######## design 1 ########
`src/rtl/scie_dispatch_if.sv`:
```
// scie_dispatch_if: core-side, SCIE-side and writeback signals of the dispatch stage.
// The master modport is the environment (core plus SCIE unit); slave is the dispatch block.
// Valid/ready on the input and writeback sides; the SCIE side has no backpressure.
interface scie_dispatch_if;
  logic        in_valid;
  logic        in_ready;
  logic [31:0] in_insn;
  logic [31:0] in_rs1;
  logic [31:0] in_rs2;

  logic        scie_valid;
  logic [31:0] scie_insn;
  logic [31:0] scie_rs1;
  logic [31:0] scie_rs2;
  logic [31:0] scie_rd;

  logic        wb_valid;
  logic        wb_ready;
  logic [4:0]  wb_rd_addr;
  logic [31:0] wb_data;
  logic        wb_err;

  modport master (
    output in_valid, in_insn, in_rs1, in_rs2, scie_rd, wb_ready,
    input  in_ready, scie_valid, scie_insn, scie_rs1, scie_rs2,
           wb_valid, wb_rd_addr, wb_data, wb_err
  );

  modport slave (
    input  in_valid, in_insn, in_rs1, in_rs2, scie_rd, wb_ready,
    output in_ready, scie_valid, scie_insn, scie_rs1, scie_rs2,
           wb_valid, wb_rd_addr, wb_data, wb_err
  );
endinterface

```
`src/rtl/scie_dispatch.sv`:
```
// scie_dispatch: in-order issue/writeback stage in front of the non-stalling SCIE unit.
// Latency: push to issue 1 cycle (0 when bypassing), issue to wb_valid LATENCY+1 cycles.
// Backpressure: in_ready falls when the input FIFO is full; issue stalls when in-flight plus
// buffered results reach RDEPTH. Optional macro SCIE_DISPATCH_BYPASS_EN enables same-cycle
// issue from in_* when the input FIFO is empty.
module scie_dispatch #(
  parameter int DEPTH   = 4,
  parameter int RDEPTH  = 4,
  parameter int LATENCY = 1
) (
  input logic            clock,
  input logic            reset,
  scie_dispatch_if.slave bus
);
  localparam int IAW = $clog2(DEPTH);
  localparam int ICW = IAW + 1;
  localparam int RAW = $clog2(RDEPTH);
  localparam int RCW = RAW + 1;
  localparam logic [ICW-1:0] IFULL = ICW'(DEPTH);
  localparam logic [RCW:0]   RLIM  = (RCW + 1)'(RDEPTH);

  // input FIFO storage and state
  logic [31:0]    iq_insn [DEPTH];
  logic [31:0]    iq_rs1  [DEPTH];
  logic [31:0]    iq_rs2  [DEPTH];
  logic [IAW-1:0] iq_wp, iq_rp;
  logic [ICW-1:0] iq_cnt, iq_cnt_nxt;
  logic           in_full;
  logic           iq_empty, iq_push, iq_pop;

  // issue-side selection
  logic [31:0] hd_insn, hd_rs1, hd_rs2;
  logic        hd_legal, bypass, issue, credit;

  // tag pipeline tracking SCIE latency
  logic [LATENCY-1:0] tag_vld;
  logic               tag_err [LATENCY];
  logic [4:0]         tag_rd  [LATENCY];
  logic [RCW-1:0]     inflight;

  // result FIFO
  logic           rq_err [RDEPTH];
  logic [4:0]     rq_rd  [RDEPTH];
  logic [31:0]    rq_dat [RDEPTH];
  logic [RAW-1:0] rq_wp, rq_rp;
  logic [RCW-1:0] rq_cnt, rq_cnt_nxt;
  logic           rq_push, rq_pop;
  logic [31:0]    rq_wdat;

  assign iq_empty     = (iq_cnt == '0);
  assign bus.in_ready = !in_full;

  // credit check uses registered counts only, so a same-cycle wb pop frees credit next cycle
  always_comb begin
    inflight = '0;
    for (int i = 0; i < LATENCY; i++) begin
      inflight = inflight + RCW'(tag_vld[i]);
    end
    credit = (({1'b0, inflight} + {1'b0, rq_cnt}) < RLIM);
  end

  // pick the issue candidate, decode it and decide push/pop of the input FIFO
  always_comb begin
    hd_insn = iq_insn[iq_rp];
    hd_rs1  = iq_rs1[iq_rp];
    hd_rs2  = iq_rs2[iq_rp];
    bypass  = 1'b0;
`ifdef SCIE_DISPATCH_BYPASS_EN
    if (iq_empty && bus.in_valid && credit) begin
      bypass  = 1'b1;
      hd_insn = bus.in_insn;
      hd_rs1  = bus.in_rs1;
      hd_rs2  = bus.in_rs2;
    end
`endif
    issue    = credit && (!iq_empty || bypass);
    iq_pop   = issue && !iq_empty;
    iq_push  = bus.in_valid && !in_full && !bypass;
    hd_legal = (hd_insn[6:0] == 7'h0B) || (hd_insn[6:0] == 7'h2B);
  end

  // SCIE-facing outputs are zero whenever nothing legal issues
  assign bus.scie_valid = issue && hd_legal;
  assign bus.scie_insn  = bus.scie_valid ? hd_insn : 32'h0;
  assign bus.scie_rs1   = bus.scie_valid ? hd_rs1  : 32'h0;
  assign bus.scie_rs2   = bus.scie_valid ? hd_rs2  : 32'h0;

  // next occupancy of the input FIFO
  always_comb begin
    iq_cnt_nxt = iq_cnt;
    if (iq_push && !iq_pop) iq_cnt_nxt = iq_cnt + ICW'(1);
    if (!iq_push && iq_pop) iq_cnt_nxt = iq_cnt - ICW'(1);
  end

  // input FIFO pointers, count and registered full flag
  always_ff @(posedge clock) begin
    if (reset) begin
      iq_wp   <= '0;
      iq_rp   <= '0;
      iq_cnt  <= '0;
      in_full <= 1'b0;
    end else begin
      if (iq_push) iq_wp <= iq_wp + IAW'(1);
      if (iq_pop)  iq_rp <= iq_rp + IAW'(1);
      iq_cnt  <= iq_cnt_nxt;
      in_full <= (iq_cnt_nxt == IFULL);
    end
  end

  // input FIFO payload write
  always_ff @(posedge clock) begin
    if (iq_push) begin
      iq_insn[iq_wp] <= bus.in_insn;
      iq_rs1[iq_wp]  <= bus.in_rs1;
      iq_rs2[iq_wp]  <= bus.in_rs2;
    end
  end

  // tag valid bits; clearing them on reset drops any SCIE results still in flight
  always_ff @(posedge clock) begin
    if (reset) begin
      tag_vld <= '0;
    end else begin
      tag_vld[0] <= issue;
      for (int i = 1; i < LATENCY; i++) begin
        tag_vld[i] <= tag_vld[i-1];
      end
    end
  end

  // tag payload follows the valid bits through the latency pipeline
  always_ff @(posedge clock) begin
    tag_err[0] <= !hd_legal;
    tag_rd[0]  <= hd_insn[11:7];
    for (int i = 1; i < LATENCY; i++) begin
      tag_err[i] <= tag_err[i-1];
      tag_rd[i]  <= tag_rd[i-1];
    end
  end

  assign rq_push = tag_vld[LATENCY-1];
  assign rq_wdat = (tag_err[LATENCY-1] || (tag_rd[LATENCY-1] == 5'd0)) ? 32'h0 : bus.scie_rd;
  assign rq_pop  = bus.wb_valid && bus.wb_ready;

  // next occupancy of the result FIFO
  always_comb begin
    rq_cnt_nxt = rq_cnt;
    if (rq_push && !rq_pop) rq_cnt_nxt = rq_cnt + RCW'(1);
    if (!rq_push && rq_pop) rq_cnt_nxt = rq_cnt - RCW'(1);
  end

  // result FIFO pointers and count
  always_ff @(posedge clock) begin
    if (reset) begin
      rq_wp  <= '0;
      rq_rp  <= '0;
      rq_cnt <= '0;
    end else begin
      if (rq_push) rq_wp <= rq_wp + RAW'(1);
      if (rq_pop)  rq_rp <= rq_rp + RAW'(1);
      rq_cnt <= rq_cnt_nxt;
    end
  end

  // result FIFO payload write
  always_ff @(posedge clock) begin
    if (rq_push) begin
      rq_err[rq_wp] <= tag_err[LATENCY-1];
      rq_rd[rq_wp]  <= tag_rd[LATENCY-1];
      rq_dat[rq_wp] <= rq_wdat;
    end
  end

  // writeback outputs read zero while the result FIFO is empty
  assign bus.wb_valid   = (rq_cnt != '0);
  assign bus.wb_rd_addr = bus.wb_valid ? rq_rd[rq_rp]  : 5'd0;
  assign bus.wb_data    = bus.wb_valid ? rq_dat[rq_rp] : 32'h0;
  assign bus.wb_err     = bus.wb_valid && rq_err[rq_rp];
endmodule

```
`src/flat_wrapper.sv`:
```
// flat-port wrapper written by rule: the top's interface ports become plain ports
module scie_dispatch_flat 
#(
  parameter int DEPTH   = 4,
  parameter int RDEPTH  = 4,
  parameter int LATENCY = 1
)
  (clock, reset, bus_in_valid, bus_in_insn, bus_in_rs1, bus_in_rs2, bus_scie_rd, bus_wb_ready, bus_in_ready, bus_scie_valid, bus_scie_insn, bus_scie_rs1, bus_scie_rs2, bus_wb_valid, bus_wb_rd_addr, bus_wb_data, bus_wb_err);
  scie_dispatch_if bus_i ();
  input logic clock;
  input logic reset;
  input wire logic [$bits(bus_i.in_valid)-1:0] bus_in_valid;
  input wire logic [$bits(bus_i.in_insn)-1:0] bus_in_insn;
  input wire logic [$bits(bus_i.in_rs1)-1:0] bus_in_rs1;
  input wire logic [$bits(bus_i.in_rs2)-1:0] bus_in_rs2;
  input wire logic [$bits(bus_i.scie_rd)-1:0] bus_scie_rd;
  input wire logic [$bits(bus_i.wb_ready)-1:0] bus_wb_ready;
  output wire logic [$bits(bus_i.in_ready)-1:0] bus_in_ready;
  output wire logic [$bits(bus_i.scie_valid)-1:0] bus_scie_valid;
  output wire logic [$bits(bus_i.scie_insn)-1:0] bus_scie_insn;
  output wire logic [$bits(bus_i.scie_rs1)-1:0] bus_scie_rs1;
  output wire logic [$bits(bus_i.scie_rs2)-1:0] bus_scie_rs2;
  output wire logic [$bits(bus_i.wb_valid)-1:0] bus_wb_valid;
  output wire logic [$bits(bus_i.wb_rd_addr)-1:0] bus_wb_rd_addr;
  output wire logic [$bits(bus_i.wb_data)-1:0] bus_wb_data;
  output wire logic [$bits(bus_i.wb_err)-1:0] bus_wb_err;
  assign bus_i.in_valid = bus_in_valid;
  assign bus_i.in_insn = bus_in_insn;
  assign bus_i.in_rs1 = bus_in_rs1;
  assign bus_i.in_rs2 = bus_in_rs2;
  assign bus_i.scie_rd = bus_scie_rd;
  assign bus_i.wb_ready = bus_wb_ready;
  assign bus_in_ready = bus_i.in_ready;
  assign bus_scie_valid = bus_i.scie_valid;
  assign bus_scie_insn = bus_i.scie_insn;
  assign bus_scie_rs1 = bus_i.scie_rs1;
  assign bus_scie_rs2 = bus_i.scie_rs2;
  assign bus_wb_valid = bus_i.wb_valid;
  assign bus_wb_rd_addr = bus_i.wb_rd_addr;
  assign bus_wb_data = bus_i.wb_data;
  assign bus_wb_err = bus_i.wb_err;
  scie_dispatch #(.DEPTH(DEPTH), .RDEPTH(RDEPTH), .LATENCY(LATENCY)) u_core (.clock(clock), .reset(reset), .bus(bus_i));
endmodule
```
`config.mk`:
```
export PLATFORM = sky130hd
export DESIGN_NAME = scie_dispatch_flat
export DESIGN_NICKNAME = d
export VERILOG_FILES = /design/src/rtl/scie_dispatch_if.sv /design/src/rtl/scie_dispatch.sv /design/src/flat_wrapper.sv
export SDC_FILE = /design/constraint.sdc
export NUM_CORES = 1
export LEC_CHECK = 0
export ABC_AREA = 1
export CAP_MARGIN = 40
export CORE_AREA = 3 3 146 289
export DETAILED_ROUTE_END_ITERATION = 10
export DIE_AREA = 0 0 149 292
export PLACE_DENSITY_LB_ADDON = 0.3
export SLEW_MARGIN = 20
export SYNTH_ARGS = -nofsm -noshare
export SYNTH_HDL_FRONTEND = slang
export SYNTH_SLANG_ARGS = --single-unit
```
`constraint.sdc`:
```
create_clock -name clock -period 6.8 [get_ports clock]
set_input_delay 1.02 -clock clock [delete_from_list [all_inputs] [get_ports clock]]
set_output_delay 1.02 -clock clock [all_outputs]
set_load 0.05 [all_outputs]
```
Fig. 1: design 1, nets reached from selected ports
Scale: 1 px per um.
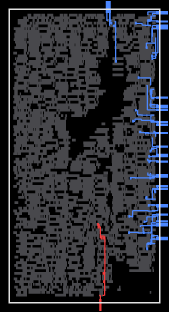
- red: `reset` (bits 1; direction input; edge bottom; end cells 6; buffers 1; wire 90.8 um)
- blue: `bus_scie_rd` (bits 32; direction input; edge 29 right, 3 top; end cells 32; buffers 32; wire 893 um)
number of buffers inserted by port buffering: 265
num ports: 269

==> run notes <==
Flow results follow.

The run finished with clean final reports. The delay of the slowest critical-path stage is 820 ps. The number of antenna violations at the first check in global routing was 8.

The fill cell instance count of the final layout is 2876. Per the OpenROAD floorplan log, the height of the die is 292 um. After layout, the buffer instance count without clock buffers stands at 290.

The cell at the root of the clock tree is sky130_fd_sc_hd__clkbuf_16. Summing all non-filler instances in the final layout gives an area of 27000 um2. Counting both buffers and inverters, the worst setup path holds a total of 4. The synthesis run shows the most used standard cells to be sky130_fd_sc_hd__edfxtp_1 (536), sky130_fd_sc_hd__nor2_1 (404), sky130_fd_sc_hd__o21ai_0 (257). Between clock sinks in the finished design, the worst skew comes to 12.3 ps. The area fraction of the largest cell type after synthesis is 0.721. The path class of the tightest hold or removal check is reg -> reg. The well-tap cell count is 530. The analysis reports a worst IR drop on VDD of 0.252 mV. The HPWL after detailed placement is 29200 um. The total die size is 43500 um2.

Listed in order, past its start point the critical path passes inv_2 > nand3_1 > nand2_1 > nor2_1 > nand3_4 > buf_12 > buf_4 > nor2_2 > clkdlybuf4s50_1. The maximum fanout encountered on the critical timing path is 37. The critical path ends at bus_scie_rs1[10].

In this run the layout overhead on the synthesized area is reported as 21.1%. In the synthesized netlist the dominant register cell turns out to be sky130_fd_sc_hd__edfxtp_1. The share of total power in the clock network is 0.253. The count of maximum capacitance violations is 0. The cell group occupying the most layout area is registers. The worst-case max-slew headroom was logged as 0.506. For this run, the total global-route usage over all layers was measured as 0.223.

The number of optimization iterations in the first detailed-route pass is 6. OpenROAD emitted warnings numbering 33. Yosys reported a register bit count of 562. The non-clock inverters instantiated in the layout total 167.

The part of the power in registers is 0.421. The count of H-tree levels built during CTS is 2.
metal layers:
layer  wire length, um  global-route usage
met4              1750              0.0959
met5                54                   0
met3              2920              0.0405
met1             18000               0.247
met2             26700               0.414
through the flow:
stage                     hold slack (ps)  utilization  setup WS [ps]  instances  power [mW]
after floorplan                       436            -           1020       1804        6.81
after global placement                447        0.629           1490       2511        7.80
after detailed placement              466        0.631           1640       2514        7.94
after CTS                             478        0.669           1010       2595        10.6
after global routing                  505        0.670           1000       2599        11.1
final                                 477        0.670           1250       2602        10.5
flip-flops by register name, summed over array words and instances (netlist names), named ones only:
signal / cells
u_core.tag_err: 1
u_core.tag_rd: 5
u_core.in_full: 1
u_core.rq_wp: 2
u_core.rq_rp: 2
u_core.rq_push: 1
u_core.iq_wp: 2
u_core.iq_rs1: 128
u_core.iq_insn: 128
u_core.iq_cnt: 3
u_core.rq_cnt: 3
u_core.rq_rd: 20
u_core.iq_rp: 2
u_core.iq_rs2: 128
u_core.rq_dat: 128
u_core.rq_err: 4
cell families (layout without fill, tap and decap cells):
kind of cell    after synthesis  in the layout
compound gates              404            404
xor+xnor                      1              1
fa+ha+maj                    13             13
buf+inv                     275            538
flops                       562            562
other cells                   1              8
simple gates                546            546

######## design 2 ########
## src/rtl/accumulate.sv

```systemverilog
// accumulate: sums N signed 2*W-bit products, floors the sum by FRAC bits,
// saturates it to W bits and offers it downstream with a valid/ready handshake.
// arg_ready and res_valid are registered state flags with no combinational path
// from any input.
module accumulate #(
    parameter int W    = 16,
    parameter int N    = 4,
    parameter int FRAC = 8
) (
    input  logic             clk,
    input  logic             rst,
    input  logic             arg_valid,
    input  logic [2*W-1:0]   arg_data,
    output logic             arg_ready,
    output logic             res_valid,
    output logic [W-1:0]     res_data,
    input  logic             res_ready
);

    // Accumulator is wide enough that N full-scale products cannot overflow.
    localparam int ACCW = 2*W + $clog2(N) + 1;
    localparam int CW   = (N > 1) ? $clog2(N) : 1;
    localparam logic [CW-1:0] LAST = CW'(N - 1);

    // Saturation limits, sign-extended to the accumulator width.
    localparam logic signed [ACCW-1:0] SAT_MAX = {{(ACCW-W+1){1'b0}}, {(W-1){1'b1}}};
    localparam logic signed [ACCW-1:0] SAT_MIN = {{(ACCW-W+1){1'b1}}, {(W-1){1'b0}}};

    typedef enum logic {
        ACCUM  = 1'b0,
        RESULT = 1'b1
    } state_t;

    state_t                 state;
    logic signed [ACCW-1:0] acc;
    logic [CW-1:0]          cnt;

    logic signed [ACCW-1:0] sum_next;
    logic signed [ACCW-1:0] shifted;
    logic [W-1:0]           sat_value;
    logic                   arg_fire;
    logic                   res_fire;

    assign arg_fire = arg_valid && arg_ready;
    assign res_fire = res_valid && res_ready;

    // Running sum including the current product, then floor-shift and clamp.
    always_comb begin
        sum_next  = acc + {{(ACCW-2*W){arg_data[2*W-1]}}, arg_data};
        shifted   = sum_next >>> FRAC;
        sat_value = shifted[W-1:0];
        if (shifted > SAT_MAX) begin
            sat_value = SAT_MAX[W-1:0];
        end else if (shifted < SAT_MIN) begin
            sat_value = SAT_MIN[W-1:0];
        end
    end

    // Two-state controller with registered handshake flags and result.
    always_ff @(posedge clk) begin
        if (rst) begin
            state     <= ACCUM;
            acc       <= '0;
            cnt       <= '0;
            res_data  <= '0;
            arg_ready <= 1'b1;
            res_valid <= 1'b0;
        end else begin
            case (state)
                ACCUM: begin
                    if (arg_fire) begin
                        acc <= sum_next;
                        if (cnt == LAST) begin
                            cnt       <= '0;
                            res_data  <= sat_value;
                            state     <= RESULT;
                            arg_ready <= 1'b0;
                            res_valid <= 1'b1;
                        end else begin
                            cnt <= cnt + CW'(1);
                        end
                    end
                end
                RESULT: begin
                    if (res_fire) begin
                        acc       <= '0;
                        state     <= ACCUM;
                        arg_ready <= 1'b1;
                        res_valid <= 1'b0;
                    end
                end
                default: begin
                    state     <= ACCUM;
                    arg_ready <= 1'b1;
                    res_valid <= 1'b0;
                end
            endcase
        end
    end

endmodule

```

## config.mk

```make
export PLATFORM = sky130hd
export DESIGN_NAME = accumulate
export DESIGN_NICKNAME = d
export VERILOG_FILES = /design/src/rtl/accumulate.sv
export SDC_FILE = /design/constraint.sdc
export NUM_CORES = 1
export LEC_CHECK = 0
export CAP_MARGIN = 20
export CELL_PAD_IN_SITES_DETAIL_PLACEMENT = 0
export CELL_PAD_IN_SITES_GLOBAL_PLACEMENT = 1
export CORE_UTILIZATION = 42
export CTS_BUF_LIST = sky130_fd_sc_hd__clkbuf_8 sky130_fd_sc_hd__clkbuf_16
export DETAILED_ROUTE_END_ITERATION = 16
export GPL_ROUTABILITY_DRIVEN = 0
export PLACE_DENSITY = 0.93
export SLEW_MARGIN = 0
export SYNTH_ARGS = -nofsm -noshare
export SYNTH_HDL_FRONTEND = slang
export SYNTH_SLANG_ARGS = --single-unit
```

## constraint.sdc

```tcl
create_clock -name clk -period 5.6 [get_ports clk]
set_input_delay 1.4 -clock clk [delete_from_list [all_inputs] [get_ports clk]]
set_output_delay 1.4 -clock clk [all_outputs]
set_load 0.1 [all_outputs]
```

==> run notes <==
Flow results follow.

The run finished with clean final reports. According to the floorplan report, the die height is 101 um. The net switching component of the power is 0.517 mW. The CTS buffer count is 5. The total instance count after detailed placement is 668. Dividing the detail-routed via count by the number of cells gives 5.81. The die is 101 um wide.

Dividing total power by cell area gives a power density of 282 nW/um2. The count of buffers inserted at the top-level ports is 53. The cell type with the largest total area after synthesis is sky130_fd_sc_hd__dfxtp_1.

The number of signal-net buffers in the layout is 59. On the worst setup and hold paths after CTS, the clock-pin slew comes to 110 ps. In the synthesized netlist the dominant register cell turns out to be sky130_fd_sc_hd__dfxtp_1. Among all stages on the critical path, the maximum delay recorded is 440 ps. TritonCTS built the clock tree. The per-instance average area after synthesis is 8.08 um2. Per the post-route antenna check, the number of violating nets is 0. The post-synthesis to final-layout area growth is 17.4%. The count of inserted antenna diode cells is 0.

In this run, post-CTS hold repair placed 0 buffers. The flop and latch count out of synthesis is 56. After technology mapping, the gate count stands at 506. The number of design rule violations left after detail routing is 0. The critical path contains buffers and inverters numbering 2 combined. The area of placed instances is 4680 um2. The maximum ir drop on the vdd rail is 0.157 mV.

The relative area of non-clock buffer cells in the final design is 0.119. The proportion of register bits with asynchronous set or reset after synthesis is 0. The number of setup violations in the final report is 0. The count of H-tree levels built during CTS is 2. The number of multi-input combinational cells is 421. The share of cells above drive strength 1 is 0.0585. The slew of the pin with the lowest slew margin is 981 ps. The via count of the first global-routing pass is 3688. The final period utilization is 0.898. Counting flops with a built-in enable in the synthesized netlist gives 0. In the final layout, the clock buffer count is 7. According to the finish report, the design has a final net count of 618. The arrival time at the worst endpoint is 5210 ps.

The internal power summed over all cells is 0.835 mW. STA on the placed design reports a worst setup slack of 240 ps. The multi-input logic area is 2810 um2.

The multi-input gate share of the layout cell area is 0.586. The cell at the root of the clock tree is sky130_fd_sc_hd__clkbuf_8. The share of total power in the clock network is 0.223. The part of the power in registers is 0.340. By instance count after routing, the leading logic cell type is sky130_fd_sc_hd__nor2_1. The setup fix buffers added after clock tree synthesis is 0. The mapped netlist covers 4090 um2. After layout, the design draws a total of 1.35 mW.

The type of the most critical hold path is reg -> reg. Timing would allow up to 199 MHz. The worst path meets setup with 572 ps of slack.
## power groups by stage
stage	clock (mW)	sequential, mW	combinational (mW)
after floorplan	0	0.496	0.421
after global placement	0	0.468	0.577
after detailed placement	0	0.469	0.583
after CTS	0.305	0.461	0.588
after global routing	0.314	0.466	0.653
final	0.301	0.461	0.591
## cells by family after synthesis
group | share of synthesized area
adder cells (fa/ha/maj) | 0.112
AND/OR/NAND/NOR | 0.210
XOR/XNOR | 0.0578
buffers and inverters | 0.0398
flip-flops | 0.274
AND-OR/OR-AND | 0.307
## flip-flops by register name, summed over array words and instances (netlist names)
signal,count
acc,35
res_valid,1
res_data,16
arg_ready,1
state,1
cnt,2
## path summary, 6_finish.rpt
| check | start | endpoint | depth (start not counted) |
|---|---|---|---|
| min reg2reg | acc[7] | acc[7] | 2 |
| max | arg_data[0] | res_data[1] | 14 |
| max reg2reg | acc[0] | res_data[1] | 13 |
| min | acc[7] | acc[7] | 2 |
## layer usage
layer,up-vias,global-route usage,routed length (um)
li1,1985,-,-
met1,1821,0.281,4840
met2,106,0.359,4810
met3,18,0.0201,486
met4,0,0.0680,219
met5,-,0,0
Fig. 2: design 2, placement density heat map
Scale: 4 px per um. 10 x 10 tiles, from dark blue (low) to red (high), 0 to 100% covered.
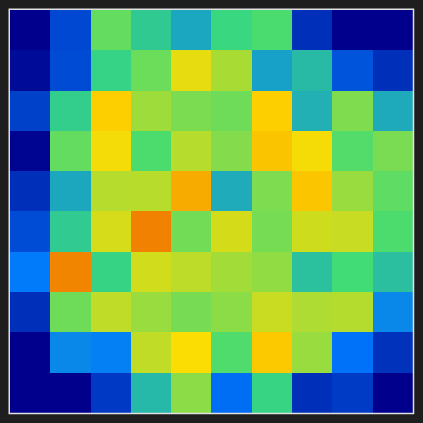
- tiles over 75% full: 8.0%
- mean over tiles: 46%
- nearly empty tiles: 8.0%
- fullest tile: 85%
core region area: 9330 um2
Final Core Density: 0.515

Fig. 3: design 2, cell placement
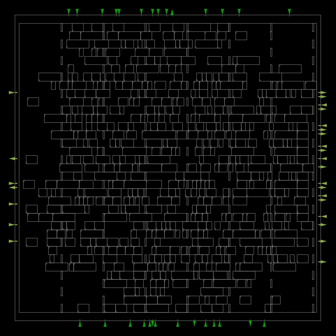
final std cells w/o fill: 676
fill count: 931
number of sequential cells in the layout: 56
number of placement rows: 35
register fraction of the total cell area: 0.233


######## design 3 ########
Fig. 4: design 3, placement density heat map
Scale: 4 px per um. 8 x 8 tiles, from dark blue (low) to red (high), 0 to 100% covered.
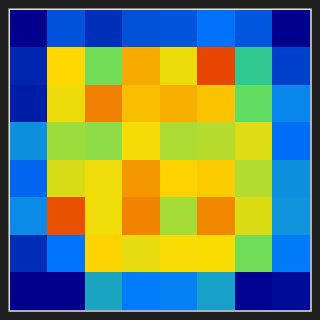
<file path="src/rtl/ram_loader.sv">
`default_nettype none
// ============================================================================
//  Module   : ram_loader
//  Purpose  : Streams DEPTH bytes over a valid/ready handshake into a small
//             program RAM, then optionally reads every word back and compares
//             a modular checksum of what was read against what was written.
//  Revision : 1.0  initial release
// ============================================================================
module ram_loader #(
  parameter int unsigned ADDR_W = 4,
  parameter int unsigned DATA_W = 8,
  parameter int unsigned DEPTH  = 16,
  parameter int unsigned VERIFY = 1
) (
  input  logic              clk,
  input  logic              clr_n,
  input  logic              start,
  input  logic              in_valid,
  input  logic [DATA_W-1:0] in_data,
  output logic              in_ready,
  output logic              ram_we,
  output logic [ADDR_W-1:0] ram_addr,
  output logic [DATA_W-1:0] ram_wdata,
  output logic              ram_ce_n,
  input  logic [DATA_W-1:0] w_bus,
  output logic              busy,
  output logic              done,
  output logic              error
);

  // Address of the final word of a session; with DEPTH == 2**ADDR_W this is
  // all-ones and the counter simply returns to zero afterwards.
  localparam logic [ADDR_W-1:0] LAST_ADDR = ADDR_W'(DEPTH - 1);

  typedef enum logic [2:0] {
    S_IDLE      = 3'd0,
    S_LOAD      = 3'd1,
    S_WRITE     = 3'd2,
    S_VERIFY_RD = 3'd3,
    S_CHECK     = 3'd4,
    S_DONE      = 3'd5
  } state_t;

  state_t              state_q, state_d;
  logic [ADDR_W-1:0]   addr_q, addr_d;
  logic [DATA_W-1:0]   wdata_q, wdata_d;
  logic [DATA_W-1:0]   wsum_q, wsum_d;
  logic [DATA_W-1:0]   rsum_q, rsum_d;
  logic                error_q, error_d;
  logic                in_ready_q, in_ready_d;
  logic                ram_we_q, ram_we_d;
  logic                ram_ce_n_q, ram_ce_n_d;
  logic                busy_q, busy_d;
  logic                done_q, done_d;

  // Next-state, datapath and registered-output decode for the load/verify FSM.
  always_comb begin
    state_d = state_q;
    addr_d  = addr_q;
    wdata_d = wdata_q;
    wsum_d  = wsum_q;
    rsum_d  = rsum_q;
    error_d = error_q;

    case (state_q)
      S_IDLE, S_DONE: begin
        // A new session always restarts from address 0 with clean sums.
        if (start) begin
          state_d = S_LOAD;
          addr_d  = '0;
          wsum_d  = '0;
          rsum_d  = '0;
          error_d = 1'b0;
        end
      end
      S_LOAD: begin
        if (in_valid && in_ready_q) begin
          wdata_d = in_data;
          wsum_d  = wsum_q + in_data;
          state_d = S_WRITE;
        end
      end
      S_WRITE: begin
        if (addr_q == LAST_ADDR) begin
          addr_d  = '0;
          state_d = (VERIFY != 0) ? S_VERIFY_RD : S_DONE;
        end else begin
          addr_d  = addr_q + 1'b1;
          state_d = S_LOAD;
        end
      end
      S_VERIFY_RD: begin
        // One word per cycle; the RAM read path is combinational.
        rsum_d = rsum_q + w_bus;
        if (addr_q == LAST_ADDR) begin
          addr_d  = '0;
          state_d = S_CHECK;
        end else begin
          addr_d  = addr_q + 1'b1;
        end
      end
      S_CHECK: begin
        error_d = (rsum_q != wsum_q);
        state_d = S_DONE;
      end
      default: begin
        state_d = S_IDLE;
      end
    endcase

    // Outputs are decoded from the next state so that they are registered
    // yet line up exactly with the state they describe.
    in_ready_d = (state_d == S_LOAD);
    ram_we_d   = (state_d == S_WRITE);
    ram_ce_n_d = (state_d != S_VERIFY_RD);
    busy_d     = (state_d == S_LOAD) || (state_d == S_WRITE) ||
                 (state_d == S_VERIFY_RD) || (state_d == S_CHECK);
    done_d     = (state_d == S_DONE);
  end

  // State, datapath and output registers; reset aborts any session at once.
  always_ff @(posedge clk or negedge clr_n) begin
    if (!clr_n) begin
      state_q    <= S_IDLE;
      addr_q     <= '0;
      wdata_q    <= '0;
      wsum_q     <= '0;
      rsum_q     <= '0;
      error_q    <= 1'b0;
      in_ready_q <= 1'b0;
      ram_we_q   <= 1'b0;
      ram_ce_n_q <= 1'b1;
      busy_q     <= 1'b0;
      done_q     <= 1'b0;
    end else begin
      state_q    <= state_d;
      addr_q     <= addr_d;
      wdata_q    <= wdata_d;
      wsum_q     <= wsum_d;
      rsum_q     <= rsum_d;
      error_q    <= error_d;
      in_ready_q <= in_ready_d;
      ram_we_q   <= ram_we_d;
      ram_ce_n_q <= ram_ce_n_d;
      busy_q     <= busy_d;
      done_q     <= done_d;
    end
  end

  assign in_ready  = in_ready_q;
  assign ram_we    = ram_we_q;
  assign ram_addr  = addr_q;
  assign ram_wdata = wdata_q;
  assign ram_ce_n  = ram_ce_n_q;
  assign busy      = busy_q;
  assign done      = done_q;
  assign error     = error_q;

endmodule
`default_nettype wire

</file>
<file path="config.mk">
export PLATFORM = sky130hd
export DESIGN_NAME = ram_loader
export DESIGN_NICKNAME = d
export VERILOG_FILES = /design/src/rtl/ram_loader.sv
export SDC_FILE = /design/constraint.sdc
export NUM_CORES = 1
export LEC_CHECK = 0
export ABC_AREA = 0
export ABC_CLOCK_PERIOD_IN_PS = 2400
export CAP_MARGIN = 20
export CORE_MARGIN = 5
export CORE_UTILIZATION = 53
export CTS_CLUSTER_DIAMETER = 40
export CTS_CLUSTER_SIZE = 24
export DETAILED_ROUTE_END_ITERATION = 8
export PLACE_DENSITY_LB_ADDON = 0.15
export SYNTH_ARGS = -nofsm -noshare
export SYNTH_HDL_FRONTEND = slang
export SYNTH_SLANG_ARGS = --single-unit
</file>
<file path="constraint.sdc">
create_clock -name clk -period 2.4 [get_ports clk]
set_input_delay 0.24 -clock clk [delete_from_list [all_inputs] [get_ports clk]]
set_output_delay 0.24 -clock clk [all_outputs]
set_load 0.1 [all_outputs]
</file>
==> run notes <==
Flow results follow.

The final tally of max-slew violations is 0. Among the non-sequential cells, AND-OR/OR-AND gates take the most area.

The smallest hold slack is 34.1 ps. The final worst-path setup slack is 403 ps.

The share of the Yosys chip area taken by registers is 0.414. By instance count after routing, the leading logic cell type is sky130_fd_sc_hd__dfrtp_1. The number of antenna violations at the first check in global routing came to 0.

The die is 75.0 um wide. The stage logs contain a warning count of 26. The finished cells cover 2740 um2. The number of gates on the worst path with buffers counted is 7. In the routed design, unresolved DRC markers number 0. Endpoints with negative setup slack in the final report add up to 0. The leading register cell type out of synthesis is sky130_fd_sc_hd__dfrtp_1. The cell at the root of the clock tree is sky130_fd_sc_hd__clkbuf_8. The arrival time at the worst endpoint is 2170 ps. Per the synthesis report, the XOR/XNOR share of the synthesized area is 0.0625.

The top-area cell type share of the netlist area is 0.402. The number of core rows is 23. The number of top-level design ports is 38. The worst setup path is captured at a flip-flop. The clock net in this run drives a total of 37 sinks. The clock-pin slew reported for the worst setup and hold paths after clock tree synthesis is 80 ps.

The later-pin clock latency in the skew report is 290 ps. The count of buffers inserted at the top-level ports is 37. Ranked by instance count, the synthesized netlist is headed by sky130_fd_sc_hd__dfrtp_1 (36), sky130_fd_sc_hd__o21ai_0 (21), sky130_fd_sc_hd__nand2_1 (20). The run reported a max-capacitance violation count of 0. The average wire per cell in the routed design is 15.1 um.

The data required time at the worst endpoint is 2580 ps. The standard cell with the maximum stage delay on the critical path is sky130_fd_sc_hd__dfrtp_1. The placed wire-length estimate is 3460 um. The number of hold buffers added after CTS was 0. Per the post-run analysis, buffers plus inverters along the critical path come to 0. The top cell types in the final layout, fill and taps aside, are sky130_fd_sc_hd__dfrtp_1 (36), sky130_fd_sc_hd__buf_4 (22), sky130_fd_sc_hd__o21ai_0 (21), sky130_fd_sc_hd__nand2_1 (20), sky130_fd_sc_hd__clkdlybuf4s50_1 (18).

The destination of the worst register-to-register timing path is wsum_q[6]. The total number of nets in the final design is 301. The final non-filler cell total is 315. The cell-mix breakdown from Yosys lists the compound-gate area share as 0.208. By instance count, the leading cell after synthesis is sky130_fd_sc_hd__dfrtp_1. Yosys reported that registers with async set or reset make up 1.00.

The cell type with the largest total area after synthesis is sky130_fd_sc_hd__dfrtp_1. At the end of the flow the core is filled with cells to 0.676. The number of distinct standard cells referenced by the synthesized netlist is 49. The sum of overflow across all layers after global routing is 0. In the final report, the number of hold violations comes to 0. The CTS buffer count is 5. The height of the chip is 75.0 um. The portion of synthesized area spent on multiplexers is 0.0402. Entering global routing, the biggest net connects 38 pins.

The final layout contains routed wiring with a total length of 4750 um. The run finished with clean final reports. The final estimated routing congestion in global placement is 0.945. Per the final layout report, the fraction of cells sized above drive strength 1 comes to 0.177.
About Fig. 4:
- fullest tile: 92%
- mean over tiles: 48%
- densest ninth of the die: centre

[layer usage]
layer	track usage	share of wire	vias to the layer above	wire (um)
met1	0.253	0.48	847	2290
met5	0	0	-	0
li1	-	-	898	-
met4	0.0534	0.0074	0	35
met3	0.0401	0.040	4	188
met2	0.298	0.47	28	2230
[final cells by class]
| type | count | area (um2) |
|---|---|---|
| clock buffers | 5 | 68.8 |
| clock inverters | 3 | 65.1 |
| fillers | 319 | 1310 |
| inverters | 8 | 30.0 |
| multi-input cells | 171 | 1240 |
| flip-flops and latches | 37 | 927 |
| well taps | 50 | 62.6 |
| repair buffers | 41 | 350 |
[flip-flops by register name (all words and copies together) (netlist names)]
name       cells
wsum_q         8
error          1
state_q        3
ram_wdata      8
ram_ce_n       1
in_ready       1
busy           1
ram_we         1
rsum_q         8
done           1
ram_addr       4

######## design 4 ########
==> src/rtl/puf_chal_sequencer_pkg.sv <==
// Shared definitions for the arbiter-PUF challenge sequencer.
// State codes are Gray-ordered along the normal flow, with IDLE at zero.
package puf_chal_sequencer_pkg;

    typedef enum logic [3:0] {
        S_IDLE   = 4'b0000,
        S_LOAD   = 4'b0001,
        S_ARM    = 4'b0011,
        S_SETTLE = 4'b0010,
        S_TRIG   = 4'b0110,
        S_SAMPLE = 4'b0111,
        S_EMIT   = 4'b0101,
        S_NEXT   = 4'b0100,
        S_DONE   = 4'b1100
    } state_t;

    localparam int unsigned ARM_CYC = 2;
    localparam int unsigned UNST_W  = 16;

    function automatic int unsigned max2(input int unsigned a, input int unsigned b);
        return (a > b) ? a : b;
    endfunction

endpackage

==> src/rtl/puf_chal_sequencer_vote_tally.sv <==
// Combinational majority vote over the per-repetition PUF responses.
module puf_vote_tally
    import puf_chal_sequencer_pkg::*;
#(
    parameter int unsigned REPS = 7
) (
    input  logic [REPS-1:0] votes,
    output logic            maj,
    output logic            unstable
);

    localparam int unsigned PC_W = $clog2(REPS + 1);

    logic [PC_W-1:0] ones;

    always_comb begin
        ones = '0;
        for (int unsigned i = 0; i < REPS; i++) begin
            ones = ones + PC_W'(votes[i]);
        end
    end

    assign maj      = ones > PC_W'(REPS / 2);
    assign unstable = (|votes) & ~(&votes);

endmodule

==> src/rtl/puf_chal_sequencer.sv <==
// Sweeps a challenge range through the arbiter PUF, repeating each challenge REPS times,
// and hands the majority-voted result to the framer over valid/ready.
module puf_chal_sequencer
    import puf_chal_sequencer_pkg::*;
#(
    parameter int unsigned CW         = 16,
    parameter int unsigned REPS       = 7,
    parameter int unsigned LOAD_CYC   = 2,
    parameter int unsigned SETTLE_CYC = 16
) (
    input  logic              clk,
    input  logic              rst_n,
    input  logic              start,
    input  logic              abort,
    input  logic [CW-1:0]     chal_first,
    input  logic [CW-1:0]     chal_last,
    output logic              puf_rst,
    output logic              puf_en,
    output logic              puf_ten,
    output logic [CW-1:0]     puf_chal,
    input  logic              puf_resp,
    output logic              out_valid,
    input  logic              out_ready,
    output logic [CW-1:0]     out_chal,
    output logic [REPS-1:0]   out_votes,
    output logic              out_maj,
    output logic              out_unstable,
    output logic [UNST_W-1:0] unstable_cnt,
    output logic              busy,
    output logic              done
);

    localparam int unsigned CNT_W = $clog2(max2(LOAD_CYC, SETTLE_CYC) + 1);
    localparam int unsigned REP_W = $clog2(REPS);

    state_t          state;
    logic [CNT_W-1:0] cnt;
    logic [REP_W-1:0] rep;
    logic [CW-1:0]    cur;
    logic [CW-1:0]    last_q;
    logic [REPS-1:0]  votes;
    logic [REPS-1:0]  votes_nxt;
    logic             maj_nxt;
    logic             unst_nxt;

    // Tally the vote vector including the bit being sampled this cycle, so the
    // verdict can be registered on the same edge that enters EMIT.
    always_comb begin
        votes_nxt      = votes;
        votes_nxt[rep] = puf_resp;
    end

    puf_vote_tally #(.REPS(REPS)) u_tally (
        .votes    (votes_nxt),
        .maj      (maj_nxt),
        .unstable (unst_nxt)
    );

    assign out_chal  = cur;
    assign out_votes = votes;

    always_ff @(posedge clk or negedge rst_n) begin
        if (!rst_n) begin
            state        <= S_IDLE;
            cnt          <= '0;
            rep          <= '0;
            cur          <= '0;
            last_q       <= '0;
            votes        <= '0;
            puf_rst      <= 1'b1;
            puf_en       <= 1'b0;
            puf_ten      <= 1'b0;
            puf_chal     <= '0;
            out_valid    <= 1'b0;
            out_maj      <= 1'b0;
            out_unstable <= 1'b0;
            unstable_cnt <= '0;
            busy         <= 1'b0;
            done         <= 1'b0;
        end else if (abort) begin
            state     <= S_IDLE;
            cnt       <= '0;
            puf_rst   <= 1'b1;
            puf_en    <= 1'b0;
            puf_ten   <= 1'b0;
            out_valid <= 1'b0;
            busy      <= 1'b0;
            done      <= 1'b0;
        end else begin
            case (state)
                S_IDLE, S_DONE: begin
                    if (start) begin
                        last_q       <= chal_last;
                        cur          <= chal_first;
                        puf_chal     <= chal_first;
                        rep          <= '0;
                        votes        <= '0;
                        cnt          <= '0;
                        out_maj      <= 1'b0;
                        out_unstable <= 1'b0;
                        unstable_cnt <= '0;
                        puf_rst      <= 1'b1;
                        busy         <= 1'b1;
                        done         <= 1'b0;
                        state        <= S_LOAD;
                    end
                end
                S_LOAD: begin
                    if (cnt == CNT_W'(LOAD_CYC - 1)) begin
                        cnt     <= '0;
                        puf_rst <= 1'b0;
                        state   <= S_ARM;
                    end else begin
                        cnt <= cnt + 1'b1;
                    end
                end
                S_ARM: begin
                    if (cnt == CNT_W'(ARM_CYC - 1)) begin
                        cnt    <= '0;
                        puf_en <= 1'b1;
                        state  <= S_SETTLE;
                    end else begin
                        cnt <= cnt + 1'b1;
                    end
                end
                S_SETTLE: begin
                    if (cnt == CNT_W'(SETTLE_CYC - 1)) begin
                        cnt     <= '0;
                        puf_ten <= 1'b1;
                        state   <= S_TRIG;
                    end else begin
                        cnt <= cnt + 1'b1;
                    end
                end
                S_TRIG: begin
                    puf_ten <= 1'b0;
                    puf_en  <= 1'b0;
                    state   <= S_SAMPLE;
                end
                S_SAMPLE: begin
                    votes <= votes_nxt;
                    if (rep == REP_W'(REPS - 1)) begin
                        out_maj      <= maj_nxt;
                        out_unstable <= unst_nxt;
                        out_valid    <= 1'b1;
                        state        <= S_EMIT;
                    end else begin
                        rep     <= rep + 1'b1;
                        puf_rst <= 1'b1;
                        state   <= S_LOAD;
                    end
                end
                S_EMIT: begin
                    if (out_ready) begin
                        out_valid <= 1'b0;
                        if (out_unstable && (unstable_cnt != '1)) begin
                            unstable_cnt <= unstable_cnt + 1'b1;
                        end
                        state <= S_NEXT;
                    end
                end
                S_NEXT: begin
                    puf_rst <= 1'b1;
                    if (cur == last_q) begin
                        busy  <= 1'b0;
                        done  <= 1'b1;
                        state <= S_DONE;
                    end else begin
                        cur          <= cur + 1'b1;
                        puf_chal     <= cur + 1'b1;
                        rep          <= '0;
                        votes        <= '0;
                        out_maj      <= 1'b0;
                        out_unstable <= 1'b0;
                        state        <= S_LOAD;
                    end
                end
                default: begin
                    state     <= S_IDLE;
                    puf_rst   <= 1'b1;
                    puf_en    <= 1'b0;
                    puf_ten   <= 1'b0;
                    out_valid <= 1'b0;
                    busy      <= 1'b0;
                    done      <= 1'b0;
                end
            endcase
        end
    end

endmodule

==> config.mk <==
export PLATFORM = sky130hd
export DESIGN_NAME = puf_chal_sequencer
export DESIGN_NICKNAME = d
export VERILOG_FILES = /design/src/rtl/puf_chal_sequencer_pkg.sv /design/src/rtl/puf_chal_sequencer_vote_tally.sv /design/src/rtl/puf_chal_sequencer.sv
export SDC_FILE = /design/constraint.sdc
export NUM_CORES = 1
export LEC_CHECK = 0
export CAP_MARGIN = 20
export CORE_MARGIN = 4
export CORE_UTILIZATION = 56
export CTS_CLUSTER_DIAMETER = 150
export DETAILED_ROUTE_END_ITERATION = 8
export GPL_ROUTABILITY_DRIVEN = 1
export PLACE_DENSITY = 0.82
export SYNTH_ARGS = -nofsm -noshare
export SYNTH_HDL_FRONTEND = slang
export SYNTH_SLANG_ARGS = --single-unit
==> constraint.sdc <==
create_clock -name clk -period 9.7 [get_ports clk]
set_input_delay 1.94 -clock clk [delete_from_list [all_inputs] [get_ports clk]]
set_output_delay 1.94 -clock clk [all_outputs]
set_load 0.03 [all_outputs]
Fig. 5: design 4, placed cells, one colour a class
Scale: 4 px per um.
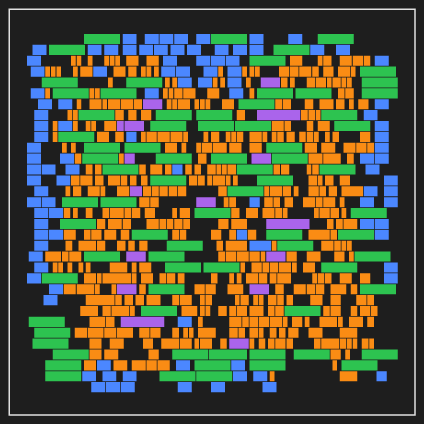
- purple: clock drivers and dummy loads (cells 16; share of their area 4.2%)
- blue: remaining buffers and delay cells (cells 105; share of their area 18%)
- orange: combinational and other logic (cells 427; share of their area 46%)
- green: sequential cells (cells 75; share of their area 32%)

Fig. 6: design 4, cell placement
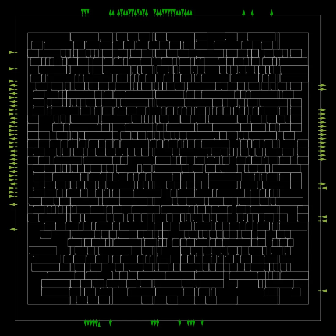
number of sequential cells in the layout: 75
final std cells w/o fill: 728

Fig. 7: design 4, met1 routing
Scale: 4 px per um. Supply wires on this layer in grey. Cells faint in the background.
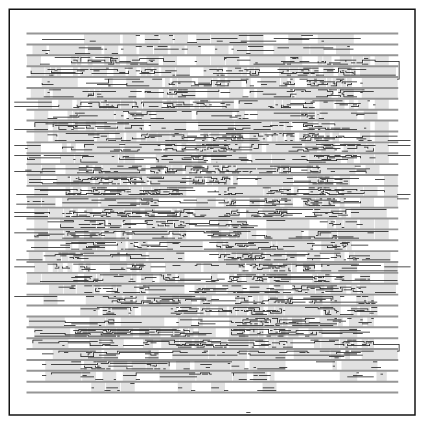
- share of all routed wire: 41%
- longest straight run: 35.9 um
- main direction: horizontal
- wire length on this layer: 5310 um
- nets with wire on the layer: 593
total via count in the routed design: 4625
met1 capacity usage during global routing: 0.354

==> run notes <==
Flow results follow.

The run finished with clean final reports. Per the timing report, the most critical flop-to-flop path originates at rep[0]. The highest clock rate this design can be run at is 218 MHz. The maximum fanout encountered on the critical timing path is 7.

The post-synth count of flops with an enable pin is 0. The count of buffers inserted at the top-level ports is 100. The kind of capture point of the worst setup path is a flip-flop. CTS built an H-tree with a depth of 3.

The library cells used most frequently in the layout, excluding fill and tap cells, are sky130_fd_sc_hd__clkdlybuf4s50_1 (99), sky130_fd_sc_hd__nand2_1 (81), sky130_fd_sc_hd__dfrtp_1 (74), sky130_fd_sc_hd__a21oi_1 (28), sky130_fd_sc_hd__nor2_1 (25). In the final report, the number of endpoints failing setup comes to 0. The post-cts resize count is 0. The number of buffers added to fix hold violations after cts is 0.

Including well taps, the total number of placed cells is 711. The peak-usage layer in the global routing report is met2. Per the STA report, the cell with the highest stage delay on the worst path is sky130_fd_sc_hd__clkdlybuf4s50_1. The worst setup path is launched from an input port.

The layout summary lists the proportion of cells stronger than drive strength 1 as 0.0610. The final estimated routing congestion in global placement is 0.848. The area of placed instances is 5730 um2. The power density normalized to cell area is 230 nW/um2.
-- worst max-delay path: cells and delay by family --
| kind | cells | cell delay (ps) |
|---|---|---|
| adders and majority gates | 4 | 1380 |
| buffers and inverters | 4 | 730 |
| AOI/OAI and AO/OA | 2 | 430 |
| muxes | 1 | 230 |
| xor gates and xnor gates | 1 | 80 |
-- worst max-delay path by stage --
| stage | startpoint | end | slack [ps] | cells past startpoint |
|---|---|---|---|---|
| 2_1_floorplan | puf_resp | out_maj | 5490 | 11 |
| 3_3_place_gp | puf_resp | out_maj | 4850 | 12 |
| 3_5_place_dp | puf_resp | out_maj | 4760 | 12 |
| 4_1_cts | puf_resp | out_maj | 5120 | 12 |
| 5_1_grt | puf_resp | out_maj | 4970 | 12 |
| 6_report | puf_resp | out_maj | 5110 | 12 |
-- where the power goes --
part           total, mW  internal [mW]  switching (mW)  leakage (nW)
combinational      0.575          0.252           0.323          1.36
sequential         0.510          0.384           0.126         0.974
clock              0.297          0.178           0.119         0.123
-- kinds of logic after synthesis --
family                   count (synthesis)
AND-OR/OR-AND                          139
XOR/XNOR                                19
adder cells (fa/ha/maj)                 14
buffers and inverters                   74
flip-flops                              75
multiplexers                            14
AND/OR/NAND/NOR                        222

######## design 5 ########
**src/rtl/control_unit_if.sv**
```systemverilog
// Datapath control bundle: the opcode going into the control unit and every
// strobe/select coming out of it, plus the state code exposed for debug.
interface control_unit_if;
    logic [2:0] opc;
    logic [1:0] ALUOP;
    logic       pcWriteUnCond;
    logic       pcWriteCond;
    logic       IorD;
    logic       memRead;
    logic       memWrite;
    logic       IRWrite;
    logic       MtoS;
    logic       push;
    logic       pop;
    logic       tos;
    logic       ldA;
    logic       ldB;
    logic       srcA;
    logic       srcB;
    logic       pcSrc;
    logic [3:0] state;

    modport master (
        input  opc,
        output ALUOP, pcWriteUnCond, pcWriteCond, IorD, memRead, memWrite,
               IRWrite, MtoS, push, pop, tos, ldA, ldB, srcA, srcB, pcSrc,
               state
    );

    modport slave (
        output opc,
        input  ALUOP, pcWriteUnCond, pcWriteCond, IorD, memRead, memWrite,
               IRWrite, MtoS, push, pop, tos, ldA, ldB, srcA, srcB, pcSrc,
               state
    );
endinterface

```
**src/rtl/control_unit.sv**
```systemverilog
// Moore control FSM for the stack-machine datapath: sequences fetch, decode,
// operand pops, ALU, pushes, memory access and jumps.
module control_unit (
    input  logic           clk,
    input  logic           rst,
    control_unit_if.master bus
);

    typedef enum logic [3:0] {
        RST0   = 4'd0,
        FETCH  = 4'd1,
        DECODE = 4'd2,
        POPA   = 4'd3,
        POPB   = 4'd4,
        ALU    = 4'd5,
        PUSHR  = 4'd6,
        MEMRD  = 4'd7,
        PUSHM  = 4'd8,
        MEMWR  = 4'd9,
        JMP    = 4'd10,
        TOS    = 4'd11,
        JZ     = 4'd12
    } state_t;

    typedef struct packed {
        logic [1:0] aluOp;
        logic       pcWriteUnCond;
        logic       pcWriteCond;
        logic       iorD;
        logic       memRead;
        logic       memWrite;
        logic       irWrite;
        logic       mToS;
        logic       push;
        logic       pop;
        logic       tos;
        logic       ldA;
        logic       ldB;
        logic       srcA;
        logic       srcB;
        logic       pcSrc;
    } ctrl_t;

    state_t     currentState;
    state_t     nextState;
    logic [2:0] opcodeReg;
    ctrl_t      outReg;

    // Strobes for a given state; op only matters for the ALU result states.
    function automatic ctrl_t decodeOutputs(input state_t s, input logic [2:0] op);
        ctrl_t c;
        c = '0;
        case (s)
            FETCH: begin
                c.memRead       = 1'b1;
                c.irWrite       = 1'b1;
                c.srcA          = 1'b1;
                c.srcB          = 1'b1;
                c.pcWriteUnCond = 1'b1;
            end
            POPA: begin
                c.pop = 1'b1;
                c.ldA = 1'b1;
            end
            POPB: begin
                c.pop = 1'b1;
                c.ldB = 1'b1;
            end
            ALU:   c.aluOp = op[1:0];
            PUSHR: begin
                c.aluOp = op[1:0];
                c.push  = 1'b1;
            end
            MEMRD: begin
                c.iorD    = 1'b1;
                c.memRead = 1'b1;
            end
            PUSHM: begin
                c.mToS = 1'b1;
                c.push = 1'b1;
            end
            MEMWR: begin
                c.iorD     = 1'b1;
                c.memWrite = 1'b1;
            end
            JMP: begin
                c.pcSrc         = 1'b1;
                c.pcWriteUnCond = 1'b1;
            end
            TOS:   c.tos = 1'b1;
            JZ: begin
                c.pcSrc       = 1'b1;
                c.pcWriteCond = 1'b1;
            end
            default: c = '0;
        endcase
        return c;
    endfunction

    // Only DECODE looks at the live opcode; POPA branches on the latched copy.
    always_comb begin
        nextState = FETCH;
        case (currentState)
            RST0:   nextState = FETCH;
            FETCH:  nextState = DECODE;
            DECODE: begin
                case (bus.opc)
                    3'b100:  nextState = MEMRD;
                    3'b110:  nextState = JMP;
                    3'b111:  nextState = TOS;
                    default: nextState = POPA;
                endcase
            end
            POPA: begin
                case (opcodeReg)
                    3'b000, 3'b001, 3'b010: nextState = POPB;
                    3'b011:                 nextState = ALU;
                    3'b101:                 nextState = MEMWR;
                    default:                nextState = FETCH;
                endcase
            end
            POPB:    nextState = ALU;
            ALU:     nextState = PUSHR;
            MEMRD:   nextState = PUSHM;
            TOS:     nextState = JZ;
            default: nextState = FETCH;
        endcase
    end

    // Outputs are registered alongside the state they belong to, so they
    // remain a pure function of the state register.
    always_ff @(posedge clk or negedge rst) begin
        if (!rst) begin
            currentState <= RST0;
            opcodeReg    <= 3'b000;
            outReg       <= '0;
        end else begin
            currentState <= nextState;
            outReg       <= decodeOutputs(nextState, opcodeReg);
            if (currentState == DECODE)
                opcodeReg <= bus.opc;
        end
    end

    assign bus.state         = currentState;
    assign bus.ALUOP         = outReg.aluOp;
    assign bus.pcWriteUnCond = outReg.pcWriteUnCond;
    assign bus.pcWriteCond   = outReg.pcWriteCond;
    assign bus.IorD          = outReg.iorD;
    assign bus.memRead       = outReg.memRead;
    assign bus.memWrite      = outReg.memWrite;
    assign bus.IRWrite       = outReg.irWrite;
    assign bus.MtoS          = outReg.mToS;
    assign bus.push          = outReg.push;
    assign bus.pop           = outReg.pop;
    assign bus.tos           = outReg.tos;
    assign bus.ldA           = outReg.ldA;
    assign bus.ldB           = outReg.ldB;
    assign bus.srcA          = outReg.srcA;
    assign bus.srcB          = outReg.srcB;
    assign bus.pcSrc         = outReg.pcSrc;

endmodule

```
**src/flat_wrapper.sv**
```systemverilog
// flat-port wrapper written by rule: the top's interface ports become plain ports
module control_unit_flat 
  (clk, rst, bus_opc, bus_ALUOP, bus_pcWriteUnCond, bus_pcWriteCond, bus_IorD, bus_memRead, bus_memWrite, bus_IRWrite, bus_MtoS, bus_push, bus_pop, bus_tos, bus_ldA, bus_ldB, bus_srcA, bus_srcB, bus_pcSrc, bus_state);
  control_unit_if bus_i ();
  input  logic clk;
  input  logic rst;
  input wire logic [$bits(bus_i.opc)-1:0] bus_opc;
  output wire logic [$bits(bus_i.ALUOP)-1:0] bus_ALUOP;
  output wire logic [$bits(bus_i.pcWriteUnCond)-1:0] bus_pcWriteUnCond;
  output wire logic [$bits(bus_i.pcWriteCond)-1:0] bus_pcWriteCond;
  output wire logic [$bits(bus_i.IorD)-1:0] bus_IorD;
  output wire logic [$bits(bus_i.memRead)-1:0] bus_memRead;
  output wire logic [$bits(bus_i.memWrite)-1:0] bus_memWrite;
  output wire logic [$bits(bus_i.IRWrite)-1:0] bus_IRWrite;
  output wire logic [$bits(bus_i.MtoS)-1:0] bus_MtoS;
  output wire logic [$bits(bus_i.push)-1:0] bus_push;
  output wire logic [$bits(bus_i.pop)-1:0] bus_pop;
  output wire logic [$bits(bus_i.tos)-1:0] bus_tos;
  output wire logic [$bits(bus_i.ldA)-1:0] bus_ldA;
  output wire logic [$bits(bus_i.ldB)-1:0] bus_ldB;
  output wire logic [$bits(bus_i.srcA)-1:0] bus_srcA;
  output wire logic [$bits(bus_i.srcB)-1:0] bus_srcB;
  output wire logic [$bits(bus_i.pcSrc)-1:0] bus_pcSrc;
  output wire logic [$bits(bus_i.state)-1:0] bus_state;
  assign bus_i.opc = bus_opc;
  assign bus_ALUOP = bus_i.ALUOP;
  assign bus_pcWriteUnCond = bus_i.pcWriteUnCond;
  assign bus_pcWriteCond = bus_i.pcWriteCond;
  assign bus_IorD = bus_i.IorD;
  assign bus_memRead = bus_i.memRead;
  assign bus_memWrite = bus_i.memWrite;
  assign bus_IRWrite = bus_i.IRWrite;
  assign bus_MtoS = bus_i.MtoS;
  assign bus_push = bus_i.push;
  assign bus_pop = bus_i.pop;
  assign bus_tos = bus_i.tos;
  assign bus_ldA = bus_i.ldA;
  assign bus_ldB = bus_i.ldB;
  assign bus_srcA = bus_i.srcA;
  assign bus_srcB = bus_i.srcB;
  assign bus_pcSrc = bus_i.pcSrc;
  assign bus_state = bus_i.state;
  control_unit u_core (.clk(clk), .rst(rst), .bus(bus_i));
endmodule
```
**config.mk**
```make
export PLATFORM = sky130hd
export DESIGN_NAME = control_unit_flat
export DESIGN_NICKNAME = d
export VERILOG_FILES = /design/src/rtl/control_unit_if.sv /design/src/rtl/control_unit.sv /design/src/flat_wrapper.sv
export SDC_FILE = /design/constraint.sdc
export NUM_CORES = 1
export LEC_CHECK = 0
export CORE_AREA = 2 2 52 54
export CTS_CLUSTER_DIAMETER = 40
export DETAILED_ROUTE_END_ITERATION = 10
export DIE_AREA = 0 0 54 56
export PLACE_DENSITY_LB_ADDON = 0.2
export SLEW_MARGIN = 20
export SYNTH_ARGS = -nofsm -noshare
export SYNTH_HDL_FRONTEND = slang
export SYNTH_SLANG_ARGS = --single-unit
```
**constraint.sdc**
```tcl
create_clock -name clk -period 1.25 [get_ports clk]
set_input_delay 0.125 -clock clk [delete_from_list [all_inputs] [get_ports clk]]
set_output_delay 0.125 -clock clk [all_outputs]
set_load 0.005 [all_outputs]
```
Fig. 8: design 5, placed cells, one colour a class
Scale: 6 px per um.
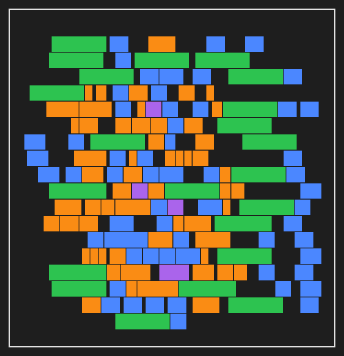
- orange: combinational and other logic (cells 57; share of their area 30%)
- green: sequential cells (cells 22; share of their area 36%)
- blue: remaining buffers and delay cells (cells 58; share of their area 32%)
- purple: clock drivers and dummy loads (cells 4; share of their area 2.3%)

Fig. 9: design 5, placement density heat map
Scale: 6 px per um. 11 x 11 tiles, from dark blue (low) to red (high), 0 to 100% covered.
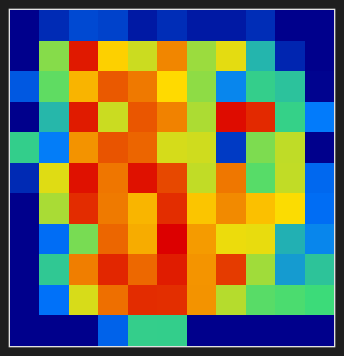
- emptiest ninth of the die: upper right
- mean over tiles: 51%
- densest ninth of the die: centre
- nearly empty tiles: 17%
- tiles over 75% full: 34%
floorplan utilization: 0.408
core region area: 2430 um2
Final Core Density: 0.654

==> run notes <==
Flow results follow.

The flow ran to the end, but the final reports show violations. The final reports fail on negative setup slack. The post-CTS hold buffer count recorded in the log is 0.

The library cell appearing most often on the critical path is sky130_fd_sc_hd__buf_6. The largest net degree at the start of global routing is 23. The combinational power reported by the tool is 2.40 mW. In the final report, the number of pins over their slew limit comes to 0.

The total instance count after detailed placement is 152. The critical path goes through buf_6 > nand2b_4 > nor3_4 > buf_6 > mux2_4. For the worst setup path, the data arrival time is 1640 ps. The number of multi-input combinational cells is 55. The pin closest to its max-slew limit shows a slew of 323 ps. The area of placed instances is 1380 um2. The share of total power in the clock network is 0.098. The final critical-path required period is 1440 ps. The commonest cells after synthesis are sky130_fd_sc_hd__dfrtp_1 (22), sky130_fd_sc_hd__nor2_1 (8), sky130_fd_sc_hd__a21oi_1 (7). The number of synthesized flops with an enable pin is 0. The number of setup violations in the final report is 15.

On the final layout, the worst clock skew is 4.53 ps. The script logs the mean routed wire length per placed instance as 14.7 um. Dividing the detail-routed via count by the number of cells gives 5.04. The total number of sequential cells is 22. The per-instance average area after synthesis is 12.0 um2. The sequential cells in the finished layout cover a total of 556 um2. The flop and latch count out of synthesis is 22. The top-area cell type share of the netlist area is 0.555.

The count of inserted antenna diode cells is 0. The part of the power in registers is 0.296. The routed design has 2510 um of wire. Looking at the reg2reg group, the worst path ends at u_core.opcodeReg[1]. The power after layout is 3.97 mW.

The leakage power figure is 0.812 nW. In the post-route analysis, the smallest setup slack over all paths is -194 ps. The share of cells above drive strength 1 is 0.440. Clock latency on the worst-skew pair, taken at its later pin, is 300 ps. The layout has 4 clock buffers. The power group with the highest consumption is combinational cells.

The most common logic cell in the final layout is sky130_fd_sc_hd__buf_4. The synthesized netlist handed to floorplanning was reported with a cell count of 83. The power consumed by sequential cells is 1.17 mW.

The capture point of the critical path is u_core.opcodeReg[1]. The finished design was reported to have a net count of 147. The non-clock inverter total of the final layout is 2. STA classifies the critical path endpoint as a flip-flop. At floorplan, the net count of the design was reported as 88. STA classifies the critical path startpoint as a flip-flop.

The CTS buffer count is 3. For this run, the detailed router's first-pass iteration total came to 4. The clock tree from TritonCTS is built. The height of the chip is 56 um. Per the CTS log, the maximum H-tree level is 1. The worst reg-to-reg path cell count is 5. Counting both buffers and inverters, the worst setup path holds a total of 2. The number of antenna violations at the first check in global routing was 0. The switching portion of total power comes to 0.361. Measured along the x axis, the die boundary spans 54 um.
[per-layer routing]
layer | global-route usage | wire length, um | part of all wire
met5 | 0 | 0 | 0
met4 | 0.0643 | 53 | 0.021
met3 | 0.0242 | 111 | 0.044
met2 | 0.333 | 1350 | 0.54
met1 | 0.227 | 993 | 0.40
[flip-flops by register name, indices dropped and copies added (netlist names)]
| register | flops |
|---|---|
| u_core.bus.ldB | 1 |
| u_core.bus.pcSrc | 1 |
| u_core.bus.tos | 1 |
| u_core.bus.state | 4 |
| u_core.bus.pcWriteCond | 1 |
| u_core.bus.IorD | 1 |
| u_core.bus.push | 1 |
| u_core.bus.memRead | 1 |
| u_core.bus.ldA | 1 |
| u_core.bus.memWrite | 1 |
| u_core.bus.pcWriteUnCond | 1 |
| u_core.bus.ALUOP | 2 |
| u_core.bus.srcA | 1 |
| u_core.opcodeReg | 3 |
| u_core.bus.pop | 1 |
| u_core.bus.MtoS | 1 |
[cells by family after synthesis]
group           after synthesis  synth area share
flops                        22             0.555
simple gates                 31             0.226
mux                           3            0.0340
buf+inv                       6            0.0454
compound gates               21             0.140

######## design 6 ########
Fig. 10: design 6, cell placement
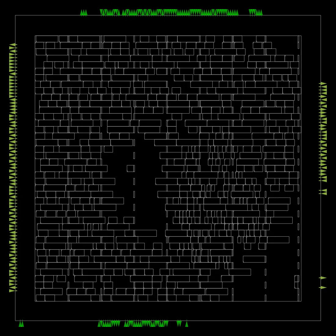
File: src/rtl/agp32_mem_pkg.sv
// agp32 data-memory bridge: shared command codes, completion status codes
// and the bridge FSM state type.
package agp32_mem_pkg;

  // Processor command codes (compared after resizing to CMD_WIDTH)
  localparam int CMD_NONE  = 0;
  localparam int CMD_READ  = 1;
  localparam int CMD_WRITE = 2;

  // Completion status returned on cpu_error
  localparam logic [1:0] ERR_OK      = 2'b00;
  localparam logic [1:0] ERR_SLAVE   = 2'b01;
  localparam logic [1:0] ERR_BADCMD  = 2'b10;
  localparam logic [1:0] ERR_TIMEOUT = 2'b11;

  typedef enum logic [1:0] {
    ST_IDLE,
    ST_REQ,
    ST_WAIT,
    ST_DONE
  } state_e;

endpackage

File: src/rtl/agp32_irq_handshake.sv
// Interrupt request/acknowledge handshake.
// A rising edge on i_req sets a one-deep pending flag, which is presented
// as o_pending. i_ack while pending clears the flag and produces a
// one-cycle o_ack_pulse. A rising edge coincident with an ack keeps the
// flag set, so a freshly raised interrupt is never lost.
// Ports:
//   clk, rst    clock, asynchronous active-high reset
//   i_req       interrupt request level from the processor
//   i_ack       acknowledge from the platform
//   o_pending   pending flag (drives the platform interrupt line)
//   o_ack_pulse one-cycle acknowledge pulse back to the processor
module agp32_irq_handshake (
  input  logic clk,
  input  logic rst,
  input  logic i_req,
  input  logic i_ack,
  output logic o_pending,
  output logic o_ack_pulse
);

  logic r_req_d;
  logic r_pending;
  logic r_ack_pulse;
  logic w_rise;

  assign w_rise = i_req & ~r_req_d;

  always_ff @(posedge clk or posedge rst) begin
    if (rst) begin
      r_req_d     <= 1'b0;
      r_pending   <= 1'b0;
      r_ack_pulse <= 1'b0;
    end else begin
      r_req_d     <= i_req;
      r_ack_pulse <= i_ack & r_pending;
      // The new edge takes priority over the clear.
      if (w_rise)
        r_pending <= 1'b1;
      else if (i_ack)
        r_pending <= 1'b0;
    end
  end

  assign o_pending   = r_pending;
  assign o_ack_pulse = r_ack_pulse;

endmodule

File: src/rtl/agp32_mem_bridge.sv
// Bridge from the agp32 command-style data-memory port to a valid/ready
// memory bus. One command is latched at a time, its address is forced to
// word alignment and a single bus request is issued. The response (or a
// timeout) completes the command with a one-cycle cpu_ready pulse; read
// data and status are held until the next completion. The interrupt
// handshake runs alongside, independent of the memory FSM.
// Ports:
//   clk, rst                  clock, asynchronous active-high reset
//   cpu_command/addr/wdata/wstrb   processor command inputs
//   cpu_mem_start_ready       bridge idle, a command is accepted this cycle
//   cpu_ready                 one-cycle completion pulse
//   cpu_rdata, cpu_error      completion data/status (held)
//   cpu_interrupt_req/ack     processor interrupt handshake
//   mem_valid/ready/we/addr/wdata/wstrb   bus request channel
//   mem_rvalid/rdata/rerr     bus response channel
//   irq_out, irq_ack          platform interrupt line and acknowledge
module agp32_mem_bridge
  import agp32_mem_pkg::*;
#(
  parameter int DATA_WIDTH     = 32,
  parameter int ADDR_WIDTH     = 32,
  parameter int ALIGN_BITS     = 2,
  parameter int CMD_WIDTH      = 3,
  parameter int TIMEOUT_CYCLES = 255
) (
  input  logic                    clk,
  input  logic                    rst,
  input  logic [CMD_WIDTH-1:0]    cpu_command,
  input  logic [ADDR_WIDTH-1:0]   cpu_addr,
  input  logic [DATA_WIDTH-1:0]   cpu_wdata,
  input  logic [DATA_WIDTH/8-1:0] cpu_wstrb,
  output logic                    cpu_mem_start_ready,
  output logic                    cpu_ready,
  output logic [DATA_WIDTH-1:0]   cpu_rdata,
  output logic [1:0]              cpu_error,
  input  logic                    cpu_interrupt_req,
  output logic                    cpu_interrupt_ack,
  output logic                    mem_valid,
  input  logic                    mem_ready,
  output logic                    mem_we,
  output logic [ADDR_WIDTH-1:0]   mem_addr,
  output logic [DATA_WIDTH-1:0]   mem_wdata,
  output logic [DATA_WIDTH/8-1:0] mem_wstrb,
  input  logic                    mem_rvalid,
  input  logic [DATA_WIDTH-1:0]   mem_rdata,
  input  logic                    mem_rerr,
  output logic                    irq_out,
  input  logic                    irq_ack
);

  localparam int STRB_W = DATA_WIDTH / 8;
  localparam logic [15:0] TO_LAST = 16'(TIMEOUT_CYCLES - 1);

  state_e                r_state;
  logic [15:0]           r_cnt;
  logic                  r_start_ready;
  logic                  r_cpu_ready;
  logic [DATA_WIDTH-1:0] r_cpu_rdata;
  logic [1:0]            r_cpu_error;
  logic                  r_mem_valid;
  logic                  r_mem_we;
  logic [ADDR_WIDTH-1:0] r_mem_addr;
  logic [DATA_WIDTH-1:0] r_mem_wdata;
  logic [STRB_W-1:0]     r_mem_wstrb;

  logic                  w_is_none;
  logic                  w_is_read;
  logic                  w_is_write;
  logic [ADDR_WIDTH-1:0] w_addr_mask;
  logic [1:0]            w_rsp_err;

  assign w_is_none   = (cpu_command == CMD_WIDTH'(CMD_NONE));
  assign w_is_read   = (cpu_command == CMD_WIDTH'(CMD_READ));
  assign w_is_write  = (cpu_command == CMD_WIDTH'(CMD_WRITE));
  assign w_addr_mask = ~ADDR_WIDTH'((64'd1 << ALIGN_BITS) - 64'd1);
  assign w_rsp_err   = mem_rerr ? ERR_SLAVE : ERR_OK;

  always_ff @(posedge clk or posedge rst) begin
    if (rst) begin
      r_state       <= ST_IDLE;
      r_cnt         <= '0;
      r_start_ready <= 1'b1;
      r_cpu_ready   <= 1'b0;
      r_cpu_rdata   <= '0;
      r_cpu_error   <= ERR_OK;
      r_mem_valid   <= 1'b0;
      r_mem_we      <= 1'b0;
      r_mem_addr    <= '0;
      r_mem_wdata   <= '0;
      r_mem_wstrb   <= '0;
    end else begin
      r_cpu_ready <= 1'b0;
      case (r_state)
        ST_IDLE: begin
          if (w_is_read || w_is_write) begin
            r_mem_we      <= w_is_write;
            r_mem_addr    <= cpu_addr & w_addr_mask;
            r_mem_wdata   <= cpu_wdata;
            r_mem_wstrb   <= cpu_wstrb;
            r_start_ready <= 1'b0;
            // A write that enables no byte lanes is a no-op on the bus.
            if (w_is_write && (cpu_wstrb == '0)) begin
              r_state     <= ST_DONE;
              r_cpu_ready <= 1'b1;
              r_cpu_error <= ERR_OK;
            end else begin
              r_state     <= ST_REQ;
              r_mem_valid <= 1'b1;
            end
          end else if (!w_is_none) begin
            r_state       <= ST_DONE;
            r_start_ready <= 1'b0;
            r_cpu_ready   <= 1'b1;
            r_cpu_error   <= ERR_BADCMD;
          end
        end
        ST_REQ: begin
          if (mem_ready) begin
            r_mem_valid <= 1'b0;
            r_cnt       <= '0;
            // Response coincident with acceptance completes immediately.
            if (mem_rvalid) begin
              r_state     <= ST_DONE;
              r_cpu_ready <= 1'b1;
              r_cpu_error <= w_rsp_err;
              if (!r_mem_we)
                r_cpu_rdata <= mem_rdata;
            end else begin
              r_state <= ST_WAIT;
            end
          end
        end
        ST_WAIT: begin
          if (mem_rvalid) begin
            r_state     <= ST_DONE;
            r_cpu_ready <= 1'b1;
            r_cpu_error <= w_rsp_err;
            if (!r_mem_we)
              r_cpu_rdata <= mem_rdata;
          end else if (r_cnt == TO_LAST) begin
            // Completion lands exactly TIMEOUT_CYCLES cycles after entry.
            r_state     <= ST_DONE;
            r_cpu_ready <= 1'b1;
            r_cpu_error <= ERR_TIMEOUT;
          end else begin
            r_cnt <= r_cnt + 16'd1;
          end
        end
        ST_DONE: begin
          r_state       <= ST_IDLE;
          r_start_ready <= 1'b1;
        end
        default: begin
          r_state       <= ST_IDLE;
          r_start_ready <= 1'b1;
          r_mem_valid   <= 1'b0;
        end
      endcase
    end
  end

  assign cpu_mem_start_ready = r_start_ready;
  assign cpu_ready           = r_cpu_ready;
  assign cpu_rdata           = r_cpu_rdata;
  assign cpu_error           = r_cpu_error;
  assign mem_valid           = r_mem_valid;
  assign mem_we              = r_mem_we;
  assign mem_addr            = r_mem_addr;
  assign mem_wdata           = r_mem_wdata;
  assign mem_wstrb           = r_mem_wstrb;

  agp32_irq_handshake u_irq (
    .clk         (clk),
    .rst         (rst),
    .i_req       (cpu_interrupt_req),
    .i_ack       (irq_ack),
    .o_pending   (irq_out),
    .o_ack_pulse (cpu_interrupt_ack)
  );

endmodule

File: config.mk
export PLATFORM = sky130hd
export DESIGN_NAME = agp32_mem_bridge
export DESIGN_NICKNAME = d
export VERILOG_FILES = /design/src/rtl/agp32_mem_pkg.sv /design/src/rtl/agp32_irq_handshake.sv /design/src/rtl/agp32_mem_bridge.sv
export SDC_FILE = /design/constraint.sdc
export NUM_CORES = 1
export LEC_CHECK = 0
export ABC_CLOCK_PERIOD_IN_PS = 4350
export CAP_MARGIN = 15
export CORE_MARGIN = 8
export CORE_UTILIZATION = 43
export DETAILED_ROUTE_END_ITERATION = 12
export GPL_TIMING_DRIVEN = 1
export PLACE_DENSITY = 0.78
export SYNTH_ARGS = -nofsm -noshare
export SYNTH_HDL_FRONTEND = slang
export SYNTH_SLANG_ARGS = --single-unit
File: constraint.sdc
create_clock -name clk -period 4.35 [get_ports clk]
set_input_delay 0.435 -clock clk [delete_from_list [all_inputs] [get_ports clk]]
set_output_delay 0.435 -clock clk [all_outputs]
set_load 0.01 [all_outputs]
==> run notes <==
Flow results follow.

From left edge to right edge, the die measures 128 um. A synthesized cell averages 13.4 um2. Using the TritonRoute via totals, the vias-per-cell ratio works out to 5.09. The maximum ir drop on the vdd rail is 0.373 mV. For reference, the top cells by count after synthesis are sky130_fd_sc_hd__dfrtp_1 (124), sky130_fd_sc_hd__mux2_2 (98), sky130_fd_sc_hd__nand2_1 (19). Post-CTS timing repair inserted 0 buffers for setup.

The power consumed by sequential cells is 1.96 mW. The clock H-tree reported by CTS has 4 levels. The number of setup violations in the final report is 0.

Sorting the synthesis cell report by count puts at the top sky130_fd_sc_hd__dfrtp_1. The number of antenna violations at the first check in global routing is 0. The number of distinct standard cells referenced by the synthesized netlist is 55. The starting utilization of the core area is 0.435. The number of buffer and inverter stages on the critical path is 1. The fill cell instance count of the final layout is 915. The top-area cell type share of the netlist area is 0.573.

The area taken by sequential standard cells is reported as 3130 um2. In this run, the synthesized area fraction spent on AND-OR/OR-AND gates is recorded as 0.0767. The share of total power in the clock network is 0.252. Post-route period utilization is reported as 0.651. The number of gates on the worst path with buffers counted is 7. The instance tally after logic synthesis is 404.

The flow ran to the end, and the final reports show no timing, DRC or antenna violations. The post-synthesis xor/xnor area fraction is 0. The worst-case max-slew headroom was logged as 0.436.

Switching power as a fraction of the total was reported as 0.297. The destination of the worst register-to-register timing path is r_cnt[15]. The most critical hold endpoint after final layout shows a slack of 344 ps.

The maximum clock path buffer count is 2. The total routed wirelength is 15100 um. Tracing the worst setup path back leads to its startpoint at r_state[0]. The via count of the first global-routing pass came to 4615. The data required time at the worst endpoint is 4650 ps.

The global-route usage over all layers is 0.190. The total negative slack for setup checks is 0 ps. OpenSTA lists the critical path endpoint as r_cnt[15]. The area of the mapped netlist is 5420 um2. Setup repair after global routing left no endpoint under its margin. The height of the chip is 128 um. The post-synth count of flops with an enable pin is 0.
## Picture notes: Fig. 10
Final Core Density: 0.667
core region area: 12500 um2
register fraction of the total cell area: 0.376
final std cells w/o fill: 804

-- sequential cells by signal, indices dropped and copies added (netlist names) --
signal,cells
cpu_rdata,32
mem_wdata,32
mem_addr,30
r_cnt,16
mem_wstrb,4
cpu_error,2
r_state,2
cpu_mem_start_ready,1
cpu_ready,1
mem_valid,1
mem_we,1
u_irq.o_ack_pulse,1
u_irq.o_pending,1
u_irq.r_req_d,1
-- per-stage QoR --
stage	cell area [um2]	setup slack (ps)	total power, mW	util
6_report	8320	1520	5.76	0.667
3_3_place_gp	7680	1520	4.25	0.616
5_1_grt	8320	1340	6.08	0.667
3_5_place_dp	7680	1470	4.35	0.616
4_1_cts	8290	1540	5.83	0.665
2_1_floorplan	5420	589	3.01	-
-- layer usage --
metal / track usage / vias to the layer above / share of wire
li1: - / 1895 / -
met1: 0.199 / 1995 / 0.37
met2: 0.314 / 173 / 0.50
met3: 0.0890 / 28 / 0.099
met4: 0.0986 / 0 / 0.030
met5: 0 / - / 0
-- layout make-up --
type | instances | area share
clock inverters | 6 | 0.0129
repair buffers | 218 | 0.263
well taps | 172 | 0.0259
clock buffers | 24 | 0.0603
inverters | 11 | 0.00527
multi-input cells | 248 | 0.256
flip-flops and latches | 125 | 0.376

######## design 7 ########
Fig. 11: design 7, met1 routing
Scale: 8 px per um. Supply wires on this layer in grey. Cells faint in the background.
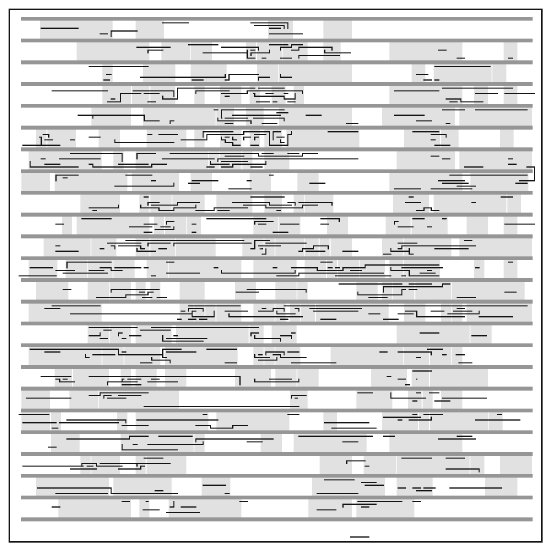
$ cat src/rtl/adder_pkg.sv
// Shared widths and types for the bit-serial multi-operand adder.
// Holds no logic, so it adds no latency and has no backpressure.
package adder_pkg;

   localparam int M = 16;
   localparam int N = 4;

   function automatic int sum_width(input int lanes, input int width);
      return $clog2(lanes * (2 ** width - 1) + 1);
   endfunction

   function automatic int count_width(input int lanes);
      return $clog2(lanes + 1);
   endfunction

   localparam int RES_W = sum_width(M, N);
   localparam int PC_W  = count_width(M);
   localparam int CNT_W = $clog2(N);
   localparam int LVLS  = $clog2(M);

   typedef logic [M-1:0]     plane_t;
   typedef logic [RES_W-1:0] res_t;
   typedef logic [PC_W-1:0]  pc_t;
   typedef logic [CNT_W-1:0] cnt_t;

endpackage

$ cat src/rtl/popcount_cla.sv
// Combinational M-input popcount built as a tree of carry-lookahead adders.
// Zero latency; no backpressure, the output follows the input plane.
module popcount_cla
   import adder_pkg::*;
(
   input  logic [M-1:0]    plane,
   output logic [PC_W-1:0] count
);

   // Level l holds M>>l partial counts, each l+1 bits wide.
   for (genvar l = 0; l <= LVLS; l++) begin : lvl
      logic [l:0] s [M >> l];

      if (l == 0) begin : leaf
         for (genvar i = 0; i < M; i++) begin : lane
            assign s[i] = plane[i];
         end
      end else begin : add
         for (genvar i = 0; i < (M >> l); i++) begin : node
            logic [l-1:0] a, b, g, p;
            logic [l:0]   c;

            assign a = lvl[l-1].s[2*i];
            assign b = lvl[l-1].s[2*i+1];
            assign g = a & b;
            assign p = a ^ b;

            // Each carry is the flattened sum-of-products of generate/propagate terms.
            always_comb begin
               logic t;
               t = 1'b0;
               c = '0;
               for (int k = 0; k < l; k++) begin
                  for (int j = 0; j <= k; j++) begin
                     t = g[j];
                     for (int m = j + 1; m <= k; m++) begin
                        t = t & p[m];
                     end
                     c[k+1] = c[k+1] | t;
                  end
               end
            end

            assign s[i] = {c[l], p ^ c[l-1:0]};
         end
      end
   end

   assign count = lvl[LVLS].s[0];

endmodule

$ cat src/rtl/parallel_adder_16x4.sv
// Bit-serial sum of M N-bit operands fed as bit-planes, LSB first; result updates on the edge sampling the last plane.
// No backpressure: every post-reset edge consumes one plane.
module parallel_adder_16x4
   import adder_pkg::*;
(
   input  logic             clk,
   input  logic             rst,
   input  logic [M-1:0]     data_bits,
   output logic [RES_W-1:0] result
);

   cnt_t plane;
   pc_t  pc;
   res_t term;
   res_t acc;
   res_t sum;

   popcount_cla u_popcount (
      .plane (data_bits),
      .count (pc)
   );

   assign term = res_t'(pc) << plane;
   assign sum  = acc + term;

   always_ff @(posedge clk or posedge rst) begin
      if (rst) begin
         plane  <= '0;
         acc    <= '0;
         result <= '0;
      end else if (plane == cnt_t'(N - 1)) begin
         result <= sum;
         acc    <= '0;
         plane  <= '0;
      end else begin
         acc   <= sum;
         plane <= plane + cnt_t'(1);
      end
   end

endmodule

$ cat config.mk
export PLATFORM = sky130hd
export DESIGN_NAME = parallel_adder_16x4
export DESIGN_NICKNAME = d
export VERILOG_FILES = /design/src/rtl/adder_pkg.sv /design/src/rtl/popcount_cla.sv /design/src/rtl/parallel_adder_16x4.sv
export SDC_FILE = /design/constraint.sdc
export NUM_CORES = 1
export LEC_CHECK = 0
export CORE_UTILIZATION = 40
export CTS_CLUSTER_SIZE = 25
export DETAILED_ROUTE_END_ITERATION = 6
export SLEW_MARGIN = 20
export SYNTH_ARGS = -nofsm -noshare
export SYNTH_HDL_FRONTEND = slang
export SYNTH_SLANG_ARGS = --single-unit
export TNS_END_PERCENT = 30
$ cat constraint.sdc
create_clock -name clk -period 2.29 [get_ports clk]
set_clock_uncertainty 0.15 [all_clocks]
set_input_delay 0.5725 -clock clk [delete_from_list [all_inputs] [get_ports clk]]
set_output_delay 0.5725 -clock clk [all_outputs]
set_load 0.05 [all_outputs]
==> run notes <==
Flow results follow.

The flow ran to the end, but the final reports show violations. The final reports fail on negative setup slack. The number of top-level design ports is 26. The first global-routing pass estimated 6470 um of wire.

The final layout contains 282 nets. The violation count after the first detailed-route iteration is 41. The final report lists a non-filler cell total of 272.

The peak-usage layer in the global routing report is met2. The leading register cell type out of synthesis is sky130_fd_sc_hd__dfrtp_1. The layout report gives the register share of total cell area as 0.179.

Per the synthesis report, the AND-OR/OR-AND share of the synthesized area is 0.111. The relative area of non-clock buffer cells in the final design is 0.177. Per the synth stats, the proportion of register bits with asynchronous set or reset is 1.00. The pre-CTS setup slack is -3040 ps. The most frequent cell after synthesis is sky130_fd_sc_hd__ha_1. After layout, the worst setup slack is -2240 ps. The cell type with the largest total area after synthesis is sky130_fd_sc_hd__dfrtp_1. Leaving out the clock tree, the finished layout contains a buffer count of 57. After floorplanning, the core was divided into 23 placement rows. The CTS buffer count is 3. The number of warnings issued by yosys is 0. STA puts the critical path data arrival time at 4520 ps. The final estimated routing congestion in global placement is 0.835. For reference, the critical path cell chain is buf_8 > ha_4 > ha_4 > fa_1 > inv_2 > fa_1 > inv_2 > ha_4 > ha_4 > o21a_1 > nor2_1 > xor2_1 > mux2i_1 > mux2_4 > ha_4 > o211ai_1 > o211ai_1 > o21ai_1 > xnor2_1 > a21oi_1. The post-synthesis to final-layout area growth is 51.5%. The largest registers in the layout are acc: 8 flops, result: 8 flops, plane: 2 flops.

The cell-mix breakdown from Yosys lists the adder-cell area share as 0.346. The global routing report lists combined usage of all routing layers as 0.201. TritonCTS built the clock tree. The number of setup violations in the final report is 16. The met2 routing resource usage after global routing is 0.415.

Multi-input logic gates represent a cell area share of 0.573. The routed design shows a via density per instance of 5.10. In this run the clock root is driven by a sky130_fd_sc_hd__clkbuf_8. The iteration count recorded for the first detailed-route pass is 4. The global routing usage on met1 is 0.200.

The number of synthesized flops with an enable pin is 0. The area of placed instances is 2270 um2. The top cell types in the final layout, fill and taps aside, are sky130_fd_sc_hd__buf_4 (32), sky130_fd_sc_hd__ha_4 (19), sky130_fd_sc_hd__dfrtp_1 (18), sky130_fd_sc_hd__nor2_1 (16), sky130_fd_sc_hd__ha_1 (14).

By area, logic gates come first. The maximum fanout encountered on the critical timing path is 4. Max-cap violations in this run came to 0. The number of buffers and inverters on the critical path is 3. Measured along the y axis, the die boundary spans 66.4 um.

The total routed wirelength is 3750 um. The number of distinct standard cells referenced by the synthesized netlist is 31. The design draws 4.01 mW. The most numerous cell type found on the critical path is sky130_fd_sc_hd__ha_4. The global-route met3 utilization is 0.0207.

The cell area that synthesis handed to floorplanning was 1660 um2. The smallest hold slack is 361 ps. The total number of sequential cells is 18. Fill cells in the final layout number 326.

The count of instantiated cells in the yosys netlist is 165. According to the tapcell log, the count of inserted taps is 50. The final critical-path required period is 4530 ps. Once layout is done, the placed cells without fillers occupy 2510 um2.

The clock-cell share of area is 0.0219. The fraction of the mapped netlist area in simple logic gates is 0.122. The post-CTS hold buffer count recorded in the log is 0. After layout, the inverter instance count without clock inverters stands at 16. The average wire per cell in the routed design is 13.8 um. The via count of the first global-routing pass is 1527.

According to the Yosys statistics, the synthesized design has a chip area of 1660 um2. The hold violation total from the final report is 0. The per-instance average area after synthesis is 10.0 um2.
About Fig. 11:
- share of all routed wire: 40%
- main direction: horizontal
- longest straight run: 30.4 um
- nets with wire on the layer: 252
- wire length on this layer: 1490 um

cell families (layout without fill, tap and decap cells):
family,count (synthesis),in the layout
buffers and inverters,20,77
AND/OR/NAND/NOR,40,40
multiplexers,8,8
adder cells (fa/ha/maj),41,41
AND-OR/OR-AND,28,28
flip-flops,18,18
XOR/XNOR,10,10
what timing repair did:
action | CTS | global route
gates resized | 83 | 13
setup buffers | 4 | 0
pin swaps | 42 | 22
setup endpoints to repair | 16 | 16
path summary, 6_finish.rpt:
| check | startpoint | end | slack, ps | cells after the start |
|---|---|---|---|---|
| worst min register to register | result[5] | result[5] | 360 | 1 |
| worst min-delay path | result[5] | result[5] | 360 | 1 |
| worst max-delay path | data_bits[6] | result[7] | -2240 | 20 |
| worst max register to register | plane[1] | acc[6] | -70 | 9 |
| min in group asynchronous | rst | acc[7] | 420 | 2 |
| max in group asynchronous | rst | acc[6] | 1110 | 3 |
where the power goes:
group,internal (mW),switching [mW]
clock,0.153,0.111
combinational,1.64,1.59
sequential,0.453,0.0614
total,2.24,1.76
routing by layer:
metal  up-vias  share of wire
met4         0          0.017
met5         -              0
met3         7          0.027
met1       676           0.40
li1        678              -
met2        27           0.56

######## design 8 ########
Fig. 12: design 8, placement density heat map
Scale: 3 px per um. 14 x 14 tiles, from dark blue (low) to red (high), 0 to 100% covered.
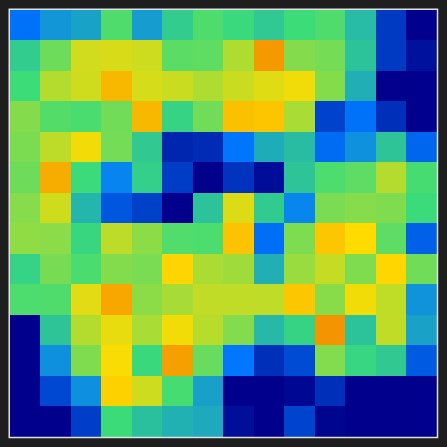
Fig. 13: design 8, cell placement
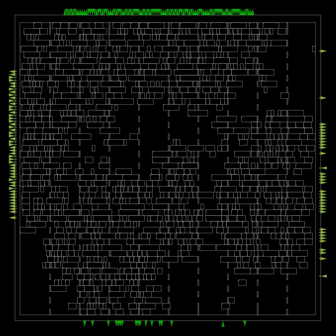
==> config.mk <==
export PLATFORM = sky130hd
export DESIGN_NAME = coin_collector
export DESIGN_NICKNAME = d
export VERILOG_FILES = /design/src/rtl/coin_collector.sv
export SDC_FILE = /design/constraint.sdc
export NUM_CORES = 1
export LEC_CHECK = 0
export CAP_MARGIN = 30
export CORE_MARGIN = 2
export CORE_UTILIZATION = 35
export DETAILED_ROUTE_END_ITERATION = 12
export GPL_ROUTABILITY_DRIVEN = 0
export PLACE_DENSITY = 0.7
export SLEW_MARGIN = 5
export SYNTH_ARGS = -nofsm -noshare
export SYNTH_HDL_FRONTEND = slang
export SYNTH_SLANG_ARGS = --single-unit
==> constraint.sdc <==
create_clock -name clk -period 12.6 [get_ports clk]
set_input_delay 2.52 -clock clk [delete_from_list [all_inputs] [get_ports clk]]
set_output_delay 2.52 -clock clk [all_outputs]
set_load 0.005 [all_outputs]
==> src/rtl/coin_collector.sv <==
// coin_collector: owns one coin's lifecycle. It removes the tile on a touch,
// scores it in saturating BCD, plays the pop animation, and restores the tile
// on respawn.
module coin_collector #(
   parameter logic [2:0]  TKN        = 3'd4,
   parameter logic [2:0]  SKY        = 3'd1,
   parameter int unsigned COIN_VALUE = 1,
   parameter int unsigned POP_FRAMES = 16,
   parameter int unsigned POP_STEP   = 2
) (
   input  logic               clk,
   input  logic               reset_n,
   input  logic               touch,
   input  logic signed [31:0] x,
   input  logic signed [31:0] y,
   input  logic               frame_tick,
   input  logic               respawn,
   output logic               map_wr_req,
   output logic signed [31:0] map_wr_x,
   output logic signed [31:0] map_wr_y,
   output logic [2:0]         map_wr_tile,
   input  logic               map_wr_ack,
   output logic               coin_visible,
   output logic               pop_active,
   output logic signed [31:0] pop_offset,
   output logic [15:0]        score,
   output logic               score_inc,
   output logic [7:0]         coin_count
);

   typedef enum logic [2:0] {
      PRESENT,
      CLEAR_REQ,
      POP,
      COLLECTED,
      RESTORE_REQ
   } state_t;

   localparam logic [3:0]         CV       = 4'(COIN_VALUE);
   localparam logic [15:0]        POP_LAST = 16'(POP_FRAMES - 1);
   localparam logic signed [31:0] STEP_S   = signed'(32'(POP_STEP));

   state_t      state, state_nx;
   logic        touch_d;
   logic [15:0] pop_cnt;
   logic        collect;
   logic        restore;
   logic        pop_tick;

   // Digit-serial BCD add with ripple carry; a carry out of the thousands
   // digit means the result passed 9999, so the sum is clamped.
   function automatic logic [15:0] bcd_add_sat(input logic [15:0] a,
                                                input logic [3:0]  v);
      logic [15:0] r;
      logic [4:0]  d;
      logic        c;
      r = '0;
      c = 1'b0;
      for (int unsigned i = 0; i < 4; i++) begin
         d = {1'b0, a[4*i +: 4]} + {1'b0, ((i == 0) ? v : 4'd0)} + {4'd0, c};
         if (d > 5'd9) begin
            r[4*i +: 4] = 4'(d - 5'd10);
            c           = 1'b1;
         end else begin
            r[4*i +: 4] = d[3:0];
            c           = 1'b0;
         end
      end
      if (c) r = 16'h9999;
      return r;
   endfunction

   // State register
   always_ff @(posedge clk) begin
      if (!reset_n) state <= PRESENT;
      else          state <= state_nx;
   end

   // Next-state decode and state-derived indicator outputs
   always_comb begin
      state_nx     = state;
      coin_visible = 1'b0;
      map_wr_req   = 1'b0;
      pop_active   = 1'b0;
      collect      = 1'b0;
      restore      = 1'b0;
      pop_tick     = 1'b0;
      case (state)
         PRESENT: begin
            coin_visible = 1'b1;
            if (touch && !touch_d) begin
               collect  = 1'b1;
               state_nx = CLEAR_REQ;
            end
         end
         CLEAR_REQ: begin
            map_wr_req = 1'b1;
            if (map_wr_ack) state_nx = POP;
         end
         POP: begin
            pop_active = 1'b1;
            pop_tick   = frame_tick;
            if (frame_tick && pop_cnt == POP_LAST) state_nx = COLLECTED;
         end
         COLLECTED: begin
            if (respawn) begin
               restore  = 1'b1;
               state_nx = RESTORE_REQ;
            end
         end
         RESTORE_REQ: begin
            map_wr_req = 1'b1;
            if (map_wr_ack) state_nx = PRESENT;
         end
         default: state_nx = PRESENT;
      endcase
   end

   // Datapath: edge detect, write address/tile capture, score, animation
   always_ff @(posedge clk) begin
      if (!reset_n) begin
         touch_d     <= 1'b0;
         map_wr_x    <= '0;
         map_wr_y    <= '0;
         map_wr_tile <= SKY;
         pop_cnt     <= '0;
         pop_offset  <= '0;
         score       <= '0;
         score_inc   <= 1'b0;
         coin_count  <= '0;
      end else begin
         touch_d   <= touch;
         score_inc <= collect;
         if (collect) begin
            map_wr_x    <= x;
            map_wr_y    <= y;
            map_wr_tile <= SKY;
            score       <= bcd_add_sat(score, CV);
            if (coin_count != 8'hFF) coin_count <= coin_count + 8'd1;
         end
         if (restore) begin
            map_wr_x    <= x;
            map_wr_y    <= y;
            map_wr_tile <= TKN;
         end
         if (state == CLEAR_REQ && map_wr_ack) begin
            pop_cnt    <= '0;
            pop_offset <= '0;
         end
         if (pop_tick) begin
            if (pop_cnt == POP_LAST) begin
               pop_offset <= '0;
            end else begin
               pop_cnt    <= pop_cnt + 16'd1;
               pop_offset <= pop_offset + STEP_S;
            end
         end
      end
   end

endmodule

==> run notes <==
Flow results follow.

The first-pass GRT wire length is 30400 um. The placed wire-length estimate is 12600 um. The total negative slack for setup checks is 0 ps. The type of the most critical hold path is reg -> reg. Derived from the worst setup path, the maximum achievable clock frequency is 165 MHz.

The flow ran to the end, and the final reports show no timing, DRC or antenna violations. The remaining antenna violation count after routing is 0. Gates resized during post-CTS repair numbered 0. The last timing report of the flow puts the setup violation total at 0. In the post-synthesis netlist, the biggest area contributors are sky130_fd_sc_hd__dfxtp_1 (42%), sky130_fd_sc_hd__nand2_1 (10%), sky130_fd_sc_hd__a21oi_1 (7.5%). The portion of the post-synthesis area used by sequential elements is 0.425. For this block, the routed nets add up to 19000 um of wire.

Per the final layout report, the fraction of cells sized above drive strength 1 comes to 0.0549. The worst path in the final design needs a cycle of 6050 ps, including I/O delays and setup. The initial utilization of the core area, before any placement, comes to 0.358. The leakage power figure is 3.25 nW.

632 cells are multi-input combinational gates. The most common cell after layout, fill and taps aside is sky130_fd_sc_hd__clkdlybuf4s50_1. In the finished design, the share of the clock period the worst path needs comes to 0.480. The internal power summed over all cells is 0.854 mW. The fill cell instance count of the final layout is 1787. Per the power-grid run, VDD falls by no more than 0.0934 mV. Max-slew check failures listed in the final report amount to 0. The clock tree from TritonCTS is built.

STA classifies the critical path startpoint as a flip-flop. The clock-cell share of area is 0.0663. The data required time at the worst endpoint is 12910 ps. Setup repair after global routing left no endpoint under its margin.

The category of cells accounting for the largest share of critical-path delay is adder cells.
About Fig. 12:
- nearly empty tiles: 11%
- tiles over 75% full: 8.2%
- fullest tile: 83%
- mean over tiles: 45%

About Fig. 13:
register fraction of the total cell area: 0.304
number of sequential cells in the layout: 142
final std cells w/o fill: 1254
core region area: 18700 um2
number of placement rows: 50

==> flip-flops by register name, summed over array words and instances (netlist names) <==
signal / flops
map_wr_tile: 2
map_wr_x: 32
score: 16
pop_offset: 31
state: 3
touch_d: 1
pop_cnt: 16
coin_count: 8
map_wr_y: 32
score_inc: 1
==> per-layer routing <==
| metal | vias to the layer above | track usage | part of all wire |
|---|---|---|---|
| li1 | 3352 | - | - |
| met1 | 3089 | 0.239 | 0.45 |
| met2 | 186 | 0.288 | 0.46 |
| met3 | 24 | 0.0626 | 0.065 |
| met4 | 0 | 0.0684 | 0.017 |
| met5 | - | 0 | 0 |
==> metrics by stage <==
stage / total power [mW] / hold slack [ps] / utilization / instance area, um2 / setup slack, ps
floorplan: 0.547 / 448 / - / 6700 / 6820
global placement: 0.619 / 436 / 0.466 / 8720 / 6760
detailed placement: 0.620 / 442 / 0.466 / 8720 / 6560
CTS: 1.16 / 451 / 0.499 / 9340 / 6530
global route: 1.19 / 465 / 0.499 / 9340 / 6020
finish: 1.14 / 448 / 0.499 / 9340 / 6550

######## design 9 ########
==> src/rtl/nand_sched_pkg.sv <==
// Shared types and width helpers for the round-robin nand2 scheduler.
// Holds the FSM state encoding and the pointer/counter width functions
// used to size registers from the N and W parameters.
package nand_sched_pkg;

  typedef enum logic [1:0] {
    IDLE = 2'd0,
    EVAL = 2'd1,
    RESP = 2'd2
  } sched_state_t;

  // Requester pointer / grant id width; at least one bit.
  function automatic int ptr_w(input int n);
    return (n > 1) ? $clog2(n) : 1;
  endfunction

  // Bit-serial position counter width; at least one bit.
  function automatic int cnt_w(input int w);
    return (w > 1) ? $clog2(w) : 1;
  endfunction

endpackage

==> src/rtl/nand2.sv <==
// Two-input NAND primitive; purely combinational, zero cycles, no flow control.
// Ports: in1, in2 operands; out = ~(in1 & in2).
module nand2 (
  output logic out,
  input  logic in1,
  input  logic in2
);

  assign out = ~(in1 & in2);

endmodule

==> src/rtl/nand_rr_sched.sv <==
// Round-robin scheduler time-sharing one nand2 among N requesters, LSB-first bit-serial.
// Latency: resp_valid rises W edges after the accept edge; one request per W+2 cycles at best.
// Backpressure: response held in RESP until resp_ready; no new request is accepted while busy.
// Ports:
//   clk, rst_n            clock and synchronous active-low reset
//   req_valid/req_ready   per-requester handshake; req_ready is one-hot-or-zero, combinational
//   req_a/req_b           packed W-bit operands, requester i at [i*W +: W]
//   resp_valid/resp_ready response handshake; resp_data = a NAND b, resp_id = granted index
module nand_rr_sched
  import nand_sched_pkg::*;
#(
  parameter int N = 4,
  parameter int W = 8
) (
  input  logic                 clk,
  input  logic                 rst_n,
  input  logic [N-1:0]         req_valid,
  output logic [N-1:0]         req_ready,
  input  logic [N*W-1:0]       req_a,
  input  logic [N*W-1:0]       req_b,
  output logic                 resp_valid,
  input  logic                 resp_ready,
  output logic [W-1:0]         resp_data,
  output logic [$clog2(N)-1:0] resp_id
);

  localparam int PTR_W = ptr_w(N);
  localparam int CNT_W = cnt_w(W);
  localparam logic [CNT_W-1:0] LAST_BIT = CNT_W'(W - 1);
  localparam logic [PTR_W-1:0] LAST_ID  = PTR_W'(N - 1);

  sched_state_t     state_q,      state_d;
  logic [PTR_W-1:0] rr_ptr_q,     rr_ptr_d;
  logic [CNT_W-1:0] bit_cnt_q,    bit_cnt_d;
  logic [W-1:0]     result_q,     result_d;
  logic [PTR_W-1:0] grant_id_q,   grant_id_d;
  logic [W-1:0]     op_a_q,       op_a_d;
  logic [W-1:0]     op_b_q,       op_b_d;
  logic             resp_valid_q, resp_valid_d;

  // Per-requester operand views of the packed input buses.
  logic [W-1:0] a_arr [N];
  logic [W-1:0] b_arr [N];

  for (genvar gi = 0; gi < N; gi++) begin : g_unpack
    assign a_arr[gi] = req_a[gi*W +: W];
    assign b_arr[gi] = req_b[gi*W +: W];
  end

  // Round-robin pick: walk offsets from the top down so the smallest
  // offset from rr_ptr that has a valid request is the one that sticks.
  logic             pick_vld;
  logic [PTR_W-1:0] pick_idx;
  logic [PTR_W-1:0] cand_idx;

  always_comb begin
    pick_vld = 1'b0;
    pick_idx = '0;
    cand_idx = '0;
    for (int k = N - 1; k >= 0; k--) begin
      cand_idx = PTR_W'((int'(rr_ptr_q) + k) % N);
      if (req_valid[cand_idx]) begin
        pick_vld = 1'b1;
        pick_idx = cand_idx;
      end
    end
  end

  // The single shared gate; every result bit is taken from its output.
  logic nand_in1;
  logic nand_in2;
  logic nand_out;

  assign nand_in1 = op_a_q[bit_cnt_q];
  assign nand_in2 = op_b_q[bit_cnt_q];

  nand2 u_nand (
    .out (nand_out),
    .in1 (nand_in1),
    .in2 (nand_in2)
  );

  always_comb begin
    state_d      = state_q;
    rr_ptr_d     = rr_ptr_q;
    bit_cnt_d    = bit_cnt_q;
    result_d     = result_q;
    grant_id_d   = grant_id_q;
    op_a_d       = op_a_q;
    op_b_d       = op_b_q;
    resp_valid_d = resp_valid_q;
    req_ready    = '0;

    unique case (state_q)
      IDLE: begin
        if (pick_vld) begin
          req_ready[pick_idx] = 1'b1;
          op_a_d              = a_arr[pick_idx];
          op_b_d              = b_arr[pick_idx];
          grant_id_d          = pick_idx;
          bit_cnt_d           = '0;
          result_d            = '0;
          state_d             = EVAL;
        end
      end
      EVAL: begin
        result_d[bit_cnt_q] = nand_out;
        if (bit_cnt_q == LAST_BIT) begin
          bit_cnt_d    = '0;
          resp_valid_d = 1'b1;
          state_d      = RESP;
        end else begin
          bit_cnt_d = bit_cnt_q + CNT_W'(1);
        end
      end
      RESP: begin
        if (resp_ready) begin
          resp_valid_d = 1'b0;
          rr_ptr_d     = (grant_id_q == LAST_ID) ? '0 : grant_id_q + PTR_W'(1);
          state_d      = IDLE;
        end
      end
      default: state_d = IDLE;
    endcase

    // An accept strobe during reset would be lost, so never raise one.
    req_ready = req_ready & {N{rst_n}};
  end

  always_ff @(posedge clk) begin
    if (!rst_n) begin
      state_q      <= IDLE;
      rr_ptr_q     <= '0;
      bit_cnt_q    <= '0;
      result_q     <= '0;
      grant_id_q   <= '0;
      op_a_q       <= '0;
      op_b_q       <= '0;
      resp_valid_q <= 1'b0;
    end else begin
      state_q      <= state_d;
      rr_ptr_q     <= rr_ptr_d;
      bit_cnt_q    <= bit_cnt_d;
      result_q     <= result_d;
      grant_id_q   <= grant_id_d;
      op_a_q       <= op_a_d;
      op_b_q       <= op_b_d;
      resp_valid_q <= resp_valid_d;
    end
  end

  assign resp_valid = resp_valid_q;
  assign resp_data  = result_q;
  assign resp_id    = grant_id_q;

endmodule

==> config.mk <==
export PLATFORM = sky130hd
export DESIGN_NAME = nand_rr_sched
export DESIGN_NICKNAME = d
export VERILOG_FILES = /design/src/rtl/nand_sched_pkg.sv /design/src/rtl/nand2.sv /design/src/rtl/nand_rr_sched.sv
export SDC_FILE = /design/constraint.sdc
export NUM_CORES = 1
export LEC_CHECK = 0
export CORE_MARGIN = 5
export CORE_UTILIZATION = 46
export CTS_CLUSTER_DIAMETER = 100
export DETAILED_ROUTE_END_ITERATION = 16
export HOLD_SLACK_MARGIN = 0.05
export PLACE_DENSITY_LB_ADDON = 0.12
export SLEW_MARGIN = 20
export SYNTH_ARGS = -nofsm -noshare
export SYNTH_HDL_FRONTEND = slang
export SYNTH_SLANG_ARGS = --single-unit
==> constraint.sdc <==
create_clock -name clk -period 4.5 [get_ports clk]
set_clock_uncertainty 0.15 [all_clocks]
set_input_delay 0.9 -clock clk [delete_from_list [all_inputs] [get_ports clk]]
set_output_delay 0.9 -clock clk [all_outputs]
set_load 0.02 [all_outputs]
Fig. 14: design 9, placed cells, one colour a class
Scale: 4 px per um.
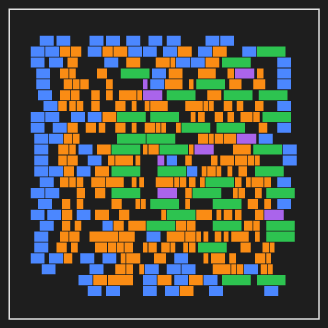
- green: sequential cells (cells 34; share of their area 23%)
- blue: remaining buffers and delay cells (cells 88; share of their area 30%)
- orange: combinational and other logic (cells 191; share of their area 44%)
- purple: clock drivers and dummy loads (cells 8; share of their area 3.1%)

==> run notes <==
Flow results follow.

The maximum ir drop on the vdd rail is 0.140 mV. The via count of the first global-routing pass is 1958. The type of the most critical hold path is reg -> reg. The total instance count after detailed placement is 365.

The final critical-path required period is 4040 ps. The mean number of vias per cell is 5.36. The number of antenna violations at the first check in global routing came to 0. The post-route core utilization is 0.686. The proportion of register bits with asynchronous set or reset after synthesis is 0. The worst register-to-register path has a setup slack of 2560 ps.

The source of the worst register-to-register timing path is rr_ptr_q[1]. The CTS buffer count is 5. Global routing finished with a remaining overflow of 0. The startpoint class of the critical path is an input port. The global-route usage over all layers is 0.181. In the post-route report, total wirelength is listed as 5350 um. Power attributed to the clock group is 0.226 mW. The count of buffers inserted at the top-level ports is 85. The flow ran to the end, and the final reports show no timing, DRC or antenna violations. Nets still carrying antenna violations after routing amount to 0.

The first detailed-routing pass ran for 4 iterations. The share of total power dissipated in sequential elements is 0.456. The number of setup violations in the final report is 0. The pre-CTS setup slack is 447 ps. Sorting the Yosys area breakdown by cell type puts at the top sky130_fd_sc_hd__dfxtp_1. Compared with the post-synthesis result, the final layout area differs by 44.5%. Counting every net in the synthesized netlist gives 316. After detailed routing, the average wire length per cell comes to 14.4 um. The placed wire-length estimate is 4290 um. The number of warnings issued by yosys is 0. Of the total synthesized cell area, the portion taken by AND-OR and OR-AND cells is 0.289. The standard cell with the maximum stage delay on the critical path is sky130_fd_sc_hd__clkdlybuf4s50_1. The beginning of the worst hold path is resp_valid. The core box area is 4350 um2. The internal power summed over all cells is 0.545 mW. Gates resized during post-CTS repair numbered 0. The area of the synthesized netlist per yosys stat is 2070 um2.

The hold violation total from the final report is 0. The number of design rule violations left after detail routing is 0. The post-CTS hold buffer count recorded in the log is 0. In this run the maximum-capacitance check reported violations numbering 0.

Setup repair after global routing left no endpoint under its margin. The total number of vias is 2000. In this run, the synthesized area fraction spent on and/or/nand/nor cells is recorded as 0.215.

The power group with the highest consumption is sequential cells. Counting flops with a built-in enable in the synthesized netlist gives 0. Data on the critical path is required at its endpoint by 3450 ps. The maximum clock path buffer count is 2. Entering global routing, the biggest net connects 33 pins.
==> synthesized netlist by cell type, drive strengths merged (3+ instances only) <==
master,number
ha,3
clkbuf,7
a21oi,10
o22ai,5
nor2,13
o21ai,23
nand2,33
dfxtp,34
mux2i,19
nand2b,5
nor3,3
o211ai,16
a21boi,16
and3,15
nand3,6
o311ai,4
buf,10
==> cell usage in the layout (no fill, tap or decap), drive strengths merged, types with 2 or more instances in the layout <==
master          n
a21boi         16
a21oi          10
and3           15
buf             3
clkbuf          7
clkdlybuf4s50  85
dfxtp          34
ha              3
inv             2
mux2i          19
nand2          33
nand2b          5
nand3           6
nand3b          2
nor2           13
nor3            3
nor4            2
o211ai         16
o21a            2
o21ai          23
o22ai           5
o311ai          4
==> final cells by class <==
class,instances,area [um2]
Tap cell,52,65.1
Timing Repair Buffer,88,873
Fill cell,396,1370
Clock buffer,7,86.3
Clock inverter,1,5.00
Multi-Input combinational cell,189,1270
Sequential cell,34,681
Inverter,2,7.51
==> layer usage <==
metal	part of all wire	global-route usage
met1	0.45	0.238
met5	0	0
met3	0.072	0.0585
met2	0.46	0.277
met4	0.017	0.0636

######## design 10 ########
==> src/rtl/i2s_sample_tx.sv <==
// Philips I2S transmitter on mclk = 256 x fs: one-deep holding buffer, frame shadow, underrun flag.
// Optional: define I2S_TX_UNDERRUN_MUTE_EN to play a silent frame on underrun instead of repeating.
module i2s_sample_tx #(
  parameter int SAMPLE_BITS = 16,
  parameter int SLOT_BITS   = 32
) (
  input  logic                          mclk,
  input  logic                          rst,
  input  logic signed [SAMPLE_BITS-1:0] s_left,
  input  logic signed [SAMPLE_BITS-1:0] s_right,
  input  logic                          s_valid,
  output logic                          s_ready,
  input  logic                          underrun_clr,
  output logic                          underrun,
  output logic                          frame_start,
  output logic                          i2s_bclk,
  output logic                          i2s_lrclk,
  output logic                          i2s_sdata
);

  localparam int MPB_LOG2 = (SLOT_BITS == 64) ? 1 : 2;
  localparam int K_W      = $clog2(SLOT_BITS);

  logic [7:0]             r_cnt;
  logic [SAMPLE_BITS-1:0] r_hold_l;
  logic [SAMPLE_BITS-1:0] r_hold_r;
  logic                   r_hold_full;
  logic [SAMPLE_BITS-1:0] r_shadow_l;
  logic [SAMPLE_BITS-1:0] r_shadow_r;
  logic                   r_s_ready;
  logic                   r_underrun;
  logic                   r_frame_start;
  logic                   r_bclk;
  logic                   r_lrclk;
  logic                   r_sdata;

  logic [7:0]             w_cnt_nxt;
  logic                   w_load;
  logic                   w_xfer;
  logic [SAMPLE_BITS-1:0] w_hold_l_nxt;
  logic [SAMPLE_BITS-1:0] w_hold_r_nxt;
  logic                   w_hold_full_nxt;
  logic [SAMPLE_BITS-1:0] w_shadow_l_nxt;
  logic [SAMPLE_BITS-1:0] w_shadow_r_nxt;
  logic                   w_underrun_nxt;
  logic [K_W-1:0]         w_k;
  logic [SAMPLE_BITS-1:0] w_sample;
  logic                   w_sdata_nxt;

  assign w_cnt_nxt = r_cnt + 8'd1;
  assign w_load    = (r_cnt == 8'hFF);
  assign w_xfer    = s_valid && r_s_ready;

  // Buffer / shadow / flag next-state.
  always_comb begin
    // NOTE: every variable gets a default before any branch, so no path leaves it unassigned and no latch is inferred.
    w_hold_l_nxt    = r_hold_l;
    w_hold_r_nxt    = r_hold_r;
    w_hold_full_nxt = r_hold_full;
    w_shadow_l_nxt  = r_shadow_l;
    w_shadow_r_nxt  = r_shadow_r;
    w_underrun_nxt  = r_underrun && !underrun_clr;

    if (w_load) begin
      if (r_hold_full) begin
        w_shadow_l_nxt  = r_hold_l;
        w_shadow_r_nxt  = r_hold_r;
        w_hold_full_nxt = 1'b0;
      end else if (s_valid) begin
        // Bypass: the pair arriving exactly at the load goes straight into the shadow.
        w_shadow_l_nxt = s_left;
        w_shadow_r_nxt = s_right;
      end else begin
        w_underrun_nxt = 1'b1;
`ifdef I2S_TX_UNDERRUN_MUTE_EN
        w_shadow_l_nxt = '0;
        w_shadow_r_nxt = '0;
`else
        w_shadow_l_nxt = r_shadow_l;
        w_shadow_r_nxt = r_shadow_r;
`endif
      end
    end else if (w_xfer) begin
      w_hold_l_nxt    = s_left;
      w_hold_r_nxt    = s_right;
      w_hold_full_nxt = 1'b1;
    end
  end

  // Serial formatting is computed from the next counter value so the flops match cnt with zero latency.
  assign w_k      = w_cnt_nxt[MPB_LOG2 +: K_W];
  assign w_sample = w_cnt_nxt[7] ? w_shadow_r_nxt : w_shadow_l_nxt;

  always_comb begin
    w_sdata_nxt = 1'b0;
    for (int i = 0; i < SAMPLE_BITS; i++) begin
      if (w_k == K_W'(SAMPLE_BITS - i)) w_sdata_nxt = w_sample[i];
    end
  end

  // NOTE: sequential state uses non-blocking assignments only, so every flop samples pre-edge values.
  always_ff @(posedge mclk) begin
    if (rst) begin
      r_cnt         <= '0;
      r_hold_full   <= 1'b0;
      r_shadow_l    <= '0;
      r_shadow_r    <= '0;
      r_s_ready     <= 1'b0;
      r_underrun    <= 1'b0;
      r_frame_start <= 1'b0;
      r_bclk        <= 1'b0;
      r_lrclk       <= 1'b0;
      r_sdata       <= 1'b0;
    end else begin
      r_cnt         <= w_cnt_nxt;
      r_hold_full   <= w_hold_full_nxt;
      r_shadow_l    <= w_shadow_l_nxt;
      r_shadow_r    <= w_shadow_r_nxt;
      r_s_ready     <= !w_hold_full_nxt;
      r_underrun    <= w_underrun_nxt;
      r_frame_start <= w_load;
      r_bclk        <= w_cnt_nxt[MPB_LOG2-1];
      r_lrclk       <= w_cnt_nxt[7];
      r_sdata       <= w_sdata_nxt;
    end
  end

  // NOTE: holding-buffer data is left unreset; it is only ever read while r_hold_full marks it valid.
  always_ff @(posedge mclk) begin
    r_hold_l <= w_hold_l_nxt;
    r_hold_r <= w_hold_r_nxt;
  end

  assign s_ready     = r_s_ready;
  assign underrun    = r_underrun;
  assign frame_start = r_frame_start;
  assign i2s_bclk    = r_bclk;
  assign i2s_lrclk   = r_lrclk;
  assign i2s_sdata   = r_sdata;

endmodule

==> config.mk <==
export PLATFORM = sky130hd
export DESIGN_NAME = i2s_sample_tx
export DESIGN_NICKNAME = d
export VERILOG_FILES = /design/src/rtl/i2s_sample_tx.sv
export SDC_FILE = /design/constraint.sdc
export NUM_CORES = 1
export LEC_CHECK = 0
export ABC_CLOCK_PERIOD_IN_PS = 5400
export CAP_MARGIN = 40
export CORE_ASPECT_RATIO = 0.8
export CORE_MARGIN = 1
export CORE_UTILIZATION = 30
export CTS_CLUSTER_DIAMETER = 200
export DETAILED_ROUTE_END_ITERATION = 12
export MAX_ROUTING_LAYER = met4
export PLACE_DENSITY = 0.55
export SYNTH_ARGS = -nofsm -noshare
export SYNTH_HDL_FRONTEND = slang
export SYNTH_SLANG_ARGS = --single-unit
==> constraint.sdc <==
create_clock -name mclk -period 5.4 [get_ports mclk]
set_clock_uncertainty 0.2 [all_clocks]
set_input_delay 0.54 -clock mclk [delete_from_list [all_inputs] [get_ports mclk]]
set_output_delay 0.54 -clock mclk [all_outputs]
set_load 0.1 [all_outputs]
Fig. 15: design 10, cell placement
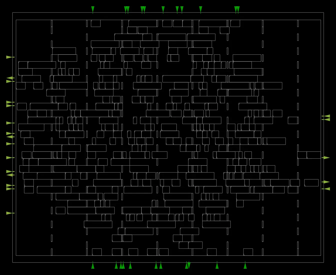
final std cells w/o fill: 510
number of sequential cells in the layout: 77

==> run notes <==
Flow results follow.

The report lists the power per cell area as 311 nW/um2. In the power breakdown, the internal column shows 1.06 mW. Detailed routing placed a total of 502 um of wire on met3. For reference, the critical path cell chain is ha_1 > and4_1 > nand3_2 > o22ai_1 > mux2i_1 > o2bb2ai_1 > a2111oi_2 > a41oi_2. The longest clock path from root to sink contains 2 buffers. The report lists the number of standard-cell rows as 34. The share of the core area taken by cells at floorplan is 0.313. The share of cells above drive strength 1 is 0.112. On met2, the global router reports a usage of 0.226.

The post-route standard cell area excluding fillers is 4370 um2. The number of synthesized flops with an enable pin is 32. The floorplan step set the die width to 122 um. For reference, the clock transition at the flip-flops on the worst setup and hold paths is 60 ps.

The post-cts resize count is 0. The critical path endpoint has a required time of 5400 ps. The net count after synthesis is 358.

The later-pin clock latency in the skew report is 340 ps. In this run the static leakage power is 1.49 nW. The largest total area in the synthesized netlist belongs to sky130_fd_sc_hd__edfxtp_1. For met3 alone, demand over resource in global routing was 0.0380. For this run, design rule violations remaining after detail routing come to 0. The most critical setup path has its startpoint at r_cnt[1].

The slowest stage of the critical path is the sky130_fd_sc_hd__and4_1 cell. The first detailed-routing pass ran for 4 iterations. The global routing usage on met1 is 0.245.

Of the post-synthesis cell area, the dominant cell type holds 0.277. The flow ran to the end, and the final reports show no timing, DRC or antenna violations. The arrival time at the worst endpoint is 3280 ps.
Fig. 16: design 10, met1 routing
Scale: 4 px per um. Supply wires on this layer in grey. Cells faint in the background.
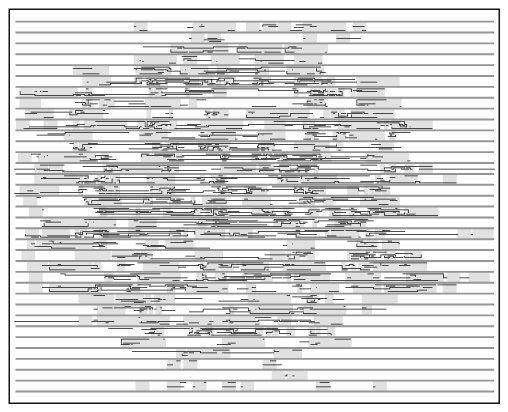
- longest straight run: 46.0 um
- wire length on this layer: 4480 um
- share of all routed wire: 49%
- nets with wire on the layer: 372

[worst paths after layout]
| path | slack (ps) | cells after the start | end |
|---|---|---|---|
| min reg2reg | 290 | 1 | r_cnt[0] |
| max reg2reg | 2120 | 8 | i2s_sdata |
| min | 290 | 1 | r_cnt[0] |
| max | 2120 | 8 | i2s_sdata |
[power by group through the flow]
stage	clock, mW	combinational, mW	sequential (mW)
floorplan	0	0.0346	0.651
global placement	0	0.0889	0.644
detailed placement	0	0.0974	0.644
CTS	0.639	0.0976	0.632
global route	0.664	0.103	0.633
finish	0.629	0.0970	0.632
[logic make-up (layout without fill, tap and decap cells)]
family	Yosys count	count (layout)
and+or+nand+nor	120	120
AOI/OAI and AO/OA	81	81
DFF	77	77
buffers and inverters	26	71
muxes	9	9
xor gates and xnor gates	7	7
adders and majority gates	1	1
[final cells by class]
type	instances	area (um2)	share of cell area
repair buffers	51	543	0.124
well taps	144	180	0.0413
flip-flops and latches	77	1860	0.426
clock inverters	3	42.5	0.00974
clock buffers	13	272	0.0622
inverters	4	15.0	0.00344
multi-input cells	218	1450	0.333
[through the flow]
step                worst slack, ps  std cells
floorplan                      2180        321
global placement               1760        486
detailed placement             1870        494
CTS                            2180        510
global route                   1960        510
finish                         2120        510

######## design 11 ########
Fig. 17: design 11, placement density heat map
Scale: 1.5 px per um. 28 x 28 tiles, from dark blue (low) to red (high), 0 to 100% covered.
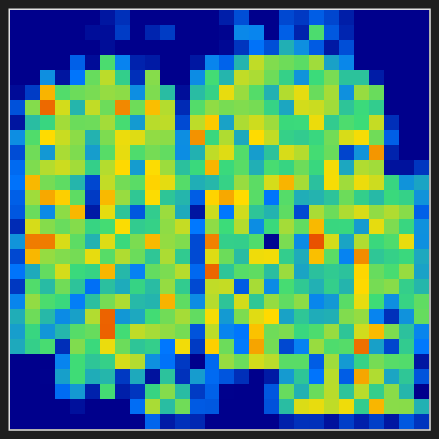
[config.mk]
export PLATFORM = sky130hd
export DESIGN_NAME = gain_oot_core
export DESIGN_NICKNAME = d
export VERILOG_FILES = /design/src/rtl/gain_oot_pkg.sv /design/src/rtl/gain_oot_sat_mult.sv /design/src/rtl/gain_oot.sv
export SDC_FILE = /design/constraint.sdc
export NUM_CORES = 2
export LEC_CHECK = 0
export CORE_MARGIN = 3
export CORE_UTILIZATION = 35
export CTS_CLUSTER_SIZE = 8
export DETAILED_ROUTE_END_ITERATION = 8
export PLACE_DENSITY_LB_ADDON = 0.15
export SLEW_MARGIN = 20
export SYNTH_ARGS = -nofsm -noshare
export SYNTH_HDL_FRONTEND = slang
export SYNTH_SLANG_ARGS = --single-unit
[constraint.sdc]
create_clock -name axis_data_clk -period 7.25 [get_ports axis_data_clk]
set_clock_uncertainty 0.05 [all_clocks]
set_input_delay 1.8125 -clock axis_data_clk [delete_from_list [all_inputs] [get_ports axis_data_clk]]
set_output_delay 1.8125 -clock axis_data_clk [all_outputs]
set_load 0.02 [all_outputs]
[src/rtl/gain_oot_pkg.sv]
// Shared constants for the gain_oot user-logic core: CtrlPort register
// offsets and the unity-gain helper used to derive the reset gain.
package gain_oot_pkg;

    localparam logic [19:0] REG_GAIN          = 20'h00000;
    localparam logic [19:0] REG_SAT_COUNT     = 20'h00004;
    localparam int          GAIN_FRAC_DEFAULT = 8;
    localparam logic [31:0] GAIN_UNITY        = 32'd1 << GAIN_FRAC_DEFAULT;

    function automatic logic [31:0] unity_gain(input int frac);
        return 32'd1 << frac;
    endfunction

    // Word-aligned decode: the byte-lane bits addr[1:0] never take part.
    function automatic logic reg_hit(input logic [19:0] addr, input logic [19:0] offset);
        return addr[19:2] == offset[19:2];
    endfunction

endpackage

[src/rtl/gain_oot_sat_mult.sv]
// One sc16 component: signed-by-unsigned multiply (stage-1 side) and
// floor shift plus saturation with a clip flag (stage-2 side), combinational only.
module gain_oot_sat_mult #(
    parameter  int GAIN_W    = 16,
    parameter  int GAIN_FRAC = 8,
    localparam int PROD_W    = 16 + GAIN_W + 1
) (
    input  logic [15:0]       i_sample,
    input  logic [GAIN_W-1:0] i_gain,
    output logic [PROD_W-1:0] o_product,
    input  logic [PROD_W-1:0] i_product,
    output logic [15:0]       o_result,
    output logic              o_sat
);

    localparam logic signed [PROD_W-1:0] SAT_MAX = PROD_W'(32767);
    localparam logic signed [PROD_W-1:0] SAT_MIN = PROD_W'(-32768);

    logic signed [PROD_W-1:0] w_sample_ext;
    logic signed [PROD_W-1:0] w_gain_ext;
    logic signed [PROD_W-1:0] w_shifted;

    // The gain is unsigned, so it is zero-extended before the signed multiply.
    assign w_sample_ext = PROD_W'($signed(i_sample));
    assign w_gain_ext   = PROD_W'({1'b0, i_gain});
    assign o_product    = w_sample_ext * w_gain_ext;

    assign w_shifted = $signed(i_product) >>> GAIN_FRAC;

    always_comb begin
        // NOTE: every output gets a default first so no path can infer a latch.
        o_result = w_shifted[15:0];
        o_sat    = 1'b0;
        if (w_shifted > SAT_MAX) begin
            o_result = 16'h7FFF;
            o_sat    = 1'b1;
        end else if (w_shifted < SAT_MIN) begin
            o_result = 16'h8000;
            o_sat    = 1'b1;
        end
    end

endmodule

[src/rtl/gain_oot.sv]
// gain_oot_core: sc16 fixed-point gain with saturation behind noc_shell_gain_oot,
// with a CtrlPort register file, packet-aligned gain updates and context passthrough.
module gain_oot_core
    import gain_oot_pkg::*;
#(
    parameter int GAIN_W    = 16,
    parameter int GAIN_FRAC = 8,
    parameter int SAT_CNT_W = 32
) (
    input  logic        axis_data_clk,
    input  logic        axis_data_rst,
    input  logic        s_ctrlport_req_wr,
    input  logic        s_ctrlport_req_rd,
    input  logic [19:0] s_ctrlport_req_addr,
    input  logic [31:0] s_ctrlport_req_data,
    output logic        s_ctrlport_resp_ack,
    output logic [31:0] s_ctrlport_resp_data,
    input  logic [31:0] s_in_payload_tdata,
    input  logic        s_in_payload_tkeep,
    input  logic        s_in_payload_tlast,
    input  logic        s_in_payload_tvalid,
    output logic        s_in_payload_tready,
    input  logic [63:0] s_in_context_tdata,
    input  logic [3:0]  s_in_context_tuser,
    input  logic        s_in_context_tlast,
    input  logic        s_in_context_tvalid,
    output logic        s_in_context_tready,
    output logic [31:0] m_out_payload_tdata,
    output logic        m_out_payload_tkeep,
    output logic        m_out_payload_tlast,
    output logic        m_out_payload_tvalid,
    input  logic        m_out_payload_tready,
    output logic [63:0] m_out_context_tdata,
    output logic [3:0]  m_out_context_tuser,
    output logic        m_out_context_tlast,
    output logic        m_out_context_tvalid,
    input  logic        m_out_context_tready
);

    localparam int                PROD_W     = 16 + GAIN_W + 1;
    localparam logic [GAIN_W-1:0] RESET_GAIN = GAIN_W'(unity_gain(GAIN_FRAC));

    logic [GAIN_W-1:0]    r_gain_reg;
    logic [GAIN_W-1:0]    r_gain_active;
    logic                 r_in_pkt;
    logic [SAT_CNT_W-1:0] r_sat_cnt;
    logic                 r_ack;
    logic [31:0]          r_resp_data;

    logic                 r_s1_valid;
    logic [PROD_W-1:0]    r_s1_prod_i;
    logic [PROD_W-1:0]    r_s1_prod_q;
    logic                 r_s1_last;
    logic                 r_s1_keep;

    logic                 r_s2_valid;
    logic [31:0]          r_s2_data;
    logic                 r_s2_last;
    logic                 r_s2_keep;

    logic                 w_s1_adv;
    logic                 w_s2_adv;
    logic                 w_in_fire;
    logic                 w_s2_load;
    logic                 w_sat_inc;
    logic                 w_wr_gain;
    logic                 w_wr_sat;
    logic [GAIN_W-1:0]    w_gain_eff;
    logic [PROD_W-1:0]    w_prod_i;
    logic [PROD_W-1:0]    w_prod_q;
    logic [15:0]          w_res_i;
    logic [15:0]          w_res_q;
    logic                 w_sat_i;
    logic                 w_sat_q;
    logic [31:0]          w_rd_data;
    logic                 w_unused_ctrl;

    assign w_unused_ctrl = ^{s_ctrlport_req_addr[1:0], s_ctrlport_req_data};

    // Context is ordered against payload by the shell, so it simply passes through.
    assign m_out_context_tdata  = s_in_context_tdata;
    assign m_out_context_tuser  = s_in_context_tuser;
    assign m_out_context_tlast  = s_in_context_tlast;
    assign m_out_context_tvalid = s_in_context_tvalid;
    assign s_in_context_tready  = m_out_context_tready;

    assign w_s2_adv  = !r_s2_valid || m_out_payload_tready;
    assign w_s1_adv  = !r_s1_valid || w_s2_adv;
    // No sample may be accepted while the core is held in reset.
    assign s_in_payload_tready = w_s1_adv && !axis_data_rst;
    assign w_in_fire = s_in_payload_tvalid && s_in_payload_tready;
    assign w_s2_load = w_s2_adv && r_s1_valid;

    // The first sample of a packet already uses the freshly latched gain.
    assign w_gain_eff = r_in_pkt ? r_gain_active : r_gain_reg;

    gain_oot_sat_mult #(.GAIN_W(GAIN_W), .GAIN_FRAC(GAIN_FRAC)) u_mult_i (
        .i_sample  (s_in_payload_tdata[31:16]),
        .i_gain    (w_gain_eff),
        .o_product (w_prod_i),
        .i_product (r_s1_prod_i),
        .o_result  (w_res_i),
        .o_sat     (w_sat_i)
    );

    gain_oot_sat_mult #(.GAIN_W(GAIN_W), .GAIN_FRAC(GAIN_FRAC)) u_mult_q (
        .i_sample  (s_in_payload_tdata[15:0]),
        .i_gain    (w_gain_eff),
        .o_product (w_prod_q),
        .i_product (r_s1_prod_q),
        .o_result  (w_res_q),
        .o_sat     (w_sat_q)
    );

    assign w_sat_inc = w_s2_load && (w_sat_i || w_sat_q);
    assign w_wr_gain = s_ctrlport_req_wr && reg_hit(s_ctrlport_req_addr, REG_GAIN);
    assign w_wr_sat  = s_ctrlport_req_wr && reg_hit(s_ctrlport_req_addr, REG_SAT_COUNT);

    always_comb begin
        w_rd_data = '0;
        if (reg_hit(s_ctrlport_req_addr, REG_GAIN)) begin
            w_rd_data = 32'(r_gain_reg);
        end else if (reg_hit(s_ctrlport_req_addr, REG_SAT_COUNT)) begin
            w_rd_data = 32'(r_sat_cnt);
        end
    end

    // NOTE: sequential state uses <= so every register samples pre-edge values.
    always_ff @(posedge axis_data_clk or posedge axis_data_rst) begin
        if (axis_data_rst) begin
            r_ack       <= 1'b0;
            r_resp_data <= '0;
            r_gain_reg  <= RESET_GAIN;
        end else begin
            r_ack       <= s_ctrlport_req_wr || s_ctrlport_req_rd;
            r_resp_data <= s_ctrlport_req_rd ? w_rd_data : 32'd0;
            if (w_wr_gain) begin
                r_gain_reg <= s_ctrlport_req_data[GAIN_W-1:0];
            end
        end
    end

    // A clear-on-write beats a simultaneous increment; the count sticks at all-ones.
    always_ff @(posedge axis_data_clk or posedge axis_data_rst) begin
        if (axis_data_rst) begin
            r_sat_cnt <= '0;
        end else if (w_wr_sat) begin
            r_sat_cnt <= '0;
        end else if (w_sat_inc && (r_sat_cnt != '1)) begin
            r_sat_cnt <= r_sat_cnt + SAT_CNT_W'(1);
        end
    end

    always_ff @(posedge axis_data_clk or posedge axis_data_rst) begin
        if (axis_data_rst) begin
            r_gain_active <= RESET_GAIN;
            r_in_pkt      <= 1'b0;
        end else if (w_in_fire) begin
            if (!r_in_pkt) begin
                r_gain_active <= r_gain_reg;
            end
            r_in_pkt <= !s_in_payload_tlast;
        end
    end

    always_ff @(posedge axis_data_clk or posedge axis_data_rst) begin
        if (axis_data_rst) begin
            r_s1_valid  <= 1'b0;
            r_s1_prod_i <= '0;
            r_s1_prod_q <= '0;
            r_s1_last   <= 1'b0;
            r_s1_keep   <= 1'b0;
            r_s2_valid  <= 1'b0;
            r_s2_data   <= '0;
            r_s2_last   <= 1'b0;
            r_s2_keep   <= 1'b0;
        end else begin
            if (w_s1_adv) begin
                r_s1_valid <= s_in_payload_tvalid;
                if (s_in_payload_tvalid) begin
                    r_s1_prod_i <= w_prod_i;
                    r_s1_prod_q <= w_prod_q;
                    r_s1_last   <= s_in_payload_tlast;
                    r_s1_keep   <= s_in_payload_tkeep;
                end
            end
            if (w_s2_adv) begin
                r_s2_valid <= r_s1_valid;
            end
            if (w_s2_load) begin
                r_s2_data <= {w_res_i, w_res_q};
                r_s2_last <= r_s1_last;
                r_s2_keep <= r_s1_keep;
            end
        end
    end

    assign s_ctrlport_resp_ack  = r_ack;
    assign s_ctrlport_resp_data = r_resp_data;
    assign m_out_payload_tvalid = r_s2_valid;
    assign m_out_payload_tdata  = r_s2_data;
    assign m_out_payload_tlast  = r_s2_last;
    assign m_out_payload_tkeep  = r_s2_keep;

endmodule

==> run notes <==
Flow results follow.

The area of the synthesized netlist per yosys stat is 26200 um2. The number of synthesized flops with an enable pin is 0. The worst setup path is launched from an input port. In this design, the largest share of critical-path delay is due to adder cells.

For the worst setup path, the data required time is 7490 ps. The leading register cell type out of synthesis is sky130_fd_sc_hd__dfrtp_1. The flow ran to the end, and the final reports show no timing, DRC or antenna violations.

In this run the clock root is driven by a sky130_fd_sc_hd__clkbuf_16. The starting utilization of the core area is 0.356. The area fraction in full adders, half adders and majority gates is 0.409.

Among the non-sequential cells, adder cells take the most area. Per the post-synthesis stats, the area per cell is 9.04 um2. After detailed routing, the average wire length per cell comes to 17.8 um. In the post-synthesis netlist, the biggest area contributors are sky130_fd_sc_hd__fa_1 (30%), sky130_fd_sc_hd__dfrtp_1 (18%), sky130_fd_sc_hd__ha_1 (11%). The fraction of the mapped netlist area in compound gates is 0.0766.

The arrival time at the worst endpoint is 7320 ps. The first global-routing pass estimated 119000 um of wire. Counting pins that exceed their max-slew limit in the final report gives 0.

The placed wire-length estimate is 60200 um. The hold violation total from the final report is 0. The number of optimization iterations in the first detailed-route pass is 5. The clock distribution power is 0.991 mW.

The post-route standard cell area excluding fillers is 31900 um2. Across every metal layer, demand over resource in global routing totals 0.192. The total length of routed met3 wires is 1930 um.

Entering global routing, the biggest net connects 138 pins. The total negative slack for setup checks is 0 ps. The tool flagged a number of max-cap violations equal to 0. The script reports the combined buffer and inverter count of the critical path as 8. The leakage component of the power was reported as 16.0 nW.

Per the synth log, the flip-flop and latch total comes to 186. When the netlist entered floorplanning its net count stood at 3685.
Notes on Fig. 17 above:
- nearly empty tiles: 16%
- mean over tiles: 39%
- tiles over 75% full: 5.7%
- fullest tile: 91%
- emptiest ninth of the die: upper right

-- cell type report --
cell class	instances	area (um2)	area share
clock inverters	14	194	0.00609
well taps	959	1200	0.0377
repair buffers	478	4210	0.132
flip-flops and latches	186	4660	0.146
multi-input cells	2010	19300	0.605
diodes	2	5.00	0.000157
clock buffers	18	429	0.0135
inverters	500	1890	0.0594
-- path summary, 6_finish.rpt --
path                                  endpoint  slack [ps]  depth (start not counted)
min reg2reg                m_out_payload_tkeep         420                          2
max reg2reg                    r_s1_prod_i[26]         410                         23
min                        m_out_payload_tkeep         420                          2
max in group asynchronous      r_s1_prod_i[14]        3840                          4
min in group asynchronous            r_s1_last        1810                          2
max                            r_s1_prod_q[26]         170                         23
-- placed cells by master, fill, tap and decap left out, drive strengths merged, types with 10 or more instances in the layout --
cell type / count
ha: 239
and3: 31
o31ai: 11
nor3: 17
clkbuf: 24
nand2: 411
nand3: 26
fa: 386
dlymetal6s2s: 11
o21ai: 82
a31oi: 10
nor2: 136
dfrtp: 184
xnor2: 30
and2: 239
clkdlybuf4s50: 112
inv: 506
a21oi: 92
xor2: 38
a21o: 31
dlygate4sd2: 10
nand4: 29
buf: 337
nor4: 11
mux2: 41
a211oi: 12
mux2i: 32

######## design 12 ########
===== src/rtl/theia_mem_pkg.sv =====
// -----------------------------------------------------------------------------
// theia_mem_pkg
// Shared definitions for the THEIA main-memory side blocks:
//   - memRdState_t        : read responder state encoding (3 bits)
//   - MEM_ERROR_PATTERN   : word returned for a rejected (out-of-range) read
//   - MEM_DEFAULT_*       : default data / RAM address widths
//   - MEM_WAIT_COUNT_WIDTH: width of the wait-state down-counter (0..15)
// -----------------------------------------------------------------------------
package theia_mem_pkg;

    localparam int MEM_DEFAULT_DATA_WIDTH     = 32;
    localparam int MEM_DEFAULT_RAM_ADDR_WIDTH = 9;
    localparam int MEM_WAIT_COUNT_WIDTH       = 4;

    localparam logic [31:0] MEM_ERROR_PATTERN = 32'hDEAD_BEEF;

    typedef enum logic [2:0] {
        ST_IDLE    = 3'd0,
        ST_ISSUE   = 3'd1,
        ST_CAPTURE = 3'd2,
        ST_WAIT    = 3'd3,
        ST_RESP    = 3'd4,
        ST_RELEASE = 3'd5
    } memRdState_t;

endpackage


===== src/rtl/theia_mem_wait_counter.sv =====
// -----------------------------------------------------------------------------
// theia_mem_wait_counter
// Loadable down-counter with a terminal flag, shared by memory-side blocks.
// Ports:
//   Clock      in   rising-edge clock
//   Reset      in   synchronous active-low reset (count and flag to 0)
//   iLoad      in   load iLoadValue (has priority over iDecrement)
//   iLoadValue in   value to load
//   iDecrement in   decrement by one, saturating at zero
//   oCount     out  current count (registered)
//   oTerminal  out  registered flag, high while the count equals 1, i.e. during
//                   the final cycle of a wait sequence
// -----------------------------------------------------------------------------
module theia_mem_wait_counter #(
    parameter int WIDTH = 4
) (
    input  logic             Clock,
    input  logic             Reset,
    input  logic             iLoad,
    input  logic [WIDTH-1:0] iLoadValue,
    input  logic             iDecrement,
    output logic [WIDTH-1:0] oCount,
    output logic             oTerminal
);

    logic [WIDTH-1:0] count_r;
    logic [WIDTH-1:0] nextCount_s;
    logic             terminal_r;

    // Next count: load wins, decrement never wraps below zero.
    always_comb begin
        nextCount_s = count_r;
        if (iLoad) begin
            nextCount_s = iLoadValue;
        end else if (iDecrement && (count_r != {WIDTH{1'b0}})) begin
            nextCount_s = count_r - {{(WIDTH-1){1'b0}}, 1'b1};
        end else begin
            nextCount_s = count_r;
        end
    end

    // Count register; the terminal flag is precomputed from the next count so
    // it is a plain register aligned with oCount.
    always_ff @(posedge Clock) begin
        if (!Reset) begin
            count_r    <= {WIDTH{1'b0}};
            terminal_r <= 1'b0;
        end else begin
            count_r    <= nextCount_s;
            terminal_r <= (nextCount_s == {{(WIDTH-1){1'b0}}, 1'b1});
        end
    end

    assign oCount    = count_r;
    assign oTerminal = terminal_r;

endmodule


===== src/rtl/theia_mem_read_responder.sv =====
// -----------------------------------------------------------------------------
// theia_mem_read_responder
// Far end of the THEIA GPU memory read port. Each accepted read request becomes
// one access on a synchronous single-port RAM (data valid the cycle after the
// read strobe); the word is returned with a one-cycle data-available pulse.
// A 4-phase handshake (RELEASE waits for the request to drop) guarantees a held
// request is serviced exactly once.
//
// Timing relative to the edge that accepts the request in IDLE:
//   +1 ISSUE (RAM strobe), +2 CAPTURE, +3..+2+WAIT_STATES WAIT,
//   +3+WAIT_STATES RESP (pulse), then RELEASE until the request is low.
//
// Ports:
//   Clock              in   system clock
//   Reset              in   synchronous active-low reset
//   iMEM_ReadRequest   in   level request, held until data available
//   iMemReadAddress    in   word address, sampled on acceptance only
//   oMemReadData       out  returned word, held until the next response
//   oMemDataAvailable  out  one-cycle pulse, oMemReadData valid in that cycle
//   oRamAddress        out  RAM address (accepted address, low bits)
//   oRamReadEnable     out  RAM read strobe, one cycle per access
//   iRamReadData       in   RAM read data
//   oBusy              out  high in every state except IDLE
//   oAddrError         out  sticky out-of-range flag (THEIA_MEM_RANGE_CHECK_EN)
//
// Optional feature macro: THEIA_MEM_RANGE_CHECK_EN
//   defined   : addresses >= RAM_DEPTH are rejected (no RAM strobe, response
//               is 32'hDEAD_BEEF, oAddrError set until reset)
//   undefined : no check, address wraps by truncation to RAM_ADDR_WIDTH bits
// -----------------------------------------------------------------------------
module theia_mem_read_responder
    import theia_mem_pkg::*;
#(
    parameter int DATA_WIDTH     = MEM_DEFAULT_DATA_WIDTH,
    parameter int ADDR_WIDTH     = 32,
    parameter int RAM_ADDR_WIDTH = MEM_DEFAULT_RAM_ADDR_WIDTH,
    parameter int RAM_DEPTH      = 510,
    parameter int WAIT_STATES    = 0
) (
    input  logic                      Clock,
    input  logic                      Reset,
    input  logic                      iMEM_ReadRequest,
    input  logic [ADDR_WIDTH-1:0]     iMemReadAddress,
    output logic [DATA_WIDTH-1:0]     oMemReadData,
    output logic                      oMemDataAvailable,
    output logic [RAM_ADDR_WIDTH-1:0] oRamAddress,
    output logic                      oRamReadEnable,
    input  logic [DATA_WIDTH-1:0]     iRamReadData,
    output logic                      oBusy
`ifdef THEIA_MEM_RANGE_CHECK_EN
    ,
    output logic                      oAddrError
`endif
);

    memRdState_t state_r;
    memRdState_t nextState_s;

    logic                      acceptReq_s;
    logic                      rangeErr_s;
    logic                      loadCounter_s;
    logic                      decCounter_s;
    logic                      counterTerminal_s;
    logic [MEM_WAIT_COUNT_WIDTH-1:0] unusedWaitCount_s;
    logic                      unusedAddrBits_s;
    logic [DATA_WIDTH-1:0]     respData_s;

    logic [RAM_ADDR_WIDTH-1:0] latchedAddr_r;
    logic                      accessErr_r;
    logic                      ramReadEnable_r;
    logic [DATA_WIDTH-1:0]     captureData_r;
    logic [DATA_WIDTH-1:0]     memReadData_r;
    logic                      dataAvailable_r;
    logic                      busy_r;

    assign acceptReq_s = (state_r == ST_IDLE) && iMEM_ReadRequest;

    // Upper address bits only matter to the range check; without it they are
    // deliberately dropped (address wraps).
    assign unusedAddrBits_s = ^iMemReadAddress[ADDR_WIDTH-1:RAM_ADDR_WIDTH];

`ifdef THEIA_MEM_RANGE_CHECK_EN
    logic addrError_r;

    assign rangeErr_s = acceptReq_s && (iMemReadAddress >= ADDR_WIDTH'(RAM_DEPTH));

    // Sticky range-error flag; only reset clears it.
    always_ff @(posedge Clock) begin
        if (!Reset) begin
            addrError_r <= 1'b0;
        end else begin
            addrError_r <= addrError_r | rangeErr_s;
        end
    end

    assign oAddrError = addrError_r;
`else
    logic [31:0] unusedDepth_s;

    assign unusedDepth_s = 32'(RAM_DEPTH);
    assign rangeErr_s    = 1'b0;
`endif

    theia_mem_wait_counter #(
        .WIDTH(MEM_WAIT_COUNT_WIDTH)
    ) uWaitCounter (
        .Clock      (Clock),
        .Reset      (Reset),
        .iLoad      (loadCounter_s),
        .iLoadValue (MEM_WAIT_COUNT_WIDTH'(WAIT_STATES)),
        .iDecrement (decCounter_s),
        .oCount     (unusedWaitCount_s),
        .oTerminal  (counterTerminal_s)
    );

    // Next-state logic and wait-counter control.
    always_comb begin
        nextState_s   = state_r;
        loadCounter_s = 1'b0;
        decCounter_s  = 1'b0;
        case (state_r)
            ST_IDLE: begin
                if (iMEM_ReadRequest) begin
                    nextState_s = ST_ISSUE;
                end else begin
                    nextState_s = ST_IDLE;
                end
            end
            ST_ISSUE: begin
                nextState_s = ST_CAPTURE;
            end
            ST_CAPTURE: begin
                if (WAIT_STATES == 0) begin
                    nextState_s = ST_RESP;
                end else begin
                    loadCounter_s = 1'b1;
                    nextState_s   = ST_WAIT;
                end
            end
            ST_WAIT: begin
                // Terminal flag marks the cycle the count is 1: leave now so
                // RESP follows exactly WAIT_STATES wait cycles.
                decCounter_s = 1'b1;
                if (counterTerminal_s) begin
                    nextState_s = ST_RESP;
                end else begin
                    nextState_s = ST_WAIT;
                end
            end
            ST_RESP: begin
                nextState_s = ST_RELEASE;
            end
            ST_RELEASE: begin
                if (!iMEM_ReadRequest) begin
                    nextState_s = ST_IDLE;
                end else begin
                    nextState_s = ST_RELEASE;
                end
            end
            default: begin
                nextState_s = ST_IDLE;
            end
        endcase
    end

    // Response word: error pattern for rejected reads; with no wait states the
    // RAM word is forwarded straight from the capture cycle.
    always_comb begin
        respData_s = captureData_r;
        if (accessErr_r) begin
            respData_s = DATA_WIDTH'(MEM_ERROR_PATTERN);
        end else if (state_r == ST_CAPTURE) begin
            respData_s = iRamReadData;
        end else begin
            respData_s = captureData_r;
        end
    end

    // State register and registered outputs (outputs follow the next state so
    // they line up with the state they belong to).
    always_ff @(posedge Clock) begin
        if (!Reset) begin
            state_r         <= ST_IDLE;
            latchedAddr_r   <= {RAM_ADDR_WIDTH{1'b0}};
            accessErr_r     <= 1'b0;
            ramReadEnable_r <= 1'b0;
            captureData_r   <= {DATA_WIDTH{1'b0}};
            memReadData_r   <= {DATA_WIDTH{1'b0}};
            dataAvailable_r <= 1'b0;
            busy_r          <= 1'b0;
        end else begin
            state_r <= nextState_s;
            if (acceptReq_s) begin
                latchedAddr_r <= iMemReadAddress[RAM_ADDR_WIDTH-1:0];
                accessErr_r   <= rangeErr_s;
            end
            ramReadEnable_r <= acceptReq_s && !rangeErr_s;
            if (state_r == ST_CAPTURE) begin
                captureData_r <= iRamReadData;
            end
            dataAvailable_r <= (nextState_s == ST_RESP);
            if (nextState_s == ST_RESP) begin
                memReadData_r <= respData_s;
            end
            busy_r <= (nextState_s != ST_IDLE);
        end
    end

    assign oRamAddress       = latchedAddr_r;
    assign oRamReadEnable    = ramReadEnable_r;
    assign oMemReadData      = memReadData_r;
    assign oMemDataAvailable = dataAvailable_r;
    assign oBusy             = busy_r;

endmodule


===== config.mk =====
export PLATFORM = sky130hd
export DESIGN_NAME = theia_mem_read_responder
export DESIGN_NICKNAME = d
export VERILOG_FILES = /design/src/rtl/theia_mem_pkg.sv /design/src/rtl/theia_mem_wait_counter.sv /design/src/rtl/theia_mem_read_responder.sv
export SDC_FILE = /design/constraint.sdc
export NUM_CORES = 1
export LEC_CHECK = 0
export CAP_MARGIN = 40
export CORE_ASPECT_RATIO = 1.1
export CORE_UTILIZATION = 40
export CTS_CLUSTER_SIZE = 40
export DETAILED_ROUTE_END_ITERATION = 6
export GPL_TIMING_DRIVEN = 0
export PLACE_DENSITY = 0.75
export SLEW_MARGIN = 20
export SYNTH_ARGS = -nofsm -noshare
export SYNTH_HDL_FRONTEND = slang
export SYNTH_SLANG_ARGS = --single-unit

===== constraint.sdc =====
create_clock -name Clock -period 1.45 [get_ports Clock]
set_clock_uncertainty 0.05 [all_clocks]
set_input_delay 0.2175 -clock Clock [delete_from_list [all_inputs] [get_ports Clock]]
set_output_delay 0.2175 -clock Clock [all_outputs]
set_load 0.01 [all_outputs]

Fig. 18: design 12, cell placement
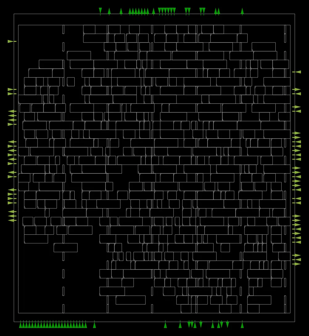
final std cells w/o fill: 527
register fraction of the total cell area: 0.355
Final Core Density: 0.626

## layout make-up
cell class	instances	area, um2	area share
inverters	4	15.0	0.00315
clock buffers	10	128	0.0268
plain buffers	23	185	0.0389
flip-flops and latches	84	1690	0.355
repair buffers	98	898	0.189
multi-input cells	198	1660	0.349
clock inverters	5	53.8	0.0113
well taps	105	131	0.0276
## kinds of logic (layout without fill, tap and decap cells)
logic type / count (synthesis) / count (layout) / share of synthesized area
adder cells (fa/ha/maj): 1 / 1 / 0.00390
AND/OR/NAND/NOR: 108 / 108 / 0.173
flip-flops: 84 / 84 / 0.524
AND-OR/OR-AND: 55 / 55 / 0.150
multiplexers: 34 / 34 / 0.106
buffers and inverters: 28 / 140 / 0.0433
## metrics by stage
stage | total power, mW | instances | setup TNS, ps
after detailed placement | 3.26 | 502 | -33840
after global placement | 3.24 | 502 | -32900
after global routing | 5.08 | 527 | -7910
after floorplan | 2.89 | 310 | -262
after CTS | 4.80 | 523 | -4360
final | 4.85 | 527 | -4170
## what timing repair did
action                     in CTS  in global routing
setup endpoints to repair     109                 75
buffers inserted                7                  4
hold endpoints to repair        0                  0
gates resized                  70                 45
pin swaps                       3                  3
==> run notes <==
Flow results follow.

The run finished, with violations left. The checks that failed: negative setup slack. The most frequent cell after synthesis is sky130_fd_sc_hd__dfxtp_1. The clock distribution power is 1.56 mW. Once routing completed, OpenROAD measured the worst setup slack at -143 ps. met1 track demand over resource after global routing is 0.205. The leakage component of the power was reported as 2.35 nW. The maximum ir drop on the vdd rail is 0.662 mV.

The number of setup violations in the final report is 46. Signal nets in the final route climb as high as met4. Per the detail_route report, DRC violations left total 0. The global-route met3 utilization is 0.0506.

In this run the number of cells on the critical path is 6. TritonCTS built the clock tree. The post-CTS hold buffer count recorded in the log is 0. For flop-to-flop paths, the worst setup slack is -140 ps. The final layout contains routed wiring with a total length of 7240 um.

The number of nets produced by synthesis is 378. In the detailed route, the total length drawn on met2 is 3460 um. On the critical path, the stage with the largest delay is an instance of sky130_fd_sc_hd__or3b_1.

The final period utilization is 1.10. The hold-critical path depth is 3. The final estimated routing congestion in global placement is 0.753. The beginning of the worst hold path is iMemReadAddress[4]. The sum of routed wire segments on met1 is 3190 um.

######## design 13 ########
Fig. 19: design 13, nets reached from selected ports
Scale: 2 px per um.
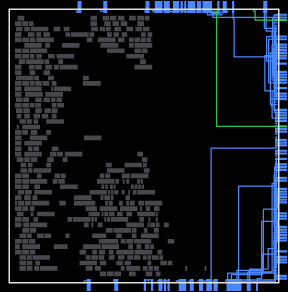
Fig. 20: design 13, placement density heat map
Scale: 3 px per um. 13 x 14 tiles, from dark blue (low) to red (high), 0 to 100% covered.
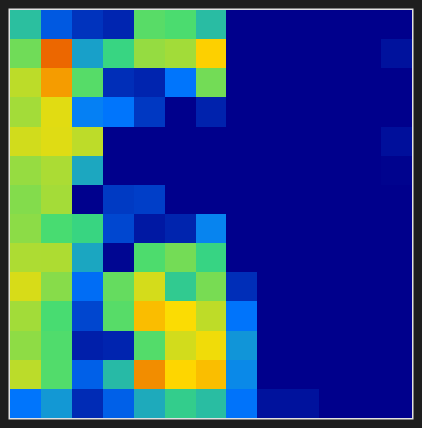
`config.mk`:
```
export PLATFORM = sky130hd
export DESIGN_NAME = mem_rd_arbiter
export DESIGN_NICKNAME = d
export VERILOG_FILES = /design/src/rtl/mem_pkg.sv /design/src/rtl/rr_arbiter.sv /design/src/rtl/mem_rd_arbiter.sv
export SDC_FILE = /design/constraint.sdc
export NUM_CORES = 1
export LEC_CHECK = 0
export CAP_MARGIN = 0
export CORE_AREA = 2 2 132 134
export DETAILED_ROUTE_END_ITERATION = 10
export DIE_AREA = 0 0 134 136
export PLACE_DENSITY = 0.68
export SYNTH_ARGS = -nofsm -noshare
export SYNTH_HDL_FRONTEND = slang
export SYNTH_SLANG_ARGS = --single-unit
export TNS_END_PERCENT = 30
```
`constraint.sdc`:
```
create_clock -name clk -period 3.1 [get_ports clk]
set_input_delay 0.31 -clock clk [delete_from_list [all_inputs] [get_ports clk]]
set_output_delay 0.31 -clock clk [all_outputs]
set_load 0.1 [all_outputs]
```
`src/rtl/mem_pkg.sv`:
```
// Shared types and constants for the memory read-channel arbiter.
//   state_t    : arbiter FSM states
//   resp_t     : AXI read response codes
//   BURST_INCR : AXI INCR burst encoding
//   axi_size() : AXI size field for a given data-bus width in bits
package mem_pkg;

   typedef enum logic [1:0] {
      IDLE = 2'd0,
      ADDR = 2'd1,
      DATA = 2'd2
   } state_t;

   typedef enum logic [1:0] {
      RESP_OKAY   = 2'b00,
      RESP_EXOKAY = 2'b01,
      RESP_SLVERR = 2'b10,
      RESP_DECERR = 2'b11
   } resp_t;

   localparam logic [1:0] BURST_INCR = 2'b01;

   function automatic logic [2:0] axi_size(input int data_width);
      return 3'($clog2(data_width / 8));
   endfunction

endpackage

```
`src/rtl/rr_arbiter.sv`:
```
// Combinational round-robin picker: grants the first requester at or after
// i_ptr, wrapping modulo NUM_M. The pointer register lives in the parent.
//   i_req       : request vector
//   i_ptr       : index of the highest-priority requester this cycle
//   o_grant     : one-hot grant
//   o_grant_idx : binary index of the granted requester
//   o_any       : at least one request present
module rr_arbiter #(
   parameter int NUM_M = 2,
   parameter int IDX_W = 1
) (
   input  logic [NUM_M-1:0] i_req,
   input  logic [IDX_W-1:0] i_ptr,
   output logic [NUM_M-1:0] o_grant,
   output logic [IDX_W-1:0] o_grant_idx,
   output logic             o_any
);

   // Scan offsets from farthest to nearest so the nearest hit overwrites.
   always_comb begin
      o_grant     = '0;
      o_grant_idx = '0;
      o_any       = 1'b0;
      for (int k = NUM_M - 1; k >= 0; k--) begin
         for (int j = 0; j < NUM_M; j++) begin
            if ((j == ((int'(i_ptr) + k) % NUM_M)) && i_req[j]) begin
               o_grant     = '0;
               o_grant[j]  = 1'b1;
               o_grant_idx = IDX_W'(j);
               o_any       = 1'b1;
            end
         end
      end
   end

endmodule

```
`src/rtl/mem_rd_arbiter.sv`:
```
// Shares the AXI4 AR/R channels of a single memory slave between NUM_M
// requesters. Round-robin grant per burst, one burst outstanding; the slave
// provides no r_last, so beats are counted against the latched length.
//
// Ports:
//   clk, rst (async, active-low)
//   s_ar_*  : packed requester AR side (slice i = requester i)
//   s_r_*   : packed requester R side (data/resp broadcast, valid/last steered)
//   ar_*    : AR channel to memory
//   r_*     : R channel from memory
//   err_id  : sticky r_id mismatch flag
//
// Optional build macro MEM_RD_ARB_RID_CHECK_EN: compares r_id with the granted
// index on each beat; a mismatch sets err_id and forces SLVERR on that beat.
// Without it r_id is ignored, err_id is 0 and r_resp passes through.
//
// state | meaning
// IDLE  | waiting for a request; grant issued combinationally
// ADDR  | AR presented to memory, waiting for ar_ready
// DATA  | routing beats to the granted requester until len+1 handshakes
module mem_rd_arbiter
   import mem_pkg::*;
#(
   parameter int NUM_M         = 2,
   parameter int ID_WIDTH      = 1,
   parameter int ADDRESS_WIDTH = 32,
   parameter int DATA_WIDTH    = 64
) (
   input  logic                          clk,
   input  logic                          rst,
   input  logic [NUM_M*ADDRESS_WIDTH-1:0] s_ar_addr,
   input  logic [NUM_M*8-1:0]            s_ar_len,
   input  logic [NUM_M-1:0]              s_ar_valid,
   output logic [NUM_M-1:0]              s_ar_ready,
   output logic [NUM_M*DATA_WIDTH-1:0]   s_r_data,
   output logic [NUM_M*2-1:0]            s_r_resp,
   output logic [NUM_M-1:0]              s_r_last,
   output logic [NUM_M-1:0]              s_r_valid,
   input  logic [NUM_M-1:0]              s_r_ready,
   output logic [ID_WIDTH-1:0]           ar_id,
   output logic [ADDRESS_WIDTH-1:0]      ar_addr,
   output logic [7:0]                    ar_len,
   output logic [2:0]                    ar_size,
   output logic [1:0]                    ar_burst,
   output logic                          ar_valid,
   input  logic                          ar_ready,
   input  logic [ID_WIDTH-1:0]           r_id,
   input  logic [DATA_WIDTH-1:0]         r_data,
   input  logic [1:0]                    r_resp,
   input  logic                          r_valid,
   output logic                          r_ready,
   output logic                          err_id
);

   localparam int IDX_W = $clog2(NUM_M);

   state_t                     r_state, w_state_nxt;
   logic [IDX_W-1:0]           r_ptr;
   logic [NUM_M-1:0]           r_gnt_oh;
   logic [ID_WIDTH-1:0]        r_g;
   logic [ADDRESS_WIDTH-1:0]   r_addr;
   logic [7:0]                 r_len;
   logic [7:0]                 r_beat_cnt;
   logic                       r_ar_valid;

   logic [NUM_M-1:0]           w_grant;
   logic [IDX_W-1:0]           w_grant_idx;
   logic                       w_any;
   logic [ADDRESS_WIDTH-1:0]   w_sel_addr;
   logic [7:0]                 w_sel_len;
   logic [IDX_W-1:0]           w_ptr_nxt;
   logic                       w_in_data;
   logic                       w_r_hs;
   logic                       w_last_beat;
   logic [1:0]                 w_resp;

   rr_arbiter #(
      .NUM_M (NUM_M),
      .IDX_W (IDX_W)
   ) u_rr (
      .i_req       (s_ar_valid),
      .i_ptr       (r_ptr),
      .o_grant     (w_grant),
      .o_grant_idx (w_grant_idx),
      .o_any       (w_any)
   );

   always_comb begin
      w_sel_addr = '0;
      w_sel_len  = '0;
      for (int i = 0; i < NUM_M; i++) begin
         if (w_grant[i]) begin
            w_sel_addr = s_ar_addr[i*ADDRESS_WIDTH +: ADDRESS_WIDTH];
            w_sel_len  = s_ar_len[i*8 +: 8];
         end
      end
   end

   assign w_ptr_nxt   = (w_grant_idx == IDX_W'(NUM_M - 1)) ? '0 : w_grant_idx + IDX_W'(1);
   assign w_in_data   = (r_state == DATA);
   assign w_r_hs      = r_valid & r_ready;
   assign w_last_beat = (r_beat_cnt == r_len);

   always_ff @(posedge clk or negedge rst) begin
      if (!rst) r_state <= IDLE;
      else      r_state <= w_state_nxt;
   end

   always_comb begin
      w_state_nxt = r_state;
      case (r_state)
         IDLE:    if (w_any) w_state_nxt = ADDR;
         ADDR:    if (r_ar_valid && ar_ready) w_state_nxt = DATA;
         DATA:    if (w_r_hs && w_last_beat) w_state_nxt = IDLE;
         default: w_state_nxt = IDLE;
      endcase
   end

   always_ff @(posedge clk or negedge rst) begin
      if (!rst) begin
         r_ptr      <= '0;
         r_gnt_oh   <= '0;
         r_g        <= '0;
         r_addr     <= '0;
         r_len      <= '0;
         r_beat_cnt <= '0;
         r_ar_valid <= 1'b0;
      end else begin
         case (r_state)
            IDLE: begin
               if (w_any) begin
                  r_addr     <= w_sel_addr;
                  r_len      <= w_sel_len;
                  r_g        <= ID_WIDTH'(w_grant_idx);
                  r_gnt_oh   <= w_grant;
                  r_ptr      <= w_ptr_nxt;
                  r_ar_valid <= 1'b1;
               end
            end
            ADDR: begin
               if (r_ar_valid && ar_ready) begin
                  r_ar_valid <= 1'b0;
                  r_beat_cnt <= '0;
               end
            end
            DATA: begin
               if (w_r_hs) r_beat_cnt <= r_beat_cnt + 8'd1;
            end
            default: ;
         endcase
      end
   end

   // rst gates the grant so a request held during reset is not acknowledged.
   assign s_ar_ready = {NUM_M{(r_state == IDLE) & rst}} & w_grant;

   assign ar_id    = r_g;
   assign ar_addr  = r_addr;
   assign ar_len   = r_len;
   assign ar_size  = axi_size(DATA_WIDTH);
   assign ar_burst = BURST_INCR;
   assign ar_valid = r_ar_valid;

   assign r_ready   = w_in_data & (|(s_r_ready & r_gnt_oh));
   assign s_r_valid = {NUM_M{w_in_data & r_valid}} & r_gnt_oh;
   assign s_r_last  = {NUM_M{w_in_data & r_valid & w_last_beat}} & r_gnt_oh;
   assign s_r_data  = {NUM_M{r_data}};
   assign s_r_resp  = {NUM_M{w_resp}};

`ifdef MEM_RD_ARB_RID_CHECK_EN
   logic w_rid_bad;
   logic r_err_id;

   assign w_rid_bad = w_in_data & r_valid & (r_id != r_g);
   assign w_resp    = w_rid_bad ? RESP_SLVERR : r_resp;

   always_ff @(posedge clk or negedge rst) begin
      if (!rst)                  r_err_id <= 1'b0;
      else if (w_rid_bad && w_r_hs) r_err_id <= 1'b1;
   end

   assign err_id = r_err_id;
`else
   logic w_unused_rid;

   assign w_unused_rid = ^r_id;
   assign w_resp       = r_resp;
   assign err_id       = 1'b0;
`endif

endmodule

```
==> run notes <==
Flow results follow.

The share of synthesized area in the top cell type comes to 0.383. The per-instance average area after synthesis is 9.96 um2. The destination of the worst register-to-register timing path is r_beat_cnt[5]. The final design was reported to hold multi-input combinational gates totalling 155. In this run, power in the clock network comes to 0.649 mW. The run finished with clean final reports.

Per the area breakdown, the dominant cell category is non-clock buffers. The area of the synthesized netlist per yosys stat is 3590 um2. For this floorplan the total number of well-tap instances is 225. Per the skew report, the later register of the worst-skew pair sees a clock latency of 300 ps.

Of the total standard cell area in the layout, the multi-input combinational portion is 0.262. The slack of the worst reg-to-reg path is 1300 ps. Summing all multiplexer cells gives an area fraction of 0.

The critical path starts at ar_len[6]. In the global route stage, overall resource usage came out at 0.103.
## Picture notes: Fig. 19
- blue: `s_r_data` (bits 128; direction output; edge 59 right, 35 top, 34 bottom; end cells 0; buffers 0; wire 1410 um)
- green: `r_resp` (bits 2; direction input; edge right; end cells 0; buffers 0; wire 107 um)

## Picture notes: Fig. 20
- emptiest ninth of the die: middle right
- fullest tile: 88%
- tiles over 75% full: 3.8%
- nearly empty tiles: 48%
floorplan utilization: 0.213
core region area: 16900 um2
Final Core Density: 0.259

## worst min-delay path by stage
stage,from,to,slack (ps)
detailed placement,rst,ar_addr[7],230
floorplan,rst,ar_addr[0],10
finish,rst,ar_addr[7],460
global route,rst,ar_addr[7],470
CTS,rst,ar_addr[7],450
global placement,rst,ar_addr[31],230
## critical path, stage by stage, from the launching register on
cell                      delay [ps]
sky130_fd_sc_hd__dfrtp_1         440
sky130_fd_sc_hd__xor2_1          180
sky130_fd_sc_hd__nor4_1          600
sky130_fd_sc_hd__and3_1          260
sky130_fd_sc_hd__buf_4           290
## flip-flops by register name, summed over array words and instances (netlist names)
name and count:
ar_id 1, ar_addr 32, r_gnt_oh 2, r_ptr 1, ar_valid 1, ar_len 8
r_state 2, r_beat_cnt 8
## per-layer routing
metal	vias up	wire length [um]	global-route usage
li1	1104	-	-
met1	1206	3280	0.101
met2	167	4740	0.176
met3	46	1140	0.0459
met4	0	449	0.0662
met5	-	0	0.00278
## cells by family after synthesis
kind of cell	after synthesis
buffers and inverters	155
AOI/OAI and AO/OA	104
DFF	55
and+or+nand+nor	36
xor gates and xnor gates	8
other	2
adders and majority gates	1

######## design 14 ########
Fig. 21: design 14, placed cells, one colour a class
Scale: 2 px per um.
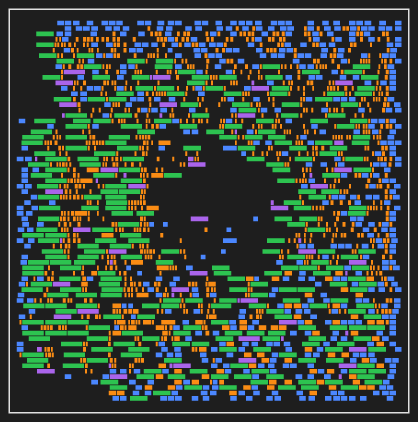
Fig. 22: design 14, placement density heat map
Scale: 2 px per um. 20 x 20 tiles, from dark blue (low) to red (high), 0 to 100% covered.
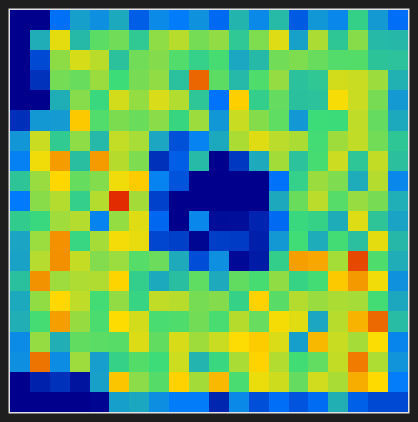
File: config.mk
export PLATFORM = sky130hd
export DESIGN_NAME = vram_arbiter
export DESIGN_NICKNAME = d
export VERILOG_FILES = /design/src/rtl/vdp_pkg.sv /design/src/rtl/vram_cpu_fifo.sv /design/src/rtl/vram_arbiter.sv
export SDC_FILE = /design/constraint.sdc
export NUM_CORES = 1
export LEC_CHECK = 0
export ABC_AREA = 1
export CORE_AREA = 3 3 196 198
export DETAILED_ROUTE_END_ITERATION = 12
export DIE_AREA = 0 0 199 201
export PLACE_DENSITY_LB_ADDON = 0.15
export SLEW_MARGIN = 10
export SYNTH_ARGS = -nofsm -noshare
export SYNTH_HDL_FRONTEND = slang
export SYNTH_SLANG_ARGS = --single-unit
File: constraint.sdc
create_clock -name clk -period 6.59 [get_ports clk]
set_input_delay 0.659 -clock clk [delete_from_list [all_inputs] [get_ports clk]]
set_output_delay 0.659 -clock clk [all_outputs]
set_load 0.01 [all_outputs]
File: src/rtl/vdp_pkg.sv
// vdp_pkg: shared VRAM arbiter types, sizes and lane helpers
package vdp_pkg;
  localparam int VRAM_ADDR_W = 14;
  localparam int VRAM_LANES = 8;
  localparam int READ_LAT_DEF = 2;
  localparam int FIFO_DEPTH_DEF = 4;
  typedef enum logic [1:0] {OWN_NONE, OWN_BG, OWN_SPR, OWN_CPU} owner_t;
  typedef logic [VRAM_LANES-1:0][VRAM_ADDR_W-1:0] lanes_addr_t;
  typedef logic [VRAM_LANES-1:0][7:0] lanes_data_t;
  typedef struct packed {
    logic we;
    logic [VRAM_ADDR_W-1:0] addr;
    logic [7:0] wdata;
  } cpu_op_t;
  // writes use lane 0 only; reads broadcast the address across every lane
  function automatic lanes_addr_t cpu_lanes(input cpu_op_t op);
    cpu_lanes = op.we ? lanes_addr_t'(op.addr) : {VRAM_LANES{op.addr}};
  endfunction
endpackage

File: src/rtl/vram_cpu_fifo.sv
// vram_cpu_fifo: synchronous FIFO of CPU VRAM operations with occupancy count
module vram_cpu_fifo
  import vdp_pkg::*;
#(
  parameter int DEPTH = FIFO_DEPTH_DEF
) (
  input  logic                   clk,
  input  logic                   rst,
  input  logic                   push_i,
  input  logic                   pop_i,
  input  cpu_op_t                wdata_i,
  output cpu_op_t                rdata_o,
  output logic                   empty_o,
  output logic                   full_o,
  output logic [$clog2(DEPTH):0] count_o
);
  localparam int AW = $clog2(DEPTH);
  cpu_op_t mem_q [DEPTH];
  logic [AW-1:0] wr_q, rd_q;
  logic [AW:0] cnt_q;
  logic do_push, do_pop;
  assign do_push = push_i & ~full_o;
  assign do_pop = pop_i & ~empty_o;
  assign empty_o = cnt_q == '0;
  assign full_o = cnt_q == (AW+1)'(DEPTH);
  assign count_o = cnt_q;
  assign rdata_o = mem_q[rd_q];
  always_ff @(posedge clk or posedge rst)
    if (rst) begin
      wr_q <= '0;
      rd_q <= '0;
      cnt_q <= '0;
    end else begin
      if (do_push) wr_q <= wr_q + 1'b1;
      if (do_pop) rd_q <= rd_q + 1'b1;
      cnt_q <= cnt_q + (AW+1)'(do_push) - (AW+1)'(do_pop);
    end
  always_ff @(posedge clk)
    if (do_push) mem_q[wr_q] <= wdata_i;
endmodule

File: src/rtl/vram_arbiter.sv
// vram_arbiter: one VRAM op per cycle between background, sprite and CPU, with owner-tagged read returns
module vram_arbiter
  import vdp_pkg::*;
#(
  parameter int READ_LAT = READ_LAT_DEF,
  parameter int FIFO_DEPTH = FIFO_DEPTH_DEF
) (
  input  logic                                    clk,
  input  logic                                    rst,
  input  logic                                    screen_busy,
  input  logic                                    bg_req,
  input  logic [VRAM_LANES-1:0][VRAM_ADDR_W-1:0]  bg_addr,
  input  logic                                    spr_req,
  input  logic [VRAM_LANES-1:0][VRAM_ADDR_W-1:0]  spr_addr,
  input  logic                                    cpu_req,
  input  logic                                    cpu_we,
  input  logic [VRAM_ADDR_W-1:0]                  cpu_addr,
  input  logic [7:0]                              cpu_wdata,
  output logic                                    cpu_ready,
  output logic [VRAM_LANES-1:0][VRAM_ADDR_W-1:0]  vram_addr,
  output logic                                    vram_rd,
  output logic                                    vram_we,
  output logic [7:0]                              vram_wdata,
  input  logic [VRAM_LANES-1:0][7:0]              vram_rdata,
  output logic                                    bg_rvalid,
  output logic                                    spr_rvalid,
  output logic                                    cpu_rvalid,
  output logic [VRAM_LANES-1:0][7:0]              rdata,
  output logic [$clog2(FIFO_DEPTH):0]             fifo_count,
  output logic                                    spr_overrun,
  input  logic                                    ovr_clr
);
  cpu_op_t head;
  logic fifo_empty, fifo_full;
  logic spr_pend_q, spr_pend_d, ovr_q, ovr_d;
  logic [VRAM_LANES-1:0][VRAM_ADDR_W-1:0] spr_addr_q, spr_sel;
  logic spr_have, cpu_have, go_bg, go_spr, go_cpu;
  owner_t tag_d, tail;
  owner_t tag_q [READ_LAT];
  logic bg_rvalid_q, spr_rvalid_q, cpu_rvalid_q;
  logic [VRAM_LANES-1:0][7:0] rdata_q;
  vram_cpu_fifo #(.DEPTH(FIFO_DEPTH)) u_fifo (
    .clk(clk),
    .rst(rst),
    .push_i(cpu_req & cpu_ready),
    .pop_i(go_cpu),
    .wdata_i({cpu_we, cpu_addr, cpu_wdata}),
    .rdata_o(head),
    .empty_o(fifo_empty),
    .full_o(fifo_full),
    .count_o(fifo_count)
  );
  assign cpu_ready = ~fifo_full;
  assign tail = tag_q[READ_LAT-1];
  assign bg_rvalid = bg_rvalid_q;
  assign spr_rvalid = spr_rvalid_q;
  assign cpu_rvalid = cpu_rvalid_q;
  assign rdata = rdata_q;
  assign spr_overrun = ovr_q;
  // a waiting sprite takes precedence over a fresh one; the fresh one is then an overrun
  always_comb begin
    spr_have = spr_pend_q | spr_req;
    cpu_have = ~fifo_empty;
    spr_sel = spr_pend_q ? spr_addr_q : spr_addr;
    go_bg = ~rst & bg_req & (screen_busy | ~(cpu_have | spr_have));
    go_spr = ~rst & spr_have & (screen_busy ? ~bg_req : ~cpu_have);
    go_cpu = ~rst & cpu_have & (~screen_busy | ~(bg_req | spr_have));
    tag_d = go_bg ? OWN_BG : go_spr ? OWN_SPR : (go_cpu & ~head.we) ? OWN_CPU : OWN_NONE;
    vram_rd = tag_d != OWN_NONE;
    vram_we = go_cpu & head.we;
    vram_addr = go_bg ? bg_addr : go_spr ? spr_sel : go_cpu ? cpu_lanes(head) : '0;
    vram_wdata = vram_we ? head.wdata : '0;
    spr_pend_d = spr_have & ~go_spr;
    ovr_d = (spr_req & spr_pend_q) | (ovr_q & ~ovr_clr);
  end
  always_ff @(posedge clk or posedge rst)
    if (rst) begin
      spr_pend_q <= 1'b0;
      spr_addr_q <= '0;
      ovr_q <= 1'b0;
      for (int i = 0; i < READ_LAT; i++) tag_q[i] <= OWN_NONE;
      bg_rvalid_q <= 1'b0;
      spr_rvalid_q <= 1'b0;
      cpu_rvalid_q <= 1'b0;
      rdata_q <= '0;
    end else begin
      spr_pend_q <= spr_pend_d;
      spr_addr_q <= spr_sel;
      ovr_q <= ovr_d;
      tag_q[0] <= tag_d;
      for (int i = 1; i < READ_LAT; i++) tag_q[i] <= tag_q[i-1];
      bg_rvalid_q <= tail == OWN_BG;
      spr_rvalid_q <= tail == OWN_SPR;
      cpu_rvalid_q <= tail == OWN_CPU;
      if (tail != OWN_NONE) rdata_q <= vram_rdata;
    end
endmodule

==> run notes <==
Flow results follow.

In this run, distinct cell masters in the synthesized netlist total 24. Before any placement, the netlist area is recorded as 13100 um2. The script logs the ratio of routed vias to standard cells as 4.90.

The share of total power dissipated in the clock network is 0.225. The flop and latch count out of synthesis is 284. Per the detail_route report, the via count comes to 11.8k. The number of antenna violations at the first check in global routing was 7.

For this design, the CTS-stage hold fixing added 0 buffers. Summed over all cells, the static leakage comes to 8.71 nW. After the first detailed-routing iteration, the DRC count stood at 839. The global-route usage over all layers is 0.248. The number of warnings issued by yosys is 0. The via count of the first global-routing pass is 11.6k.

The global routing usage on met1 is 0.301. Relative to the synthesized area, the layout overhead comes to 49.2%. In the Yosys report the total cell count is 1429. The count of H-tree levels built during CTS is 1.

The cell at the root of the clock tree is sky130_fd_sc_hd__clkbuf_16. The top-area cell type share of the netlist area is 0.367. Headroom to the max-slew limit came out at 0.235. Of the total synthesized cell area, the portion taken by XOR and XNOR cells is 0.00267. The largest net degree at the start of global routing is 102. The final tally of max-slew violations is 0. The power consumed by sequential cells is 2.66 mW. The flow reports an fmax of 189 MHz.

The fraction of the mapped netlist area in compound gates is 0.0103. The finished layout holds 2404 standard cells, fillers aside. The run finished with clean final reports.
## Picture notes: Fig. 21
- green: sequential cells (cells 284; share of their area 40%)
- orange: combinational and other logic (cells 1061; share of their area 27%)
- blue: remaining buffers and delay cells (cells 529; share of their area 28%)
- purple: clock drivers and dummy loads (cells 58; share of their area 5.2%)
core region area: 36700 um2
register fraction of the total cell area: 0.387
number of placement rows: 70
Post-Layout Inst Area: 19500 um2
Final Core Density: 0.532

## Picture notes: Fig. 22
- mean over tiles: 47%
- densest ninth of the die: middle left
- nearly empty tiles: 6.5%
- fullest tile: 95%
- emptiest ninth of the die: centre
floorplan utilization: 0.357

==> final cells by class <==
cell class              count  area, um2  area share
multi-input cells         974       4780       0.244
clock inverters            21        183     0.00935
inverters                  87        333      0.0170
diodes                      4       10.0    0.000512
clock buffers              37        808      0.0414
repair buffers            529       5280       0.270
flip-flops and latches    284       7570       0.387
well taps                 468        586      0.0300
==> worst max-delay path: stages, from the launching register on <==
cell	delay, ps
sky130_fd_sc_hd__dfrtp_1	770
sky130_fd_sc_hd__inv_2	520
sky130_fd_sc_hd__nand2_1	170
sky130_fd_sc_hd__nand3_1	130
sky130_fd_sc_hd__nand2_2	560
sky130_fd_sc_hd__nand3_1	820
sky130_fd_sc_hd__nand3_1	460
sky130_fd_sc_hd__clkdlybuf4s50_1	610
==> final timing paths <==
check                                    end           start  slack [ps]
setup / recovery               vram_addr[16]  u_fifo.rd_q[0]        1310
min in group asynchronous          rdata[10]             rst         750
setup reg to reg           u_fifo.count_o[2]      spr_pend_q        3860
hold / removal                       tail[0]        tag_q[2]         350
hold reg to reg                      tail[0]        tag_q[2]         350
max in group asynchronous     spr_addr_q[49]             rst        4370

######## design 15 ########
Fig. 23: design 15, nets reached from selected ports
Scale: 2 px per um.
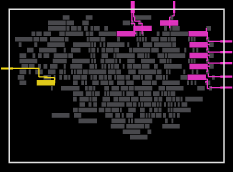
Fig. 24: design 15, placement density heat map
Scale: 4 px per um. 11 x 8 tiles, from dark blue (low) to red (high), 0 to 100% covered.
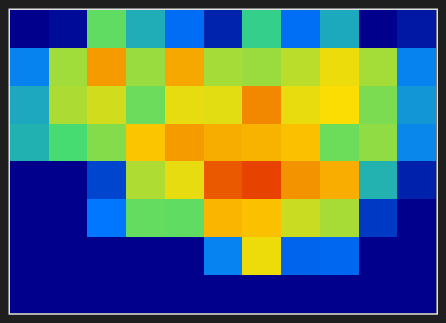
## config.mk

```make
export PLATFORM = sky130hd
export DESIGN_NAME = spi_master
export DESIGN_NICKNAME = d
export VERILOG_FILES = /design/src/rtl/spi_master.sv
export SDC_FILE = /design/constraint.sdc
export NUM_CORES = 1
export LEC_CHECK = 0
export ABC_AREA = 1
export CAP_MARGIN = 40
export CORE_ASPECT_RATIO = 0.7
export CORE_MARGIN = 2
export CORE_UTILIZATION = 29
export DETAILED_ROUTE_END_ITERATION = 8
export GPL_TIMING_DRIVEN = 0
export HOLD_SLACK_MARGIN = 0.08
export SETUP_SLACK_MARGIN = 0.5
export SLEW_MARGIN = 20
export SYNTH_ARGS = -nofsm -noshare
export SYNTH_HDL_FRONTEND = slang
export SYNTH_SLANG_ARGS = --single-unit
```

## constraint.sdc

```tcl
create_clock -name clk -period 1.4 [get_ports clk]
set_clock_uncertainty 0.05 [all_clocks]
set_input_delay 0.14 -clock clk [delete_from_list [all_inputs] [get_ports clk]]
set_output_delay 0.14 -clock clk [all_outputs]
set_load 0.01 [all_outputs]
```

## src/rtl/spi_master.sv

```systemverilog
// Mode-0 SPI initiator: one WIDTH-bit full-duplex transfer per start, MSB first,
// with sclk derived from clk by a CLK_DIV half-period counter.
module spi_master #(
  parameter int CLK_DIV = 100,
  parameter int WIDTH   = 8
) (
  input  logic             clk,
  input  logic             rst_n,
  input  logic             start,
  input  logic [WIDTH-1:0] din,
  output logic [WIDTH-1:0] dout,
  output logic             busy,
  output logic             done,
  output logic             sclk,
  output logic             mosi,
  input  logic             miso,
  output logic             ssel
);

  localparam int CW = $clog2(CLK_DIV) + 1;
  localparam int BW = (WIDTH > 1) ? $clog2(WIDTH) : 1;
  localparam logic [CW-1:0] HALF_LAST = CW'(CLK_DIV - 1);
  // HOLD spans the final low phase plus the CLK_DIV guard before ssel rises.
  localparam logic [CW-1:0] HOLD_LAST = CW'(2 * CLK_DIV - 1);
  localparam logic [BW-1:0] BIT_LAST  = BW'(WIDTH - 1);

  typedef enum logic [2:0] {
    S_IDLE  = 3'd0,
    S_SETUP = 3'd1,
    S_HIGH  = 3'd2,
    S_LOW   = 3'd3,
    S_HOLD  = 3'd4,
    S_DONE  = 3'd5
  } state_t;

  state_t           state_q, state_d;
  logic [CW-1:0]    cnt_q, cnt_d;
  logic [BW-1:0]    bit_q, bit_d;
  logic [WIDTH-1:0] tx_q, tx_d;
  logic [WIDTH-1:0] rx_q, rx_d;
  logic [WIDTH-1:0] dout_q, dout_d;
  logic             sclk_q, sclk_d;
  logic             mosi_q, mosi_d;
  logic             ssel_q, ssel_d;
  logic             busy_q, busy_d;
  logic             done_q, done_d;

  // State and datapath registers; reset aborts any transfer at once.
  always_ff @(posedge clk or negedge rst_n) begin
    if (!rst_n) begin
      state_q <= S_IDLE;
      cnt_q   <= '0;
      bit_q   <= '0;
      tx_q    <= '0;
      rx_q    <= '0;
      dout_q  <= '0;
      sclk_q  <= 1'b0;
      mosi_q  <= 1'b0;
      ssel_q  <= 1'b1;
      busy_q  <= 1'b0;
      done_q  <= 1'b0;
    end else begin
      state_q <= state_d;
      cnt_q   <= cnt_d;
      bit_q   <= bit_d;
      tx_q    <= tx_d;
      rx_q    <= rx_d;
      dout_q  <= dout_d;
      sclk_q  <= sclk_d;
      mosi_q  <= mosi_d;
      ssel_q  <= ssel_d;
      busy_q  <= busy_d;
      done_q  <= done_d;
    end
  end

  // Next-state and next-output logic for the transfer sequencer.
  always_comb begin
    state_d = state_q;
    cnt_d   = cnt_q;
    bit_d   = bit_q;
    tx_d    = tx_q;
    rx_d    = rx_q;
    dout_d  = dout_q;
    sclk_d  = sclk_q;
    mosi_d  = mosi_q;
    ssel_d  = ssel_q;
    busy_d  = busy_q;
    done_d  = done_q;

    case (state_q)
      S_IDLE: begin
        cnt_d = '0;
        if (start) begin
          tx_d    = din;
          bit_d   = '0;
          ssel_d  = 1'b0;
          mosi_d  = din[WIDTH-1];
          busy_d  = 1'b1;
          state_d = S_SETUP;
        end else begin
          state_d = S_IDLE;
        end
      end

      S_SETUP, S_LOW: begin
        if (cnt_q == HALF_LAST) begin
          cnt_d   = '0;
          sclk_d  = 1'b1;
          state_d = S_HIGH;
        end else begin
          cnt_d = cnt_q + CW'(1);
        end
      end

      S_HIGH: begin
        if (cnt_q == HALF_LAST) begin
          cnt_d  = '0;
          sclk_d = 1'b0;
          // Sampling late in the high phase absorbs a slave's miso latency.
          rx_d   = {rx_q[WIDTH-2:0], miso};
          if (bit_q == BIT_LAST) begin
            state_d = S_HOLD;
          end else begin
            bit_d   = bit_q + BW'(1);
            tx_d    = {tx_q[WIDTH-2:0], 1'b0};
            mosi_d  = tx_q[WIDTH-2];
            state_d = S_LOW;
          end
        end else begin
          cnt_d = cnt_q + CW'(1);
        end
      end

      S_HOLD: begin
        if (cnt_q == HOLD_LAST) begin
          cnt_d   = '0;
          ssel_d  = 1'b1;
          mosi_d  = 1'b0;
          done_d  = 1'b1;
          dout_d  = rx_q;
          state_d = S_DONE;
        end else begin
          cnt_d = cnt_q + CW'(1);
        end
      end

      S_DONE: begin
        done_d  = 1'b0;
        busy_d  = 1'b0;
        state_d = S_IDLE;
      end

      default: begin
        state_d = S_IDLE;
        cnt_d   = '0;
        bit_d   = '0;
        sclk_d  = 1'b0;
        mosi_d  = 1'b0;
        ssel_d  = 1'b1;
        busy_d  = 1'b0;
        done_d  = 1'b0;
      end
    endcase
  end

  assign dout = dout_q;
  assign busy = busy_q;
  assign done = done_q;
  assign sclk = sclk_q;
  assign mosi = mosi_q;
  assign ssel = ssel_q;

endmodule
```

==> run notes <==
Flow results follow.

TritonRoute reported its final design rule violation total as 0. The smallest hold slack is -304 ps. Hold-check failures listed in the final report amount to 14. In the final report, the number of endpoints failing setup comes to 37. The power report lists cell-internal power as 1.61 mW. The maximum ir drop on the vdd rail is 0.341 mV. After legalization and detailed placement, the total HPWL measured 3270 um. The flow ran to the end, but the final reports show violations. The total routed wirelength is 5400 um. By instance count after routing, the leading logic cell types are sky130_fd_sc_hd__nand2_1 (69), sky130_fd_sc_hd__dfrtp_1 (38), sky130_fd_sc_hd__buf_4 (28), sky130_fd_sc_hd__nand2_4 (14), sky130_fd_sc_hd__buf_6 (14). The fill cell instance count of the final layout is 675. In the synthesized netlist the dominant register cell turns out to be sky130_fd_sc_hd__dfrtp_1. The violation count after the first detailed-route iteration is 102. The final reports fail on negative hold slack, negative setup slack. The critical path in the final layout is reported with a setup slack of -143 ps. From left edge to right edge, the die measures 107 um. The part of the power in registers is 0.572. The power after layout is 2.12 mW. Synthesis handed over a netlist of 253 instances. The type of the most critical hold path is in -> async. The sum of overflow across all layers after global routing is 0. The number of antenna violations at the first check in global routing is 0.

The startpoint class of the critical path is a flip-flop. The area fraction of the largest cell type after synthesis is 0.480. The relative area of non-clock buffer cells in the final design is 0.185. The source of the worst register-to-register timing path is state_q[0].

Of the total power, the share spent switching nets is 0.241. The mean number of vias per cell is 4.54. Summed over all routing layers, the global router reports a total usage of 0.130. According to the timing report, the critical path is launched from state_q[0]. Counting along the longest clock path gives a buffer depth of 2. The power report puts the leakage power at 1.56 nW.

In this run the count of I/O pins placed on the die edge is 25. The critical path is of the reg -> reg type. At the pin with the least slew margin, the transition time is 386 ps.
About Fig. 23:
- yellow: `mosi` (bits 1; direction output; edge left; end cells 1; buffers 1; wire 30.2 um)
- magenta: `dout` (bits 8; direction output; edge 5 right, 3 top; end cells 8; buffers 8; wire 109 um)

About Fig. 24:
- nearly empty tiles: 28%
- tiles over 75% full: 16%
- densest ninth of the die: centre
- mean over tiles: 39%
- emptiest ninth of the die: lower left
- fullest tile: 92%
core region area: 7220 um2
Final Core Density: 0.451

-- sequential cells by signal (all words and copies together) (netlist names) --
signal / flops
dout: 8
state_q: 3
bit_q: 3
cnt_q: 8
done: 1
busy: 1
rx_q: 8
ssel: 1
mosi: 1
sclk: 1
tx_q: 7
-- worst max-delay path, stage by stage (launching register included) --
cell and delay, ps:
sky130_fd_sc_hd__dfrtp_2 490, sky130_fd_sc_hd__buf_4 180, sky130_fd_sc_hd__nor2_4 120, sky130_fd_sc_hd__nand2_4 100
sky130_fd_sc_hd__inv_2 90, sky130_fd_sc_hd__nand2_4 60, sky130_fd_sc_hd__nand3_4 130, sky130_fd_sc_hd__clkbuf_16 170
sky130_fd_sc_hd__o21ai_2 50
-- cells by family (layout without fill, tap and decap cells) --
logic type,count (synthesis),after routing,synth area share
buf+inv,25,96,0.0498
xor+xnor,4,4,0.0164
compound gates,33,33,0.0954
fa+ha+maj,3,3,0.0176
flops,42,42,0.492
simple gates,146,148,0.328
-- layer usage --
layer	GRT usage	routed length, um	vias up
met5	0	0	-
met4	0.0361	36	0
met3	0.0291	209	5
met2	0.202	2500	38
met1	0.184	2650	905
li1	-	-	977

######## design 16 ########
Fig. 25: design 16, nets reached from selected ports
Scale: 2 px per um.
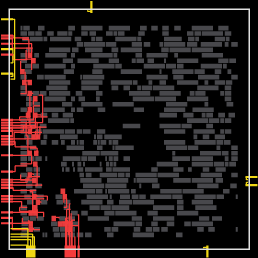
Fig. 26: design 16, placement density heat map
Scale: 3 px per um. 12 x 12 tiles, from dark blue (low) to red (high), 0 to 100% covered.
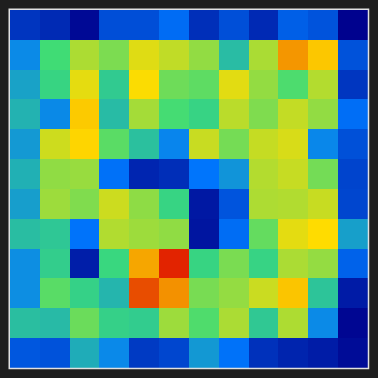
## src/rtl/tlul_pkg.sv

```systemverilog
// TL-UL bus types shared by TL-UL devices: field widths, opcodes and the
// host-to-device / device-to-host channel structs.
package tlul_pkg;

  localparam int TL_AW  = 32;
  localparam int TL_DW  = 32;
  localparam int TL_AIW = 8;
  localparam int TL_DIW = 1;
  localparam int TL_DBW = TL_DW / 8;
  localparam int TL_SZW = 2;

  typedef enum logic [2:0] {
    PutFullData    = 3'h0,
    PutPartialData = 3'h1,
    Get            = 3'h4
  } tl_a_m_op;

  typedef enum logic [2:0] {
    AccessAck     = 3'h0,
    AccessAckData = 3'h1
  } tl_d_m_op;

  typedef struct packed {
    logic                a_valid;
    tl_a_m_op            a_opcode;
    logic [2:0]          a_param;
    logic [TL_SZW-1:0]   a_size;
    logic [TL_AIW-1:0]   a_source;
    logic [TL_AW-1:0]    a_address;
    logic [TL_DBW-1:0]   a_mask;
    logic [TL_DW-1:0]    a_data;
    logic                d_ready;
  } tl_h2d_t;

  typedef struct packed {
    logic                d_valid;
    tl_d_m_op            d_opcode;
    logic [2:0]          d_param;
    logic [TL_SZW-1:0]   d_size;
    logic [TL_AIW-1:0]   d_source;
    logic [TL_DIW-1:0]   d_sink;
    logic [TL_DW-1:0]    d_data;
    logic                d_error;
    logic                a_ready;
  } tl_d2h_t;

endpackage

```

## src/rtl/prim_fifo_sync.sv

```systemverilog
// Synchronous FIFO with occupancy counter. A push is dropped when full and a
// pop is ignored when empty; push and pop in the same cycle keep occupancy.
module prim_fifo_sync #(
  parameter int Width = 8,
  parameter int Depth = 2
) (
  input  logic             clk_i,
  input  logic             rst_ni,
  input  logic             wvalid_i,
  input  logic [Width-1:0] wdata_i,
  input  logic             rready_i,
  output logic [Width-1:0] rdata_o,
  output logic             full_o,
  output logic             empty_o
);

  localparam int PtrW = (Depth > 1) ? $clog2(Depth) : 1;
  localparam int CntW = $clog2(Depth + 1);

  logic [Width-1:0] mem [Depth];
  logic [PtrW-1:0]  wptr, rptr;
  logic [CntW-1:0]  cnt;
  logic             push, pop;

  assign full_o  = (cnt == CntW'(Depth));
  assign empty_o = (cnt == '0);
  assign push    = wvalid_i && !full_o;
  assign pop     = rready_i && !empty_o;
  assign rdata_o = mem[rptr];

  function automatic logic [PtrW-1:0] ptr_inc(input logic [PtrW-1:0] ptr);
    return (ptr == PtrW'(Depth - 1)) ? '0 : ptr + PtrW'(1);
  endfunction

  // Storage: payload only, no reset needed since occupancy gates visibility.
  always_ff @(posedge clk_i) begin
    if (push) mem[wptr] <= wdata_i;
  end

  // Pointers and occupancy counter.
  always_ff @(posedge clk_i or negedge rst_ni) begin
    if (!rst_ni) begin
      wptr <= '0;
      rptr <= '0;
      cnt  <= '0;
    end else begin
      if (push) wptr <= ptr_inc(wptr);
      if (pop)  rptr <= ptr_inc(rptr);
      if (push && !pop)      cnt <= cnt + CntW'(1);
      else if (pop && !push) cnt <= cnt - CntW'(1);
    end
  end

endmodule

```

## src/rtl/tlul_adapter_sram.sv

```systemverilog
// TL-UL device adapter driving a single-port, fixed-latency SRAM port.
// Optional request checking is enabled by defining TLUL_ADAPTER_SRAM_ERR_CHECK_EN.
//
// Handshakes: a channel beat transfers on a cycle where valid && ready are
// both high. The A channel is accepted when a_valid && a_ready; forwarded
// requests complete with req_o && gnt_i in that same cycle. The D channel
// holds every field stable while d_valid && !d_ready.
module tlul_adapter_sram
  import tlul_pkg::*;
#(
  parameter int SramAw      = 12,
  parameter int Outstanding = 2
) (
  input  logic              clk_i,
  input  logic              rst_ni,
  input  tl_h2d_t           tl_i,
  output tl_d2h_t           tl_o,
  output logic              req_o,
  input  logic              gnt_i,
  output logic              we_o,
  output logic [SramAw-1:0] addr_o,
  output logic [TL_DW-1:0]  wdata_o,
  output logic [TL_DW-1:0]  wmask_o,
  input  logic              rvalid_i,
  input  logic [TL_DW-1:0]  rdata_i
);

  typedef struct packed {
    tl_d_m_op          opcode;
    logic [TL_SZW-1:0] size;
    logic [TL_AIW-1:0] source;
`ifdef TLUL_ADAPTER_SRAM_ERR_CHECK_EN
    logic              error;
`endif
  } trk_t;

  trk_t             trk_in, trk_head;
  logic             trk_full, trk_empty, trk_pop;
  logic [TL_DW-1:0] rd_head;
  logic             rd_full, rd_empty, rd_pop;
  logic             a_err, a_ready, accept, rd_pend;
  logic             head_read, head_err, d_valid;

`ifdef TLUL_ADAPTER_SRAM_ERR_CHECK_EN
  logic [TL_DBW-1:0] win;
  logic              misalign, size_bad;

  // Request legality: opcode, alignment, mask within the size window.
  always_comb begin
    win      = '0;
    misalign = 1'b0;
    size_bad = 1'b0;
    case (tl_i.a_size)
      2'd0: win = 4'b0001 << tl_i.a_address[1:0];
      2'd1: begin
        win      = 4'b0011 << tl_i.a_address[1:0];
        misalign = tl_i.a_address[0];
      end
      2'd2: begin
        win      = 4'b1111;
        misalign = |tl_i.a_address[1:0];
      end
      default: size_bad = 1'b1;
    endcase
    a_err = !(tl_i.a_opcode inside {PutFullData, PutPartialData, Get}) ||
            misalign || size_bad || (|(tl_i.a_mask & ~win)) ||
            ((tl_i.a_opcode == PutFullData) && (tl_i.a_mask != win));
  end
  assign head_err = trk_head.error;
`else
  assign a_err    = 1'b0;
  assign head_err = 1'b0;
`endif

  logic unused_tl;
  assign unused_tl = ^{tl_i.a_param, tl_i.a_address, rd_full};

  // Full blocks acceptance even if a response pops this cycle.
  assign a_ready = !trk_full && (a_err || gnt_i);
  assign accept  = tl_i.a_valid && a_ready;
  assign req_o   = tl_i.a_valid && !trk_full && !a_err;
  assign we_o    = (tl_i.a_opcode != Get);
  assign addr_o  = tl_i.a_address[SramAw+1:2];
  assign wdata_o = we_o ? tl_i.a_data : '0;

  // Byte-enable mask to bit-enable mask.
  always_comb begin
    wmask_o = '0;
    for (int i = 0; i < TL_DBW; i++) wmask_o[8*i +: 8] = {8{tl_i.a_mask[i]}};
  end

  // Tracking entry captured on every accepted request.
  always_comb begin
    trk_in        = '0;
    trk_in.opcode = (tl_i.a_opcode == Get) ? AccessAckData : AccessAck;
    trk_in.size   = tl_i.a_size;
    trk_in.source = tl_i.a_source;
`ifdef TLUL_ADAPTER_SRAM_ERR_CHECK_EN
    trk_in.error  = a_err;
`endif
  end

  // Marks the one cycle in which the memory returns data for a granted read.
  always_ff @(posedge clk_i or negedge rst_ni) begin
    if (!rst_ni) rd_pend <= 1'b0;
    else         rd_pend <= req_o && gnt_i && !we_o;
  end

  assign head_read = (trk_head.opcode == AccessAckData);
  assign d_valid   = !trk_empty && (!head_read || head_err || !rd_empty);
  assign trk_pop   = d_valid && tl_i.d_ready;
  assign rd_pop    = trk_pop && head_read && !head_err;

  // D-channel response built from the tracking head and read-data head.
  always_comb begin
    tl_o          = '0;
    tl_o.d_valid  = d_valid;
    tl_o.d_opcode = trk_head.opcode;
    tl_o.d_size   = trk_head.size;
    tl_o.d_source = trk_head.source;
    tl_o.d_error  = head_err;
    tl_o.a_ready  = a_ready;
    if (head_read) tl_o.d_data = head_err ? '1 : rd_head;
  end

  prim_fifo_sync #(.Width($bits(trk_t)), .Depth(Outstanding)) u_trk_fifo (
    .clk_i    (clk_i),
    .rst_ni   (rst_ni),
    .wvalid_i (accept),
    .wdata_i  (trk_in),
    .rready_i (trk_pop),
    .rdata_o  (trk_head),
    .full_o   (trk_full),
    .empty_o  (trk_empty)
  );

  prim_fifo_sync #(.Width(TL_DW), .Depth(Outstanding)) u_rd_fifo (
    .clk_i    (clk_i),
    .rst_ni   (rst_ni),
    .wvalid_i (rvalid_i && rd_pend),
    .wdata_i  (rdata_i),
    .rready_i (rd_pop),
    .rdata_o  (rd_head),
    .full_o   (rd_full),
    .empty_o  (rd_empty)
  );

endmodule

```

## config.mk

```make
export PLATFORM = sky130hd
export DESIGN_NAME = tlul_adapter_sram
export DESIGN_NICKNAME = d
export VERILOG_FILES = /design/src/rtl/tlul_pkg.sv /design/src/rtl/prim_fifo_sync.sv /design/src/rtl/tlul_adapter_sram.sv
export SDC_FILE = /design/constraint.sdc
export NUM_CORES = 1
export LEC_CHECK = 0
export ABC_CLOCK_PERIOD_IN_PS = 4300
export CORE_MARGIN = 5
export CORE_UTILIZATION = 40
export DETAILED_ROUTE_END_ITERATION = 10
export HOLD_SLACK_MARGIN = 0.12
export PLACE_DENSITY_LB_ADDON = 0.1
export SKIP_CTS_REPAIR_TIMING = 1
export SYNTH_ARGS = -nofsm -noshare
export SYNTH_HDL_FRONTEND = slang
export SYNTH_HIERARCHICAL = 1
export SYNTH_SLANG_ARGS = --single-unit
```

## constraint.sdc

```tcl
create_clock -name clk_i -period 4.3 [get_ports clk_i]
set_input_delay 0.86 -clock clk_i [delete_from_list [all_inputs] [get_ports clk_i]]
set_output_delay 0.86 -clock clk_i [all_outputs]
set_load 0.01 [all_outputs]
```

==> run notes <==
Flow results follow.

The mean number of vias per cell is 4.53. The maximum clock path buffer count is 2. The count of buffers inserted at the top-level ports is 163. The total number of vias is 2651. The count of maximum capacitance violations is 0.

The multi-input logic area is 1370 um2. The script computed a power per unit cell area of 451 nW/um2. STA puts the critical path data required time at 3440 ps. By instance count after routing, the leading logic cell types are sky130_fd_sc_hd__clkdlybuf4s50_1 (163), sky130_fd_sc_hd__edfxtp_1 (90), sky130_fd_sc_hd__mux2_4 (38), sky130_fd_sc_hd__nor2b_1 (34), sky130_fd_sc_hd__and2_1 (34).

After floorplanning, the core was divided into 39 placement rows. A synthesized cell averages 15.3 um2. The run finished with clean final reports. The violation count after the first detailed-route iteration is 177. The arrival time at the worst endpoint is 2810 ps. The maximum ir drop on the vdd rail is 0.201 mV. The count of inserted antenna diode cells is 0. The floorplan report gives the top-level pin count as 252. The worst register-to-register path has a depth of 10. Before antenna repair, the detailed router went through 4 iterations. Among the stages of the critical path, the cell type that occurs most often is sky130_fd_sc_hd__buf_4. The final layout contains 562 nets.

The skew report gives the latency at the later pin of the worst-skew pair as 330 ps. In this run the worst hold path is classified as reg -> reg. The timing report gives the biggest stage delay along the critical path as 540 ps. TritonRoute reported its final design rule violation total as 0. The CTS buffer count is 9.

The first global-routing pass estimated 14900 um of wire. After detailed routing, the wire length on met1 is 3340 um. The instance tally after logic synthesis is 312. The CTS log lists the clock sinks for this run as 99. The sum of overflow across all layers after global routing is 0.

The filler cells instantiated in the layout total 927. The routed design uses 5340 um of met2 wire. The global-route met3 utilization is 0.0578. The area of the mapped netlist is 4770 um2. The clock-pin slew reported for the worst setup and hold paths after clock tree synthesis is 60 ps. The routed design shows a wire length per standard cell of 16.7 um. OpenSTA lists the critical path startpoint as u_trk_fifo/rptr.

Per the timing report, the biggest fanout along the worst path comes to 35. The final non-filler cell total is 585. In the global route stage, met2 resource usage came out at 0.254.

The global routing report lists met1 layer usage as 0.130. The number of antenna violations at the first check in global routing is 0. The critical path's slowest stage uses the library cell sky130_fd_sc_hd__clkdlybuf4s50_1.

The global routing stage identified its most utilized layer as met2. The placed wire-length estimate is 7280 um. For this run, the total global-route usage over all layers was measured as 0.137. The most critical setup path has its endpoint at tl_o[33]. The clock tree from TritonCTS is built.

The worst register-to-register path begins at u_trk_fifo/rptr. In this run the top signal layer used is met4. The height of the chip is 119 um. Counting the warning lines in the Yosys log gives 6. Per the detailed-route log, wirelength across all metal layers totals 9760 um. The power after layout is 2.91 mW. The total instance count after detailed placement is 570. STA lists the startpoint of the worst hold path as u_trk_fifo/wptr.

Between clock sinks in the finished design, the worst skew comes to 5.36 ps. The maximum clock rate is 272 MHz.
About Fig. 25:
- red: `wdata_o` (bits 32; direction output; edge 25 left, 7 bottom; end cells 32; buffers 32; wire 742 um)
- yellow: `addr_o` (bits 12; direction output; edge 6 bottom, 3 left, 2 right, 1 top; end cells 0; buffers 0; wire 132 um)

About Fig. 26:
- nearly empty tiles: 2.1%
- tiles over 75% full: 6.9%
- fullest tile: 96%
- mean over tiles: 44%

power breakdown:
| part | switching, mW | internal (mW) |
|---|---|---|
| Sequential | 0.100 | 1.13 |
| Clock | 0.305 | 0.442 |
| Combinational | 0.345 | 0.583 |
| Total | 0.750 | 2.16 |
critical path, delay by kind of cell (launching register included):
family	cells	cell delay [ps]
multiplexers	1	400
buffers and inverters	3	1150
AND/OR/NAND/NOR	2	390
flip-flops	1	530
worst min path at each step:
stage	endpoint	depth (start not counted)
floorplan	u_rd_fifo/wptr	1
global placement	u_trk_fifo/wptr	1
detailed placement	u_trk_fifo/wptr	1
CTS	u_trk_fifo/wptr	1
global route	u_trk_fifo/wptr	1
finish	u_trk_fifo/wptr	1
layout make-up:
cell class | instances | area share
multi-input cells | 155 | 0.212
clock inverters | 4 | 0.00661
clock buffers | 11 | 0.0361
well taps | 143 | 0.0278
inverters | 4 | 0.00233
flip-flops and latches | 99 | 0.455
repair buffers | 169 | 0.260
flip-flops by register name (all words and copies together) (netlist names), 2 cells and up:
name	flops
u_trk_fifo/cnt	2
u_trk_fifo/mem	26
u_rd_fifo/mem	64
u_rd_fifo/cnt	2

######## design 17 ########
Fig. 27: design 17, placed cells, one colour a class
Scale: 2 px per um.
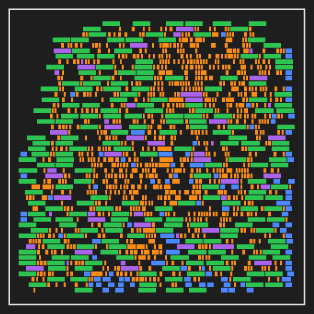
Fig. 28: design 17, cell placement
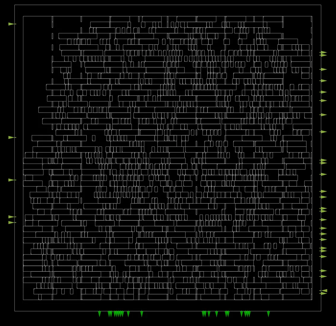
--- src/rtl/spi_lcd_rx.sv ---
// spi_lcd_rx: display-side SPI (mode 0) receiver and command decoder.
// Deserialises MOSI bytes, decodes SET_COLUMN / SET_PAGE / WRITE_RAM and
// converts WRITE_RAM data into addressed RGB565 pixel writes.
//
// Ports:
//   i_clk, i_rst_n      system clock (>= 4x SCK), async active-low reset
//   i_sck, i_mosi       SPI clock and data (MSB first), async to i_clk
//   i_dc, i_cs          0 = command / 1 = data; active-low chip select
//   o_byte_valid        one-cycle pulse per completed byte
//   o_byte, o_byte_dc   last received byte and its DC value (held)
//   o_pix_valid         one-cycle in-range pixel write pulse
//   o_pix_x, o_pix_y    pixel column / row
//   o_pix_data          RGB565 pixel, high byte first on the wire
//   o_oob               one-cycle pulse for a dropped out-of-range pixel
//
// Decode states:
//   state  | meaning
//   IDLE   | no command seen since reset; data bytes ignored
//   CASET  | collecting column start/end bytes
//   PASET  | collecting page start/end bytes
//   RAMWR  | pairing data bytes into pixels at the window pointer
//   IGNORE | unknown command; data bytes ignored
module spi_lcd_rx #(
  parameter int         WIDTH      = 240,
  parameter int         HEIGHT     = 320,
  parameter logic [7:0] SET_COLUMN = 8'h2A,
  parameter logic [7:0] SET_PAGE   = 8'h2B,
  parameter logic [7:0] WRITE_RAM  = 8'h2C
) (
  input  logic        i_clk,
  input  logic        i_rst_n,
  input  logic        i_sck,
  input  logic        i_mosi,
  input  logic        i_dc,
  input  logic        i_cs,
  output logic        o_byte_valid,
  output logic [7:0]  o_byte,
  output logic        o_byte_dc,
  output logic        o_pix_valid,
  output logic [8:0]  o_pix_x,
  output logic [8:0]  o_pix_y,
  output logic [15:0] o_pix_data,
  output logic        o_oob
);

  localparam logic [15:0] W16 = 16'(WIDTH);
  localparam logic [15:0] H16 = 16'(HEIGHT);

  typedef enum logic [2:0] {IDLE, CASET, PASET, RAMWR, IGNORE} state_t;

  // ---------------- input synchronisers ----------------
  logic sck_m_q, sck_q1, sck_q2;
  logic mosi_m_q, mosi_q1;
  logic dc_m_q, dc_q1;
  logic cs_m_q, cs_q1;

  always_ff @(posedge i_clk or negedge i_rst_n) begin
    if (!i_rst_n) begin
      sck_m_q  <= 1'b0;
      sck_q1   <= 1'b0;
      sck_q2   <= 1'b0;
      mosi_m_q <= 1'b0;
      mosi_q1  <= 1'b0;
      dc_m_q   <= 1'b0;
      dc_q1    <= 1'b0;
      cs_m_q   <= 1'b1;
      cs_q1    <= 1'b1;
    end else begin
      sck_m_q  <= i_sck;
      sck_q1   <= sck_m_q;
      sck_q2   <= sck_q1;
      mosi_m_q <= i_mosi;
      mosi_q1  <= mosi_m_q;
      dc_m_q   <= i_dc;
      dc_q1    <= dc_m_q;
      cs_m_q   <= i_cs;
      cs_q1    <= cs_m_q;
    end
  end

  logic sck_rise;
  assign sck_rise = sck_q1 & ~sck_q2;

  // ---------------- deserialiser ----------------
  logic [6:0] shift_q;
  logic [2:0] bitcnt_q;
  logic       cap_valid_q;
  logic [7:0] cap_byte_q;
  logic       cap_dc_q;

  always_ff @(posedge i_clk or negedge i_rst_n) begin
    if (!i_rst_n) begin
      shift_q     <= '0;
      bitcnt_q    <= '0;
      cap_valid_q <= 1'b0;
      cap_byte_q  <= '0;
      cap_dc_q    <= 1'b0;
    end else begin
      cap_valid_q <= 1'b0;
      if (cs_q1) begin
        // deselect drops any partial byte; only the bit count matters
        bitcnt_q <= '0;
      end else if (sck_rise) begin
        shift_q  <= {shift_q[5:0], mosi_q1};
        bitcnt_q <= bitcnt_q + 3'd1;
        if (bitcnt_q == 3'd7) begin
          cap_valid_q <= 1'b1;
          cap_byte_q  <= {shift_q, mosi_q1};
          cap_dc_q    <= dc_q1;
        end
      end
    end
  end

  logic       byte_valid_q;
  logic [7:0] byte_q;
  logic       byte_dc_q;

  always_ff @(posedge i_clk or negedge i_rst_n) begin
    if (!i_rst_n) begin
      byte_valid_q <= 1'b0;
      byte_q       <= '0;
      byte_dc_q    <= 1'b0;
    end else begin
      byte_valid_q <= cap_valid_q;
      if (cap_valid_q) begin
        byte_q    <= cap_byte_q;
        byte_dc_q <= cap_dc_q;
      end
    end
  end

  // ---------------- decode FSM ----------------
  state_t      state_q, state_d;
  logic [2:0]  idx_q, idx_d;       // data-byte index, saturates at 4
  logic        half_q, half_d;     // high byte of a pixel is pending
  logic [7:0]  hi_q, hi_d;
  logic [23:0] shadow_q, shadow_d; // first three address bytes
  logic [15:0] xs_q, xs_d, xe_q, xe_d, ys_q, ys_d, ye_q, ye_d;
  logic [15:0] px_q, px_d, py_q, py_d;
  logic        pix_valid_q, pix_valid_d;
  logic        oob_q, oob_d;
  logic [8:0]  pix_x_q, pix_x_d, pix_y_q, pix_y_d;
  logic [15:0] pix_data_q, pix_data_d;

  always_ff @(posedge i_clk or negedge i_rst_n) begin
    if (!i_rst_n) begin
      state_q     <= IDLE;
      idx_q       <= '0;
      half_q      <= 1'b0;
      hi_q        <= '0;
      shadow_q    <= '0;
      xs_q        <= '0;
      xe_q        <= W16 - 16'd1;
      ys_q        <= '0;
      ye_q        <= H16 - 16'd1;
      px_q        <= '0;
      py_q        <= '0;
      pix_valid_q <= 1'b0;
      oob_q       <= 1'b0;
      pix_x_q     <= '0;
      pix_y_q     <= '0;
      pix_data_q  <= '0;
    end else begin
      state_q     <= state_d;
      idx_q       <= idx_d;
      half_q      <= half_d;
      hi_q        <= hi_d;
      shadow_q    <= shadow_d;
      xs_q        <= xs_d;
      xe_q        <= xe_d;
      ys_q        <= ys_d;
      ye_q        <= ye_d;
      px_q        <= px_d;
      py_q        <= py_d;
      pix_valid_q <= pix_valid_d;
      oob_q       <= oob_d;
      pix_x_q     <= pix_x_d;
      pix_y_q     <= pix_y_d;
      pix_data_q  <= pix_data_d;
    end
  end

  always_comb begin
    state_d     = state_q;
    idx_d       = idx_q;
    half_d      = half_q;
    hi_d        = hi_q;
    shadow_d    = shadow_q;
    xs_d        = xs_q;
    xe_d        = xe_q;
    ys_d        = ys_q;
    ye_d        = ye_q;
    px_d        = px_q;
    py_d        = py_q;
    pix_valid_d = 1'b0;
    oob_d       = 1'b0;
    pix_x_d     = pix_x_q;
    pix_y_d     = pix_y_q;
    pix_data_d  = pix_data_q;

    if (byte_valid_q) begin
      if (!byte_dc_q) begin
        idx_d  = '0;
        half_d = 1'b0;
        if (byte_q == SET_COLUMN) begin
          state_d = CASET;
        end else if (byte_q == SET_PAGE) begin
          state_d = PASET;
        end else if (byte_q == WRITE_RAM) begin
          state_d = RAMWR;
          px_d    = xs_q;
          py_d    = ys_q;
        end else begin
          state_d = IGNORE;
        end
      end else begin
        case (state_q)
          CASET, PASET: begin
            if (idx_q < 3'd4) begin
              idx_d    = idx_q + 3'd1;
              shadow_d = {shadow_q[15:0], byte_q};
              if (idx_q == 3'd3) begin
                if (state_q == CASET) begin
                  xs_d = shadow_q[23:8];
                  xe_d = {shadow_q[7:0], byte_q};
                end else begin
                  ys_d = shadow_q[23:8];
                  ye_d = {shadow_q[7:0], byte_q};
                end
              end
            end
          end
          RAMWR: begin
            if (!half_q) begin
              hi_d   = byte_q;
              half_d = 1'b1;
            end else begin
              half_d = 1'b0;
              if (px_q < W16 && py_q < H16) begin
                pix_valid_d = 1'b1;
                pix_x_d     = px_q[8:0];
                pix_y_d     = py_q[8:0];
                pix_data_d  = {hi_q, byte_q};
              end else begin
                oob_d = 1'b1;
              end
              // equality-only wrap: a degenerate window runs through 16 bits
              if (px_q == xe_q) begin
                px_d = xs_q;
                py_d = (py_q == ye_q) ? ys_q : py_q + 16'd1;
              end else begin
                px_d = px_q + 16'd1;
              end
            end
          end
          default: ;
        endcase
      end
    end
  end

  assign o_byte_valid = byte_valid_q;
  assign o_byte       = byte_q;
  assign o_byte_dc    = byte_dc_q;
  assign o_pix_valid  = pix_valid_q;
  assign o_pix_x      = pix_x_q;
  assign o_pix_y      = pix_y_q;
  assign o_pix_data   = pix_data_q;
  assign o_oob        = oob_q;

endmodule

--- config.mk ---
export PLATFORM = sky130hd
export DESIGN_NAME = spi_lcd_rx
export DESIGN_NICKNAME = d
export VERILOG_FILES = /design/src/rtl/spi_lcd_rx.sv
export SDC_FILE = /design/constraint.sdc
export NUM_CORES = 1
export LEC_CHECK = 0
export ABC_AREA = 1
export ABC_CLOCK_PERIOD_IN_PS = 1950
export CORE_MARGIN = 4
export CORE_UTILIZATION = 50
export CTS_CLUSTER_DIAMETER = 50
export DETAILED_ROUTE_END_ITERATION = 7
export PLACE_DENSITY_LB_ADDON = 0.08
export SLEW_MARGIN = 20
export SYNTH_ARGS = -nofsm -noshare
export SYNTH_HDL_FRONTEND = slang
export SYNTH_SLANG_ARGS = --single-unit
export TNS_END_PERCENT = 30
--- constraint.sdc ---
create_clock -name i_clk -period 1.95 [get_ports i_clk]
set_clock_uncertainty 0.15 [all_clocks]
set_input_delay 0.2925 -clock i_clk [delete_from_list [all_inputs] [get_ports i_clk]]
set_output_delay 0.2925 -clock i_clk [all_outputs]
set_load 0.01 [all_outputs]
==> run notes <==
Flow results follow.

The number of multi-input combinational cells is 787. By instance count after routing, the leading logic cell type is sky130_fd_sc_hd__nand2_1. The routed design has 22800 um of wire. The post-CTS hold buffer count recorded in the log is 1. The first global-routing pass estimated 37600 um of wire. Wire segments on met2 add up to 10400 um in the final route. Per the synthesis report, the AND-OR/OR-AND share of the synthesized area is 0.0863. According to the floorplan report, the die height is 147 um. Counting every sink on the clock net gives 210. The number of distinct standard cells referenced by the synthesized netlist is 33. The source of the worst register-to-register timing path is px_q[5]. STA classifies the critical path startpoint as a flip-flop.

The peak-usage layer in the global routing report is met2. Setup repair after global routing could not meet its margin everywhere. Per the cell usage report, the commonest logic cells after layout are sky130_fd_sc_hd__nand2_1 (443), sky130_fd_sc_hd__dfrtp_1 (186), sky130_fd_sc_hd__inv_1 (133), sky130_fd_sc_hd__o21ai_0 (132), sky130_fd_sc_hd__nand3_1 (60). The setup fix buffers added after clock tree synthesis is 1. The data required time at the worst endpoint is 1510 ps. The number of warnings issued by yosys is 0. The hold path endpoint is cs_m_q. The run finished with clean final reports. The final layout reports a setup TNS of 0 ps. The headroom to the max-slew limit is 0.667. Counting the buffers created by CTS gives 26. After detailed routing, the average wire length per cell comes to 14.7 um. The number of buffer and inverter stages on the critical path is 1. The kind of capture point of the worst setup path is an output port.

The clock tree from TritonCTS is built. Leaving out the clock tree, the finished layout contains an inverter count of 156. The sequential cells in the finished layout cover a total of 5290 um2. The number of design rule violations left after detail routing is 0.

The number of OpenROAD warnings is 27. The dominant kind of combinational cell is simple AND/OR/NAND/NOR gates. The number of nets in the synthesized netlist is 1206. The area fraction in full adders, half adders and majority gates is 0.00778. Synthesis inferred 210 register bits. Routing resource usage on met3 recorded by global route was 0.0275. In this run, the synthesized area fraction spent on xor and xnor cells is recorded as 0.0163. Looking at the clock tree report, the maximum root-to-sink buffer count equals 3.

The portion of the post-synthesis area used by sequential elements is 0.547. The overall die width is 147 um. The global routing usage on met1 is 0.310.

The largest net degree at the start of global routing is 65. The via count of the first global-routing pass is 7286.
## Picture notes: Fig. 27
- blue: remaining buffers and delay cells (cells 93; share of their area 8.3%)
- green: sequential cells (cells 210; share of their area 46%)
- purple: clock drivers and dummy loads (cells 47; share of their area 7.8%)
- orange: combinational and other logic (cells 943; share of their area 37%)
core region area: 18800 um2
register fraction of the total cell area: 0.452
number of placement rows: 50
Post-Layout Inst Area: 11700 um2

## Picture notes: Fig. 28
number of sequential cells in the layout: 210
Final Core Density: 0.621
inserted tap cell count: 260
fill count: 1699
final std cells w/o fill: 1553

## flip-flops by register name (all words and copies together), names as in the netlist, 9 cells and up
register	flops
shadow_q	24
o_pix_data	16
px_q	16
py_q	16
xe_q	16
xs_q	16
ye_q	16
ys_q	16
o_pix_x	9
o_pix_y	9
## kinds of logic after synthesis
group                    after synthesis
buffers and inverters                197
adder cells (fa/ha/maj)                6
flip-flops                           210
AND/OR/NAND/NOR                      602
XOR/XNOR                              18
AND-OR/OR-AND                        161
## synth_stat cells (all sizes together)
master  instances  area [um2]
nor3           10        60.1
dfrtp         194        4850
nand3          72         400
nand4           8        50.1
nand2         454        1730
o21ai         155         780
nor2           53         226
buf            14         104
a21oi           2        21.3
clkbuf         27         101
a22o            2        17.5
o22ai           1        6.26
xor2           17         149
inv           156         586
nand3b          4        30.0
ha              6        75.1
a22oi           1        7.51
nor4            1        12.5
xnor2           1        8.76
dfstp          16         420
## power breakdown
part,switching (mW),leakage [nW],internal (mW)
Combinational,0.119,2.23,0.0437
Sequential,0.0189,2.84,4.41
Clock,1.87,0.430,2.93

######## design 18 ########
Fig. 29: design 18, cell placement
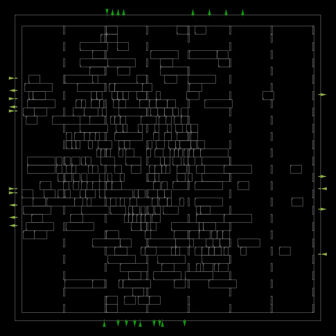
Fig. 30: design 18, placement density heat map
Scale: 4 px per um. 10 x 10 tiles, from dark blue (low) to red (high), 0 to 100% covered.
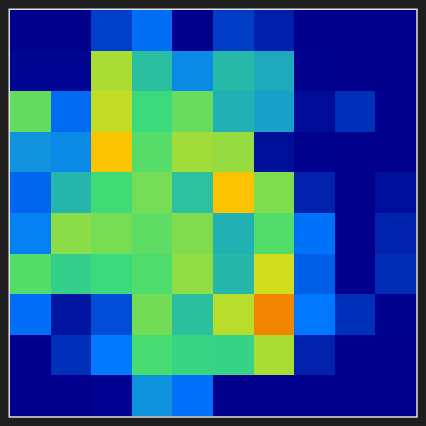
$ cat config.mk
export PLATFORM = sky130hd
export DESIGN_NAME = cmd_frame_decoder
export DESIGN_NICKNAME = d
export VERILOG_FILES = /design/src/rtl/cmd_frame_decoder.sv
export SDC_FILE = /design/constraint.sdc
export NUM_CORES = 1
export LEC_CHECK = 0
export CORE_MARGIN = 2
export CORE_UTILIZATION = 25
export CTS_CLUSTER_DIAMETER = 80
export CTS_CLUSTER_SIZE = 8
export DETAILED_ROUTE_END_ITERATION = 7
export GPL_TIMING_DRIVEN = 0
export SYNTH_ARGS = -nofsm -noshare
export SYNTH_HDL_FRONTEND = slang
export SYNTH_SLANG_ARGS = --single-unit
$ cat constraint.sdc
create_clock -name CLK -period 3.11 [get_ports CLK]
set_clock_uncertainty 0.2 [all_clocks]
set_input_delay 0.4665 -clock CLK [delete_from_list [all_inputs] [get_ports CLK]]
set_output_delay 0.4665 -clock CLK [all_outputs]
set_load 0.03 [all_outputs]
$ cat src/rtl/cmd_frame_decoder.sv
// Command frame decoder: turns a stream of received bytes into register-file
// write/read strobes, ALU operand loads and burst writes, with an idle timeout.
module cmd_frame_decoder #(
    parameter int DATA_W   = 8,
    parameter int ADDR_W   = 4,
    parameter int FUNC_W   = 4,
    parameter int TIMEOUT  = 255,
    parameter int OPA_ADDR = 0,
    parameter int OPB_ADDR = 1
) (
    input  logic              CLK,
    input  logic              RST,
    input  logic [DATA_W-1:0] RX_P_Data,
    input  logic              RX_D_VLD,
    output logic [ADDR_W-1:0] Reg_Addr,
    output logic [DATA_W-1:0] Reg_Wr_Data,
    output logic [FUNC_W-1:0] ALU_FUN,
    output logic              WrEn,
    output logic              RdEn,
    output logic              ALU_EN,
    output logic              Busy,
    output logic              Frame_Err
);

    typedef enum logic [3:0] {
        IDLE, WR_ADDR, WR_DATA, RD_ADDR, OPA, OPB, FUNC, BW_ADDR, BW_LEN, BW_DATA
    } state_t;

    localparam int IDLE_W = (TIMEOUT > 0) ? $clog2(TIMEOUT + 1) : 1;
    localparam logic [IDLE_W-1:0] TO_VAL = IDLE_W'(TIMEOUT);
    localparam logic [ADDR_W-1:0] OPA_A  = ADDR_W'(OPA_ADDR);
    localparam logic [ADDR_W-1:0] OPB_A  = ADDR_W'(OPB_ADDR);
    localparam logic [DATA_W-1:0] ONE    = DATA_W'(1);

    state_t              state_q, state_d;
    logic [ADDR_W-1:0]   addr_q, addr_d;
    logic [DATA_W-1:0]   cnt_q, cnt_d;
    logic [IDLE_W-1:0]   idle_q, idle_d, idle_inc;
    logic [ADDR_W-1:0]   reg_addr_q, reg_addr_d;
    logic [DATA_W-1:0]   wr_data_q, wr_data_d;
    logic [FUNC_W-1:0]   alu_fun_q, alu_fun_d;
    logic                wr_en_q, wr_en_d;
    logic                rd_en_q, rd_en_d;
    logic                alu_en_q, alu_en_d;
    logic                busy_q;
    logic                ferr_q, ferr_d;
    logic [ADDR_W-1:0]   byte_addr;
    logic [FUNC_W-1:0]   byte_fun;

    assign byte_addr = RX_P_Data[ADDR_W-1:0];
    assign byte_fun  = RX_P_Data[FUNC_W-1:0];
    assign idle_inc  = idle_q + 1'b1;

    always_ff @(posedge CLK or negedge RST) begin
        if (!RST) begin
            state_q    <= IDLE;
            addr_q     <= '0;
            cnt_q      <= '0;
            idle_q     <= '0;
            reg_addr_q <= '0;
            wr_data_q  <= '0;
            alu_fun_q  <= '0;
            wr_en_q    <= 1'b0;
            rd_en_q    <= 1'b0;
            alu_en_q   <= 1'b0;
            busy_q     <= 1'b0;
            ferr_q     <= 1'b0;
        end else begin
            state_q    <= state_d;
            addr_q     <= addr_d;
            cnt_q      <= cnt_d;
            idle_q     <= idle_d;
            reg_addr_q <= reg_addr_d;
            wr_data_q  <= wr_data_d;
            alu_fun_q  <= alu_fun_d;
            wr_en_q    <= wr_en_d;
            rd_en_q    <= rd_en_d;
            alu_en_q   <= alu_en_d;
            busy_q     <= (state_d != IDLE);
            ferr_q     <= ferr_d;
        end
    end

    always_comb begin
        state_d    = state_q;
        addr_d     = addr_q;
        cnt_d      = cnt_q;
        idle_d     = idle_q;
        reg_addr_d = reg_addr_q;
        wr_data_d  = wr_data_q;
        alu_fun_d  = alu_fun_q;
        wr_en_d    = 1'b0;
        rd_en_d    = 1'b0;
        alu_en_d   = 1'b0;
        ferr_d     = 1'b0;

        if (state_q == IDLE) begin
            idle_d = '0;
            if (RX_D_VLD) begin
                case (RX_P_Data)
                    DATA_W'(8'hAA): state_d = WR_ADDR;
                    DATA_W'(8'hBB): state_d = RD_ADDR;
                    DATA_W'(8'hCC): state_d = OPA;
                    DATA_W'(8'hDD): state_d = FUNC;
                    DATA_W'(8'hEE): state_d = BW_ADDR;
                    default:        ferr_d  = 1'b1;
                endcase
            end
        end else if (RX_D_VLD) begin
            // A strobe always wins over a timeout expiring in the same cycle.
            idle_d = '0;
            case (state_q)
                WR_ADDR: begin
                    addr_d  = byte_addr;
                    state_d = WR_DATA;
                end
                WR_DATA: begin
                    wr_en_d    = 1'b1;
                    reg_addr_d = addr_q;
                    wr_data_d  = RX_P_Data;
                    state_d    = IDLE;
                end
                RD_ADDR: begin
                    rd_en_d    = 1'b1;
                    reg_addr_d = byte_addr;
                    state_d    = IDLE;
                end
                OPA: begin
                    wr_en_d    = 1'b1;
                    reg_addr_d = OPA_A;
                    wr_data_d  = RX_P_Data;
                    state_d    = OPB;
                end
                OPB: begin
                    wr_en_d    = 1'b1;
                    reg_addr_d = OPB_A;
                    wr_data_d  = RX_P_Data;
                    state_d    = FUNC;
                end
                FUNC: begin
                    alu_en_d  = 1'b1;
                    alu_fun_d = byte_fun;
                    state_d   = IDLE;
                end
                BW_ADDR: begin
                    addr_d  = byte_addr;
                    state_d = BW_LEN;
                end
                BW_LEN: begin
                    cnt_d   = RX_P_Data;
                    state_d = (RX_P_Data == '0) ? IDLE : BW_DATA;
                end
                BW_DATA: begin
                    wr_en_d    = 1'b1;
                    reg_addr_d = addr_q;
                    wr_data_d  = RX_P_Data;
                    addr_d     = addr_q + 1'b1;
                    cnt_d      = cnt_q - 1'b1;
                    if (cnt_q == ONE) state_d = IDLE;
                end
                default: state_d = IDLE;
            endcase
        end else begin
            idle_d = idle_inc;
            if ((TIMEOUT != 0) && (idle_inc == TO_VAL)) begin
                state_d = IDLE;
                ferr_d  = 1'b1;
                idle_d  = '0;
            end
        end
    end

    assign Reg_Addr    = reg_addr_q;
    assign Reg_Wr_Data = wr_data_q;
    assign ALU_FUN     = alu_fun_q;
    assign WrEn        = wr_en_q;
    assign RdEn        = rd_en_q;
    assign ALU_EN      = alu_en_q;
    assign Busy        = busy_q;
    assign Frame_Err   = ferr_q;

endmodule
==> run notes <==
Flow results follow.

The cell group occupying the most layout area is logic gates. Post-CTS repair ended up resizing 0 cells. The detailed route wirelength on metal2 is 2680 um. The non-clock inverter total of the final layout is 6. The delay of the slowest critical-path stage is 480 ps. The height of the chip is 102 um. After clock tree synthesis, the flow added hold-fix buffers numbering 1. For this run the top cell type by instance count after synthesis was sky130_fd_sc_hd__dfrtp_1.

The total routed wirelength is 5630 um. The portion of the post-synthesis area used by sequential elements is 0.473. The worst hold path begins at idle_q[0]. For this design the total switching power over the nets is 0.925 mW.

The maximum ir drop on the vdd rail is 0.320 mV. The largest net degree at the start of global routing is 25. According to the timing report, the critical path is captured at Busy.

The run finished with clean final reports. Ranked by total cell area, the synthesized netlist is headed by sky130_fd_sc_hd__dfrtp_1 (47%), sky130_fd_sc_hd__mux2_2 (7.6%), sky130_fd_sc_hd__o21ai_0 (5.3%). The report gives the cell count of the worst hold path as 1.

Per the detail_route report, the via count comes to 1980.
About Fig. 29:
fill count: 963
register fraction of the total cell area: 0.381
inserted tap cell count: 129
number of sequential cells in the layout: 45

About Fig. 30:
- emptiest ninth of the die: upper right
- nearly empty tiles: 30%
- mean over tiles: 27%
- tiles over 75% full: 3.0%
Final Core Density: 0.320
core region area: 9240 um2

flip-flops by register name (all words and copies together) (netlist names):
| register | count |
|---|---|
| ALU_EN | 1 |
| ALU_FUN | 4 |
| Busy | 1 |
| Frame_Err | 1 |
| RdEn | 1 |
| Reg_Addr | 4 |
| Reg_Wr_Data | 8 |
| WrEn | 1 |
| addr_q | 4 |
| cnt_q | 8 |
| idle_q | 8 |
| state_q | 4 |
cell families (layout without fill, tap and decap cells):
logic type	after synthesis	count (layout)	synth area share
AND-OR/OR-AND	64	64	0.166
XOR/XNOR	6	6	0.0221
adder cells (fa/ha/maj)	5	5	0.0263
buffers and inverters	18	57	0.0284
flip-flops	45	45	0.473
multiplexers	18	18	0.0841
AND/OR/NAND/NOR	93	93	0.200
metrics by stage:
step	power, mW	util	std cells	worst slack [ps]
6_report	2.32	0.320	417	338
3_5_place_dp	1.96	0.308	408	127
2_1_floorplan	1.57	-	249	522
4_1_cts	2.35	0.320	417	352
5_1_grt	2.49	0.320	417	228
3_3_place_gp	1.94	0.307	407	80.2

######## design 19 ########
## src/rtl/history_query_arbiter_pkg.sv

```systemverilog
// Shared types and constants for the history query arbiter.
// The WAIT-state timeout is compiled in only when QUERY_TIMEOUT_EN is defined.
package gouram_query_pkg;

  localparam int TIME_W = 32;
  localparam int NO_HIT = -1;

  typedef struct packed {
    logic signed [TIME_W-1:0] start_time;
    logic signed [TIME_W-1:0] end_time;
  } time_range_t;

  typedef enum logic [1:0] {
    S_IDLE  = 2'd0,
    S_ISSUE = 2'd1,
    S_WAIT  = 2'd2
  } query_state_e;

endpackage

```

## src/rtl/history_query_arbiter_rr.sv

```systemverilog
// Combinational round-robin picker.
// Returns the first requester at or after the pointer, wrapping from NUM_REQ-1 back to 0.
module rr_arbiter #(
  parameter  int NUM_REQ = 4,
  localparam int IDX_W   = $clog2(NUM_REQ)
) (
  input  logic [NUM_REQ-1:0] req,
  input  logic [IDX_W-1:0]   ptr,
  output logic [NUM_REQ-1:0] grant,
  output logic [IDX_W-1:0]   idx,
  output logic               any
);

  always_comb begin
    int j;
    logic [IDX_W-1:0] j_idx;
    grant = '0;
    idx   = '0;
    any   = 1'b0;
    j     = 0;
    j_idx = '0;
    for (int k = 0; k < NUM_REQ; k++) begin
      j = int'(ptr) + k;
      if (j >= NUM_REQ) j = j - NUM_REQ;
      j_idx = IDX_W'(j);
      if (!any && req[j_idx]) begin
        any          = 1'b1;
        grant[j_idx] = 1'b1;
        idx          = j_idx;
      end
    end
  end

endmodule

```

## src/rtl/history_query_arbiter.sv

```systemverilog
// Shares one signal-history range-query engine between NUM_REQ trackers, round-robin.
// Define QUERY_TIMEOUT_EN to abandon queries the engine never answers within TIMEOUT_CYCLES.
//
// state   | meaning
// --------+---------------------------------------------------------------
// S_IDLE  | no query in flight; arbitrate pending requests
// S_ISSUE | range captured; short-circuit empty windows or pulse recalc
// S_WAIT  | engine evaluating; first cycle ignores eng_done_i (stale)
module history_query_arbiter
  import gouram_query_pkg::*;
#(
  parameter int NUM_REQ        = 4,
  parameter int TIME_W         = 32,
  parameter int TIMEOUT_CYCLES = 64
) (
  input  logic                              clk,
  input  logic                              rst,
  input  logic [NUM_REQ-1:0]                req_valid_i,
  input  logic [NUM_REQ-1:0][2*TIME_W-1:0]  req_range_i,
  output logic [NUM_REQ-1:0]                req_ready_o,
  output logic [NUM_REQ-1:0]                rsp_valid_o,
  output logic [TIME_W-1:0]                 rsp_time_o,
  output logic                              eng_recalc_o,
  output logic [2*TIME_W-1:0]               eng_range_o,
  input  logic                              eng_done_i,
  input  logic [TIME_W-1:0]                 eng_result_i,
  output logic                              busy_o,
  output logic                              timeout_o
);

  localparam int IDX_W = $clog2(NUM_REQ);

  if (NUM_REQ < 2 || NUM_REQ > 8 || TIMEOUT_CYCLES < 1) begin : g_param_check
    $error("history_query_arbiter: unsupported parameter values");
  end

  query_state_e             state;
  logic [IDX_W-1:0]         rr_ptr;
  logic [IDX_W-1:0]         gnt_idx;
  logic signed [TIME_W-1:0] cap_start;
  logic signed [TIME_W-1:0] cap_end;
  logic                     wait_first;

  logic [NUM_REQ-1:0]       arb_grant;
  logic [IDX_W-1:0]         arb_idx;
  logic                     arb_any;

`ifdef QUERY_TIMEOUT_EN
  localparam int CNT_W = $clog2(TIMEOUT_CYCLES + 1);
  logic [CNT_W-1:0] to_cnt;
`endif

  rr_arbiter #(.NUM_REQ(NUM_REQ)) u_rr (
    .req   (req_valid_i),
    .ptr   (rr_ptr),
    .grant (arb_grant),
    .idx   (arb_idx),
    .any   (arb_any)
  );

  always_ff @(posedge clk or posedge rst) begin
    if (rst) begin
      state        <= S_IDLE;
      rr_ptr       <= '0;
      gnt_idx      <= '0;
      cap_start    <= '0;
      cap_end      <= '0;
      wait_first   <= 1'b0;
      req_ready_o  <= '0;
      rsp_valid_o  <= '0;
      rsp_time_o   <= '0;
      eng_recalc_o <= 1'b0;
      eng_range_o  <= '0;
      busy_o       <= 1'b0;
      timeout_o    <= 1'b0;
`ifdef QUERY_TIMEOUT_EN
      to_cnt       <= '0;
`endif
    end else begin
      case (state)
        S_IDLE: begin
          rsp_valid_o <= '0;
          timeout_o   <= 1'b0;
          if (arb_any) begin
            req_ready_o            <= arb_grant;
            gnt_idx                <= arb_idx;
            {cap_start, cap_end}   <= req_range_i[arb_idx];
            rr_ptr                 <= (arb_idx == IDX_W'(NUM_REQ - 1)) ? '0 : arb_idx + IDX_W'(1);
            busy_o                 <= 1'b1;
            state                  <= S_ISSUE;
          end
        end
        S_ISSUE: begin
          req_ready_o <= '0;
          // An inverted window can never hit, so answer without touching the engine.
          if (cap_start > cap_end) begin
            rsp_time_o  <= TIME_W'(NO_HIT);
            rsp_valid_o <= NUM_REQ'(1) << gnt_idx;
            busy_o      <= 1'b0;
            state       <= S_IDLE;
          end else begin
            eng_range_o  <= {cap_start, cap_end};
            eng_recalc_o <= 1'b1;
            wait_first   <= 1'b1;
`ifdef QUERY_TIMEOUT_EN
            to_cnt       <= CNT_W'(TIMEOUT_CYCLES - 1);
`endif
            state        <= S_WAIT;
          end
        end
        S_WAIT: begin
          eng_recalc_o <= 1'b0;
          wait_first   <= 1'b0;
          if (!wait_first && eng_done_i) begin
            rsp_time_o  <= eng_result_i;
            rsp_valid_o <= NUM_REQ'(1) << gnt_idx;
            busy_o      <= 1'b0;
            state       <= S_IDLE;
          end
`ifdef QUERY_TIMEOUT_EN
          else if (to_cnt == '0) begin
            rsp_time_o  <= TIME_W'(NO_HIT);
            rsp_valid_o <= NUM_REQ'(1) << gnt_idx;
            timeout_o   <= 1'b1;
            busy_o      <= 1'b0;
            state       <= S_IDLE;
          end else begin
            to_cnt <= to_cnt - CNT_W'(1);
          end
`endif
        end
        default: begin
          state  <= S_IDLE;
          busy_o <= 1'b0;
        end
      endcase
    end
  end

endmodule

```

## config.mk

```make
export PLATFORM = sky130hd
export DESIGN_NAME = history_query_arbiter
export DESIGN_NICKNAME = d
export VERILOG_FILES = /design/src/rtl/history_query_arbiter_pkg.sv /design/src/rtl/history_query_arbiter_rr.sv /design/src/rtl/history_query_arbiter.sv
export SDC_FILE = /design/constraint.sdc
export NUM_CORES = 1
export LEC_CHECK = 0
export ABC_AREA = 1
export CAP_MARGIN = 0
export CORE_MARGIN = 5
export CORE_UTILIZATION = 41
export DETAILED_ROUTE_END_ITERATION = 10
export PLACE_DENSITY = 0.78
export SLEW_MARGIN = 20
export SYNTH_ARGS = -nofsm -noshare
export SYNTH_HDL_FRONTEND = slang
export SYNTH_SLANG_ARGS = --single-unit
```

## constraint.sdc

```tcl
create_clock -name clk -period 5.71 [get_ports clk]
set_input_delay 0.8565 -clock clk [delete_from_list [all_inputs] [get_ports clk]]
set_output_delay 0.8565 -clock clk [all_outputs]
set_load 0.02 [all_outputs]
```

Fig. 31: design 19, placement density heat map
Scale: 2 px per um. 17 x 17 tiles, from dark blue (low) to red (high), 0 to 100% covered.
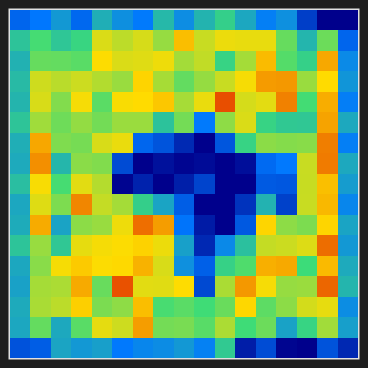
- emptiest ninth of the die: centre
- mean over tiles: 50%
- nearly empty tiles: 5.2%
Final Core Density: 0.584
core region area: 26700 um2
floorplan utilization: 0.412

Fig. 32: design 19, placed cells, one colour a class
Scale: 2 px per um.
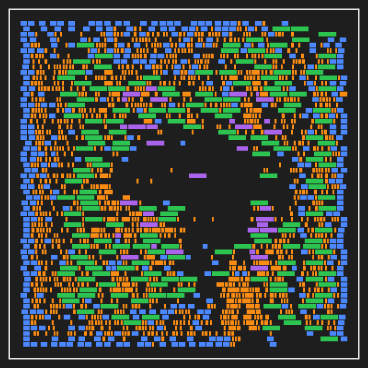
- purple: clock drivers and dummy loads (cells 32; share of their area 4.0%)
- green: sequential cells (cells 176; share of their area 29%)
- orange: combinational and other logic (cells 1379; share of their area 40%)
- blue: remaining buffers and delay cells (cells 412; share of their area 27%)

==> run notes <==
Flow results follow.

The flow ran to the end, and the final reports show no timing, DRC or antenna violations. The top-area cell type share of the netlist area is 0.400. For this run, the total global-route usage over all layers was measured as 0.247. The number of antenna violations at the first check in global routing is 1. The sum of overflow across all layers after global routing is 0.

The leakage power figure is 8.17 nW. For this run, asynchronously set or reset flops after synthesis account for 1.00. The worst hold path terminates at eng_range_o[49].

The final tally of max-slew violations is 0. Setup total negative slack on the finished layout was measured at 0 ps. The maximum clock rate is 219 MHz. Once layout is done, the placed cells without fillers occupy 15600 um2. According to the timing report, the arrival time at the worst endpoint equals 4880 ps. The maximum clock path buffer count is 2. The leading register cell type out of synthesis is sky130_fd_sc_hd__dfrtp_1. For this design the top-level I/O count stands at 402. The H-tree was split into 4 levels. The fraction of power spent switching nets is 0.554. The number of design rule violations left after detail routing is 0. For this design, Yosys synthesis ends with a cell count of 1659. The slew of the pin with the lowest slew margin is 1040 ps. The final period utilization is 0.799. In this run the layout overhead on the synthesized area is reported as 41.7%. When the netlist entered floorplanning its net count stood at 1998. The maximum fanout encountered on the critical timing path is 80. The cell type with the largest total area after synthesis is sky130_fd_sc_hd__dfrtp_1. The final non-filler cell total is 2341. Setup violations remaining at the end of the flow were counted as 0. The placed wire-length estimate is 28300 um. Synthesis instantiated 33 different standard cells from the library. The violation count after the first detailed-route iteration is 767.

The number of hold buffers added after CTS was 0. The number of core rows is 60. For met2 alone, demand over resource in global routing was 0.422. The count of maximum capacitance violations is 0. The internal power summed over all cells is 5.13 mW. Summing over the stages, the warning tally comes to 39. The startpoint class of the critical path is a flip-flop. RePlAce ended its routability-driven mode at a weighted congestion of 0.866. The share of total power dissipated in the clock network is 0.104. Per the OpenROAD timing report, the critical path contains 14 cells. In this run the most used layer during global routing was met2. The total number of vias is 11.7k. The later-pin clock latency in the skew report is 440 ps.

The kind of capture point of the worst setup path is a flip-flop. For reference, the most critical setup path is categorized as reg -> reg. The area of placed instances is 15000 um2.
cells by family (layout without fill, tap and decap cells):
| group | count (synthesis) | after routing | share of synthesized area |
|---|---|---|---|
| and+or+nand+nor | 1157 | 1157 | 0.424 |
| other | 1 | 2 | 0.000340 |
| AOI/OAI and AO/OA | 79 | 79 | 0.0389 |
| buffers and inverters | 202 | 542 | 0.0871 |
| DFF | 176 | 176 | 0.400 |
| adders and majority gates | 44 | 44 | 0.0499 |
area by class of cell:
| class | count | area, um2 | area share |
|---|---|---|---|
| diodes | 1 | 2.50 | 0.000160 |
| clock buffers | 17 | 425 | 0.0272 |
| clock inverters | 15 | 183 | 0.0117 |
| inverters | 98 | 375 | 0.0240 |
| multi-input cells | 1281 | 5710 | 0.366 |
| flip-flops and latches | 176 | 4400 | 0.282 |
| well taps | 341 | 427 | 0.0273 |
| repair buffers | 412 | 4090 | 0.262 |
sequential cells by signal, indices dropped and copies added, names as in the netlist, named ones only:
register and cells:
eng_range_o 64, cap_end 32, cap_start 32, rsp_time_o 32
req_ready_o 4, rsp_valid_o 4, gnt_idx 2, state 2
busy_o 1, rr_ptr 1, wait_first 1

######## design 20 ########
Fig. 33: design 20, placed cells, one colour a class
Scale: 2 px per um.
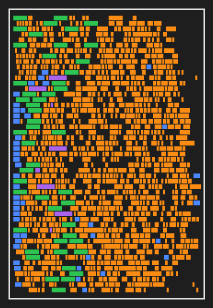
Fig. 34: design 20, met1 routing
Scale: 3 px per um. Supply wires on this layer in grey. Cells faint in the background.
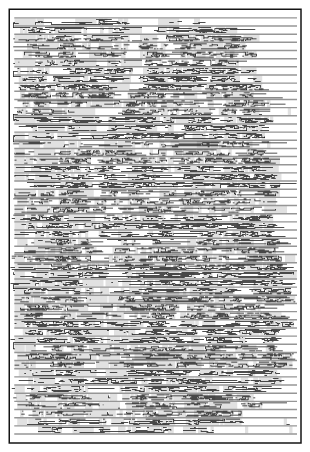
Fig. 35: design 20, nets reached from selected ports
Scale: 2 px per um.
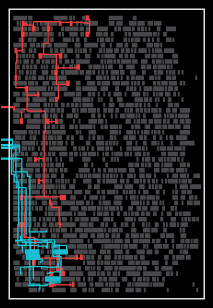
==> config.mk <==
export PLATFORM = sky130hd
export DESIGN_NAME = change_sequencer_flat
export DESIGN_NICKNAME = d
export VERILOG_FILES = /design/src/rtl/change_sequencer_if.sv /design/src/rtl/change_sequencer.sv /design/src/flat_wrapper.sv
export SDC_FILE = /design/constraint.sdc
export NUM_CORES = 1
export LEC_CHECK = 0
export ABC_CLOCK_PERIOD_IN_PS = 26100
export CORE_ASPECT_RATIO = 1.5
export CORE_UTILIZATION = 62
export DETAILED_ROUTE_END_ITERATION = 7
export PLACE_DENSITY = 0.82
export SLEW_MARGIN = 10
export SYNTH_ARGS = -nofsm -noshare
export SYNTH_HDL_FRONTEND = slang
export SYNTH_SLANG_ARGS = --single-unit
==> constraint.sdc <==
create_clock -name clock -period 26.1 [get_ports clock]
set_clock_uncertainty 0.1 [all_clocks]
set_input_delay 2.61 -clock clock [delete_from_list [all_inputs] [get_ports clock]]
set_output_delay 2.61 -clock clock [all_outputs]
set_load 0.005 [all_outputs]
==> src/rtl/change_sequencer_if.sv <==
// change_sequencer_if: groups the front-end, keypad and coin-release
// signals of the change sequencer. The front end (coin acceptor, keypad,
// actuator) uses the master modport and the sequencer uses the slave modport.
interface change_sequencer_if;
  logic       CoinValid;
  logic [2:0] CoinType;
  logic [3:0] Cost;
  logic       Buy;
  logic       Cancel;
  logic       DispReady;
  logic       CoinReject;
  logic       DispValid;
  logic [2:0] DispCoin;
  logic [3:0] Paid;
  logic [1:0] Pentagons;
  logic [1:0] Triangles;
  logic [1:0] Circles;
  logic       Vend;
  logic       ExactAmount;
  logic       CoughUpMore;
  logic       NotEnoughChange;
  logic       Refunded;
  logic [7:0] SalesTotal;

  modport master (
    output CoinValid, CoinType, Cost, Buy, Cancel, DispReady,
    input  CoinReject, DispValid, DispCoin, Paid, Pentagons, Triangles, Circles,
    input  Vend, ExactAmount, CoughUpMore, NotEnoughChange, Refunded, SalesTotal
  );

  modport slave (
    input  CoinValid, CoinType, Cost, Buy, Cancel, DispReady,
    output CoinReject, DispValid, DispCoin, Paid, Pentagons, Triangles, Circles,
    output Vend, ExactAmount, CoughUpMore, NotEnoughChange, Refunded, SalesTotal
  );
endinterface

==> src/rtl/change_sequencer.sv <==
// change_sequencer: collects coins, keeps the coin inventory, solves for the
// fewest-coin change (ties broken towards more pentagons) and releases coins
// one per DispValid/DispReady handshake. Coin values: circle 1, triangle 3,
// pentagon 5. Optional sales accumulator enabled by CHANGE_SEQ_AUDIT_EN.
module change_sequencer #(
  parameter int INIT_P  = 2,
  parameter int INIT_T  = 2,
  parameter int INIT_C  = 2,
  parameter int TIMEOUT = 100
) (
  input  logic              clock,
  input  logic              reset,
  change_sequencer_if.slave bus
);

  typedef enum logic [1:0] {
    ST_COLLECT  = 2'd0,
    ST_SOLVE    = 2'd1,
    ST_DISPENSE = 2'd2,
    ST_DONE     = 2'd3
  } state_e;

  localparam logic [2:0] COIN_C = 3'b001;
  localparam logic [2:0] COIN_T = 3'b010;
  localparam logic [2:0] COIN_P = 3'b100;

  // Pentagons first, then triangles, then circles.
  function automatic logic [2:0] next_coin(input logic [1:0] p, input logic [1:0] t,
                                           input logic [1:0] c);
    if (p != 2'd0)      return COIN_P;
    else if (t != 2'd0) return COIN_T;
    else if (c != 2'd0) return COIN_C;
    else                return 3'b000;
  endfunction

  state_e      state_q;
  logic [3:0]  paid_q, target_q, cost_q;
  logic [1:0]  pent_q, trng_q, circ_q;
  logic [1:0]  plan_p_q, plan_t_q, plan_c_q;
  logic        refund_q;
  logic [15:0] tmo_q;
  logic        coin_reject_q, disp_valid_q, vend_q, exact_q, more_q, nec_q, refunded_q;
  logic [2:0]  disp_coin_q;

  logic [3:0]  coin_val_s;
  logic [1:0]  coin_cnt_s;
  logic        coin_legal_s, coin_ok_s, tmo_hit_s;
  logic [15:0] tmo_next_s;
  logic        sol_found_s;
  logic [1:0]  sol_p_s, sol_t_s, sol_c_s;
  logic [4:0]  best_s, cnt_s;
  logic signed [6:0] c_s;
  logic [2:0]  first_coin_s, nxt_coin_s;
  logic [1:0]  rem_p_s, rem_t_s, rem_c_s;

  // Decode the inserted coin and decide whether it can be accepted.
  always_comb begin
    coin_val_s   = 4'd0;
    coin_cnt_s   = 2'd3;
    coin_legal_s = 1'b0;
    case (bus.CoinType)
      COIN_C:  begin coin_val_s = 4'd1; coin_cnt_s = circ_q; coin_legal_s = 1'b1; end
      COIN_T:  begin coin_val_s = 4'd3; coin_cnt_s = trng_q; coin_legal_s = 1'b1; end
      COIN_P:  begin coin_val_s = 4'd5; coin_cnt_s = pent_q; coin_legal_s = 1'b1; end
      default: begin coin_val_s = 4'd0; coin_cnt_s = 2'd3;   coin_legal_s = 1'b0; end
    endcase
    coin_ok_s = coin_legal_s && (({1'b0, paid_q} + {1'b0, coin_val_s}) <= 5'd15) &&
                (coin_cnt_s != 2'd3);
  end

  // Idle-credit timer: a full idle period with credit held acts as Cancel.
  always_comb begin
    if (paid_q != 4'd0) begin
      tmo_next_s = (tmo_q == 16'hFFFF) ? tmo_q : tmo_q + 16'd1;
    end else begin
      tmo_next_s = 16'd0;
    end
    tmo_hit_s = (TIMEOUT != 0) && (paid_q != 4'd0) && !bus.Cancel && !bus.Buy &&
                !(bus.CoinValid && coin_ok_s) &&
                (({16'd0, tmo_q} + 32'd1) == 32'(TIMEOUT));
  end

  // Exhaustive change search; descending p with strict improvement keeps larger p on ties.
  always_comb begin
    sol_found_s = 1'b0;
    sol_p_s     = 2'd0;
    sol_t_s     = 2'd0;
    sol_c_s     = 2'd0;
    best_s      = 5'h1F;
    c_s         = 7'sd0;
    cnt_s       = 5'd0;
    for (int pi = 3; pi >= 0; pi--) begin
      for (int ti = 0; ti <= 3; ti++) begin
        c_s   = $signed({3'b000, target_q}) - $signed(7'(5 * pi)) - $signed(7'(3 * ti));
        cnt_s = 5'(pi) + 5'(ti) + c_s[4:0];
        if ((3'(pi) <= {1'b0, pent_q}) && (3'(ti) <= {1'b0, trng_q}) &&
            (c_s >= 7'sd0) && (c_s <= $signed({5'b00000, circ_q})) && (cnt_s < best_s)) begin
          sol_found_s = 1'b1;
          best_s      = cnt_s;
          sol_p_s     = 2'(pi);
          sol_t_s     = 2'(ti);
          sol_c_s     = c_s[1:0];
        end else begin
          sol_found_s = sol_found_s;
        end
      end
    end
    first_coin_s = next_coin(sol_p_s, sol_t_s, sol_c_s);
  end

  // Plan that remains once the presented coin is taken, and the coin that follows it.
  always_comb begin
    rem_p_s = plan_p_q;
    rem_t_s = plan_t_q;
    rem_c_s = plan_c_q;
    case (disp_coin_q)
      COIN_P:  rem_p_s = plan_p_q - 2'd1;
      COIN_T:  rem_t_s = plan_t_q - 2'd1;
      COIN_C:  rem_c_s = plan_c_q - 2'd1;
      default: rem_p_s = plan_p_q;
    endcase
    nxt_coin_s = next_coin(rem_p_s, rem_t_s, rem_c_s);
  end

  // Sequencer FSM: credit, inventory, plan and all registered outputs.
  always_ff @(posedge clock) begin
    if (reset) begin
      state_q       <= ST_COLLECT;
      paid_q        <= 4'd0;
      target_q      <= 4'd0;
      cost_q        <= 4'd0;
      pent_q        <= 2'(INIT_P);
      trng_q        <= 2'(INIT_T);
      circ_q        <= 2'(INIT_C);
      plan_p_q      <= 2'd0;
      plan_t_q      <= 2'd0;
      plan_c_q      <= 2'd0;
      refund_q      <= 1'b0;
      tmo_q         <= 16'd0;
      coin_reject_q <= 1'b0;
      disp_valid_q  <= 1'b0;
      disp_coin_q   <= 3'b000;
      vend_q        <= 1'b0;
      exact_q       <= 1'b0;
      more_q        <= 1'b0;
      nec_q         <= 1'b0;
      refunded_q    <= 1'b0;
    end else begin
      coin_reject_q <= bus.CoinValid && (state_q != ST_COLLECT);
      vend_q        <= 1'b0;
      exact_q       <= 1'b0;
      more_q        <= 1'b0;
      nec_q         <= 1'b0;
      refunded_q    <= 1'b0;
      case (state_q)
        ST_COLLECT: begin
          if (bus.Cancel || tmo_hit_s) begin
            tmo_q         <= 16'd0;
            coin_reject_q <= bus.CoinValid;
            if (paid_q != 4'd0) begin
              target_q <= paid_q;
              refund_q <= 1'b1;
              state_q  <= ST_SOLVE;
            end
          end else if (bus.Buy) begin
            tmo_q         <= 16'd0;
            coin_reject_q <= bus.CoinValid;
            if (paid_q < bus.Cost) begin
              more_q <= 1'b1;
            end else begin
              cost_q   <= bus.Cost;
              target_q <= paid_q - bus.Cost;
              refund_q <= 1'b0;
              state_q  <= ST_SOLVE;
            end
          end else if (bus.CoinValid && coin_ok_s) begin
            tmo_q  <= 16'd0;
            paid_q <= paid_q + coin_val_s;
            case (bus.CoinType)
              COIN_C:  circ_q <= circ_q + 2'd1;
              COIN_T:  trng_q <= trng_q + 2'd1;
              COIN_P:  pent_q <= pent_q + 2'd1;
              default: circ_q <= circ_q;
            endcase
          end else begin
            tmo_q         <= tmo_next_s;
            coin_reject_q <= bus.CoinValid;
          end
        end
        ST_SOLVE: begin
          if (sol_found_s || refund_q) begin
            plan_p_q <= sol_p_s;
            plan_t_q <= sol_t_s;
            plan_c_q <= sol_c_s;
            if (first_coin_s == 3'b000) begin
              paid_q     <= 4'd0;
              state_q    <= ST_DONE;
              refunded_q <= refund_q;
              vend_q     <= !refund_q;
              exact_q    <= !refund_q && (target_q == 4'd0);
            end else begin
              disp_valid_q <= 1'b1;
              disp_coin_q  <= first_coin_s;
              state_q      <= ST_DISPENSE;
            end
          end else begin
            // Change cannot be paid out: fall back to refunding the credit.
            nec_q    <= 1'b1;
            target_q <= paid_q;
            refund_q <= 1'b1;
          end
        end
        ST_DISPENSE: begin
          if (bus.DispReady) begin
            plan_p_q <= rem_p_s;
            plan_t_q <= rem_t_s;
            plan_c_q <= rem_c_s;
            case (disp_coin_q)
              COIN_P:  pent_q <= pent_q - 2'd1;
              COIN_T:  trng_q <= trng_q - 2'd1;
              COIN_C:  circ_q <= circ_q - 2'd1;
              default: pent_q <= pent_q;
            endcase
            disp_coin_q <= nxt_coin_s;
            if (nxt_coin_s == 3'b000) begin
              disp_valid_q <= 1'b0;
              paid_q       <= 4'd0;
              state_q      <= ST_DONE;
              refunded_q   <= refund_q;
              vend_q       <= !refund_q;
              exact_q      <= !refund_q && (target_q == 4'd0);
            end
          end
        end
        ST_DONE:  state_q <= ST_COLLECT;
        default:  state_q <= ST_COLLECT;
      endcase
    end
  end

`ifdef CHANGE_SEQ_AUDIT_EN
  function automatic logic [7:0] sat_add(input logic [7:0] a, input logic [3:0] b);
    logic [8:0] s;
    s = {1'b0, a} + {5'd0, b};
    return s[8] ? 8'hFF : s[7:0];
  endfunction

  logic [7:0] sales_q;

  // Running sales total, credited with the latched cost once per Vend.
  always_ff @(posedge clock) begin
    if (reset) begin
      sales_q <= 8'd0;
    end else if (vend_q) begin
      sales_q <= sat_add(sales_q, cost_q);
    end
  end

  assign bus.SalesTotal = sales_q;
`else
  assign bus.SalesTotal = 8'h00;
`endif

  assign bus.CoinReject      = coin_reject_q;
  assign bus.DispValid       = disp_valid_q;
  assign bus.DispCoin        = disp_coin_q;
  assign bus.Paid            = paid_q;
  assign bus.Pentagons       = pent_q;
  assign bus.Triangles       = trng_q;
  assign bus.Circles         = circ_q;
  assign bus.Vend            = vend_q;
  assign bus.ExactAmount     = exact_q;
  assign bus.CoughUpMore     = more_q;
  assign bus.NotEnoughChange = nec_q;
  assign bus.Refunded        = refunded_q;

endmodule

==> src/flat_wrapper.sv <==
// flat-port wrapper written by rule: the top's interface ports become plain ports
module change_sequencer_flat 
#(
  parameter int INIT_P  = 2,
  parameter int INIT_T  = 2,
  parameter int INIT_C  = 2,
  parameter int TIMEOUT = 100
)
  (clock, reset, bus_CoinValid, bus_CoinType, bus_Cost, bus_Buy, bus_Cancel, bus_DispReady, bus_CoinReject, bus_DispValid, bus_DispCoin, bus_Paid, bus_Pentagons, bus_Triangles, bus_Circles, bus_Vend, bus_ExactAmount, bus_CoughUpMore, bus_NotEnoughChange, bus_Refunded, bus_SalesTotal);
  change_sequencer_if bus_i ();
  input  logic clock;
  input  logic reset;
  input wire logic [$bits(bus_i.CoinValid)-1:0] bus_CoinValid;
  input wire logic [$bits(bus_i.CoinType)-1:0] bus_CoinType;
  input wire logic [$bits(bus_i.Cost)-1:0] bus_Cost;
  input wire logic [$bits(bus_i.Buy)-1:0] bus_Buy;
  input wire logic [$bits(bus_i.Cancel)-1:0] bus_Cancel;
  input wire logic [$bits(bus_i.DispReady)-1:0] bus_DispReady;
  output wire logic [$bits(bus_i.CoinReject)-1:0] bus_CoinReject;
  output wire logic [$bits(bus_i.DispValid)-1:0] bus_DispValid;
  output wire logic [$bits(bus_i.DispCoin)-1:0] bus_DispCoin;
  output wire logic [$bits(bus_i.Paid)-1:0] bus_Paid;
  output wire logic [$bits(bus_i.Pentagons)-1:0] bus_Pentagons;
  output wire logic [$bits(bus_i.Triangles)-1:0] bus_Triangles;
  output wire logic [$bits(bus_i.Circles)-1:0] bus_Circles;
  output wire logic [$bits(bus_i.Vend)-1:0] bus_Vend;
  output wire logic [$bits(bus_i.ExactAmount)-1:0] bus_ExactAmount;
  output wire logic [$bits(bus_i.CoughUpMore)-1:0] bus_CoughUpMore;
  output wire logic [$bits(bus_i.NotEnoughChange)-1:0] bus_NotEnoughChange;
  output wire logic [$bits(bus_i.Refunded)-1:0] bus_Refunded;
  output wire logic [$bits(bus_i.SalesTotal)-1:0] bus_SalesTotal;
  assign bus_i.CoinValid = bus_CoinValid;
  assign bus_i.CoinType = bus_CoinType;
  assign bus_i.Cost = bus_Cost;
  assign bus_i.Buy = bus_Buy;
  assign bus_i.Cancel = bus_Cancel;
  assign bus_i.DispReady = bus_DispReady;
  assign bus_CoinReject = bus_i.CoinReject;
  assign bus_DispValid = bus_i.DispValid;
  assign bus_DispCoin = bus_i.DispCoin;
  assign bus_Paid = bus_i.Paid;
  assign bus_Pentagons = bus_i.Pentagons;
  assign bus_Triangles = bus_i.Triangles;
  assign bus_Circles = bus_i.Circles;
  assign bus_Vend = bus_i.Vend;
  assign bus_ExactAmount = bus_i.ExactAmount;
  assign bus_CoughUpMore = bus_i.CoughUpMore;
  assign bus_NotEnoughChange = bus_i.NotEnoughChange;
  assign bus_Refunded = bus_i.Refunded;
  assign bus_SalesTotal = bus_i.SalesTotal;
  change_sequencer #(.INIT_P(INIT_P), .INIT_T(INIT_T), .INIT_C(INIT_C), .TIMEOUT(TIMEOUT)) u_core (.clock(clock), .reset(reset), .bus(bus_i));
endmodule
==> run notes <==
Flow results follow.

The beginning of the worst hold path is u_core.plan_p_q[1]. The smallest hold slack is 396 ps. The non-clock inverters instantiated in the layout total 67. The detailed placer reported the number of placed instances as 1302.

The count of buffers added on input and output ports is 32. Entering global routing, the biggest net connects 39 pins. The final estimated routing congestion in global placement is 1.08.

The data arrival time reported for the critical path is 24610 ps. The area of the mapped netlist is 8340 um2. The flow ran to the end, and the final reports show no timing, DRC or antenna violations.

The library cells used most frequently in the layout, excluding fill and tap cells, are sky130_fd_sc_hd__nor2_1 (118), sky130_fd_sc_hd__nand2_1 (97), sky130_fd_sc_hd__ha_1 (81), sky130_fd_sc_hd__a21oi_1 (80), sky130_fd_sc_hd__o21ai_0 (68). The launch point of the critical path was reported as u_core.target_q[0]. In the finished design, the share of the clock period the worst path needs comes to 0.938.

The average wire per cell in the routed design is 21.3 um. The placed wire-length estimate is 20900 um. The top-area cell type share of the netlist area is 0.124.

For the worst reg-to-reg path, the startpoint reported by OpenROAD is u_core.target_q[0].
Notes on Fig. 33 above:
- orange: combinational and other logic (cells 1051; share of their area 82%)
- purple: clock drivers and dummy loads (cells 8; share of their area 1.6%)
- green: sequential cells (cells 49; share of their area 11%)
- blue: remaining buffers and delay cells (cells 46; share of their area 4.9%)
core region area: 13100 um2
Post-Layout Inst Area: 8960 um2
register fraction of the total cell area: 0.110
number of placement rows: 51

Notes on Fig. 34 above:
- longest straight run: 40.9 um
- main direction: horizontal
- nets with wire on the layer: 1154
- wire length on this layer: 10200 um
total wire length after detailed routing: 28000 um
met1 capacity usage during global routing: 0.441
total via count in the routed design: 9256

Notes on Fig. 35 above:
- cyan: `bus_Paid` (bits 4; direction output; edge left; end cells 4; buffers 4; wire 464 um)
- red: `reset` (bits 1; direction input; edge left; end cells 39; buffers 2; wire 403 um)

-- power breakdown --
group / internal (mW) / switching, mW / leakage, nW
combinational: 0.365 / 0.664 / 3.14
clock: 0.0356 / 0.0282 / 0.0641
sequential: 0.0862 / 0.0136 / 0.397
-- stage by stage --
step	util	setup WS (ps)
2_1_floorplan	-	3660
3_5_place_dp	0.665	924
6_report	0.685	1620
3_3_place_gp	0.665	1520
4_1_cts	0.676	849
5_1_grt	0.685	-14.4
-- cells by family (layout without fill, tap and decap cells) --
| kind of cell | after synthesis | after routing | share of synthesized area |
|---|---|---|---|
| DFF | 49 | 49 | 0.118 |
| and+or+nand+nor | 454 | 454 | 0.281 |
| AOI/OAI and AO/OA | 363 | 363 | 0.322 |
| xor gates and xnor gates | 53 | 53 | 0.0604 |
| buffers and inverters | 126 | 121 | 0.0631 |
| muxes | 17 | 17 | 0.0217 |
| other | 1 | 9 | 0.000450 |
| adders and majority gates | 88 | 88 | 0.133 |
-- per-layer routing --
metal	global-route usage	share of wire
met1	0.441	0.37
met2	0.702	0.49
met3	0.0300	0.070
met4	0.268	0.072
met5	0	0

######## design 21 ########
Fig. 36: design 21, cell placement
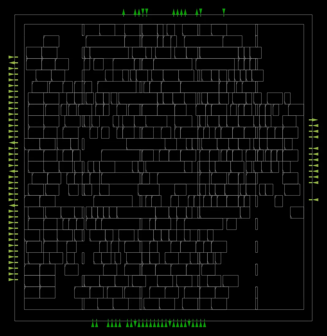
File: src/rtl/xor_unit_arbiter.sv
// xor_unit_arbiter
// Shares one registered XOR unit (res = A ^ B) among NREQ requesters.
// Round-robin arbitration in IDLE. A winner that also asserts lock keeps
// ownership in BURST for up to BURST_MAX back-to-back grants.
// Results appear one cycle after the grant, tagged with the requester index.
// Optional feature macro: XOR_ARB_PARITY_EN adds res_par, the even parity
// (reduction XOR) of res_data, registered alongside it.

module xor_unit_arbiter #(
    parameter  int NREQ      = 4,
    parameter  int W         = 8,
    parameter  int BURST_MAX = 4,
    localparam int IDW       = $clog2(NREQ)
) (
    input  logic              clk,
    input  logic              reset,
    input  logic              en,
    input  logic [NREQ-1:0]   req,
    input  logic [NREQ-1:0]   lock,
    input  logic [NREQ*W-1:0] a_in,
    input  logic [NREQ*W-1:0] b_in,
    output logic [NREQ-1:0]   gnt,
    output logic              res_valid,
    output logic [W-1:0]      res_data,
    output logic [IDW-1:0]    res_id,
`ifdef XOR_ARB_PARITY_EN
    output logic              res_par,
`endif
    output logic              busy
);

    // Counter must be able to hold BURST_MAX itself.
    localparam int CW       = $clog2(BURST_MAX + 1);
    localparam bit BURST_EN = (BURST_MAX > 1);

    typedef enum logic [0:0] {
        ST_IDLE  = 1'b0,
        ST_BURST = 1'b1
    } state_t;

    state_t             state_r;
    state_t             state_nx_s;
    logic [IDW-1:0]     ptr_r;
    logic [IDW-1:0]     ptr_nx_s;
    logic [IDW-1:0]     owner_r;
    logic [IDW-1:0]     owner_nx_s;
    logic [CW-1:0]      cnt_r;
    logic [CW-1:0]      cnt_nx_s;
    logic [CW-1:0]      cnt_inc_s;
    logic               busy_r;

    logic [IDW-1:0]     win_s;
    logic               win_found_s;
    logic               grant_s;
    logic [IDW-1:0]     gid_s;
    logic [NREQ-1:0]    gnt_s;

    logic [W-1:0]       a_arr_s [NREQ];
    logic [W-1:0]       b_arr_s [NREQ];
    logic [W-1:0]       op_x_s;

    logic               res_valid_r;
    logic [W-1:0]       res_data_r;
    logic [IDW-1:0]     res_id_r;

    // Requester index ptr+k, wrapped modulo NREQ (works for non-power-of-2 NREQ).
    function automatic logic [IDW-1:0] rr_idx_f(input logic [IDW-1:0] p, input int k);
        return IDW'((int'(p) + k) % NREQ);
    endfunction

    // Even parity of a result word.
    function automatic logic parity_f(input logic [W-1:0] d);
        return ^d;
    endfunction

    // Unpack the flat operand buses into per-requester words.
    for (genvar g = 0; g < NREQ; g++) begin : g_unpack
        assign a_arr_s[g] = a_in[g*W +: W];
        assign b_arr_s[g] = b_in[g*W +: W];
    end

    // Round-robin winner: scan from the far end back toward ptr+1 so the
    // last overwrite is the first requester after ptr.
    always_comb begin
        win_s       = {IDW{1'b0}};
        win_found_s = |req;
        for (int k = NREQ; k >= 1; k--) begin
            win_s = req[rr_idx_f(ptr_r, k)] ? rr_idx_f(ptr_r, k) : win_s;
        end
    end

    assign cnt_inc_s = cnt_r + {{(CW-1){1'b0}}, 1'b1};

    // Next-state, grant decision and bookkeeping updates.
    always_comb begin
        state_nx_s = state_r;
        ptr_nx_s   = ptr_r;
        owner_nx_s = owner_r;
        cnt_nx_s   = cnt_r;
        grant_s    = 1'b0;
        gid_s      = owner_r;
        gnt_s      = {NREQ{1'b0}};
        case (state_r)
            ST_IDLE: begin
                if (en && win_found_s) begin
                    grant_s    = 1'b1;
                    gid_s      = win_s;
                    ptr_nx_s   = win_s;
                    owner_nx_s = win_s;
                    if (BURST_EN && lock[win_s]) begin
                        state_nx_s = ST_BURST;
                        cnt_nx_s   = {{(CW-1){1'b0}}, 1'b1};
                    end else begin
                        state_nx_s = ST_IDLE;
                        cnt_nx_s   = {CW{1'b0}};
                    end
                end else begin
                    state_nx_s = ST_IDLE;
                end
            end
            ST_BURST: begin
                if (!en) begin
                    // Frozen: no grant, state and count held.
                    state_nx_s = ST_BURST;
                end else if (req[owner_r]) begin
                    grant_s  = 1'b1;
                    gid_s    = owner_r;
                    cnt_nx_s = cnt_inc_s;
                    // A beat granted with lock dropped is the last one.
                    if ((cnt_inc_s >= CW'(BURST_MAX)) || !lock[owner_r]) begin
                        state_nx_s = ST_IDLE;
                        cnt_nx_s   = {CW{1'b0}};
                    end else begin
                        state_nx_s = ST_BURST;
                    end
                end else begin
                    // Owner withdrew its request: release without a grant.
                    state_nx_s = ST_IDLE;
                    cnt_nx_s   = {CW{1'b0}};
                end
            end
            default: begin
                state_nx_s = ST_IDLE;
                cnt_nx_s   = {CW{1'b0}};
            end
        endcase
        if (grant_s) begin
            gnt_s[gid_s] = 1'b1;
        end else begin
            gnt_s = {NREQ{1'b0}};
        end
    end

    // Grant is combinational but forced low while reset is asserted.
    assign gnt    = gnt_s & {NREQ{reset}};
    assign op_x_s = a_arr_s[gid_s] ^ b_arr_s[gid_s];

    // Arbiter state, round-robin pointer, burst owner/count and busy flag.
    always_ff @(posedge clk or negedge reset) begin
        if (!reset) begin
            state_r <= ST_IDLE;
            ptr_r   <= IDW'(NREQ - 1);
            owner_r <= {IDW{1'b0}};
            cnt_r   <= {CW{1'b0}};
            busy_r  <= 1'b0;
        end else begin
            state_r <= state_nx_s;
            ptr_r   <= ptr_nx_s;
            owner_r <= owner_nx_s;
            cnt_r   <= cnt_nx_s;
            busy_r  <= (state_nx_s == ST_BURST);
        end
    end

    // Shared XOR unit: capture the granted requester's result one cycle later.
    always_ff @(posedge clk or negedge reset) begin
        if (!reset) begin
            res_valid_r <= 1'b0;
            res_data_r  <= {W{1'b0}};
            res_id_r    <= {IDW{1'b0}};
        end else if (grant_s) begin
            res_valid_r <= 1'b1;
            res_data_r  <= op_x_s;
            res_id_r    <= gid_s;
        end else begin
            res_valid_r <= 1'b0;
        end
    end

`ifdef XOR_ARB_PARITY_EN
    logic res_par_r;

    // Parity tracks res_data: updated on grants, held otherwise.
    always_ff @(posedge clk or negedge reset) begin
        if (!reset) begin
            res_par_r <= 1'b0;
        end else if (grant_s) begin
            res_par_r <= parity_f(op_x_s);
        end else begin
            res_par_r <= res_par_r;
        end
    end

    assign res_par = res_par_r;
`endif

    assign res_valid = res_valid_r;
    assign res_data  = res_data_r;
    assign res_id    = res_id_r;
    assign busy      = busy_r;

endmodule

File: config.mk
export PLATFORM = sky130hd
export DESIGN_NAME = xor_unit_arbiter
export DESIGN_NICKNAME = d
export VERILOG_FILES = /design/src/rtl/xor_unit_arbiter.sv
export SDC_FILE = /design/constraint.sdc
export NUM_CORES = 1
export LEC_CHECK = 0
export ABC_AREA = 1
export CORE_AREA = 2 2 69 71
export DETAILED_ROUTE_END_ITERATION = 10
export DIE_AREA = 0 0 71 73
export PLACE_DENSITY = 0.82
export REMOVE_ABC_BUFFERS = 1
export SYNTH_ARGS = -nofsm -noshare
export SYNTH_HDL_FRONTEND = slang
export SYNTH_SLANG_ARGS = --single-unit
File: constraint.sdc
create_clock -name clk -period 3.2 [get_ports clk]
set_input_delay 0.96 -clock clk [delete_from_list [all_inputs] [get_ports clk]]
set_output_delay 0.96 -clock clk [all_outputs]
set_load 0.01 [all_outputs]
==> run notes <==
Flow results follow.

The cell type with the largest total area after synthesis is sky130_fd_sc_hd__dfrtp_1. The total instance count after detailed placement is 405. The via count of the first global-routing pass is 2076. The flow ran to the end, and the final reports show no timing, DRC or antenna violations. The number of synthesized flops with an enable pin is 0. The worst setup path is of the in -> out kind. The library cell appearing most often on the critical path is sky130_fd_sc_hd__nand3_2. The power share of the combinational group is 0.733. The slew of the pin with the lowest slew margin is 276 ps. The post-synthesis to final-layout area growth is 68.7%. After the flow finishes, the layout carries non-filler instances totaling 418. The total length of routed met3 wires is 354 um.

The total die size is 5180 um2. The timing report attributes the biggest portion of critical-path delay to simple AND/OR/NAND/NOR gates. The highest clock rate this design can be run at is 321 MHz. For this sky-water flow run, the detailed-routed wirelength per cell is reported as 12.0 um. The area of placed instances is 2780 um2.

The number of top-level design ports is 91. Per the layout area report, the combinational fraction of cell area is 0.397. Checking hold timing, the worst path is listed with class reg -> reg. The leading register cell type out of synthesis is sky130_fd_sc_hd__dfrtp_1. The total negative slack for setup checks is 0 ps.

The worst reg-to-reg path cell count is 18. 0 antenna diodes ended up in the layout. The global-route met3 utilization is 0.0373.

The main area contributors are sky130_fd_sc_hd__dfrtp_1 (25%), sky130_fd_sc_hd__xnor2_1 (17%), sky130_fd_sc_hd__nand3_1 (14%). The total number of sequential cells is 19. The largest single stage delay on the critical path is 150 ps.

In the post-route report, total wirelength is listed as 5000 um. The number of multi-input combinational cells is 196. The standard cell with the maximum stage delay on the critical path is sky130_fd_sc_hd__buf_2. From the final report, the count of setup violators was given as 0. The fraction of final cell area spent on non-clock buffers in this run is 0.363. The area of the mapped netlist is 1740 um2.

The overall die width is 71 um. The fraction of power spent switching nets is 0.460. Once synthesis finished, the tally of register bits stood at 19. The cell at the root of the clock tree is sky130_fd_sc_hd__clkbuf_8. After detailed routing, the met2 layer carries 2610 um of wire. The total number of vias is 2063.

Final hold analysis gives a worst-case slack of 497 ps. Of the total power, the clock network draws 0.071. The arrival time at the worst endpoint is 2160 ps. The headroom to the max-slew limit is 0.816. The layout has 28 inverters outside the clock class. The hold violation total from the final report is 0. After its last routability iteration, the placer logged a weighted congestion of 0.899.

The later-pin clock latency in the skew report is 260 ps. The top routing layer in use is met4. Combinational cells consume a total of 1.70 mW. Counting plain and timing-repair buffers in the layout gives 117. The commonest cells after synthesis are sky130_fd_sc_hd__nand2_1 (58), sky130_fd_sc_hd__nand3_1 (50), sky130_fd_sc_hd__xnor2_1 (33).

The post-cts resize count is 51. The portion of the post-synthesis area used by sequential elements is 0.275. The pre-CTS setup slack is -854 ps. The worst register-to-register path ends at res_data[5]. Per STA, the endpoint of the critical path is gnt[2]. For this run, global-route usage on met2 was measured as 0.384. The synthesized netlist was found by Yosys to have 251 cells. The sequential power reported by the tool is 0.453 mW. The clock drives 19 sinks. Clock skew on the completed layout was measured at 3.67 ps. The net switching component of the power is 1.07 mW. The final critical-path required period is 3120 ps.

The number of buffers added to fix hold violations after cts is 0. Counting the buffers created by CTS gives 3.
About Fig. 36:
inserted tap cell count: 54
register fraction of the total cell area: 0.163
number of placement rows: 25
fill count: 384
Final Core Density: 0.646

kinds of logic after synthesis:
family                   Yosys count  synth area share
AND/OR/NAND/NOR                  146             0.399
buffers and inverters             36            0.0995
XOR/XNOR                          33             0.167
flip-flops                        19             0.275
AND-OR/OR-AND                     16            0.0519
adder cells (fa/ha/maj)            1           0.00721
cells in the final DEF, fill, tap and decap left out, drive strengths merged, types with 2 or more instances in the layout:
cell / count
clkdlybuf4s50: 81
nand2: 74
nand3: 51
buf: 35
xnor2: 33
inv: 28
dfrtp: 17
nor2: 10
o21ai: 9
or2: 8
a21oi: 4
clkbuf: 4
dfstp: 2
worst min path at each step:
| stage | startpoint | endpoint | slack (ps) | depth (start not counted) |
|---|---|---|---|---|
| 5_1_grt | cnt_r[1] | cnt_r[1] | 530 | 2 |
| 6_report | res_id[0] | res_id[0] | 500 | 2 |
| 4_1_cts | res_id[1] | res_id[1] | 500 | 2 |
| 3_3_place_gp | res_id[0] | res_id[0] | 470 | 2 |
| 2_1_floorplan | cnt_r[1] | cnt_r[1] | 460 | 2 |
| 3_5_place_dp | res_id[0] | res_id[0] | 480 | 2 |


==> layout pictures side by side <==
Nets reached from selected ports.
Plate I
Scale: 2 px per um.
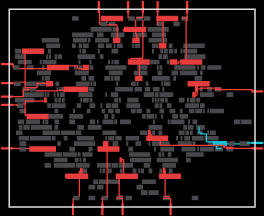
Plate II
Scale: 3 px per um.
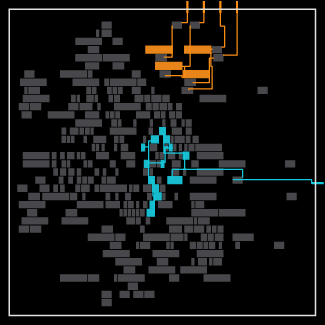
Plate III
Scale: 4 px per um.
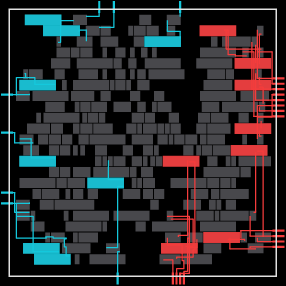
Plate IV
Scale: 4 px per um.
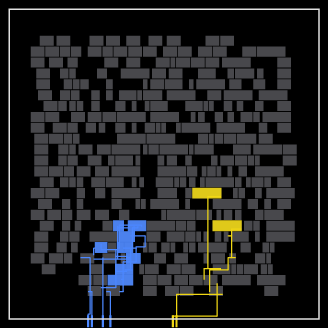
Plate V
Scale: 3 px per um.
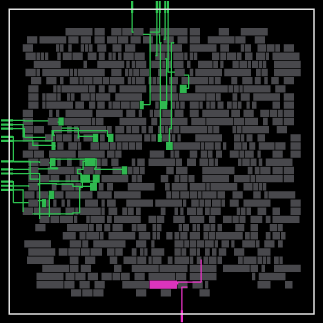
Plate VI
Scale: 2 px per um.
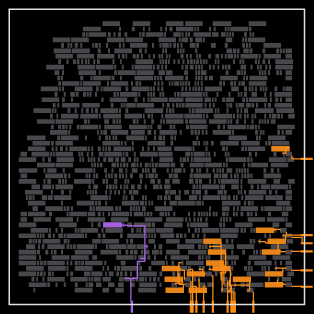
Plate I -> design 10
Plate IV -> design 9
Plate V -> design 4
Plate II -> design 18
Plate VI -> design 17
Plate III -> design 7
The one with the most cells is Plate VI.


==> notes/layouts.md <==
Pictures saved along the way, in no particular order.

Cell placement.
image #1
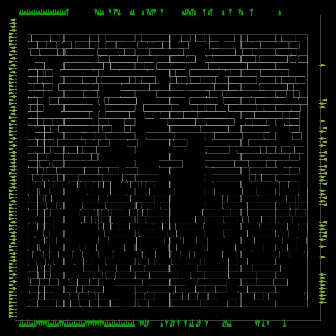
image #2
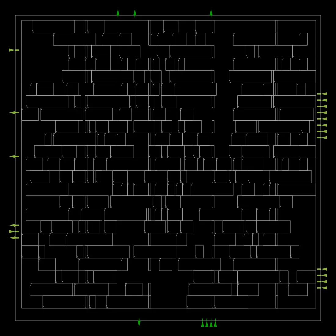
image #3
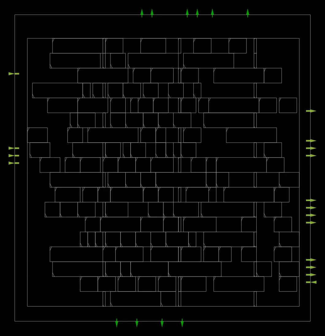
image #4
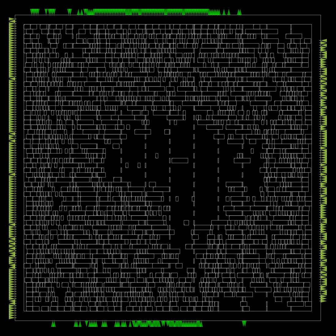
image #5
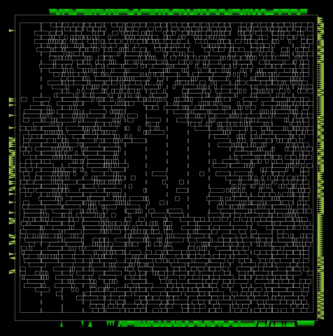
image #6
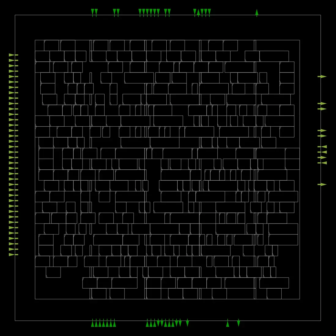
Of these, most sequential cells: image #5
Of these, fewest cells: image #3
- design 14 = image #5
- design 5 = image #3
- design 16 = image #1
- design 9 = image #6
- design 7 = image #2
- design 19 = image #4

No activity file was given, so power comes from the tool's default toggle rates.
